==================== block 1
<file path="src/rtl/wishbone_slave_pkg.sv">
// rtl/wishbone_slave_pkg.sv - shared state encodings, response codes and memory-map defaults
package wishbone_slave_pkg;

    typedef enum logic [1:0] {
        WB_IDLE = 2'd0,
        WB_REQ  = 2'd1,
        WB_RESP = 2'd2
    } wb_state_t;

    typedef enum logic {
        WB_RSP_OK  = 1'b0,
        WB_RSP_ERR = 1'b1
    } wb_rsp_t;

    localparam logic [31:0] WB_DEFAULT_BASE = 32'h0000_0000;
    localparam logic [31:0] WB_DEFAULT_MASK = 32'hFFFF_0000;

    // Width needed to count 0..timeout; never zero so a disabled timeout still elaborates.
    function automatic int wb_ctr_width(input int timeout);
        int w;
        w = $clog2(timeout + 1);
        return (w < 1) ? 1 : w;
    endfunction

endpackage

</file>
<file path="src/rtl/wishbone_timeout_ctr.sv">
// rtl/wishbone_timeout_ctr.sv - saturating wait counter that flags the last allowed REQ cycle
module wishbone_timeout_ctr
    import wishbone_slave_pkg::*;
#(
    parameter int TIMEOUT = 15
) (
    input  logic i_CLK,
    input  logic i_RST,
    input  logic i_CLR,
    input  logic i_EN,
    output logic o_EXPIRED
);

    localparam int W = wb_ctr_width(TIMEOUT);
    localparam logic [W-1:0] LAST = (TIMEOUT == 0) ? '0 : W'(TIMEOUT - 1);
    localparam logic [W-1:0] SAT  = W'(TIMEOUT);

    logic [W-1:0] r_cnt;

    always_ff @(posedge i_CLK) begin
        if (i_RST || i_CLR) begin
            r_cnt <= '0;
        end else if (i_EN && (TIMEOUT != 0) && (r_cnt != SAT)) begin
            r_cnt <= r_cnt + 1'b1;
        end
    end

    // Expiry lands on the edge that closes the TIMEOUT-th strobe cycle.
    assign o_EXPIRED = (TIMEOUT != 0) && i_EN && (r_cnt == LAST);

endmodule

</file>
<file path="src/rtl/wishbone_slave.sv">
// rtl/wishbone_slave.sv - Wishbone B4 classic-cycle target bridging to a held-strobe device port
module wishbone_slave
    import wishbone_slave_pkg::*;
#(
    parameter int                    DATA_WIDTH = 32,
    parameter int                    ADDR_WIDTH = 32,
    parameter logic [ADDR_WIDTH-1:0] BASE_ADDR  = ADDR_WIDTH'(WB_DEFAULT_BASE),
    parameter logic [ADDR_WIDTH-1:0] ADDR_MASK  = ADDR_WIDTH'(WB_DEFAULT_MASK),
    parameter int                    TIMEOUT    = 15
) (
    input  logic                      i_CLK,
    input  logic                      i_RST,
    input  logic                      i_CYC,
    input  logic                      i_STB,
    input  logic                      i_WE,
    input  logic [ADDR_WIDTH-1:0]     i_ADDR,
    input  logic [DATA_WIDTH-1:0]     i_DATA,
    input  logic [DATA_WIDTH/8-1:0]   i_SEL,
    input  logic                      i_TAGN,
    output logic [DATA_WIDTH-1:0]     o_DATA,
    output logic                      o_ACK,
    output logic                      o_ERR,
    output logic                      o_TAGN,
    output logic [ADDR_WIDTH-1:0]     o_DEV_ADDR,
    output logic [DATA_WIDTH-1:0]     o_DEV_WDATA,
    output logic [DATA_WIDTH/8-1:0]   o_DEV_BE,
    output logic                      o_DEV_WE,
    output logic                      o_DEV_RE,
    input  logic [DATA_WIDTH-1:0]     i_DEV_RDATA,
    input  logic                      i_DEV_RDY
);

    localparam int SEL_W = DATA_WIDTH / 8;

    wb_state_t               r_state;
    logic [DATA_WIDTH-1:0]   r_data;
    logic                    r_ack;
    logic                    r_err;
    logic                    r_tagn;
    logic [ADDR_WIDTH-1:0]   r_dev_addr;
    logic [DATA_WIDTH-1:0]   r_dev_wdata;
    logic [SEL_W-1:0]        r_dev_be;
    logic                    r_dev_we;
    logic                    r_dev_re;

    logic w_hit;
    logic w_in_req;
    logic w_expired;

    assign w_hit    = ((i_ADDR & ADDR_MASK) == BASE_ADDR);
    assign w_in_req = (r_state == WB_REQ);

    wishbone_timeout_ctr #(
        .TIMEOUT (TIMEOUT)
    ) u_timeout (
        .i_CLK     (i_CLK),
        .i_RST     (i_RST),
        .i_CLR     (!w_in_req),
        .i_EN      (w_in_req),
        .o_EXPIRED (w_expired)
    );

    always_ff @(posedge i_CLK) begin
        if (i_RST) begin
            r_state     <= WB_IDLE;
            r_data      <= '0;
            r_ack       <= 1'b0;
            r_err       <= 1'b0;
            r_tagn      <= 1'b0;
            r_dev_addr  <= '0;
            r_dev_wdata <= '0;
            r_dev_be    <= '0;
            r_dev_we    <= 1'b0;
            r_dev_re    <= 1'b0;
        end else begin
            r_ack <= 1'b0;
            r_err <= 1'b0;
            case (r_state)
                WB_IDLE: begin
                    if (i_CYC && i_STB) begin
                        r_dev_addr  <= i_ADDR & ~ADDR_MASK;
                        r_dev_wdata <= i_DATA;
                        r_dev_be    <= i_SEL;
                        r_tagn      <= i_TAGN;
                        if (w_hit) begin
                            r_state  <= WB_REQ;
                            r_dev_we <= i_WE;
                            r_dev_re <= !i_WE;
                        end else begin
                            r_state <= WB_RESP;
                            r_err   <= 1'b1;
                        end
                    end
                end
                WB_REQ: begin
                    // Ready wins over expiry when both land on the same cycle.
                    if (!i_CYC) begin
                        r_state  <= WB_IDLE;
                        r_dev_we <= 1'b0;
                        r_dev_re <= 1'b0;
                    end else if (i_DEV_RDY) begin
                        if (r_dev_re) begin
                            r_data <= i_DEV_RDATA;
                        end
                        r_state  <= WB_RESP;
                        r_ack    <= 1'b1;
                        r_dev_we <= 1'b0;
                        r_dev_re <= 1'b0;
                    end else if (w_expired) begin
                        r_state  <= WB_RESP;
                        r_err    <= 1'b1;
                        r_dev_we <= 1'b0;
                        r_dev_re <= 1'b0;
                    end
                end
                WB_RESP: begin
                    r_state <= WB_IDLE;
                end
                default: begin
                    r_state <= WB_IDLE;
                end
            endcase
        end
    end

    assign o_DATA      = r_data;
    assign o_ACK       = r_ack;
    assign o_ERR       = r_err;
    assign o_TAGN      = r_tagn;
    assign o_DEV_ADDR  = r_dev_addr;
    assign o_DEV_WDATA = r_dev_wdata;
    assign o_DEV_BE    = r_dev_be;
    assign o_DEV_WE    = r_dev_we;
    assign o_DEV_RE    = r_dev_re;

endmodule

</file>
<file path="config.mk">
export PLATFORM = sky130hd
export DESIGN_NAME = wishbone_slave
export DESIGN_NICKNAME = d
export VERILOG_FILES = /design/src/rtl/wishbone_slave_pkg.sv /design/src/rtl/wishbone_timeout_ctr.sv /design/src/rtl/wishbone_slave.sv
export SDC_FILE = /design/constraint.sdc
export NUM_CORES = 1
export LEC_CHECK = 0
export ABC_AREA = 1
export CORE_UTILIZATION = 41
export DETAILED_ROUTE_END_ITERATION = 12
export PLACE_DENSITY = 0.87
export SETUP_SLACK_MARGIN = 0.1
export SLEW_MARGIN = 20
export SYNTH_ARGS = -nofsm -noshare
export SYNTH_HDL_FRONTEND = slang
export SYNTH_SLANG_ARGS = --single-unit
</file>
<file path="constraint.sdc">
create_clock -name i_CLK -period 2.44 [get_ports i_CLK]
set_input_delay 0.366 -clock i_CLK [delete_from_list [all_inputs] [get_ports i_CLK]]
set_output_delay 0.366 -clock i_CLK [all_outputs]
set_load 0.005 [all_outputs]
</file>
==================== block 2
[config.mk]
export PLATFORM = sky130hd
export DESIGN_NAME = decoder2to4_pipe_flat
export DESIGN_NICKNAME = d
export VERILOG_FILES = /design/src/rtl/dec_pkg.sv /design/src/rtl/decoder2to4_pipe_if.sv /design/src/rtl/sync_fifo.sv /design/src/rtl/decoder2to4_pipe.sv /design/src/flat_wrapper.sv
export SDC_FILE = /design/constraint.sdc
export NUM_CORES = 1
export LEC_CHECK = 0
export ABC_AREA = 1
export CORE_MARGIN = 2
export CORE_UTILIZATION = 45
export DETAILED_ROUTE_END_ITERATION = 10
export PLACE_DENSITY = 0.8
export SLEW_MARGIN = 40
export SYNTH_ARGS = -nofsm -noshare
export SYNTH_HDL_FRONTEND = slang
export SYNTH_SLANG_ARGS = --single-unit
[constraint.sdc]
create_clock -name clk -period 3.5 [get_ports clk]
set_input_delay 0.875 -clock clk [delete_from_list [all_inputs] [get_ports clk]]
set_output_delay 0.875 -clock clk [all_outputs]
set_load 0.01 [all_outputs]
[src/rtl/dec_pkg.sv]
// rtl/dec_pkg.sv - shared widths, constants and the 2-to-4 one-hot decode function
package dec_pkg;

    localparam int ONEHOT_W = 4;
    localparam int CODE_W   = 2;

    localparam logic [ONEHOT_W-1:0] ONEHOT_NONE = 4'b0000;

    function automatic logic [ONEHOT_W-1:0] onehot2(input logic [CODE_W-1:0] code);
        return ONEHOT_W'(1) << code;
    endfunction

endpackage

[src/rtl/decoder2to4_pipe_if.sv]
// rtl/decoder2to4_pipe_if.sv - upstream code and downstream one-hot handshake bundle
interface decoder2to4_pipe_if;
    import dec_pkg::*;

    logic                in_valid;
    logic                in_ready;
    logic [CODE_W-1:0]   in;
    logic                en;
    logic                out_valid;
    logic                out_ready;
    logic [ONEHOT_W-1:0] out;

    modport master (
        output in_valid, in, en, out_ready,
        input  in_ready, out_valid, out
    );

    modport slave (
        input  in_valid, in, en, out_ready,
        output in_ready, out_valid, out
    );

endinterface

[src/rtl/sync_fifo.sv]
// rtl/sync_fifo.sv - single-clock FIFO, power-of-two depth, occupancy-counted full/empty
module sync_fifo #(
    parameter int WIDTH = 4,
    parameter int DEPTH = 2
) (
    input  logic             clk,
    input  logic             rst_n,
    input  logic             push,
    input  logic [WIDTH-1:0] din,
    input  logic             pop,
    output logic [WIDTH-1:0] dout,
    output logic             empty,
    output logic             full
);

    localparam int            AW       = $clog2(DEPTH);
    localparam logic [AW:0]   FULL_CNT = (AW+1)'(DEPTH);

    logic [WIDTH-1:0] mem [DEPTH];
    logic [AW-1:0]    wr_ptr;
    logic [AW-1:0]    rd_ptr;
    logic [AW:0]      count;
    logic             do_push;
    logic             do_pop;

    // A full FIFO refuses pushes even when a pop frees a slot the same cycle.
    assign do_push = push && !full;
    assign do_pop  = pop && !empty;

    always_ff @(posedge clk or negedge rst_n) begin
        if (!rst_n) begin
            wr_ptr <= '0;
            rd_ptr <= '0;
            count  <= '0;
        end else begin
            if (do_push) wr_ptr <= wr_ptr + AW'(1);
            if (do_pop)  rd_ptr <= rd_ptr + AW'(1);
            case ({do_push, do_pop})
                2'b10:   count <= count + (AW+1)'(1);
                2'b01:   count <= count - (AW+1)'(1);
                default: count <= count;
            endcase
        end
    end

    always_ff @(posedge clk) begin
        if (do_push) mem[wr_ptr] <= din;
    end

    assign dout  = mem[rd_ptr];
    assign empty = (count == '0);
    assign full  = (count == FULL_CNT);

endmodule

[src/rtl/decoder2to4_pipe.sv]
// rtl/decoder2to4_pipe.sv - buffered 2-to-4 one-hot decoder with valid/ready on both sides
module decoder2to4_pipe
    import dec_pkg::*;
#(
    parameter int DEPTH = 2,
    parameter int CNT_W = 8
) (
    input  logic               clk,
    input  logic               rst_n,
    decoder2to4_pipe_if.slave  bus,
    output logic [CNT_W-1:0]   xfer_cnt
);

    logic                push;
    logic                pop;
    logic                empty;
    logic                full;
    logic [ONEHOT_W-1:0] word;
    logic [ONEHOT_W-1:0] dout;

    // Decode before storage so the buffer holds finished select words.
    assign word = bus.en ? onehot2(bus.in) : ONEHOT_NONE;

    assign bus.in_ready  = !full;
    assign bus.out_valid = !empty;
    assign bus.out       = empty ? ONEHOT_NONE : dout;

    assign push = bus.in_valid && bus.in_ready;
    assign pop  = bus.out_valid && bus.out_ready;

    sync_fifo #(
        .WIDTH (ONEHOT_W),
        .DEPTH (DEPTH)
    ) u_fifo (
        .clk   (clk),
        .rst_n (rst_n),
        .push  (push),
        .din   (word),
        .pop   (pop),
        .dout  (dout),
        .empty (empty),
        .full  (full)
    );

    always_ff @(posedge clk or negedge rst_n) begin
        if (!rst_n) begin
            xfer_cnt <= '0;
        end else if (pop && (xfer_cnt != '1)) begin
            xfer_cnt <= xfer_cnt + CNT_W'(1);
        end
    end

endmodule

[src/flat_wrapper.sv]
// flat-port wrapper written by rule: the top's interface ports become plain ports
module decoder2to4_pipe_flat import dec_pkg::*;
#(
    parameter int DEPTH = 2,
    parameter int CNT_W = 8
)
  (clk, rst_n, xfer_cnt, bus_in_valid, bus_in, bus_en, bus_out_ready, bus_in_ready, bus_out_valid, bus_out);
  decoder2to4_pipe_if bus_i ();
  input  logic clk;
  input  logic rst_n;
  output logic [CNT_W-1:0] xfer_cnt;
  input wire logic [$bits(bus_i.in_valid)-1:0] bus_in_valid;
  input wire logic [$bits(bus_i.in)-1:0] bus_in;
  input wire logic [$bits(bus_i.en)-1:0] bus_en;
  input wire logic [$bits(bus_i.out_ready)-1:0] bus_out_ready;
  output wire logic [$bits(bus_i.in_ready)-1:0] bus_in_ready;
  output wire logic [$bits(bus_i.out_valid)-1:0] bus_out_valid;
  output wire logic [$bits(bus_i.out)-1:0] bus_out;
  assign bus_i.in_valid = bus_in_valid;
  assign bus_i.in = bus_in;
  assign bus_i.en = bus_en;
  assign bus_i.out_ready = bus_out_ready;
  assign bus_in_ready = bus_i.in_ready;
  assign bus_out_valid = bus_i.out_valid;
  assign bus_out = bus_i.out;
  decoder2to4_pipe #(.DEPTH(DEPTH), .CNT_W(CNT_W)) u_core (.clk(clk), .rst_n(rst_n), .bus(bus_i), .xfer_cnt(xfer_cnt));
endmodule
==================== block 3
File: src/rtl/reg_write_tracer.sv
// Register-file write monitor: shadow copy plus a FIFO of write trace records.
// Define TRACE_PC_EN to add trace_pc and store P_C with each record.
module reg_write_tracer #(
    parameter int          NUM_PORTS  = 2,
    parameter int          DATA_W     = 32,
    parameter int          ADDR_W     = 5,
    parameter int          PC_W       = 32,
    parameter int          FIFO_DEPTH = 8,
    parameter int unsigned PC_START   = 12
) (
    input  logic                        reloj,
    input  logic                        resetM,
    input  logic [PC_W-1:0]             P_C,
    input  logic [NUM_PORTS-1:0]        wr_n,
    input  logic [NUM_PORTS*ADDR_W-1:0] wr_addr,
    input  logic [NUM_PORTS*DATA_W-1:0] wr_data,
    input  logic [ADDR_W-1:0]           sh_addr,
    output logic [DATA_W-1:0]           sh_data,
    output logic                        trace_valid,
    input  logic                        trace_ready,
    output logic [1:0]                  trace_port,
    output logic [ADDR_W-1:0]           trace_addr,
    output logic [DATA_W-1:0]           trace_data,
`ifdef TRACE_PC_EN
    output logic [PC_W-1:0]             trace_pc,
`endif
    output logic                        overflow,
    output logic [7:0]                  drop_cnt
);

    localparam int PW = (FIFO_DEPTH > 1) ? $clog2(FIFO_DEPTH) : 1;
    localparam int CW = $clog2(FIFO_DEPTH + 1);

    typedef struct packed {
        logic [1:0]        port;
        logic [ADDR_W-1:0] addr;
        logic [DATA_W-1:0] data;
`ifdef TRACE_PC_EN
        logic [PC_W-1:0]   pc;
`endif
    } rec_t;

    logic [DATA_W-1:0]    shadow [2**ADDR_W];
    rec_t                 fifo_mem [FIFO_DEPTH];
    rec_t                 rec_in [NUM_PORTS];
    rec_t                 head;
    logic [PW-1:0]        slot [NUM_PORTS];
    logic [PW-1:0]        rd_ptr, wr_ptr;
    logic [CW-1:0]        count, n, free;
    logic [NUM_PORTS-1:0] qual;
    logic [8:0]           drop_sum;
    logic                 pc_ok, fits, push, pop;

    // Each qualified port takes the next slot after the lower-indexed ones.
    always_comb begin
        pc_ok = (P_C >= PC_W'(PC_START));
        n     = '0;
        for (int k = 0; k < NUM_PORTS; k++) begin
            slot[k]        = wr_ptr + n[PW-1:0];
            qual[k]        = !wr_n[k] && pc_ok &&
                             (wr_addr[k*ADDR_W +: ADDR_W] != '0);
            rec_in[k].port = 2'(k);
            rec_in[k].addr = wr_addr[k*ADDR_W +: ADDR_W];
            rec_in[k].data = wr_data[k*DATA_W +: DATA_W];
`ifdef TRACE_PC_EN
            rec_in[k].pc   = P_C;
`endif
            n = n + CW'(qual[k]);
        end
        free     = CW'(FIFO_DEPTH) - count;
        fits     = (n <= free);
        push     = (n != '0) && fits;
        pop      = trace_valid && trace_ready;
        drop_sum = {1'b0, drop_cnt} + 9'(n);
    end

    always_ff @(posedge reloj or posedge resetM) begin
        if (resetM) begin
            for (int i = 0; i < 2**ADDR_W; i++) shadow[i] <= '0;
        end else begin
            for (int k = 0; k < NUM_PORTS; k++)
                if (qual[k])
                    shadow[wr_addr[k*ADDR_W +: ADDR_W]] <=
                        wr_data[k*DATA_W +: DATA_W];
        end
    end

    always_ff @(posedge reloj) begin
        if (push)
            for (int k = 0; k < NUM_PORTS; k++)
                if (qual[k]) fifo_mem[slot[k]] <= rec_in[k];
    end

    always_ff @(posedge reloj or posedge resetM) begin
        if (resetM) begin
            rd_ptr   <= '0;
            wr_ptr   <= '0;
            count    <= '0;
            overflow <= 1'b0;
            drop_cnt <= '0;
        end else begin
            if (push) wr_ptr <= wr_ptr + n[PW-1:0];
            if (pop)  rd_ptr <= rd_ptr + PW'(1);
            count <= count + (push ? n : '0) - CW'(pop);
            if ((n != '0) && !fits) begin
                overflow <= 1'b1;
                drop_cnt <= drop_sum[8] ? 8'hFF : drop_sum[7:0];
            end
        end
    end

    assign head        = fifo_mem[rd_ptr];
    assign trace_valid = (count != '0);
    assign trace_port  = head.port;
    assign trace_addr  = head.addr;
    assign trace_data  = head.data;
`ifdef TRACE_PC_EN
    assign trace_pc    = head.pc;
`endif
    assign sh_data     = shadow[sh_addr];

endmodule

File: config.mk
export PLATFORM = sky130hd
export DESIGN_NAME = reg_write_tracer
export DESIGN_NICKNAME = d
export VERILOG_FILES = /design/src/rtl/reg_write_tracer.sv
export SDC_FILE = /design/constraint.sdc
export NUM_CORES = 2
export LEC_CHECK = 0
export CELL_PAD_IN_SITES_DETAIL_PLACEMENT = 0
export CELL_PAD_IN_SITES_GLOBAL_PLACEMENT = 1
export CORE_MARGIN = 1.5
export CORE_UTILIZATION = 42
export DETAILED_ROUTE_END_ITERATION = 12
export GPL_ROUTABILITY_DRIVEN = 0
export PLACE_DENSITY_LB_ADDON = 0.05
export SYNTH_ARGS = -nofsm -noshare
export SYNTH_HDL_FRONTEND = slang
export SYNTH_SLANG_ARGS = --single-unit
File: constraint.sdc
create_clock -name reloj -period 40.4 [get_ports reloj]
set_input_delay 8.08 -clock reloj [delete_from_list [all_inputs] [get_ports reloj]]
set_output_delay 8.08 -clock reloj [all_outputs]
set_load 0.005 [all_outputs]
==================== block 4
[src/rtl/debug_sbus_responder.sv]
// Debug system bus responder: turns single-cycle sbread/sbwrite pulses into one
// valid/ready word-bus transaction each, with lane steering, error and timeout reporting.
module debug_sbus_responder #(
  parameter int TIMEOUT_CYCLES = 1023,
  parameter int TO_W           = 10
) (
  input  logic        clk,
  input  logic        rst,
  input  logic [31:0] sbaddr,
  input  logic [31:0] sbdata_o,
  input  logic [2:0]  sbsize,
  input  logic        sbread,
  input  logic        sbwrite,
  output logic [31:0] sbdata_i,
  output logic        sbbusy,
  output logic        sberror,
  output logic        mem_valid,
  output logic        mem_we,
  output logic [31:0] mem_addr,
  output logic [31:0] mem_wdata,
  output logic [3:0]  mem_wstrb,
  input  logic        mem_ready,
  input  logic [31:0] mem_rdata,
  input  logic        mem_err
);

  localparam logic [1:0] IDLE = 2'd0;
  localparam logic [1:0] REQ  = 2'd1;
  localparam logic [1:0] RESP = 2'd2;

  // Last REQ cycle index before giving up; mem_valid stays up TIMEOUT_CYCLES cycles.
  localparam logic [TO_W-1:0] TO_LAST =
    TO_W'((TIMEOUT_CYCLES > 0) ? (TIMEOUT_CYCLES - 1) : 0);
  localparam bit TO_EN = (TIMEOUT_CYCLES != 0);

  logic [1:0]      state_q, state_d;
  logic            mem_we_q, mem_we_d;
  logic [31:0]     mem_addr_q, mem_addr_d;
  logic [31:0]     mem_wdata_q, mem_wdata_d;
  logic [3:0]      mem_wstrb_q, mem_wstrb_d;
  logic [1:0]      lane_q, lane_d;
  logic [1:0]      size_q, size_d;
  logic [TO_W-1:0] to_q, to_d;
  logic [31:0]     sbdata_q, sbdata_d;
  logic            sberror_q, sberror_d;

  logic            accept;
  logic            illegal;
  logic [31:0]     wr_data;
  logic [3:0]      wr_strb;
  logic [31:0]     rd_shift;
  logic [31:0]     rd_ext;
  logic            timeout_hit;

  assign accept = (state_q == IDLE) && (sbread || sbwrite);

  assign illegal = (sbsize > 3'd2)
                || ((sbsize == 3'd1) && sbaddr[0])
                || ((sbsize == 3'd2) && (sbaddr[1:0] != 2'b00))
                || (sbread && sbwrite);

  always_comb begin
    wr_data = sbdata_o;
    wr_strb = 4'b1111;
    case (sbsize[1:0])
      2'd0: begin
        wr_data = {4{sbdata_o[7:0]}};
        wr_strb = 4'b0001 << sbaddr[1:0];
      end
      2'd1: begin
        wr_data = {2{sbdata_o[15:0]}};
        wr_strb = sbaddr[1] ? 4'b1100 : 4'b0011;
      end
      default: begin
        wr_data = sbdata_o;
        wr_strb = 4'b1111;
      end
    endcase
    if (!sbwrite) begin
      wr_strb = 4'b0000;
    end
  end

  // Halves are always lane-aligned, so one byte-granular shift serves both narrow sizes.
  assign rd_shift = mem_rdata >> {lane_q, 3'b000};

  always_comb begin
    case (size_q)
      2'd0:    rd_ext = {24'h0, rd_shift[7:0]};
      2'd1:    rd_ext = {16'h0, rd_shift[15:0]};
      default: rd_ext = mem_rdata;
    endcase
  end

  assign timeout_hit = TO_EN && (to_q == TO_LAST);

  always_comb begin
    state_d     = state_q;
    mem_we_d    = mem_we_q;
    mem_addr_d  = mem_addr_q;
    mem_wdata_d = mem_wdata_q;
    mem_wstrb_d = mem_wstrb_q;
    lane_d      = lane_q;
    size_d      = size_q;
    to_d        = to_q;
    sbdata_d    = sbdata_q;
    sberror_d   = sberror_q;
    case (state_q)
      IDLE: begin
        if (accept) begin
          sbdata_d  = 32'h0;
          sberror_d = 1'b0;
          to_d      = '0;
          lane_d    = sbaddr[1:0];
          size_d    = sbsize[1:0];
          if (illegal) begin
            sberror_d = 1'b1;
            state_d   = RESP;
          end else begin
            mem_we_d    = sbwrite;
            mem_addr_d  = {sbaddr[31:2], 2'b00};
            mem_wdata_d = sbwrite ? wr_data : 32'h0;
            mem_wstrb_d = wr_strb;
            state_d     = REQ;
          end
        end
      end
      REQ: begin
        to_d = to_q + 1'b1;
        if (mem_ready) begin
          sberror_d = mem_err;
          if (!mem_we_q && !mem_err) begin
            sbdata_d = rd_ext;
          end
          state_d = RESP;
        end else if (timeout_hit) begin
          sberror_d = 1'b1;
          state_d   = RESP;
        end
      end
      RESP: begin
        state_d = IDLE;
      end
      default: begin
        state_d = IDLE;
      end
    endcase
  end

  always_ff @(posedge clk or posedge rst) begin
    if (rst) begin
      state_q     <= IDLE;
      mem_we_q    <= 1'b0;
      mem_addr_q  <= 32'h0;
      mem_wdata_q <= 32'h0;
      mem_wstrb_q <= 4'h0;
      lane_q      <= 2'd0;
      size_q      <= 2'd0;
      to_q        <= '0;
      sbdata_q    <= 32'h0;
      sberror_q   <= 1'b0;
    end else begin
      state_q     <= state_d;
      mem_we_q    <= mem_we_d;
      mem_addr_q  <= mem_addr_d;
      mem_wdata_q <= mem_wdata_d;
      mem_wstrb_q <= mem_wstrb_d;
      lane_q      <= lane_d;
      size_q      <= size_d;
      to_q        <= to_d;
      sbdata_q    <= sbdata_d;
      sberror_q   <= sberror_d;
    end
  end

  // Busy is combinational so the debug module sees it in the pulse cycle itself.
  assign sbbusy    = ((state_q != IDLE) && (state_q != RESP)) || accept;
  assign mem_valid = (state_q == REQ);
  assign mem_we    = mem_we_q;
  assign mem_addr  = mem_addr_q;
  assign mem_wdata = mem_wdata_q;
  assign mem_wstrb = mem_wstrb_q;
  assign sbdata_i  = sbdata_q;
  assign sberror   = sberror_q;

endmodule

[config.mk]
export PLATFORM = sky130hd
export DESIGN_NAME = debug_sbus_responder
export DESIGN_NICKNAME = d
export VERILOG_FILES = /design/src/rtl/debug_sbus_responder.sv
export SDC_FILE = /design/constraint.sdc
export NUM_CORES = 1
export LEC_CHECK = 0
export CORE_UTILIZATION = 45
export CTS_CLUSTER_SIZE = 14
export DETAILED_ROUTE_END_ITERATION = 8
export PLACE_DENSITY_LB_ADDON = 0.05
export SLEW_MARGIN = 40
export SYNTH_ARGS = -nofsm -noshare
export SYNTH_HDL_FRONTEND = slang
export SYNTH_SLANG_ARGS = --single-unit
[constraint.sdc]
create_clock -name clk -period 7.22 [get_ports clk]
set_input_delay 0.722 -clock clk [delete_from_list [all_inputs] [get_ports clk]]
set_output_delay 0.722 -clock clk [all_outputs]
set_load 0.01 [all_outputs]
### The metal 2 layer, block 3

Scale bar: 100 µm.
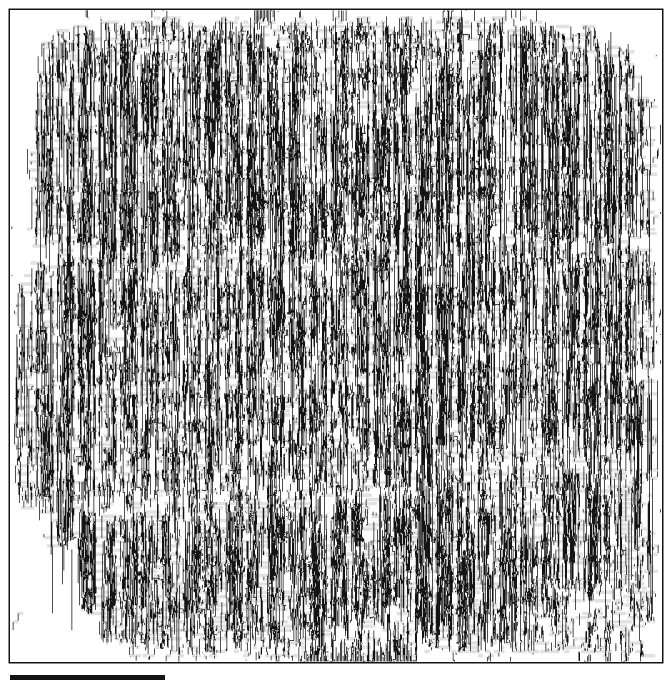
main direction: vertical
share of all routed wire: 46%
nets with wire on the layer: 5225

### Routing congestion map, block 3

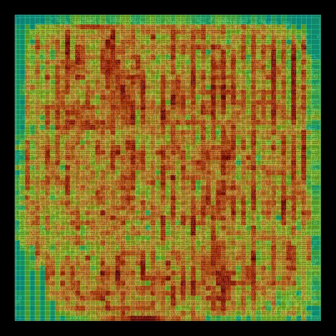
met1 Resource Use GR: 0.4773
busiest grt layer: met2
share of the core filled with cells: 0.4720
grt met3 use: 0.06571
met2 GRT Util: 0.5445

==> impl_metrics.ini, block 3 <==
; synthesis and place-and-route metrics
[job]
openroad.warnings = 41

[detailed_routing]
top_layer_used = met5
wl_per_cell_um = 33.18
drt-initial-drc-count = 8003
wl_met1_um = 127400
dr.pass1.iters = 6

[floorplanning]
ioPinCount = 197
coreArea_um2 = 172100
fp-row-count = 152
chipArea_um2 = 176400

[sta]
setup_tns_ns = 0
finalWorstSetupSlack_ns = 19.49
maxSlewHeadroom = 0.2044
tightest_slew_ns = 1.193
fin_crit_ns = 20.91

[clock_tree]
hold_buffers = 0
cts_buffer_depth = 3
clkSinkCount = 1347
cts_buffers = 161

[final_layout]
drive_above_1_share = 0.1382
largest_cell_class = registers
syn_to_final_growth_pct = 11.25
comb_area_frac = 0.4240
finalNonFillerCells = 9320
num_antenna_cells = 4
fillers = 15970
seq_share = 0.4328
lay_top_count = nor2_1

[synthesis]
ys.flops = 1347
synthAdderAreaFrac = 0.003736
ff_type = dfrtp_1
largest_area_cell = dfrtp_1
synth_seq_share = 0.4814
ys_async_sr_fraction = 0.7743
synthCells = 7223
yosys_warnings = 0
most_common_cell = nor2_1
common_cells = nor2_1, dfrtp_1, a21oi_1, a22oi_1, clkbuf_1
top_area_frac = 0.3575
yosys_area_um2 = 73020
avgSynthCellArea_um2 = 10.11
xor_share = 0.0008397

[worst_setup_path]
worst_path_dominant_cell_family = buffers and inverters
cp.arrival_ns = 12.83
end_kind = primary output
cp-start-kind = primary input
cp.required_ns = 32.32
critical_path_depth = 8
crit_start = sh_addr[0]
reg2reg_slack_ns = 34.60
path_cells = buf_8, buf_4, buf_4, buf_4, mux4_2, a221oi_1, a21oi_1, clkdlybuf4s50_1
cp_max_fo = 43
slowest_stage = buf_4
regToRegStartpoint = count[0]$_DFF_PP0_
worst_path_largest_cell_delay_ns = 0.89

[power]
power_density_nw_per_um2 = 59.93
maxPowerGroup = sequential cells
p_total_uw = 4868
clock_power_uw = 1430
sw_frac_of_total = 0.3373
ir_worst_vdd_v = 0.00004358
pwr-share-comb = 0.309
power_leakage_uw = 0.03301

[place]
place_area_um2 = 76170
hpwl_um = 171300

[status]
status = finished, final reports clean

[min_path]
holdCritStartpoint = shadow[1016]$_DFF_PP0_
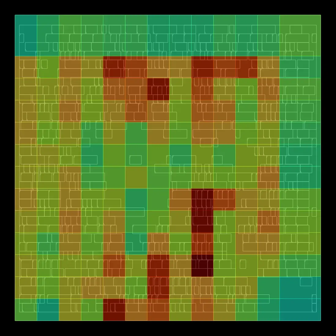
*Routing congestion map, block 1*
Avg WL per Cell: 13.84 µm
grt met3 use: 0.07257

### Drive-strength map, block 1

Scale bar: 20 µm.
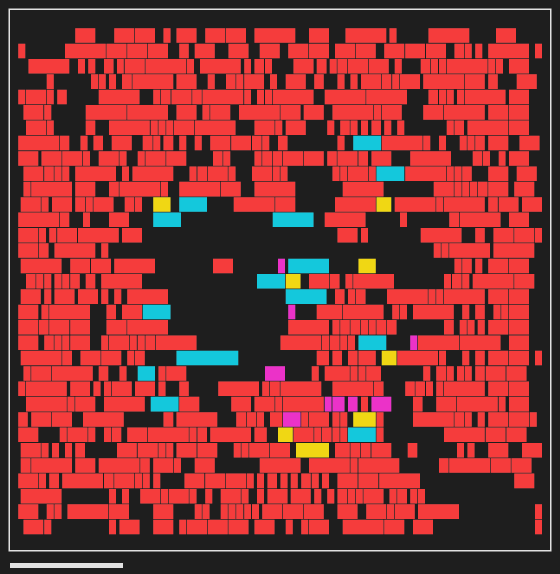
[x2] magenta | cells: 9 | share: 1.4%
[x6 and larger] cyan | cells: 14 | share: 2.1%
[x1 and smaller] red | cells: 623 | share: 95%
[x3 and x4] yellow | cells: 8 | share: 1.2%
Non-clock buffers: 201
Area Overhead vs Synth: 59.88%
final setup margin: 0.8023 ns

==> impl_metrics.ini, block 1 <==
; synthesis and place-and-route metrics
[final_layout]
fin_nets = 758
finalNonFillerCells = 759

[place]
hpwl_um = 7597
place_inst = 743

[power]
pwr-share-clk = 0.328
pwr-share-comb = 0.151

[synthesis]
avgSynthCellArea_um2 = 7.733
yosys_area_um2 = 3596
largest_area_cell = dfxtp_1
ff_type = dfxtp_1

[global_routing]
grt_antenna_before_repair = 0

[sta]
fin_crit_ns = 1.638
fin_skew_ns = 0.01035

[status]
status = finished, final reports clean

[worst_setup_path]
worst_path_dominant_cell_family = buffers and inverters
ff2ff_path_depth = 6

[job]
openroad.warnings = 27

[floorplanning]
fp.dieH_um = 95.65
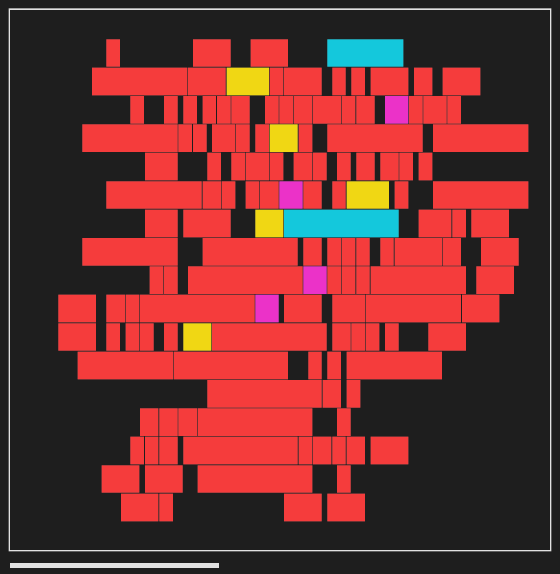
*Drive-strength map, block 2*
Scale bar: 20 µm.
[x2] magenta | cells: 4 | share: 2.9%
[x3 and x4] yellow | cells: 5 | share: 3.6%
[x1 and smaller] red | cells: 129 | share: 92%
[x6 and larger] cyan | cells: 2 | share: 1.4%

### Routing congestion map, block 2

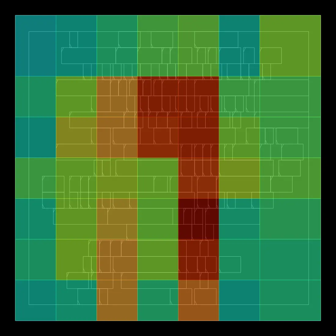
Avg WL per Cell: 11.58 µm
grt met3 use: 0.02586
met1 Resource Use GR: 0.1861

==> impl_metrics.ini, block 2 <==
; synthesis and place-and-route metrics
[status]
status = finished, final reports clean

[final_layout]
logic_gate_count = 80
drive_above_1_share = 0.07857
reg_top3 = u_core.u_fifo.mem (8), u_core.xfer_cnt (8), u_core.u_fifo.count (2)

[synthesis]
yosysCellCount = 117
ys_top_logic_family = simple AND/OR/NAND/NOR gates
synth_seq_share = 0.5275

[job]
drv_cap = 0
openroad.warnings = 26

[worst_setup_path]
timing.rr.end = u_core.u_fifo.count[1]$_DFFE_PN0P_
worst_path_dominant_cell_family = buffers and inverters
path_cells = nor2_2, a21oi_1, clkdlybuf4s50_1
end_kind = primary output
cp.arrival_ns = 1.80

[sta]
finalWorstSetupSlack_ns = 0.8232
setup_tns_ns = 0
hold_ws_ns = 0.5495
maxSlewHeadroom = 0.6378

[clock_tree]
hold_buffers = 0

[global_routing]
grt_use_met2 = 0.2863
grt_pass1_vias = 804
top_usage_layer = met2

[detailed_routing]
postRouteAntennaNets = 0
wl_met2_um = 933
top_layer_used = met4
totalWireLength_um = 1945
wl_met1_um = 830

[min_path]
holdCritStartpoint = u_core.u_fifo.wr_ptr$_DFFE_PN0P_
### The metal 2 layer, block 4

Scale bar: 20 µm.
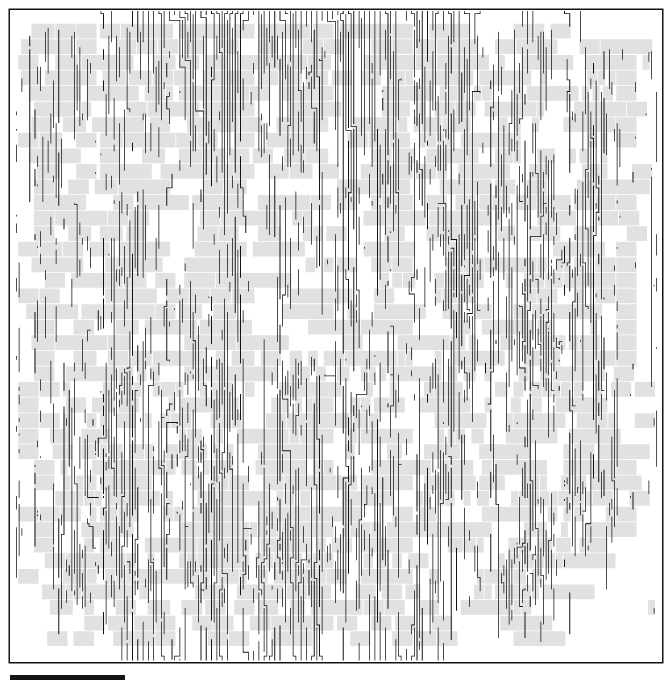
main direction: vertical
nets with wire on the layer: 753
share of all routed wire: 51%

### A small window of the routed layout, block 4

Scale bar: 10 µm. Window x 37 to 77, y 14 to 54 µm. Cells in gray, sequential cells in the stronger gray; small squares are vias.
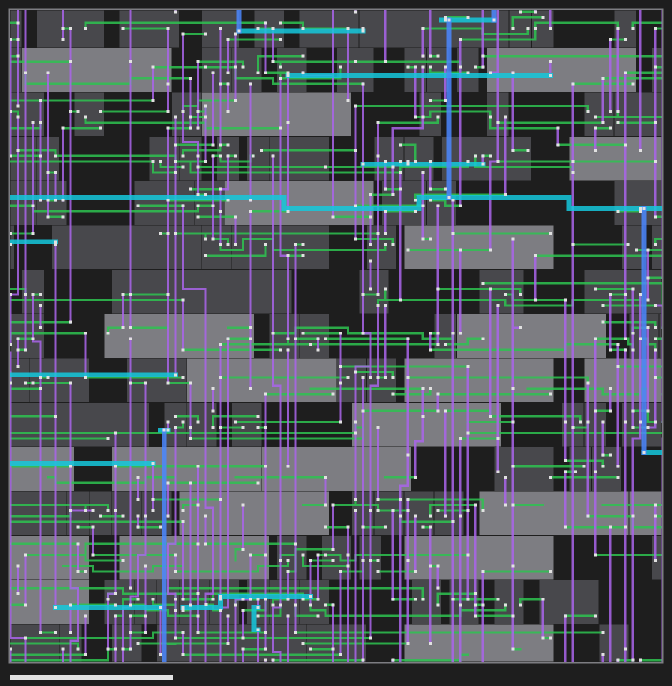
[M2] purple
[M3] cyan
[M4] blue
[M1] green
sequential cells in the window: 21
most frequent: o21ai_0 (31), dfrtp_1 (21), nand2_1 (20)
cells with their middle in the window: 118
netlist names of flops here include: mem_wdata (12), mem_wstrb (4), state_q (2)

==> impl_metrics.ini, block 4 <==
; synthesis and place-and-route metrics
[floorplanning]
fp-row-count = 40
ioPinCount = 209
die_w_um = 113.9
fp.dieH_um = 113.9

[detailed_routing]
drt-initial-drc-count = 279
wl_per_cell_um = 17.62
postRouteAntennaNets = 0
via_count = 5021
totalWireLength_um = 16470
met3_length_um = 1334

[synthesis]
yosys_warnings = 0
ys_top_logic_family = AND-OR/OR-AND gates
largest_area_cell = dfrtp_1
ys.flops = 116

[clock_tree]
cts_tree = yes
cts_buffers = 17
htreeDepth = 4
clk_pin_slew_ns = 0.05
post-cts-setup-buffer-count = 0

[global_routing]
grt_max_degree = 65
grt_use_met2 = 0.4333
grtUsageMet3 = 0.07598
top_usage_layer = met2
grt_use_total = 0.2589
grt_pass1_vias = 5061

[worst_setup_path]
worst_path_largest_cell_delay_ns = 0.57
ff2ff_path_depth = 6
regToRegStartpoint = state_q[1]$_DFFE_PP0P_
worst-setup-path-type = primary input to primary output
worst_path_dominant_cell_family = buffers and inverters
cp.arrival_ns = 2.43
timing.rr.end = mem_addr[4]$_DFFE_PP0P_

[power]
pg_seq_uw = 1010
ir_worst_vdd_v = 0.0002693
clock_power_uw = 885
sw_frac_of_total = 0.3130
power_leakage_uw = 0.003556
p_seq_frac = 0.346
maxPowerGroup = combinational cells

[place]
place_area_um2 = 7784
hpwl_um = 11610

[final_layout]
final_cell_mix = clkdlybuf4s50_1, dfrtp_1, nand2_1, o21ai_0, mux2i_1
drive_above_1_share = 0.09257
clkCellAreaFrac = 0.07327
buf_share = 0.2541
logic_gate_count = 398
seq_share = 0.3455
finalNonFillerCells = 935
fin_nets = 862

[job]
drv_cap = 0

[min_path]
whs_path_depth = 2

[sta]
finalWorstSetupSlack_ns = 4.066
maxSlewHeadroom = 0.4611

[status]
status = finished, final reports clean

==> gallery <==
Signal wires on met1.
Plate I
Scale bar: 20 µm. Supply wires on this layer in gray.
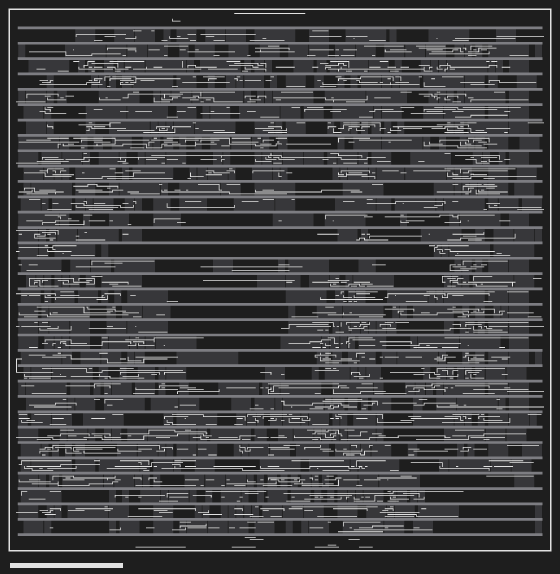
Plate II
Scale bar: 20 µm. Supply wires on this layer in gray.
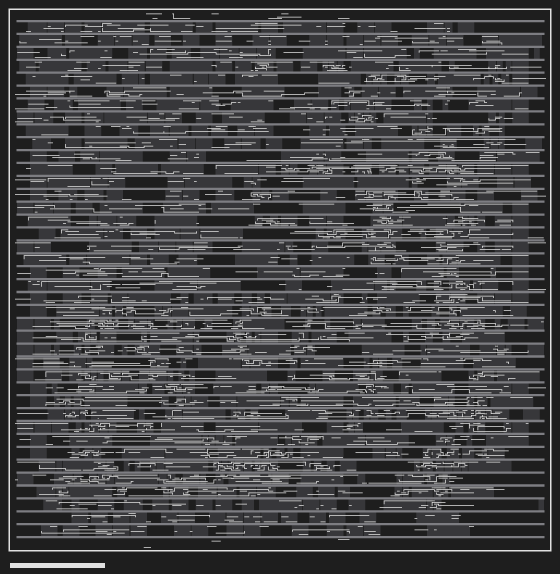
Plate III
Scale bar: 100 µm. Supply wires on this layer in gray.
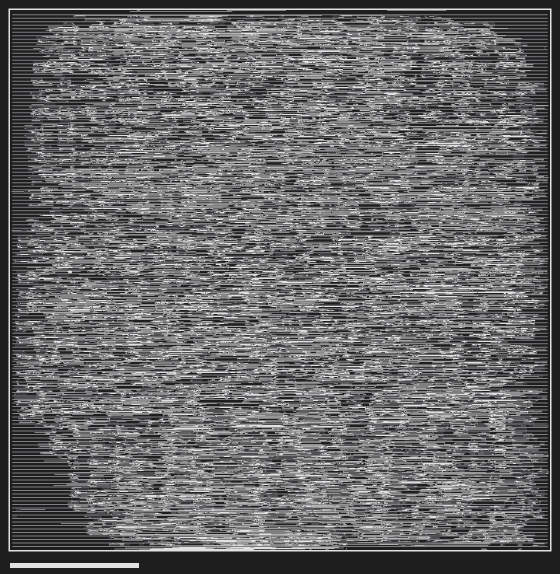
Plate IV
Scale bar: 20 µm. Supply wires on this layer in gray.
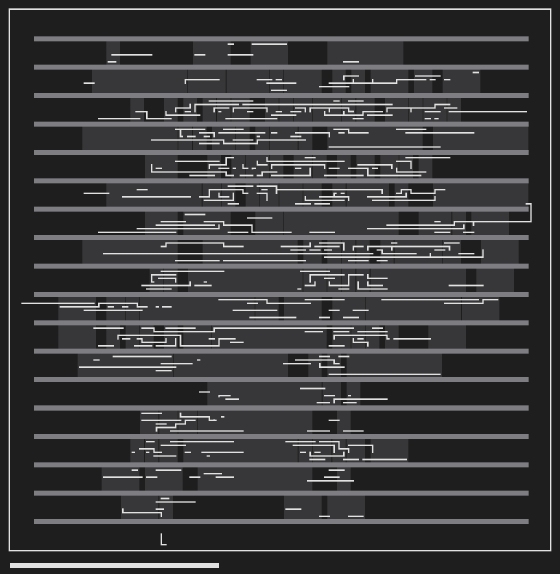
Plate IV is block 2.
Plate III is block 3.
Plate I is block 1.
Plate II is block 4.
Of these, smallest die: Plate IV
Of these, largest die: Plate III

Key to Plate III:
nets with wire on the layer: 6639
share of all routed wire: 41%
main direction: horizontal
longest straight run: 192 µm
wire length on this layer: 127 mm


==================== block 5
[src/rtl/wb_stage_pkg.sv]
// wb_stage_pkg: write-back source/load-type encodings and the W-register layout
package wb_stage_pkg;
  localparam logic [1:0] WSEL_ALU = 2'd0;
  localparam logic [1:0] WSEL_MEM = 2'd1;
  localparam logic [1:0] WSEL_PC8 = 2'd2;
  localparam logic [1:0] WSEL_MDU = 2'd3;
  localparam logic [2:0] LD_LW  = 3'd0;
  localparam logic [2:0] LD_LH  = 3'd1;
  localparam logic [2:0] LD_LHU = 3'd2;
  localparam logic [2:0] LD_LB  = 3'd3;
  localparam logic [2:0] LD_LBU = 3'd4;
  typedef struct packed {
    logic        valid;
    logic [31:0] pc;
    logic        we;
    logic [4:0]  waddr;
    logic [1:0]  wsel;
    logic [2:0]  ld_type;
    logic [1:0]  addr_lo;
    logic [31:0] alu;
    logic [31:0] mdu;
    logic [31:0] rdata;
  } w_reg_t;
endpackage

[src/rtl/wb_stage_load_ext.sv]
// wb_stage_load_ext: picks the addressed byte/halfword of a load word and extends it to 32 bits
module wb_stage_load_ext
  import wb_stage_pkg::*;
(
  input  logic [31:0] rdata,
  input  logic [1:0]  addr_lo,
  input  logic [2:0]  ld_type,
  output logic [31:0] ext_data
);
  logic [31:0] sh;
  logic [15:0] h;
  logic [7:0]  b;
  // lane select then extension; halfwords ignore addr_lo[0], reserved types read as zero
  always_comb begin
    sh = rdata >> {addr_lo, 3'b000};
    b = sh[7:0];
    h = addr_lo[1] ? rdata[31:16] : rdata[15:0];
    ext_data = (ld_type == LD_LW)  ? rdata :
               (ld_type == LD_LH)  ? {{16{h[15]}}, h} :
               (ld_type == LD_LHU) ? {16'h0, h} :
               (ld_type == LD_LB)  ? {{24{b[7]}}, b} :
               (ld_type == LD_LBU) ? {24'h0, b} : 32'h0;
  end
endmodule

[src/rtl/wb_stage.sv]
// wb_stage: M/W pipeline register, write-back source mux and register-file write port
module wb_stage
  import wb_stage_pkg::*;
#(
  parameter logic [31:0] RESET_PC = 32'h0000_3000
) (
  input  logic        clk,
  input  logic        reset,
  input  logic        m_valid,
  input  logic [31:0] m_pc,
  input  logic        m_we,
  input  logic [4:0]  m_waddr,
  input  logic [1:0]  m_wsel,
  input  logic [2:0]  m_ld_type,
  input  logic [1:0]  m_addr_lo,
  input  logic [31:0] m_alu,
  input  logic [31:0] m_mdu,
  input  logic [31:0] m_rdata,
  input  logic        w_stall,
  input  logic        w_flush,
  output logic        grf_we,
  output logic [4:0]  grf_waddr,
  output logic [31:0] grf_wdata,
  output logic [31:0] grf_pc,
  output logic        w_valid
);
  w_reg_t w_d, w_q, m_in;
  logic [31:0] ext_data;
  wb_stage_load_ext u_load_ext (
    .rdata    (w_q.rdata),
    .addr_lo  (w_q.addr_lo),
    .ld_type  (w_q.ld_type),
    .ext_data (ext_data)
  );
  // next W contents: reset beats flush beats stall; a bubble still tracks the M-stage pc
  always_comb begin
    m_in = {m_valid, m_pc, m_we, m_waddr, m_wsel, m_ld_type, m_addr_lo, m_alu, m_mdu, m_rdata};
    w_d = reset   ? '{pc: RESET_PC, default: '0} :
          w_flush ? '{pc: m_pc, default: '0} :
          w_stall ? w_q : m_in;
  end
  // M/W boundary register
  always_ff @(posedge clk) w_q <= w_d;
  // write port driven only from W state, so no combinational path from the m_* inputs
  always_comb begin
    grf_we = w_q.valid & w_q.we & (w_q.waddr != 5'd0);
    grf_waddr = w_q.waddr;
    grf_pc = w_q.pc;
    w_valid = w_q.valid;
    grf_wdata = (w_q.wsel == WSEL_ALU) ? w_q.alu :
                (w_q.wsel == WSEL_MEM) ? ext_data :
                (w_q.wsel == WSEL_PC8) ? w_q.pc + 32'd8 : w_q.mdu;
  end
endmodule

[config.mk]
export PLATFORM = sky130hd
export DESIGN_NAME = wb_stage
export DESIGN_NICKNAME = d
export VERILOG_FILES = /design/src/rtl/wb_stage_pkg.sv /design/src/rtl/wb_stage_load_ext.sv /design/src/rtl/wb_stage.sv
export SDC_FILE = /design/constraint.sdc
export NUM_CORES = 1
export LEC_CHECK = 0
export ABC_CLOCK_PERIOD_IN_PS = 2500
export CORE_ASPECT_RATIO = 1.75
export CORE_MARGIN = 3
export CORE_UTILIZATION = 35
export DETAILED_ROUTE_END_ITERATION = 10
export GPL_ROUTABILITY_DRIVEN = 0
export PLACE_DENSITY = 0.71
export REMOVE_ABC_BUFFERS = 1
export SYNTH_ARGS = -nofsm -noshare
export SYNTH_HDL_FRONTEND = slang
export SYNTH_HIERARCHICAL = 1
export SYNTH_SLANG_ARGS = --single-unit
[constraint.sdc]
create_clock -name clk -period 2.5 [get_ports clk]
set_clock_uncertainty 0.2 [all_clocks]
set_input_delay 0.5 -clock clk [delete_from_list [all_inputs] [get_ports clk]]
set_output_delay 0.5 -clock clk [all_outputs]
set_load 0.005 [all_outputs]
==================== block 6
<file path="config.mk">
export PLATFORM = sky130hd
export DESIGN_NAME = hex_keypad_entry
export DESIGN_NICKNAME = d
export VERILOG_FILES = /design/src/rtl/hex_keypad_entry.sv
export SDC_FILE = /design/constraint.sdc
export NUM_CORES = 1
export LEC_CHECK = 0
export CAP_MARGIN = 20
export CELL_PAD_IN_SITES_DETAIL_PLACEMENT = 2
export CELL_PAD_IN_SITES_GLOBAL_PLACEMENT = 2
export CORE_ASPECT_RATIO = 1.2
export CORE_MARGIN = 4
export CORE_UTILIZATION = 39
export CTS_CLUSTER_SIZE = 30
export DETAILED_ROUTE_END_ITERATION = 10
export DONT_BUFFER_PORTS = 1
export GPL_TIMING_DRIVEN = 0
export PLACE_DENSITY = 0.81
export SLEW_MARGIN = 20
export SYNTH_ARGS = -nofsm -noshare
export SYNTH_HDL_FRONTEND = slang
export SYNTH_SLANG_ARGS = --single-unit
</file>
<file path="constraint.sdc">
create_clock -name clk -period 4.25 [get_ports clk]
set_clock_uncertainty 0.2 [all_clocks]
set_input_delay 1.0625 -clock clk [delete_from_list [all_inputs] [get_ports clk]]
set_output_delay 1.0625 -clock clk [all_outputs]
set_load 0.05 [all_outputs]
</file>
<file path="src/rtl/hex_keypad_entry.sv">
`default_nettype none
// ============================================================================
// Module      : hex_keypad_entry
// Description : 4x4 hex keypad scanner with frame-based press/release
//               debounce; accepted digits are shifted into a 32-bit word,
//               newest digit in the least significant nibble.
// Revision    : 1.0 - initial release
// ============================================================================
module hex_keypad_entry #(
    parameter int SCAN_DIV = 1000,
    parameter int DEBOUNCE = 4
) (
    input  logic        clk,
    input  logic        rst_n,
    input  logic [3:0]  rows,
    output logic [3:0]  cols,
    input  logic        clear,
    output logic [31:0] value,
    output logic [3:0]  digit_count,
    output logic        key_valid,
    output logic [3:0]  key_code
);

    localparam int            DW         = (SCAN_DIV > 1) ? $clog2(SCAN_DIV) : 1;
    localparam logic [DW-1:0] DWELL_LAST = DW'(SCAN_DIV - 1);
    localparam logic [3:0]    DB_CNT     = 4'(DEBOUNCE);

    typedef enum logic [1:0] {
        S_IDLE     = 2'd0,
        S_PRESS_DB = 2'd1,
        S_HELD     = 2'd2,
        S_REL_DB   = 2'd3
    } state_t;

    logic [3:0]    r_sync1;
    logic [3:0]    r_sync2;
    logic [DW-1:0] r_dwell;
    logic [1:0]    r_col;
    logic [1:0]    r_acc_cnt;   // lows seen so far this frame, saturating at 2
    logic [3:0]    r_acc_code;  // code of the single low seen so far
    state_t        r_state;
    logic [3:0]    r_cnt;
    logic [3:0]    r_cand;

    logic [3:0] w_low;
    logic [2:0] w_pc;
    logic [1:0] w_row;
    logic [1:0] w_base;
    logic [2:0] w_sum;
    logic [1:0] w_tot;
    logic [3:0] w_fcode;
    logic       w_sample;
    logic       w_frame_end;
    logic       w_single;
    logic       w_none;
    logic [3:0] w_cnt_inc;
    logic       w_db_done;
    logic       w_accept;

    assign cols        = ~(4'b0001 << r_col);
    assign w_sample    = (r_dwell == DWELL_LAST);
    assign w_frame_end = w_sample && (r_col == 2'd3);

    // Two-flop synchronizer for the asynchronous, active-low row lines
    always_ff @(posedge clk or negedge rst_n) begin
        if (!rst_n) begin
            r_sync1 <= 4'hF;
            r_sync2 <= 4'hF;
        end else begin
            r_sync1 <= rows;
            r_sync2 <= r_sync1;
        end
    end

    // Fold the current column sample into the running frame summary
    always_comb begin
        w_low = ~r_sync2;
        w_pc  = 3'(w_low[0]) + 3'(w_low[1]) + 3'(w_low[2]) + 3'(w_low[3]);
        w_row = 2'd0;
        if (w_low[0])      w_row = 2'd0;
        else if (w_low[1]) w_row = 2'd1;
        else if (w_low[2]) w_row = 2'd2;
        else if (w_low[3]) w_row = 2'd3;
        // column 0 opens a new frame, so nothing carries over into it
        w_base  = (r_col == 2'd0) ? 2'd0 : r_acc_cnt;
        w_sum   = {1'b0, w_base} + w_pc;
        w_tot   = (w_sum > 3'd1) ? 2'd2 : w_sum[1:0];
        w_fcode = (w_pc == 3'd1) ? {w_row, r_col} : r_acc_code;
    end

    // Column dwell counter, column rotation and per-frame accumulation
    always_ff @(posedge clk or negedge rst_n) begin
        if (!rst_n) begin
            r_dwell    <= '0;
            r_col      <= 2'd0;
            r_acc_cnt  <= 2'd0;
            r_acc_code <= 4'd0;
        end else if (w_sample) begin
            r_dwell    <= '0;
            r_col      <= r_col + 2'd1;
            r_acc_cnt  <= w_tot;
            r_acc_code <= w_fcode;
        end else begin
            r_dwell    <= r_dwell + DW'(1);
        end
    end

    // Frame-level decode feeding the debounce state machine
    always_comb begin
        w_single  = w_frame_end && (w_tot == 2'd1);
        w_none    = w_frame_end && (w_tot == 2'd0);
        w_cnt_inc = r_cnt + 4'd1;
        w_db_done = (w_cnt_inc == DB_CNT);
        w_accept  = w_single &&
                    (((r_state == S_IDLE) && (DEBOUNCE == 1)) ||
                     ((r_state == S_PRESS_DB) && (w_fcode == r_cand) && w_db_done));
    end

    // Press/release debounce FSM with registered key strobe and code
    always_ff @(posedge clk or negedge rst_n) begin
        if (!rst_n) begin
            r_state   <= S_IDLE;
            r_cnt     <= 4'd0;
            r_cand    <= 4'd0;
            key_valid <= 1'b0;
            key_code  <= 4'd0;
        end else begin
            key_valid <= w_accept;
            if (w_accept) begin
                key_code <= w_fcode;
            end
            if (w_frame_end) begin
                case (r_state)
                    S_IDLE: begin
                        if (w_single) begin
                            r_cand  <= w_fcode;
                            r_cnt   <= 4'd1;
                            r_state <= (DEBOUNCE == 1) ? S_HELD : S_PRESS_DB;
                        end
                    end
                    S_PRESS_DB: begin
                        if (w_single && (w_fcode == r_cand)) begin
                            r_cnt <= w_cnt_inc;
                            if (w_db_done) begin
                                r_state <= S_HELD;
                            end
                        end else begin
                            r_state <= S_IDLE;
                        end
                    end
                    S_HELD: begin
                        // a multi-key or different-key frame keeps the key held
                        if (w_none) begin
                            r_cnt   <= 4'd1;
                            r_state <= (DEBOUNCE == 1) ? S_IDLE : S_REL_DB;
                        end
                    end
                    S_REL_DB: begin
                        if (w_none) begin
                            r_cnt <= w_cnt_inc;
                            if (w_db_done) begin
                                r_state <= S_IDLE;
                            end
                        end else begin
                            r_state <= S_HELD;
                        end
                    end
                    default: r_state <= S_IDLE;
                endcase
            end
        end
    end

    // Digit word assembly; a clear on the accept edge keeps only the new digit
    always_ff @(posedge clk or negedge rst_n) begin
        if (!rst_n) begin
            value       <= 32'h0;
            digit_count <= 4'd0;
        end else if (w_accept) begin
            if (clear) begin
                value       <= {28'h0, w_fcode};
                digit_count <= 4'd1;
            end else begin
                value       <= {value[27:0], w_fcode};
                digit_count <= (digit_count == 4'd8) ? 4'd8 : digit_count + 4'd1;
            end
        end else if (clear) begin
            value       <= 32'h0;
            digit_count <= 4'd0;
        end
    end

endmodule
`default_nettype wire

</file>
==================== block 7
--- config.mk ---
export PLATFORM = sky130hd
export DESIGN_NAME = bitstream_fetch
export DESIGN_NICKNAME = d
export VERILOG_FILES = /design/src/rtl/bitstream_fetch.sv
export SDC_FILE = /design/constraint.sdc
export NUM_CORES = 1
export LEC_CHECK = 0
export CAP_MARGIN = 10
export CORE_ASPECT_RATIO = 0.9
export CORE_MARGIN = 2
export CORE_UTILIZATION = 58
export CTS_BUF_LIST = sky130_fd_sc_hd__clkbuf_4
export DETAILED_ROUTE_END_ITERATION = 8
export GPL_ROUTABILITY_DRIVEN = 0
export PLACE_DENSITY = 0.79
export SYNTH_ARGS = -nofsm -noshare
export SYNTH_HDL_FRONTEND = slang
export SYNTH_SLANG_ARGS = --single-unit
--- constraint.sdc ---
create_clock -name clk -period 6.8 [get_ports clk]
set_clock_uncertainty 0.05 [all_clocks]
set_input_delay 1.7 -clock clk [delete_from_list [all_inputs] [get_ports clk]]
set_output_delay 1.7 -clock clk [all_outputs]
set_load 0.005 [all_outputs]
--- src/rtl/bitstream_fetch.sv ---
// Byte-granular bitstream fetch buffer between a 32-bit word source
// and a byte-popping entropy decoder, with slice start/end tracking.
module bitstream_fetch #(
    parameter int DEPTH_WORDS = 4,
    parameter int PRIME_BYTES = 2
) (
    input  logic        clk,
    input  logic        reset_n,
    input  logic        start,
    input  logic        flush,
    input  logic        s_valid,
    output logic        s_ready,
    input  logic [31:0] s_word,
    input  logic        s_last,
    input  logic        request_byte,
    output logic [7:0]  data,
    output logic        data_valid,
    output logic        stall,
    output logic        eos,
    output logic        underflow,
    output logic [4:0]  level
);

    localparam int CAP = 4 * DEPTH_WORDS;
    localparam int PW  = $clog2(CAP);

    typedef enum logic [1:0] {
        IDLE = 2'd0,
        FILL = 2'd1,
        RUN  = 2'd2,
        DONE = 2'd3
    } state_t;

    state_t        state;
    state_t        state_nx;
    logic [7:0]    mem [CAP];
    logic [PW-1:0] wptr;
    logic [PW-1:0] rptr;
    logic          last_seen;
    logic          push;
    logic          pop;
    logic          uf_set;
    logic          start_go;
    logic          active;

    assign active   = (state == FILL) || (state == RUN);
    assign push     = s_valid && s_ready && !flush;
    assign pop      = request_byte && (state == RUN)
                      && (level != 5'd0) && !flush;
    assign uf_set   = request_byte && (level == 5'd0)
                      && ((state == RUN) || (state == DONE));
    assign start_go = start && !flush
                      && ((state == IDLE) || (state == DONE));

    // State register
    always_ff @(posedge clk or negedge reset_n) begin
        if (!reset_n) state <= IDLE;
        else          state <= state_nx;
    end

    // Next-state logic; flush overrides every other transition
    always_comb begin
        state_nx = state;
        if (flush) begin
            state_nx = IDLE;
        end else begin
            unique case (state)
                IDLE: if (start) state_nx = FILL;
                FILL: if (level >= 5'(PRIME_BYTES) || last_seen)
                          state_nx = RUN;
                RUN:  if (last_seen && level == 5'd0)
                          state_nx = DONE;
                DONE: if (start) state_nx = FILL;
                default: state_nx = IDLE;
            endcase
        end
    end

    // Outputs derived from state and registered occupancy
    always_comb begin
        s_ready    = active && (level <= 5'(CAP - 4)) && !last_seen;
        data       = (level != 5'd0) ? mem[rptr] : 8'h00;
        data_valid = (level != 5'd0);
        eos        = (state == DONE);
        stall      = (state == FILL)
                     || ((state == RUN) && (level == 5'd0) && !last_seen);
    end

    // Pointers, occupancy and slice flags
    always_ff @(posedge clk or negedge reset_n) begin
        if (!reset_n) begin
            wptr      <= '0;
            rptr      <= '0;
            level     <= '0;
            last_seen <= 1'b0;
            underflow <= 1'b0;
        end else if (flush) begin
            wptr      <= '0;
            rptr      <= '0;
            level     <= '0;
            last_seen <= 1'b0;
            underflow <= 1'b0;
        end else begin
            if (push) wptr <= wptr + PW'(4);
            if (pop)  rptr <= rptr + PW'(1);
            unique case ({push, pop})
                2'b10:   level <= level + 5'd4;
                2'b01:   level <= level - 5'd1;
                2'b11:   level <= level + 5'd3;
                default: level <= level;
            endcase
            if (start_go)          last_seen <= 1'b0;
            else if (push && s_last) last_seen <= 1'b1;
            if (start_go)    underflow <= 1'b0;
            else if (uf_set) underflow <= 1'b1;
        end
    end

    // Byte storage; MSB byte of the word lands first in stream order
    always_ff @(posedge clk) begin
        if (push) begin
            for (int k = 0; k < 4; k++) begin
                mem[wptr + PW'(k)] <= s_word[31-8*k -: 8];
            end
        end
    end

endmodule

### Routing congestion map, block 5

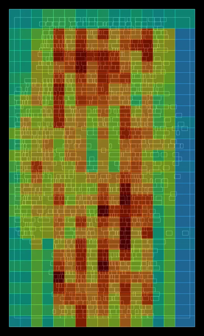
gr usage total: 0.2356
Avg WL per Cell: 20.26 µm
share of the core filled with cells: 0.5557

### The metal 2 layer, block 5

Scale bar: 20 µm.
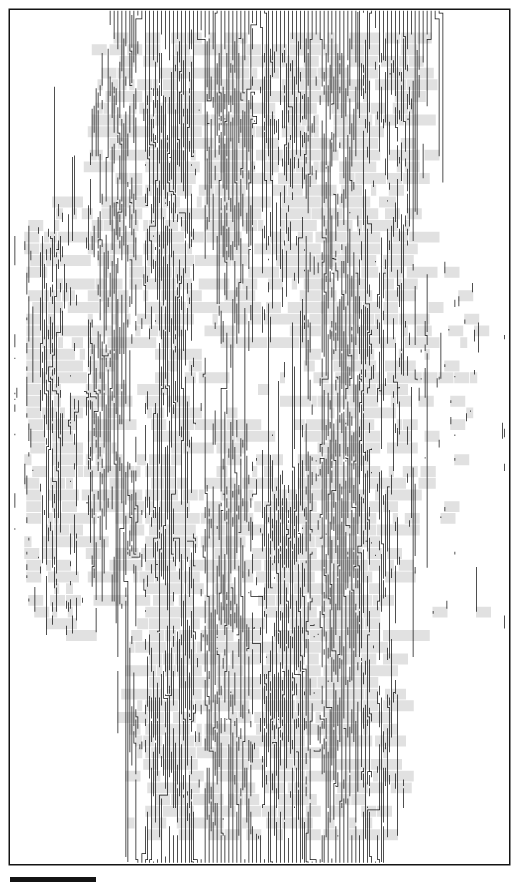
share of all routed wire: 55%
nets with wire on the layer: 1081
longest straight run: 83.0 µm
wire length on this layer: 14900 µm

==> impl_metrics.ini, block 5 <==
; synthesis and place-and-route metrics
[worst_setup_path]
timing.rr.end = w_q[97]$_SDFFE_PP0N_
worst_path_largest_cell_delay_ns = 0.62
worst-setup-path-type = flop to primary output
ff2ff_path_depth = 4
end_kind = primary output
critical_path_depth = 6

[detailed_routing]
avgViaCountPerCell = 5.261
postRouteAntennaNets = 0

[sta]
rsz0062_at_grt = true
finalWorstSetupSlack_ns = -0.8287
setup_viol = 32
setup_tns_ns = -20.74
maxSlewViolCount = 0
fin_crit_ns = 3.329

[synthesis]
yosys_area_um2 = 7392
largest_area_cell = dfxtp_1
synthCells = 793
yosysCellCount = 793
ys.flops = 142
most_common_cell = dfxtp_1
ys_types = 48
ys_async_sr_fraction = 0
ff_type = dfxtp_1

[final_layout]
drive_above_1_share = 0.2601
clkCellAreaFrac = 0.05337
design_area_um2 = 11420
nClkBuffers = 19
lay_top_count = clkdlybuf4s50_1
logic_gate_count = 556
combGateArea_um2 = 4278
syn_to_final_growth_pct = 54.45

[power]
clock_power_uw = 2640
p_int_uw = 4552

[min_path]
whs_path_depth = 2

[floorplanning]
die_w_um = 115.9

[clock_tree]
cts_buffer_depth = 2
cts_tree = yes
hold_buffers = 0

[global_routing]
grt_pass1_vias = 7208
top_usage_layer = met2

[status]
status = complete, but fails checks
failed_checks = setup timing
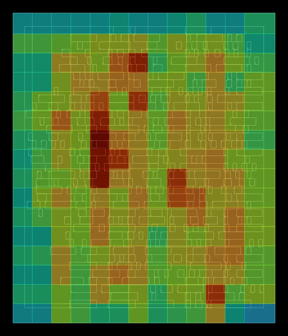
*Routing congestion map, block 6*
met2 GRT Util: 0.3667
Avg WL per Cell: 20.26 µm
share of the core filled with cells: 0.4624
busiest grt layer: met2

==> impl_metrics.ini, block 6 <==
; synthesis and place-and-route metrics
[worst_setup_path]
critPathCapture = r_cnt[3]$_DFFE_PN0P_
crit_start = r_sync2[0]$_DFF_PN1_
worst-setup-path-type = flop to flop
ff2ff_path_depth = 12
path_cells = inv_1, fa_1, ha_2, ha_4, nor3b_4, buf_6, mux2i_4, xor2_1, o211ai_1, o41a_1, or4_1, nand3_1
worst_path_largest_cell_delay_ns = 0.57

[power]
clock_power_uw = 665
switchingPower_uw = 319.6
pwr-share-clk = 0.449
pg_seq_uw = 741
p_seq_frac = 0.500
maxPowerGroup = sequential cells
p_total_uw = 1481

[synthesis]
ff_type = dfrtp_1
top_area_frac = 0.5016
common_cells = nand2_1, dfrtp_1, a21oi_1, inv_1, nor2_1
syn_nets = 374
synthCells = 354
yosys_warnings = 0
avgSynthCellArea_um2 = 9.723
area_leaders = dfrtp_1, nand2_1, dfstp_2, a21oi_1, ha_1
ys_types = 39
yosysCellCount = 354

[detailed_routing]
avgViaCountPerCell = 5.468
postRouteAntennaNets = 0
totalWireLength_um = 10010
top_layer_used = met4

[min_path]
hold_path_end = r_sync2[2]$_DFF_PN1_
whs_path_depth = 0

[final_layout]
design_area_um2 = 3981
num-nonclk-buffers = 22
flops = 77
reg_top3 = value (32), r_dwell (10)
lay_top_count = nand2_1
num_antenna_cells = 0
largest_register = value
seq_share = 0.4865
buf_share = 0.03520

[global_routing]
grtUsageMet3 = 0.04073

[job]
drv_cap = 0
openroad.warnings = 30

[clock_tree]
clk_pin_slew_ns = 0.08
clkSinkCount = 77
clk_latency_ns = 0.35
cts_buffers = 9
root_buffer = clkbuf_8

[floorplanning]
taps = 117
ioPinCount = 52

[sta]
fin_crit_ns = 4.141
maxSlewViolCount = 0
maxSlewHeadroom = 0.5977
tightest_slew_ns = 0.5992

[status]
status = finished, final reports clean

[place]
place_inst = 471
place_area_um2 = 3588
### Routing congestion map, block 7

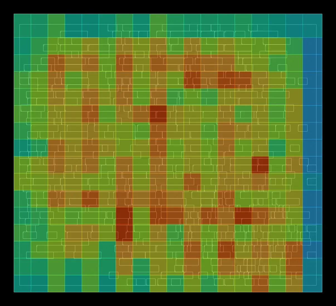
busiest grt layer: met2
grt met3 use: 0.05721
share of the core filled with cells: 0.6557
met2 GRT Util: 0.3094

### The metal 2 layer, block 7

Scale bar: 50 µm.
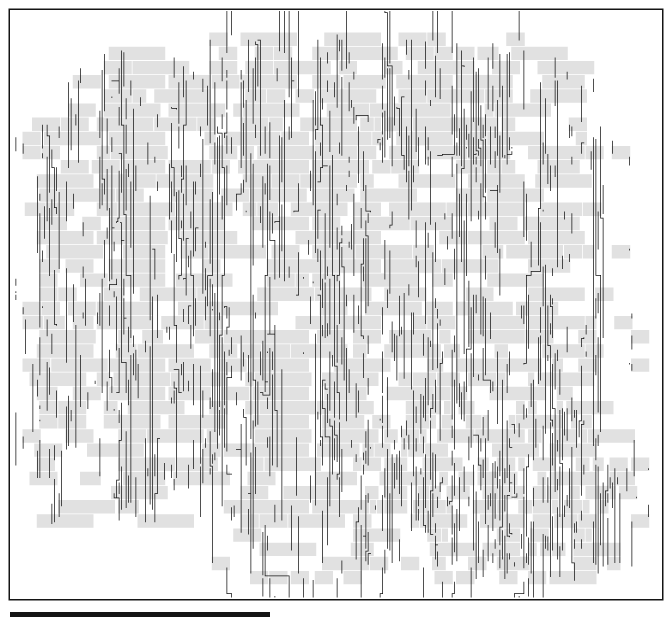
longest straight run: 59.7 µm
nets with wire on the layer: 451
wire length on this layer: 6430 µm
main direction: vertical

==> impl_metrics.ini, block 7 <==
; synthesis and place-and-route metrics
[worst_setup_path]
reg2reg_slack_ns = 3.76
worst_path_largest_cell_delay_ns = 0.66
worst_path_dominant_cell_family = buffers and inverters
critical_path_depth = 5
slowest_stage = dfrtp_2

[final_layout]
fillers = 906
register_area_um2 = 4220
lay_top_count = edfxtp_1
fin_nets = 527
buf_share = 0.07045
nClkBuffers = 19
comb_area_frac = 0.3599
flops = 143
syn_to_final_growth_pct = 9.370

[detailed_routing]
post-route-drc-count = 0
via_count = 3789
wl_met1_um = 5899
top_layer_used = met4
drt-initial-drc-count = 387
dr.pass1.iters = 4
avgViaCountPerCell = 5.829

[global_routing]
grt_pass1_wl_um = 21250
grt_pass1_vias = 3915
grt_antenna_before_repair = 0

[sta]
finalWorstSetupSlack_ns = 2.043
fmax_ghz = 0.2102
fin_crit_ns = 4.757

[synthesis]
edf_count = 128
aoi_share = 0.02710
synthAdderAreaFrac = 0.02449
synth_area_um2 = 7665
area_leaders = edfxtp_1, mux2_4, mux4_2, dfrtp_1, buf_12
yosys_warnings = 0
syn_nets = 498

[floorplanning]
ioPinCount = 57
taps = 164
chipArea_um2 = 14150

[job]
openroad.warnings = 34

[clock_tree]
post-cts-setup-buffer-count = 0
root_buffer = clkbuf_4
htreeDepth = 4

[power]
power_leakage_uw = 0.002854
p_seq_frac = 0.494
p_total_uw = 2127

[min_path]
min_path_type = flop to flop

[place]
portBuffers = 56
place_inst = 618

[status]
status = finished, final reports clean

## Gallery

Drive-strength map.
shot_01.png
Scale bar: 20 µm.
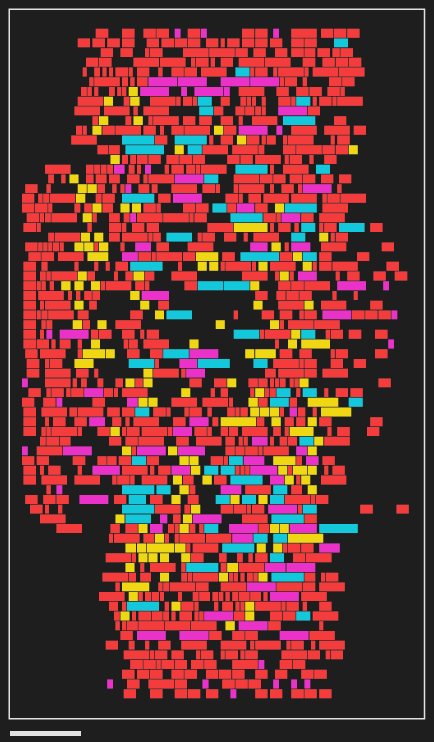
shot_02.png
Scale bar: 50 µm.
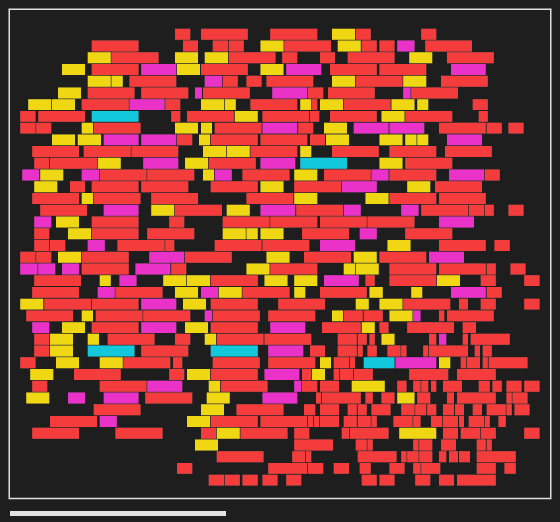
shot_03.png
Scale bar: 20 µm.
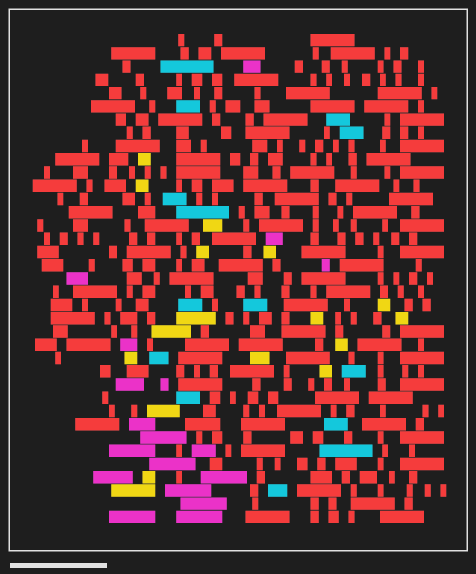
- block 6 = shot_03.png
- block 5 = shot_01.png
- block 7 = shot_02.png
- fewest cells: shot_03.png

Key to shot_01.png:
[x6 and larger] cyan | cells: 65 | share: 6.0%
[x3 and x4] yellow | cells: 133 | share: 12%
[x1 and smaller] red | cells: 808 | share: 74%
[x2] magenta | cells: 86 | share: 7.9%


==================== block 8
### A small window of the routed layout, block 8

Scale bar: 10 µm. Window x 61 to 101, y 28 to 68 µm. Cells in gray, sequential cells in the stronger gray; small squares are vias.
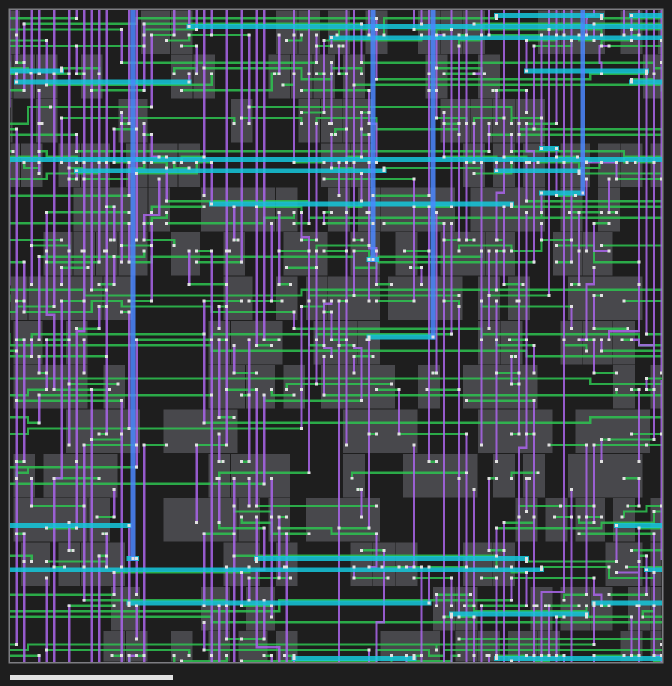

File: src/rtl/pipeline_pkg.sv
// pipeline_pkg: shared ALU control enum, ALUOp codes and R-type funct constants
package pipeline_pkg;
  typedef enum logic [2:0] {
    ALU_ADD,
    ALU_SUB,
    ALU_AND,
    ALU_OR,
    ALU_SLT,
    ALU_PASS0
  } alu_ctrl_t;
  localparam logic [1:0] ALUOP_MEM   = 2'b00;
  localparam logic [1:0] ALUOP_BEQ   = 2'b01;
  localparam logic [1:0] ALUOP_RTYPE = 2'b10;
  localparam logic [5:0] FUNCT_ADD = 6'b100000;
  localparam logic [5:0] FUNCT_SUB = 6'b100010;
  localparam logic [5:0] FUNCT_AND = 6'b100100;
  localparam logic [5:0] FUNCT_OR  = 6'b100101;
  localparam logic [5:0] FUNCT_SLT = 6'b101010;
endpackage

File: src/rtl/alu_control.sv
// alu_control: maps ALUOp (alu_op) and funct to the ALU operation (ctrl); purely combinational
module alu_control
  import pipeline_pkg::*;
(
  input  logic [1:0] alu_op,
  input  logic [5:0] funct,
  output alu_ctrl_t  ctrl
);
  // Only the R-type code consults funct; unknown functs produce a zero result.
  always_comb begin
    ctrl = alu_op == ALUOP_MEM   ? ALU_ADD :
           alu_op == ALUOP_BEQ   ? ALU_SUB :
           alu_op != ALUOP_RTYPE ? ALU_ADD :
           funct == FUNCT_ADD    ? ALU_ADD :
           funct == FUNCT_SUB    ? ALU_SUB :
           funct == FUNCT_AND    ? ALU_AND :
           funct == FUNCT_OR     ? ALU_OR  :
           funct == FUNCT_SLT    ? ALU_SLT : ALU_PASS0;
  end
endmodule

File: src/rtl/execute_stage.sv
// execute_stage: MIPS EX stage (operand mux, ALU, branch adder, dest mux) feeding the EX/MEM register.
// Ports: clk, reset (sync, active-low), stall (hold), flush (bubble), ID/EX control and data in;
// registered MEM/WB control, branch_target, zero, alu_result, write_data, write_reg out.
module execute_stage
  import pipeline_pkg::*;
#(
  parameter int DATA_W = 32,
  parameter int REG_W  = 5
) (
  input  logic              clk,
  input  logic              reset,
  input  logic              stall,
  input  logic              flush,
  input  logic              RegDstIn,
  input  logic              ALUSrcIn,
  input  logic              MemtoRegIn,
  input  logic              RegWriteIn,
  input  logic              MemReadIn,
  input  logic              MemWriteIn,
  input  logic              BranchIn,
  input  logic              ALUOp1In,
  input  logic              ALUOp0In,
  input  logic [DATA_W-1:0] npc,
  input  logic [DATA_W-1:0] rdata1,
  input  logic [DATA_W-1:0] rdata2,
  input  logic [DATA_W-1:0] s_extend,
  input  logic [REG_W-1:0]  instr_2016,
  input  logic [REG_W-1:0]  instr_1511,
  output logic              MemtoRegOut,
  output logic              RegWriteOut,
  output logic              MemReadOut,
  output logic              MemWriteOut,
  output logic              BranchOut,
  output logic [DATA_W-1:0] branch_target,
  output logic              zero,
  output logic [DATA_W-1:0] alu_result,
  output logic [DATA_W-1:0] write_data,
  output logic [REG_W-1:0]  write_reg
);
  alu_ctrl_t         ctrl;
  logic [DATA_W-1:0] op_b;
  logic [DATA_W-1:0] alu_y;
  logic              slt;
  alu_control u_alu_control (
    .alu_op({ALUOp1In, ALUOp0In}),
    .funct (s_extend[5:0]),
    .ctrl  (ctrl)
  );
  always_comb begin
    op_b  = ALUSrcIn ? s_extend : rdata2;
    slt   = $signed(rdata1) < $signed(op_b);
    alu_y = ctrl == ALU_ADD ? rdata1 + op_b :
            ctrl == ALU_SUB ? rdata1 - op_b :
            ctrl == ALU_AND ? rdata1 & op_b :
            ctrl == ALU_OR  ? rdata1 | op_b :
            ctrl == ALU_SLT ? {{(DATA_W-1){1'b0}}, slt} : '0;
  end
  // Reset and flush both load a bubble; flush wins over stall.
  always_ff @(posedge clk) begin
    if (!reset || flush) begin
      MemtoRegOut   <= 1'b0;
      RegWriteOut   <= 1'b0;
      MemReadOut    <= 1'b0;
      MemWriteOut   <= 1'b0;
      BranchOut     <= 1'b0;
      branch_target <= '0;
      zero          <= 1'b0;
      alu_result    <= '0;
      write_data    <= '0;
      write_reg     <= '0;
    end else if (!stall) begin
      MemtoRegOut   <= MemtoRegIn;
      RegWriteOut   <= RegWriteIn;
      MemReadOut    <= MemReadIn;
      MemWriteOut   <= MemWriteIn;
      BranchOut     <= BranchIn;
      branch_target <= npc + (s_extend << 2);
      zero          <= alu_y == '0;
      alu_result    <= alu_y;
      write_data    <= rdata2;
      write_reg     <= RegDstIn ? instr_1511 : instr_2016;
    end
  end
endmodule

File: config.mk
export PLATFORM = sky130hd
export DESIGN_NAME = execute_stage
export DESIGN_NICKNAME = d
export VERILOG_FILES = /design/src/rtl/pipeline_pkg.sv /design/src/rtl/alu_control.sv /design/src/rtl/execute_stage.sv
export SDC_FILE = /design/constraint.sdc
export NUM_CORES = 1
export LEC_CHECK = 0
export ABC_AREA = 1
export CORE_MARGIN = 3
export CORE_UTILIZATION = 50
export CTS_BUF_LIST = sky130_fd_sc_hd__clkbuf_4
export DETAILED_ROUTE_END_ITERATION = 8
export GPL_TIMING_DRIVEN = 0
export PLACE_DENSITY = 0.81
export SETUP_SLACK_MARGIN = 0.15
export SLEW_MARGIN = 25
export SYNTH_ARGS = -nofsm -noshare
export SYNTH_HDL_FRONTEND = slang
export SYNTH_SLANG_ARGS = --single-unit
File: constraint.sdc
create_clock -name clk -period 3.7 [get_ports clk]
set_input_delay 0.37 -clock clk [delete_from_list [all_inputs] [get_ports clk]]
set_output_delay 0.37 -clock clk [all_outputs]
set_load 0.05 [all_outputs]
==================== block 9
===== src/rtl/soma_pkg.sv =====
// Shared types and default widths for the soma timestep scheduler.
package soma_pkg;

  localparam int unsigned NnwDefault = 12;
  localparam int unsigned VwDefault  = 20;

  typedef enum logic [1:0] {
    StIdle,
    StRun,
    StClear,
    StDone
  } soma_state_e;

endpackage


===== src/rtl/soma_idx_cnt.sv =====
// Neuron index counter shared by the update and zeroing sweeps.
module soma_idx_cnt #(
  parameter int unsigned NNW = 12
) (
  input  logic           clk_soma,
  input  logic           rst_n,
  input  logic           load_zero,
  input  logic           inc,
  input  logic [NNW-1:0] last_idx,
  output logic [NNW-1:0] idx,
  output logic           last
);

  logic [NNW-1:0] idx_q;

  always_ff @(posedge clk_soma or negedge rst_n) begin
    if (!rst_n) begin
      idx_q <= '0;
    end else if (load_zero) begin
      idx_q <= '0;
    end else if (inc) begin
      idx_q <= idx_q + NNW'(1);
    end
  end

  assign idx  = idx_q;
  assign last = (idx_q == last_idx);

endmodule


===== src/rtl/soma_sched.sv =====
// Timestep scheduler: sweeps neurons 0..N-1 through a read (S0) / write+spike (S1)
// pipeline, or zeroes Vm[0..N-1] on a clear request.
module soma_sched
  import soma_pkg::*;
#(
  parameter int unsigned NNW = NnwDefault,
  parameter int unsigned VW  = VwDefault
) (
  input  logic           clk_soma,
  input  logic           rst_n,
  input  logic           tick,
  input  logic           cfg_enable,
  input  logic [NNW-1:0] cfg_neuron_num,
  input  logic           cfg_clear_req,
  output logic           vm_re,
  output logic [NNW-1:0] vm_raddr,
  output logic           vm_we,
  output logic [NNW-1:0] vm_waddr,
  output logic [VW-1:0]  vm_wdata,
  input  logic           soma_fire,
  input  logic [VW-1:0]  soma_vm_next,
  output logic           spk_valid,
  output logic [NNW-1:0] spk_id,
  input  logic           spk_ready,
  output logic           busy,
  output logic           done,
  output logic [NNW:0]   spk_count,
  output logic           overrun
);

  soma_state_e    state_q;
  logic [NNW-1:0] n_q;
  logic [NNW-1:0] s1_idx_q;
  logic           s1_valid_q;
  logic           rd_active_q;
  logic [NNW:0]   spk_count_q;
  logic           overrun_q;

  logic [NNW-1:0] idx;
  logic           idx_last;
  logic           in_idle, in_run, in_clear;
  logic           advance, stall, s1_write;
  logic           tick_acc, start_run, start_clear, cnt_inc;

  assign in_idle  = (state_q == StIdle);
  assign in_run   = (state_q == StRun);
  assign in_clear = (state_q == StClear);

  // S1 holds while a firing neuron waits for the spike sink.
  assign advance  = !soma_fire || spk_ready;
  assign stall    = s1_valid_q && !advance;
  assign s1_write = in_run && s1_valid_q && advance;

  assign tick_acc    = tick && cfg_enable;
  assign start_clear = in_idle && cfg_clear_req;
  assign start_run   = in_idle && tick_acc && !cfg_clear_req;
  assign cnt_inc     = (vm_re || in_clear) && !idx_last;

  soma_idx_cnt #(
    .NNW (NNW)
  ) u_idx_cnt (
    .clk_soma  (clk_soma),
    .rst_n     (rst_n),
    .load_zero (start_run || start_clear),
    .inc       (cnt_inc),
    .last_idx  (n_q - NNW'(1)),
    .idx       (idx),
    .last      (idx_last)
  );

  assign vm_re     = in_run && rd_active_q && !stall;
  assign vm_raddr  = in_run ? idx : '0;
  assign vm_we     = s1_write || in_clear;
  assign vm_waddr  = in_clear ? idx : (in_run ? s1_idx_q : '0);
  assign vm_wdata  = s1_write ? soma_vm_next : '0;
  assign spk_valid = in_run && s1_valid_q && soma_fire;
  assign spk_id    = s1_idx_q;
  assign busy      = in_run || in_clear;
  assign done      = (state_q == StDone);
  assign spk_count = spk_count_q;
  assign overrun   = overrun_q;

  always_ff @(posedge clk_soma or negedge rst_n) begin
    if (!rst_n) begin
      state_q     <= StIdle;
      n_q         <= '0;
      s1_idx_q    <= '0;
      s1_valid_q  <= 1'b0;
      rd_active_q <= 1'b0;
      spk_count_q <= '0;
      overrun_q   <= 1'b0;
    end else begin
      // Any request outside IDLE is dropped; a tick losing to a clear is dropped too.
      if ((!in_idle && (tick || cfg_clear_req)) || (in_idle && cfg_clear_req && tick_acc)) begin
        overrun_q <= 1'b1;
      end

      case (state_q)
        StIdle: begin
          if (cfg_clear_req) begin
            n_q     <= cfg_neuron_num;
            state_q <= (cfg_neuron_num == '0) ? StDone : StClear;
          end else if (tick_acc) begin
            n_q         <= cfg_neuron_num;
            spk_count_q <= '0;
            s1_valid_q  <= 1'b0;
            rd_active_q <= (cfg_neuron_num != '0);
            state_q     <= (cfg_neuron_num == '0) ? StDone : StRun;
          end
        end

        StRun: begin
          if (spk_valid && spk_ready) begin
            spk_count_q <= spk_count_q + (NNW + 1)'(1);
          end
          if (!stall) begin
            s1_valid_q <= vm_re;
            s1_idx_q   <= idx;
            if (vm_re && idx_last) begin
              rd_active_q <= 1'b0;
            end
          end
          if (s1_write && !rd_active_q) begin
            state_q <= StDone;
          end
        end

        StClear: begin
          if (idx_last) begin
            state_q <= StDone;
          end
        end

        StDone: begin
          state_q <= StIdle;
        end

        default: begin
          state_q <= StIdle;
        end
      endcase
    end
  end

endmodule


===== config.mk =====
export PLATFORM = sky130hd
export DESIGN_NAME = soma_sched
export DESIGN_NICKNAME = d
export VERILOG_FILES = /design/src/rtl/soma_pkg.sv /design/src/rtl/soma_idx_cnt.sv /design/src/rtl/soma_sched.sv
export SDC_FILE = /design/constraint.sdc
export NUM_CORES = 1
export LEC_CHECK = 0
export ABC_CLOCK_PERIOD_IN_PS = 5910
export CORE_MARGIN = 5
export CORE_UTILIZATION = 40
export CTS_BUF_LIST = sky130_fd_sc_hd__clkbuf_4 sky130_fd_sc_hd__clkbuf_8
export CTS_CLUSTER_DIAMETER = 100
export DETAILED_ROUTE_END_ITERATION = 10
export GPL_TIMING_DRIVEN = 0
export HOLD_SLACK_MARGIN = 0.12
export PLACE_DENSITY = 0.71
export SYNTH_ARGS = -nofsm -noshare
export SYNTH_HDL_FRONTEND = slang
export SYNTH_SLANG_ARGS = --single-unit

===== constraint.sdc =====
create_clock -name clk_soma -period 5.91 [get_ports clk_soma]
set_input_delay 0.8865 -clock clk_soma [delete_from_list [all_inputs] [get_ports clk_soma]]
set_output_delay 0.8865 -clock clk_soma [all_outputs]
set_load 0.005 [all_outputs]

==================== block 10
### src/rtl/latch_serializer_8bit.sv
// Serializer for the TI-side data latch. It loads a parallel byte on a
// Pi load strobe and shifts it out MSB-first, one bit per Pi shift strobe.
// Both strobes are asynchronous to clk, so each one is synchronized and
// edge-detected internally.
module latch_serializer_8bit #(
    parameter int unsigned WIDTH       = 8,
    parameter int unsigned SYNC_STAGES = 2
) (
    input  logic             clk,
    input  logic             reset_n,
    input  logic [0:WIDTH-1] din,
    input  logic             le_in,
    input  logic             sclk_in,
    output logic             sout,
    output logic             busy,
    output logic             done,
    output logic             err
);

    localparam int unsigned CW = $clog2(WIDTH + 1);

    typedef enum logic [1:0] {
        StIdle,
        StShift,
        StDone
    } state_e;

    state_e                 r_state;
    state_e                 w_state_next;
    logic   [0:WIDTH-1]     r_shift;
    logic   [0:WIDTH-1]     w_shift_next;
    logic   [CW-1:0]        r_count;
    logic   [CW-1:0]        w_count_next;
    logic                   r_err;
    logic                   w_err_next;

    logic [SYNC_STAGES-1:0] r_le_sync;
    logic [SYNC_STAGES-1:0] r_sclk_sync;
    logic                   r_le_hist;
    logic                   r_sclk_hist;
    logic                   w_le_pulse;
    logic                   w_sclk_pulse;

    // Strobe synchronizers plus one history flop each for rising-edge detection
    always_ff @(posedge clk or negedge reset_n) begin
        if (!reset_n) begin
            r_le_sync   <= '0;
            r_sclk_sync <= '0;
            r_le_hist   <= 1'b0;
            r_sclk_hist <= 1'b0;
        end else begin
            r_le_sync   <= {r_le_sync[SYNC_STAGES-2:0], le_in};
            r_sclk_sync <= {r_sclk_sync[SYNC_STAGES-2:0], sclk_in};
            r_le_hist   <= r_le_sync[SYNC_STAGES-1];
            r_sclk_hist <= r_sclk_sync[SYNC_STAGES-1];
        end
    end

    assign w_le_pulse   = r_le_sync[SYNC_STAGES-1] & ~r_le_hist;
    assign w_sclk_pulse = r_sclk_sync[SYNC_STAGES-1] & ~r_sclk_hist;

    // State, shift register, bit count and sticky error
    always_ff @(posedge clk or negedge reset_n) begin
        if (!reset_n) begin
            r_state <= StIdle;
            r_shift <= '0;
            r_count <= '0;
            r_err   <= 1'b0;
        end else begin
            r_state <= w_state_next;
            r_shift <= w_shift_next;
            r_count <= w_count_next;
            r_err   <= w_err_next;
        end
    end

    // Next-state logic; a load pulse always wins over a coincident shift pulse
    always_comb begin
        w_state_next = r_state;
        w_shift_next = r_shift;
        w_count_next = r_count;
        w_err_next   = r_err;
        if (w_le_pulse) begin
            w_shift_next = din;
            w_count_next = '0;
            w_err_next   = 1'b0;
            w_state_next = StShift;
        end else if (w_sclk_pulse) begin
            unique case (r_state)
                StIdle: begin
                    w_err_next = 1'b1;
                end
                StShift: begin
                    w_shift_next = {r_shift[1:WIDTH-1], 1'b0};
                    if (r_count == CW'(WIDTH - 1)) begin
                        w_count_next = CW'(WIDTH);
                        w_state_next = StDone;
                    end else begin
                        w_count_next = r_count + 1'b1;
                    end
                end
                StDone: begin
                    // Count is already saturated at WIDTH; only zeros move in
                    w_shift_next = {r_shift[1:WIDTH-1], 1'b0};
                end
                default: begin
                    w_state_next = StIdle;
                end
            endcase
        end
    end

    assign sout = r_shift[0];
    assign busy = (r_state == StShift);
    assign done = (r_state == StDone);
    assign err  = r_err;

endmodule

### config.mk
export PLATFORM = sky130hd
export DESIGN_NAME = latch_serializer_8bit
export DESIGN_NICKNAME = d
export VERILOG_FILES = /design/src/rtl/latch_serializer_8bit.sv
export SDC_FILE = /design/constraint.sdc
export NUM_CORES = 1
export LEC_CHECK = 0
export ABC_CLOCK_PERIOD_IN_PS = 3000
export CAP_MARGIN = 20
export CORE_MARGIN = 1
export CORE_UTILIZATION = 54
export DETAILED_ROUTE_END_ITERATION = 16
export PLACE_DENSITY_LB_ADDON = 0.25
export SLEW_MARGIN = 40
export SYNTH_ARGS = -nofsm -noshare
export SYNTH_HDL_FRONTEND = slang
export SYNTH_SLANG_ARGS = --single-unit
### constraint.sdc
create_clock -name clk -period 3 [get_ports clk]
set_clock_uncertainty 0.05 [all_clocks]
set_input_delay 0.45 -clock clk [delete_from_list [all_inputs] [get_ports clk]]
set_output_delay 0.45 -clock clk [all_outputs]
set_load 0.03 [all_outputs]
==================== block 11
==> config.mk <==
export PLATFORM = sky130hd
export DESIGN_NAME = sram_pipe_decode_stage_flat
export DESIGN_NICKNAME = d
export VERILOG_FILES = /design/src/rtl/sram_pipe_decode_stage_if.sv /design/src/rtl/sram_pipe_decode_stage.sv /design/src/flat_wrapper.sv
export SDC_FILE = /design/constraint.sdc
export NUM_CORES = 2
export LEC_CHECK = 0
export ABC_CLOCK_PERIOD_IN_PS = 17100
export CAP_MARGIN = 15
export CORE_AREA = 2 2 580 582
export CTS_CLUSTER_SIZE = 30
export DETAILED_ROUTE_END_ITERATION = 10
export DIE_AREA = 0 0 582 584
export PLACE_DENSITY_LB_ADDON = 0.12
export SLEW_MARGIN = 10
export SYNTH_ARGS = -nofsm -noshare
export SYNTH_HDL_FRONTEND = slang
export SYNTH_SLANG_ARGS = --single-unit
==> constraint.sdc <==
create_clock -name clk -period 17.1 [get_ports clk]
set_input_delay 3.42 -clock clk [delete_from_list [all_inputs] [get_ports clk]]
set_output_delay 3.42 -clock clk [all_outputs]
set_load 0.02 [all_outputs]
==> src/rtl/sram_pipe_decode_stage_if.sv <==
// Bundle between the upstream pipeline and the SRAM decode stage: stage controls,
// binary request fields, and the decoded word-line / write / bypass results.
interface sram_pipe_decode_stage_if #(
    parameter int SRAM_DEPTH = 64,
    parameter int SRAM_INDEX = 6,
    parameter int SRAM_WIDTH = 8,
    parameter int NUM_RD     = 12,
    parameter int NUM_WR     = 6
);
    logic                           stall_i;
    logic                           flush_i;
    logic [NUM_RD-1:0]              rd_valid_i;
    logic [NUM_RD*SRAM_INDEX-1:0]   rd_addr_i;
    logic [NUM_WR-1:0]              we_i;
    logic [NUM_WR*SRAM_INDEX-1:0]   wr_addr_i;
    logic [NUM_WR*SRAM_WIDTH-1:0]   wr_data_i;

    logic [NUM_RD*SRAM_DEPTH-1:0]   decoded_rd_addr_o;
    logic [NUM_WR*SRAM_DEPTH-1:0]   decoded_wr_addr_o;
    logic [NUM_WR-1:0]              we_o;
    logic [NUM_WR*SRAM_WIDTH-1:0]   wr_data_o;
    logic [NUM_RD-1:0]              rd_byp_valid_o;
    logic [NUM_RD*SRAM_WIDTH-1:0]   rd_byp_data_o;
    logic                           addr_err_o;

    modport master (
        output stall_i, flush_i, rd_valid_i, rd_addr_i, we_i, wr_addr_i, wr_data_i,
        input  decoded_rd_addr_o, decoded_wr_addr_o, we_o, wr_data_o,
               rd_byp_valid_o, rd_byp_data_o, addr_err_o
    );

    modport slave (
        input  stall_i, flush_i, rd_valid_i, rd_addr_i, we_i, wr_addr_i, wr_data_i,
        output decoded_rd_addr_o, decoded_wr_addr_o, we_o, wr_data_o,
               rd_byp_valid_o, rd_byp_data_o, addr_err_o
    );
endinterface

==> src/rtl/sram_pipe_decode_stage.sv <==
// Registered address/data stage in front of the multi-ported SRAM: one-hot decode,
// last-writer-wins collision resolution and same-cycle read bypass.
module sram_pipe_decode_stage #(
    parameter int SRAM_DEPTH = 64,
    parameter int SRAM_INDEX = 6,
    parameter int SRAM_WIDTH = 8,
    parameter int NUM_RD     = 12,
    parameter int NUM_WR     = 6
) (
    input  logic                     clk,
    input  logic                     reset,
    sram_pipe_decode_stage_if.slave  bus
);
    // One extra bit so that SRAM_DEPTH == 2**SRAM_INDEX is representable.
    localparam logic [SRAM_INDEX:0] DEPTH_LIM = (SRAM_INDEX+1)'(SRAM_DEPTH);

    logic [NUM_RD-1:0]       rd_valid_reg;
    logic [SRAM_INDEX-1:0]   rd_addr_reg [NUM_RD];
    logic [NUM_WR-1:0]       we_reg;
    logic [SRAM_INDEX-1:0]   wr_addr_reg [NUM_WR];
    logic [SRAM_WIDTH-1:0]   wr_data_reg [NUM_WR];

    logic [NUM_RD-1:0]       rd_in_range;
    logic [NUM_WR-1:0]       wr_in_range;
    logic [NUM_WR-1:0]       wr_cand;
    logic [NUM_WR-1:0]       we_eff;
    logic [NUM_RD-1:0]       byp_valid;
    logic [SRAM_WIDTH-1:0]   byp_data [NUM_RD];

    logic capture;
    assign capture = !bus.flush_i && !bus.stall_i;

    always_ff @(posedge clk) begin
        if (reset) begin
            rd_valid_reg <= '0;
            we_reg       <= '0;
        end else if (bus.flush_i) begin
            rd_valid_reg <= '0;
            we_reg       <= '0;
        end else if (!bus.stall_i) begin
            rd_valid_reg <= bus.rd_valid_i;
            we_reg       <= bus.we_i;
        end
    end

    genvar gi;
    generate
        for (gi = 0; gi < NUM_RD; gi++) begin : g_rd
            always_ff @(posedge clk) begin
                if (reset)
                    rd_addr_reg[gi] <= '0;
                else if (capture)
                    rd_addr_reg[gi] <= bus.rd_addr_i[gi*SRAM_INDEX +: SRAM_INDEX];
            end

            assign rd_in_range[gi] = {1'b0, rd_addr_reg[gi]} < DEPTH_LIM;
            assign bus.decoded_rd_addr_o[gi*SRAM_DEPTH +: SRAM_DEPTH] =
                (rd_valid_reg[gi] && rd_in_range[gi]) ? (SRAM_DEPTH'(1) << rd_addr_reg[gi]) : '0;
            assign bus.rd_byp_data_o[gi*SRAM_WIDTH +: SRAM_WIDTH] = byp_data[gi];
        end

        for (gi = 0; gi < NUM_WR; gi++) begin : g_wr
            always_ff @(posedge clk) begin
                if (reset) begin
                    wr_addr_reg[gi] <= '0;
                    wr_data_reg[gi] <= '0;
                end else if (capture) begin
                    wr_addr_reg[gi] <= bus.wr_addr_i[gi*SRAM_INDEX +: SRAM_INDEX];
                    wr_data_reg[gi] <= bus.wr_data_i[gi*SRAM_WIDTH +: SRAM_WIDTH];
                end
            end

            assign wr_in_range[gi] = {1'b0, wr_addr_reg[gi]} < DEPTH_LIM;
            assign wr_cand[gi]     = we_reg[gi] && wr_in_range[gi];
            assign bus.decoded_wr_addr_o[gi*SRAM_DEPTH +: SRAM_DEPTH] =
                we_eff[gi] ? (SRAM_DEPTH'(1) << wr_addr_reg[gi]) : '0;
            assign bus.wr_data_o[gi*SRAM_WIDTH +: SRAM_WIDTH] = wr_data_reg[gi];
        end
    endgenerate

    // A candidate is suppressed by any higher-numbered candidate on the same index.
    always_comb begin
        we_eff = wr_cand;
        for (int w = 0; w < NUM_WR; w++) begin
            for (int k = w + 1; k < NUM_WR; k++) begin
                if (wr_cand[k] && (wr_addr_reg[k] == wr_addr_reg[w]))
                    we_eff[w] = 1'b0;
            end
        end
    end

    // Winners are unique per index, so OR-ing the hit data selects exactly one word.
    always_comb begin
        byp_valid = '0;
        for (int r = 0; r < NUM_RD; r++) begin
            byp_data[r] = '0;
            for (int w = 0; w < NUM_WR; w++) begin
                if (rd_valid_reg[r] && we_eff[w] && (wr_addr_reg[w] == rd_addr_reg[r])) begin
                    byp_valid[r] = 1'b1;
                    byp_data[r]  = byp_data[r] | wr_data_reg[w];
                end
            end
        end
    end

    assign bus.we_o           = we_eff;
    assign bus.rd_byp_valid_o = byp_valid;
    assign bus.addr_err_o     = (|(rd_valid_reg & ~rd_in_range)) || (|(we_reg & ~wr_in_range));
endmodule
==> src/flat_wrapper.sv <==
// flat-port wrapper written by rule: the top's interface ports become plain ports
module sram_pipe_decode_stage_flat 
#(
    parameter int SRAM_DEPTH = 64,
    parameter int SRAM_INDEX = 6,
    parameter int SRAM_WIDTH = 8,
    parameter int NUM_RD     = 12,
    parameter int NUM_WR     = 6
)
  (clk, reset, bus_stall_i, bus_flush_i, bus_rd_valid_i, bus_rd_addr_i, bus_we_i, bus_wr_addr_i, bus_wr_data_i, bus_decoded_rd_addr_o, bus_decoded_wr_addr_o, bus_we_o, bus_wr_data_o, bus_rd_byp_valid_o, bus_rd_byp_data_o, bus_addr_err_o);
  sram_pipe_decode_stage_if #(.SRAM_DEPTH(SRAM_DEPTH), .SRAM_INDEX(SRAM_INDEX), .SRAM_WIDTH(SRAM_WIDTH), .NUM_RD(NUM_RD), .NUM_WR(NUM_WR)) bus_i ();
  input  logic clk;
  input  logic reset;
  input wire logic [$bits(bus_i.stall_i)-1:0] bus_stall_i;
  input wire logic [$bits(bus_i.flush_i)-1:0] bus_flush_i;
  input wire logic [$bits(bus_i.rd_valid_i)-1:0] bus_rd_valid_i;
  input wire logic [$bits(bus_i.rd_addr_i)-1:0] bus_rd_addr_i;
  input wire logic [$bits(bus_i.we_i)-1:0] bus_we_i;
  input wire logic [$bits(bus_i.wr_addr_i)-1:0] bus_wr_addr_i;
  input wire logic [$bits(bus_i.wr_data_i)-1:0] bus_wr_data_i;
  output wire logic [$bits(bus_i.decoded_rd_addr_o)-1:0] bus_decoded_rd_addr_o;
  output wire logic [$bits(bus_i.decoded_wr_addr_o)-1:0] bus_decoded_wr_addr_o;
  output wire logic [$bits(bus_i.we_o)-1:0] bus_we_o;
  output wire logic [$bits(bus_i.wr_data_o)-1:0] bus_wr_data_o;
  output wire logic [$bits(bus_i.rd_byp_valid_o)-1:0] bus_rd_byp_valid_o;
  output wire logic [$bits(bus_i.rd_byp_data_o)-1:0] bus_rd_byp_data_o;
  output wire logic [$bits(bus_i.addr_err_o)-1:0] bus_addr_err_o;
  assign bus_i.stall_i = bus_stall_i;
  assign bus_i.flush_i = bus_flush_i;
  assign bus_i.rd_valid_i = bus_rd_valid_i;
  assign bus_i.rd_addr_i = bus_rd_addr_i;
  assign bus_i.we_i = bus_we_i;
  assign bus_i.wr_addr_i = bus_wr_addr_i;
  assign bus_i.wr_data_i = bus_wr_data_i;
  assign bus_decoded_rd_addr_o = bus_i.decoded_rd_addr_o;
  assign bus_decoded_wr_addr_o = bus_i.decoded_wr_addr_o;
  assign bus_we_o = bus_i.we_o;
  assign bus_wr_data_o = bus_i.wr_data_o;
  assign bus_rd_byp_valid_o = bus_i.rd_byp_valid_o;
  assign bus_rd_byp_data_o = bus_i.rd_byp_data_o;
  assign bus_addr_err_o = bus_i.addr_err_o;
  sram_pipe_decode_stage #(.SRAM_DEPTH(SRAM_DEPTH), .SRAM_INDEX(SRAM_INDEX), .SRAM_WIDTH(SRAM_WIDTH), .NUM_RD(NUM_RD), .NUM_WR(NUM_WR)) u_core (.clk(clk), .reset(reset), .bus(bus_i));
endmodule
### Drive-strength map, block 8

Scale bar: 50 µm.
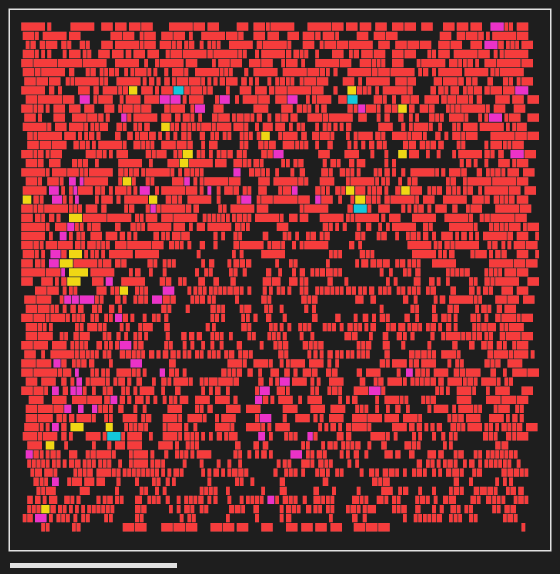
[x3 and x4] yellow | cells: 24 | share: 1.0%
[x2] magenta | cells: 67 | share: 2.8%
[x1 and smaller] red | cells: 2306 | share: 96%
[x6 and larger] cyan | cells: 4 | share: 0.17%
Non-clock buffers: 308
Design Area, Final: 15270 µm²

Notes on 'A small window of the routed layout' of block 8 above:
[M2] purple
[M1] green
[M3] cyan
[M4] blue
sequential cells in the window: 0
cells with their middle in the window: 162
most frequent: nand2_1 (46), inv_1 (35), ha_1 (21)

==> impl_metrics.ini, block 8 <==
; synthesis and place-and-route metrics
[final_layout]
logic_gate_count = 1578
num-nonclk-inverters = 392
seq_share = 0.1403
finish.utilization = 0.6468
clkCellAreaFrac = 0.007783
reg_top3 = alu_result (32), branch_target (32), write_data (32)
flops = 107
register_area_um2 = 2142

[clock_tree]
hold_buffers = 0
htreeDepth = 3
postCtsResizedCells = 15
cts_buffer_depth = 2
post-cts-setup-buffer-count = 0
cts_buffers = 9

[min_path]
whs_path_depth = 3
holdCritStartpoint = MemReadIn

[power]
pwr-share-clk = 0.140
switchingPower_uw = 1959
p_int_uw = 2133
power_leakage_uw = 0.008091
p_seq_frac = 0.302
ir_worst_vdd_v = 0.0001768
pg_comb_uw = 2280

[detailed_routing]
wl_per_cell_um = 18.29
avgViaCountPerCell = 5.481
wl_met2_um = 21760

[floorplanning]
fp.dieH_um = 161.4
fp-row-count = 56
coreArea_um2 = 23610

[status]
status = finished, final reports clean

[worst_setup_path]
critPathCapture = zero$_SDFFE_PP0N_
slowest_stage = o21ai_1
cp-start-kind = primary input
crit_buf_inv = 3
path_cells = clkbuf_4, clkbuf_2, o21ai_1, ha_1, nor2_1, inv_1, nor3_2, nand3b_1, nand3_1, nand2_1, nand3_1, nand2_1, nor2_1, nand3_1, nor3_1, nand2_1, a21oi_1
cp.required_ns = 4.12

[synthesis]
yosys_area_um2 = 12070
syn_nets = 2407
synthCells = 2128
ys_types = 47
yosysCellCount = 2128
ys.flops = 107

[sta]
finalWorstSetupSlack_ns = 0.2809

[job]
openroad.warnings = 61
drv_cap = 0

[place]
hpwl_um = 42330
place_inst = 2702

[global_routing]
top_usage_layer = met2
grt_use_total = 0.3615
grt_max_degree = 19
### Signal wires on met1, block 10

Scale bar: 10 µm. Supply wires on this layer in gray.
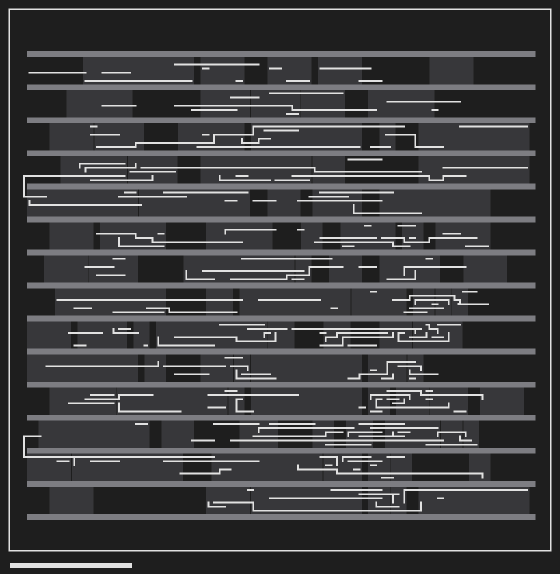
longest straight run: 17.5 µm
share of all routed wire: 52%
nets with wire on the layer: 92
wire length on this layer: 766 µm
main direction: horizontal

==> impl_metrics.ini, block 10 <==
; synthesis and place-and-route metrics
[final_layout]
num-nonclk-buffers = 15
combGateArea_um2 = 417.9
largest_reg_flops = 8
largest_register = r_shift
buf_share = 0.1251
fillers = 116

[place]
pre_cts_slack_ns = 1.030

[job]
openroad.warnings = 28

[power]
ir_worst_vdd_v = 0.0004034
power_leakage_uw = 0.0005205
pg_seq_uw = 363
switchingPower_uw = 176.8
p_seq_frac = 0.544

[detailed_routing]
wl_met2_um = 642
wl_per_cell_um = 12.83
totalWireLength_um = 1475
avgViaCountPerCell = 5.183

[worst_setup_path]
cp.required_ns = 2.50
cp_max_fo = 7
reg2reg_slack_ns = 1.28
timing.rr.end = r_shift[4]$_DFFE_PN0P_

[synthesis]
common_cells = dfrtp_1, mux2_4, a21oi_1, mux2_2
ys_types = 24
edf_count = 0
ff_type = dfrtp_1

[sta]
hold_ws_ns = 0.01443
setup_viol = 0

[clock_tree]
cts_buffer_depth = 2
clk_latency_ns = 0.31
post-cts-setup-buffer-count = 0
hold_buffers = 0
postCtsResizedCells = 0
cts_buffers = 3

[floorplanning]
initial_core_util = 0.6099

[global_routing]
grt_use_met2 = 0.2529

[status]
status = finished, final reports clean
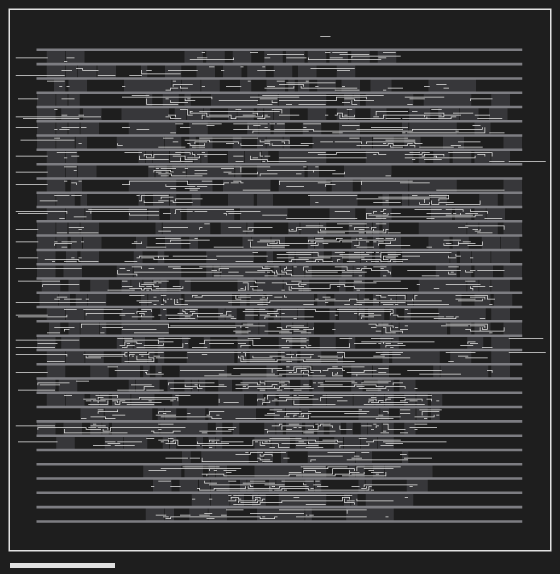
*Signal wires on met1, block 9*
Scale bar: 20 µm. Supply wires on this layer in gray.
wire length on this layer: 4280 µm
main direction: horizontal
share of all routed wire: 43%
nets with wire on the layer: 489
longest straight run: 25.3 µm
routed vias: 3392
met1 Resource Use GR: 0.2368
Routed WL: 9978 µm

==> impl_metrics.ini, block 9 <==
; synthesis and place-and-route metrics
[synthesis]
xor_share = 0.05596
synth_seq_share = 0.3924
edf_count = 0
synthMuxAreaShare = 0.05087
syn_nets = 441

[worst_setup_path]
worst_path_dominant_cell_family = buffers and inverters
worst-setup-path-type = primary input to primary output

[final_layout]
finish.utilization = 0.5807
seq_share = 0.2804
logic_gate_count = 303
largest_cell_class = multi-input combinational cells
final_cell_mix = clkdlybuf4s50_1, nand2_1, dfrtp_1, and2_1, nor2_1

[status]
status = finished, final reports clean

[clock_tree]
root_buffer = clkbuf_8

[power]
pg_comb_uw = 790
p_int_uw = 893.1
power_leakage_uw = 0.002091
pg_seq_uw = 543

[place]
place_inst = 613
hpwl_um = 7816

[detailed_routing]
wl_per_cell_um = 16.07

[floorplanning]
chipArea_um2 = 10560

[global_routing]
grt_pass1_wl_um = 15890
top_usage_layer = met2

[sta]
hold_ws_ns = 0.4961
### Routing congestion map, block 11

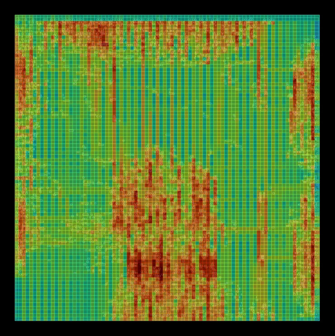
met1 Resource Use GR: 0.1617
Avg WL per Cell: 29.34 µm
busiest grt layer: met2
grt met3 use: 0.03096

==> impl_metrics.ini, block 11 <==
; synthesis and place-and-route metrics
[clock_tree]
hold_buffers = 0
post-cts-setup-buffer-count = 0

[power]
pg_seq_uw = 607
pwr-share-comb = 0.356
p_seq_frac = 0.341
power_leakage_uw = 0.01226
maxPowerGroup = combinational cells
pwr-share-clk = 0.302

[synthesis]
common_cells = nor2_1, xnor2_1, clkbuf_1, and2_1, xor2_1
synth_seq_share = 0.2010
area_leaders = edfxtp_1, nor2_1, xnor2_1, xor2_1, and2_1
edf_count = 156
synthCells = 3747
ys_top_logic_family = simple AND/OR/NAND/NOR gates
simple_gate_area_frac = 0.4187
yosys_area_um2 = 25100
ys_types = 64
yosysCellCount = 3747
ff_type = edfxtp_1
synth_area_um2 = 25100
avgSynthCellArea_um2 = 6.700
ys.flops = 174
largest_area_cell = edfxtp_1
ys_async_sr_fraction = 0
yosys_warnings = 0

[place]
pre_cts_slack_ns = 9.302
place_inst = 9303
place_area_um2 = 44510

[final_layout]
num_antenna_cells = 22
flops = 174
finalNonFillerCells = 9358
finish.utilization = 0.1359
comb_area_frac = 0.4012
num-nonclk-buffers = 1601
num-nonclk-inverters = 17
largest_cell_class = multi-input combinational cells
lay_top_count = clkdlybuf4s50_1
clkCellAreaFrac = 0.01488

[sta]
fmax_ghz = 0.1210
maxSlewHeadroom = 0.1955
finalHoldViolCount = 0
setup_tns_ns = 0
rsz0062_at_grt = false
maxSlewViolCount = 0
fin_crit_ns = 8.263
finalWorstSetupSlack_ns = 8.837

[worst_setup_path]
slowest_stage = or3_1
regToRegStartpoint = u_core.we_reg[5]$_SDFFE_PP0N_
worst_path_largest_cell_delay_ns = 0.75
cp_max_fo = 24

[min_path]
hold_path_end = u_core.we_reg[0]$_SDFFE_PP0N_
whs_path_depth = 2
min_path_type = flop to flop

[global_routing]
grt_pass1_vias = 34400
grt_use_total = 0.1540

[detailed_routing]
avgViaCountPerCell = 3.601
post-route-drc-count = 0
postRouteAntennaNets = 0
via_count = 33700

[floorplanning]
taps = 4387
die_w_um = 582
fp.dieH_um = 584

[status]
status = finished, final reports clean

[job]
drv_cap = 0

==================== block 12
### Signal wires on met1, block 12

Scale bar: 20 µm. Supply wires on this layer in gray.
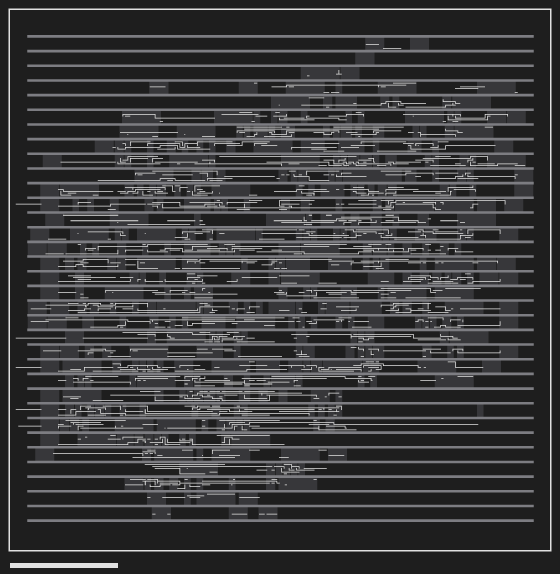

==> src/rtl/bcd_sub_serial.sv <==
// bcd_sub_serial: digit-serial packed-BCD subtractor Z = X - Y, LSD first, start/busy/done handshake
//   Optional feature macro BCD_SUB_SIGNMAG_EN: adds a FIX pass so a negative result is
//   returned as its magnitude (B_out acts as sign); without it Z_out is the ten's complement.
//   Ports:
//     CLK_in    rising-edge clock
//     RSTn_in   synchronous active-low reset
//     Start_in  request, sampled only in IDLE
//     X_in      minuend, packed BCD, digit 0 in [3:0]
//     Y_in      subtrahend, packed BCD
//     Z_out     result, packed BCD (valid from Done_out until next accepted start)
//     B_out     final borrow (X < Y)
//     Err_out   an operand nibble was > 9
//     Busy_out  operation in progress
//     Done_out  one-cycle result-valid pulse
module bcd_sub_serial #(
    parameter int DIGITS = 4
) (
    input  logic                  CLK_in,
    input  logic                  RSTn_in,
    input  logic                  Start_in,
    input  logic [4*DIGITS-1:0]   X_in,
    input  logic [4*DIGITS-1:0]   Y_in,
    output logic [4*DIGITS-1:0]   Z_out,
    output logic                  B_out,
    output logic                  Err_out,
    output logic                  Busy_out,
    output logic                  Done_out
);
    localparam int KW = DIGITS > 1 ? $clog2(DIGITS) : 1;

    typedef enum logic [1:0] {
        IDLE,
        SUB,
`ifdef BCD_SUB_SIGNMAG_EN
        FIX,
`endif
        DONE
    } state_t;

    state_t st, nxt;
    logic [4*DIGITS-1:0] x, y, z;
    logic [KW-1:0] k;
    logic b, bo, err, bad, fix, last, neg;
    logic [3:0] a, s, zd;
    logic [4:0] d;

`ifdef BCD_SUB_SIGNMAG_EN
    assign fix = st == FIX;
`else
    assign fix = 1'b0;
`endif

    always_comb begin
        bad = 1'b0;
        for (int i = 0; i < DIGITS; i++)
            bad = bad | (X_in[i*4 +: 4] > 4'd9) | (Y_in[i*4 +: 4] > 4'd9);
    end

    // FIX pass computes 0 - Z (ten's complement of Z) in place, which is the magnitude
    always_comb begin
        a    = fix ? 4'd0 : x[k*4 +: 4];
        s    = fix ? z[k*4 +: 4] : y[k*4 +: 4];
        d    = {1'b0, a} - {1'b0, s} - {4'd0, b};
        neg  = d[4];
        zd   = neg ? d[3:0] + 4'd10 : d[3:0];
        last = k == KW'(DIGITS - 1);
    end

    always_ff @(posedge CLK_in)
        st <= !RSTn_in ? IDLE : nxt;

    always_comb begin
        nxt = st;
        case (st)
            IDLE: nxt = Start_in ? (bad ? DONE : SUB) : IDLE;
`ifdef BCD_SUB_SIGNMAG_EN
            SUB:  nxt = last ? (neg ? FIX : DONE) : SUB;
            FIX:  nxt = last ? DONE : FIX;
`else
            SUB:  nxt = last ? DONE : SUB;
`endif
            DONE: nxt = IDLE;
            default: nxt = IDLE;
        endcase
    end

    always_ff @(posedge CLK_in) begin
        if (!RSTn_in) begin
            x   <= '0;
            y   <= '0;
            z   <= '0;
            k   <= '0;
            b   <= 1'b0;
            bo  <= 1'b0;
            err <= 1'b0;
        end else if (st == IDLE) begin
            if (Start_in) begin
                x   <= X_in;
                y   <= Y_in;
                z   <= '0;
                k   <= '0;
                b   <= 1'b0;
                bo  <= 1'b0;
                err <= bad;
            end
        end else if (st == SUB || fix) begin
            z[k*4 +: 4] <= zd;
            k <= last ? '0 : k + 1'b1;
            // borrow is cleared on the last digit so a following FIX pass starts clean
            b <= last ? 1'b0 : neg;
            if (last && !fix)
                bo <= neg;
        end
    end

    assign Z_out    = z;
    assign B_out    = bo;
    assign Err_out  = err;
    assign Busy_out = (st == SUB) | fix;
    assign Done_out = st == DONE;
endmodule

==> config.mk <==
export PLATFORM = sky130hd
export DESIGN_NAME = bcd_sub_serial
export DESIGN_NICKNAME = d
export VERILOG_FILES = /design/src/rtl/bcd_sub_serial.sv
export SDC_FILE = /design/constraint.sdc
export NUM_CORES = 1
export LEC_CHECK = 0
export ABC_AREA = 1
export CORE_MARGIN = 3
export CORE_UTILIZATION = 30
export CTS_CLUSTER_DIAMETER = 100
export DETAILED_ROUTE_END_ITERATION = 10
export GPL_TIMING_DRIVEN = 0
export HOLD_SLACK_MARGIN = 0.1
export PLACE_DENSITY = 0.59
export SLEW_MARGIN = 0
export SYNTH_ARGS = -nofsm -noshare
export SYNTH_HDL_FRONTEND = slang
export SYNTH_SLANG_ARGS = --single-unit
export TNS_END_PERCENT = 100
==> constraint.sdc <==
create_clock -name CLK_in -period 6 [get_ports CLK_in]
set_clock_uncertainty 0.1 [all_clocks]
set_input_delay 0.6 -clock CLK_in [delete_from_list [all_inputs] [get_ports CLK_in]]
set_output_delay 0.6 -clock CLK_in [all_outputs]
set_load 0.02 [all_outputs]
==================== block 13
===== src/rtl/uart_seq_pkg.sv =====
// Shared definitions for the UART frame sequencer.
//   - seq_state_t : sequencer FSM states
//   - CHAR_*      : ASCII bytes used in the "A+B=SS[CR LF]" frame
//   - FRAME_LEN_* : frame lengths without / with the CR LF trailer
package uart_seq_pkg;

  typedef enum logic [2:0] {
    ST_IDLE      = 3'd0,
    ST_LOAD      = 3'd1,
    ST_START     = 3'd2,
    ST_WAIT_ACK  = 3'd3,
    ST_WAIT_DONE = 3'd4,
    ST_NEXT      = 3'd5
  } seq_state_t;

  localparam logic [7:0] CHAR_PLUS = 8'h2B;
  localparam logic [7:0] CHAR_EQ   = 8'h3D;
  localparam logic [7:0] CHAR_CR   = 8'h0D;
  localparam logic [7:0] CHAR_LF   = 8'h0A;
  localparam logic [7:0] CHAR_0    = 8'h30;

  localparam int FRAME_LEN_SHORT = 6;
  localparam int FRAME_LEN_CRLF  = 8;

endpackage


===== src/rtl/hex_to_ascii.sv =====
// Converts a 4-bit nibble to its ASCII hex digit.
// Ports:
//   nibble : value 0..15
//   ascii  : '0'..'9', then 'A'..'F' (HEX_UPPER=1) or 'a'..'f' (HEX_UPPER=0)
module hex_to_ascii
  import uart_seq_pkg::*;
#(
  parameter bit HEX_UPPER = 1'b1
) (
  input  logic [3:0] nibble,
  output logic [7:0] ascii
);

  localparam logic [7:0] ALPHA_BASE = HEX_UPPER ? 8'h41 : 8'h61;

  always_comb begin
    if (nibble < 4'd10) begin
      ascii = CHAR_0 + {4'b0000, nibble};
    end else begin
      ascii = ALPHA_BASE + {4'b0000, nibble} - 8'd10;
    end
  end

endmodule


===== src/rtl/uart_frame_sequencer.sv =====
// Sequences the shared UART transmitter: on a send request it snapshots
// op_a, op_b and sum and emits "A+B=SS" (plus CR LF when SEND_CRLF=1),
// one byte per tx_start.
//
// Handshake: tx_start is a one-cycle pulse with tx_data valid in the same
// cycle. The TX core acknowledges by raising tx_busy; the byte is complete
// when tx_busy falls again. If tx_busy does not rise within ACK_TIMEOUT
// cycles of tx_start, ack_err is set (sticky) and the byte counts as sent.
//
// Ports:
//   clk, reset_n      : clock, asynchronous active-low reset
//   op_a, op_b, sum   : operands and their sum (sampled on request accept)
//   send_req          : frame request, level or pulse
//   tx_busy           : UART TX busy
//   tx_start, tx_data : byte launch to the UART TX
//   seq_busy          : frame in progress
//   frame_done        : one-cycle pulse after the last byte completes
//   ack_err           : sticky acknowledge timeout flag
//   dbg_state         : current FSM state (seq_state_t encoding)
module uart_frame_sequencer
  import uart_seq_pkg::*;
#(
  parameter bit SEND_CRLF   = 1'b1,
  parameter bit HEX_UPPER   = 1'b1,
  parameter int ACK_TIMEOUT = 4
) (
  input  logic       clk,
  input  logic       reset_n,
  input  logic [3:0] op_a,
  input  logic [3:0] op_b,
  input  logic [4:0] sum,
  input  logic       send_req,
  input  logic       tx_busy,
  output logic       tx_start,
  output logic [7:0] tx_data,
  output logic       seq_busy,
  output logic       frame_done,
  output logic       ack_err,
  output logic [2:0] dbg_state
);

  localparam logic [2:0] LAST_IDX =
    SEND_CRLF ? 3'(FRAME_LEN_CRLF - 1) : 3'(FRAME_LEN_SHORT - 1);
  localparam logic [3:0] ACK_LAST = 4'(ACK_TIMEOUT - 1);

  seq_state_t state, state_nxt;
  logic [2:0] idx;
  logic       pending;
  logic [3:0] a_q, b_q;
  logic [4:0] s_q;
  logic [3:0] ack_cnt;

  logic       accept;
  logic       ack_expired;
  logic       frame_end;
  logic [3:0] nibble;
  logic [7:0] hex_byte;
  logic [7:0] load_byte;

  assign dbg_state = state;

  // Next-state logic
  always_comb begin
    state_nxt   = state;
    accept      = 1'b0;
    ack_expired = 1'b0;
    frame_end   = 1'b0;
    case (state)
      ST_IDLE: begin
        // A foreign byte in flight blocks the start; the request stays
        // remembered in pending until tx_busy drops.
        if ((send_req || pending) && !tx_busy) begin
          accept    = 1'b1;
          state_nxt = ST_LOAD;
        end
      end
      ST_LOAD:  state_nxt = ST_START;
      ST_START: state_nxt = ST_WAIT_ACK;
      ST_WAIT_ACK: begin
        if (tx_busy) begin
          state_nxt = ST_WAIT_DONE;
        end else if (ack_cnt == ACK_LAST) begin
          ack_expired = 1'b1;
          state_nxt   = ST_NEXT;
        end
      end
      ST_WAIT_DONE: begin
        if (!tx_busy) state_nxt = ST_NEXT;
      end
      ST_NEXT: begin
        if (idx == LAST_IDX) begin
          frame_end = 1'b1;
          state_nxt = ST_IDLE;
        end else begin
          state_nxt = ST_LOAD;
        end
      end
      default: state_nxt = ST_IDLE;
    endcase
  end

  // Single converter shared by all hex positions; the nibble is chosen by index.
  always_comb begin
    nibble = 4'h0;
    case (idx)
      3'd0:    nibble = a_q;
      3'd2:    nibble = b_q;
      3'd4:    nibble = {3'b000, s_q[4]};
      3'd5:    nibble = s_q[3:0];
      default: nibble = 4'h0;
    endcase
  end

  hex_to_ascii #(
    .HEX_UPPER(HEX_UPPER)
  ) u_hex (
    .nibble(nibble),
    .ascii (hex_byte)
  );

  always_comb begin
    load_byte = hex_byte;
    case (idx)
      3'd1:    load_byte = CHAR_PLUS;
      3'd3:    load_byte = CHAR_EQ;
      3'd6:    load_byte = CHAR_CR;
      3'd7:    load_byte = CHAR_LF;
      default: load_byte = hex_byte;
    endcase
  end

  // State register
  always_ff @(posedge clk or negedge reset_n) begin
    if (!reset_n) begin
      state <= ST_IDLE;
    end else begin
      state <= state_nxt;
    end
  end

  // Datapath and registered outputs
  always_ff @(posedge clk or negedge reset_n) begin
    if (!reset_n) begin
      idx        <= 3'd0;
      pending    <= 1'b0;
      a_q        <= 4'h0;
      b_q        <= 4'h0;
      s_q        <= 5'h00;
      ack_cnt    <= 4'h0;
      tx_start   <= 1'b0;
      tx_data    <= 8'h00;
      seq_busy   <= 1'b0;
      frame_done <= 1'b0;
      ack_err    <= 1'b0;
    end else begin
      // Registered from next state so seq_busy tracks (state != IDLE) exactly.
      seq_busy   <= (state_nxt != ST_IDLE);
      tx_start   <= (state == ST_START);
      frame_done <= frame_end;

      // One-deep request memory; repeated requests merge.
      pending <= accept ? 1'b0 : (pending | send_req);

      if (accept) begin
        a_q <= op_a;
        b_q <= op_b;
        s_q <= sum;
      end

      if (state == ST_LOAD) begin
        tx_data <= load_byte;
      end

      if (state == ST_START) begin
        ack_cnt <= 4'h0;
      end else if (state == ST_WAIT_ACK) begin
        ack_cnt <= ack_cnt + 4'd1;
      end

      if (ack_expired) begin
        ack_err <= 1'b1;
      end

      if (state == ST_NEXT) begin
        idx <= frame_end ? 3'd0 : idx + 3'd1;
      end
    end
  end

endmodule


===== config.mk =====
export PLATFORM = sky130hd
export DESIGN_NAME = uart_frame_sequencer
export DESIGN_NICKNAME = d
export VERILOG_FILES = /design/src/rtl/uart_seq_pkg.sv /design/src/rtl/hex_to_ascii.sv /design/src/rtl/uart_frame_sequencer.sv
export SDC_FILE = /design/constraint.sdc
export NUM_CORES = 1
export LEC_CHECK = 0
export ABC_AREA = 0
export ABC_CLOCK_PERIOD_IN_PS = 2190
export CAP_MARGIN = 20
export CORE_UTILIZATION = 49
export CTS_BUF_LIST = sky130_fd_sc_hd__clkbuf_4
export DETAILED_ROUTE_END_ITERATION = 8
export PLACE_DENSITY = 0.88
export SLEW_MARGIN = 25
export SYNTH_ARGS = -nofsm -noshare
export SYNTH_HDL_FRONTEND = slang
export SYNTH_SLANG_ARGS = --single-unit

===== constraint.sdc =====
create_clock -name clk -period 2.19 [get_ports clk]
set_input_delay 0.5475 -clock clk [delete_from_list [all_inputs] [get_ports clk]]
set_output_delay 0.5475 -clock clk [all_outputs]
set_load 0.005 [all_outputs]

### Routing congestion map, block 12

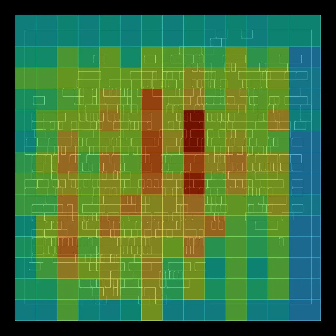
gr usage total: 0.1442
grt met3 use: 0.03197
busiest grt layer: met2
met2 GRT Util: 0.2370
share of the core filled with cells: 0.4083

### The metal 2 layer, block 12

Scale bar: 20 µm.
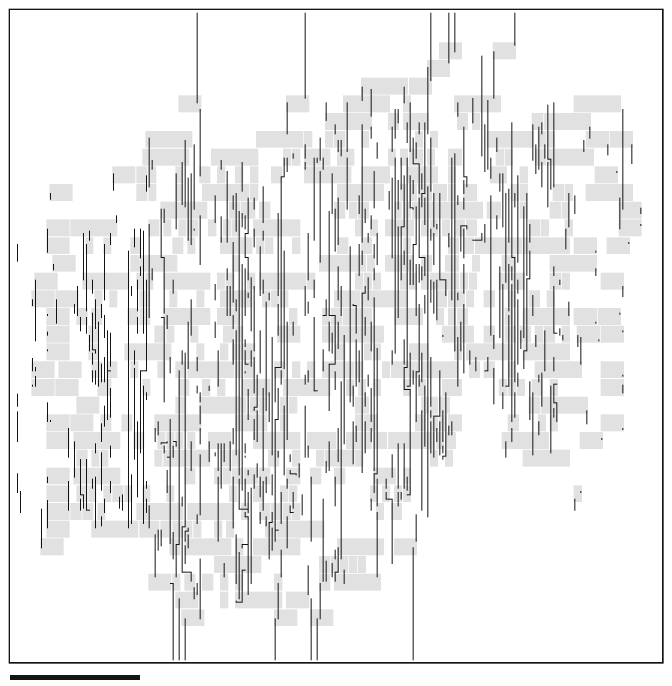
share of all routed wire: 45%
nets with wire on the layer: 371
main direction: vertical

About 'Signal wires on met1' of block 12:
longest straight run: 42.8 µm
share of all routed wire: 50%
met1 Resource Use GR: 0.1949
routed vias: 2547
Routed WL: 6982 µm

==> impl_metrics.ini, block 12 <==
; synthesis and place-and-route metrics
[power]
pwr-share-comb = 0.205
pg_seq_uw = 399
sw_frac_of_total = 0.2896
ir_worst_vdd_v = 0.00009764
clock_power_uw = 268
power_leakage_uw = 0.001361

[detailed_routing]
wl_met2_um = 3112
post-route-drc-count = 0

[synthesis]
xor_share = 0.006123
ff_type = dfxtp_1
synthAdderAreaFrac = 0.05747

[worst_setup_path]
cp.required_ns = 6.15
crit_start = k[0]$_SDFFE_PN0P_
critical_path_depth = 17
timing.rr.end = Z_out[6]$_SDFFE_PN0P_

[sta]
finalWorstSetupSlack_ns = 2.475

[global_routing]
grt_pass1_vias = 2426

[status]
status = finished, final reports clean

[floorplanning]
initial_core_util = 0.3154
ioPinCount = 55

[clock_tree]
post-cts-setup-buffer-count = 0
cts_tree = yes

[final_layout]
lay_top_count = nor2_1
seq_share = 0.3201

[job]
openroad.warnings = 29
### Routing congestion map, block 13

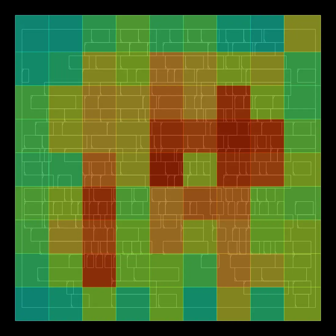
share of the core filled with cells: 0.6841
grt met3 use: 0.05474
Avg WL per Cell: 13.62 µm
met1 Resource Use GR: 0.2366
busiest grt layer: met2

==> impl_metrics.ini, block 13 <==
; synthesis and place-and-route metrics
[worst_setup_path]
crit_start = idx[1]$_DFFE_PN0P_
cp_max_fo = 3
reg2reg_slack_ns = 0.05
critPathCapture = tx_data[2]$_DFFE_PN0P_
path_cells = inv_1, ha_2, and3_4, a31o_4, o21ai_2, ha_2, nand3_1, mux2_2, a221o_1
worst_path_largest_cell_delay_ns = 0.39

[synthesis]
synthCells = 170
synthMuxAreaShare = 0.1184
most_common_cell = dfrtp_1
top_area_frac = 0.4848
common_cells = dfrtp_1, nand2_1, mux2_1, nor2_1, ha_1
yosys_warnings = 0
ys_top_logic_family = AND-OR/OR-AND gates

[final_layout]
largest_cell_class = multi-input combinational cells
clkCellAreaFrac = 0.03241
fillers = 264
seq_share = 0.3719

[power]
pwr-share-clk = 0.130
power_leakage_uw = 0.001054
switchingPower_uw = 1302
clock_power_uw = 446
p_seq_frac = 0.334

[floorplanning]
chipArea_um2 = 3934
die_w_um = 62.72

[sta]
fmax_ghz = 0.4682
finalWorstSetupSlack_ns = 0.05398

[place]
portBuffers = 30
place_inst = 253

[clock_tree]
hold_buffers = 0
postCtsResizedCells = 2

[min_path]
min_path_type = flop to flop

[status]
status = finished, final reports clean

[global_routing]
grt_max_degree = 36
grt_overflow = 0

[job]
drv_cap = 0

==> layout pictures side by side <==
Drive-strength map.
Scale bar: 20 µm.
picture 1
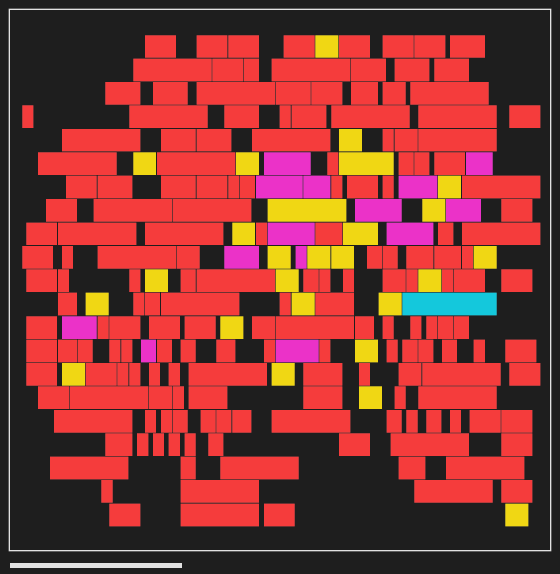
picture 2
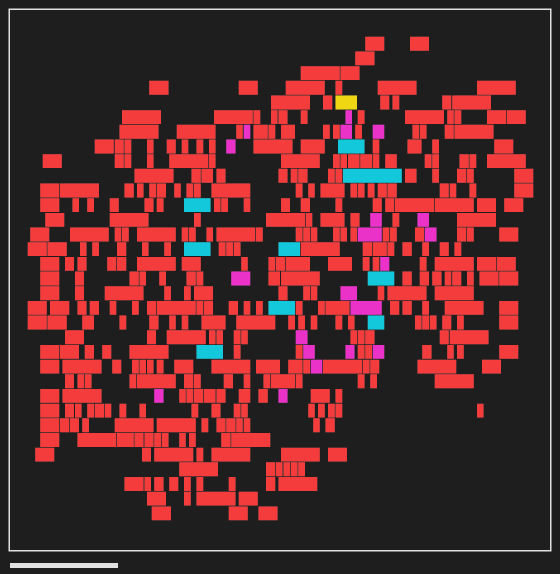
| from | picture |
|---|---|
| block 13 | picture 1 |
| block 12 | picture 2 |
Of these, largest die: picture 2
Of these, most cells: picture 2



==> notes/layouts.md <==
Pictures saved along the way, in no particular order.

Drive-strength map.
panel A
Scale bar: 20 µm.
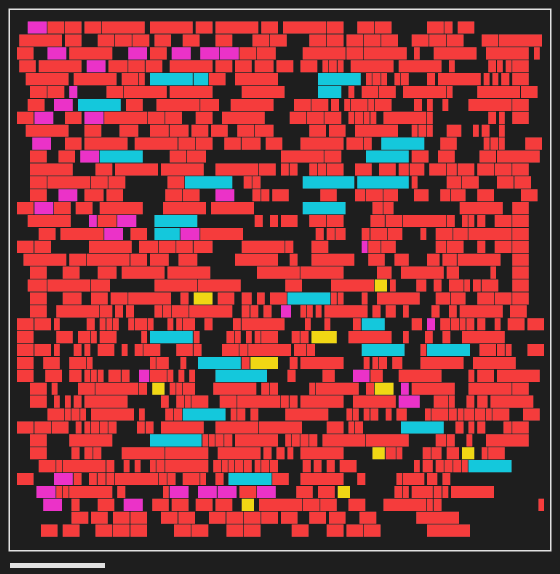
panel B
Scale bar: 20 µm.
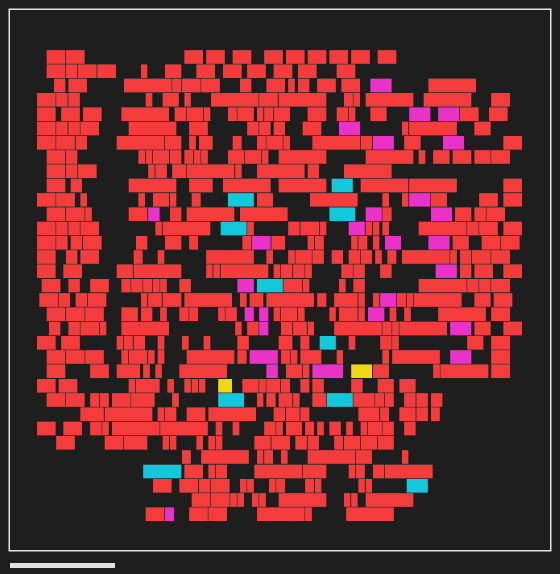
panel C
Scale bar: 10 µm.
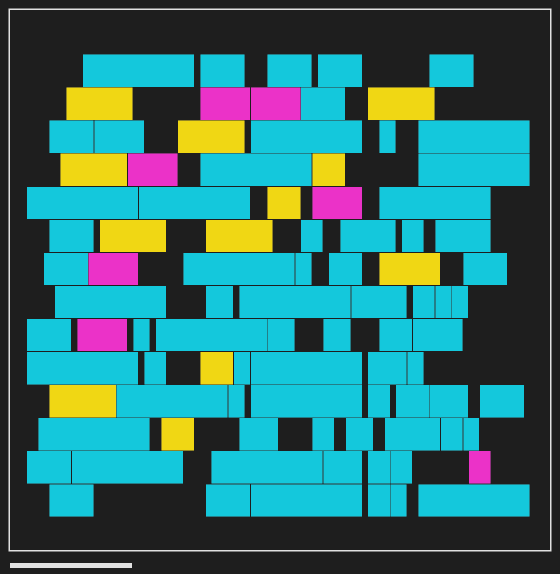
The one with the most cells is panel A.
The one with the largest die is panel A.
Panel B comes from block 9.
Panel A comes from block 4.
Panel C comes from block 10.

Key to panel B:
[x3 and x4] yellow | cells: 2 | share: 0.39%
[x2] magenta | cells: 27 | share: 5.2%
[x6 and larger] cyan | cells: 10 | share: 1.9%
[x1 and smaller] red | cells: 477 | share: 92%


## Gallery

Signal wires on met1.
image #1
Scale bar: 20 µm. Supply wires on this layer in gray.
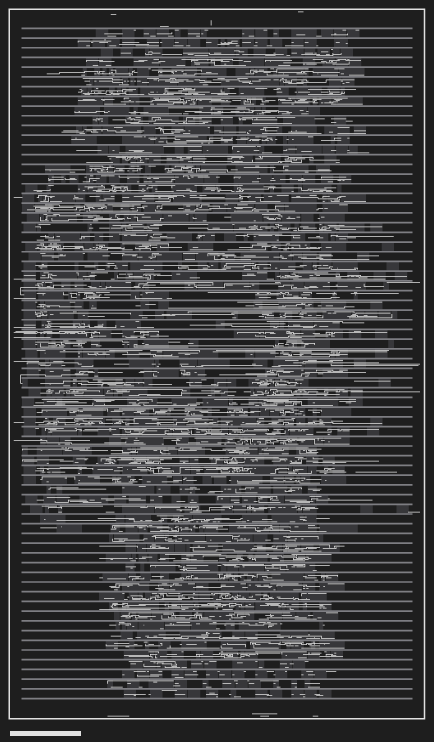
image #2
Scale bar: 50 µm. Supply wires on this layer in gray.
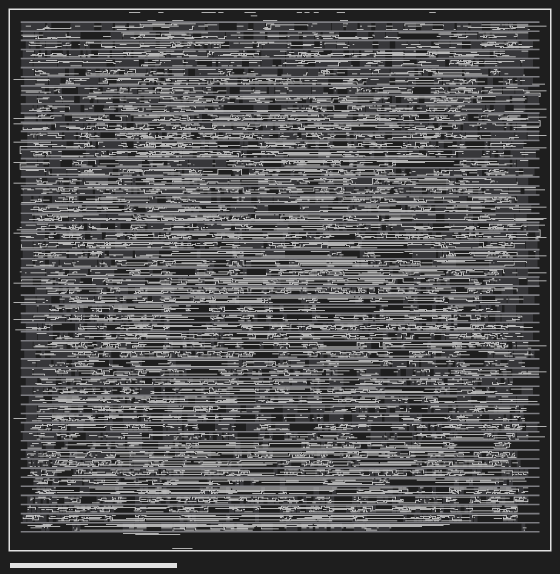
image #3
Scale bar: 20 µm. Supply wires on this layer in gray.
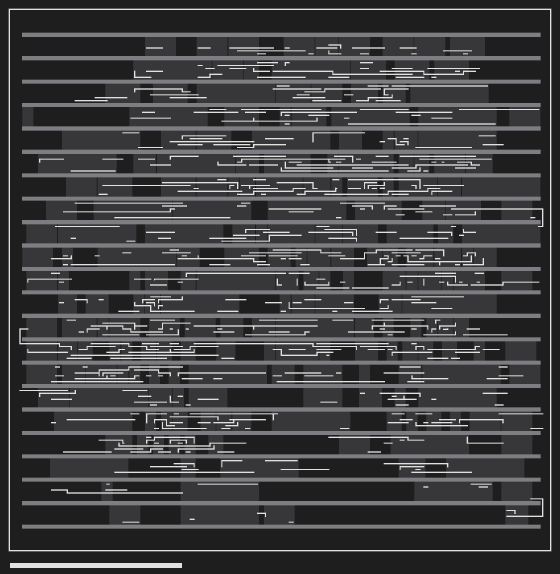
image #4
Scale bar: 20 µm. Supply wires on this layer in gray.
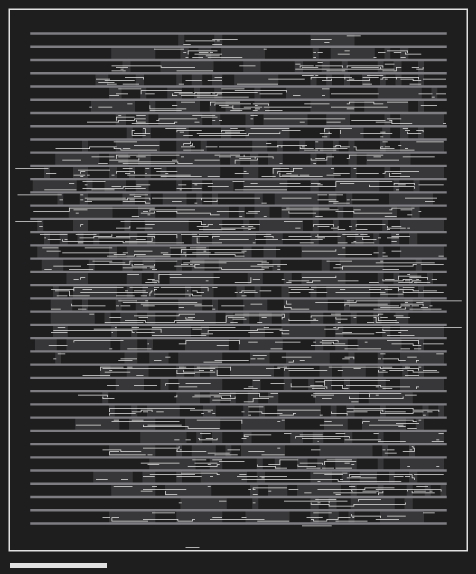
image #5
Scale bar: 50 µm. Supply wires on this layer in gray.
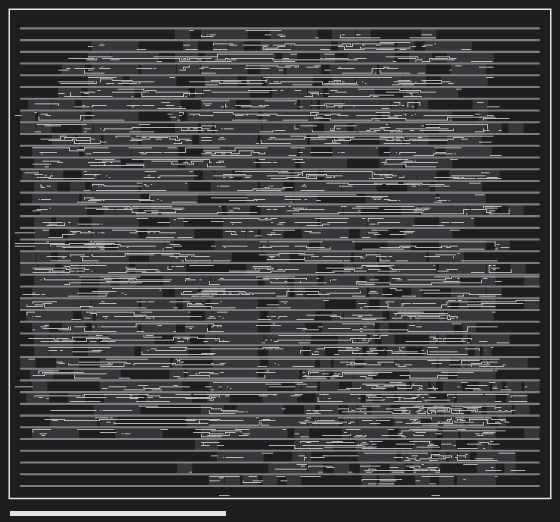
image #6
Scale bar: 200 µm. Supply wires on this layer in gray.
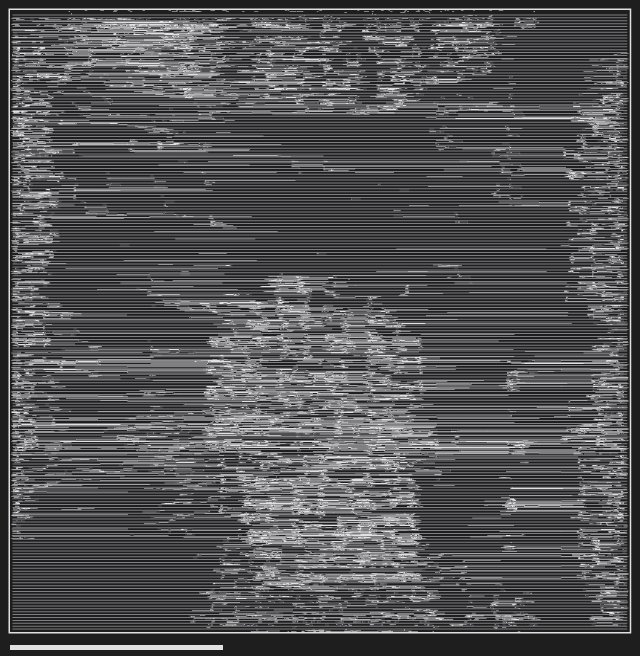
For block 7, see image #5.
For block 8, see image #2.
For block 5, see image #1.
For block 6, see image #4.
For block 11, see image #6.
For block 13, see image #3.
Of these, largest die: image #6
Of these, smallest die: image #3

Key to image #4:
longest straight run: 25.3 µm
nets with wire on the layer: 367

Power is estimated from default activity; no workload was simulated.
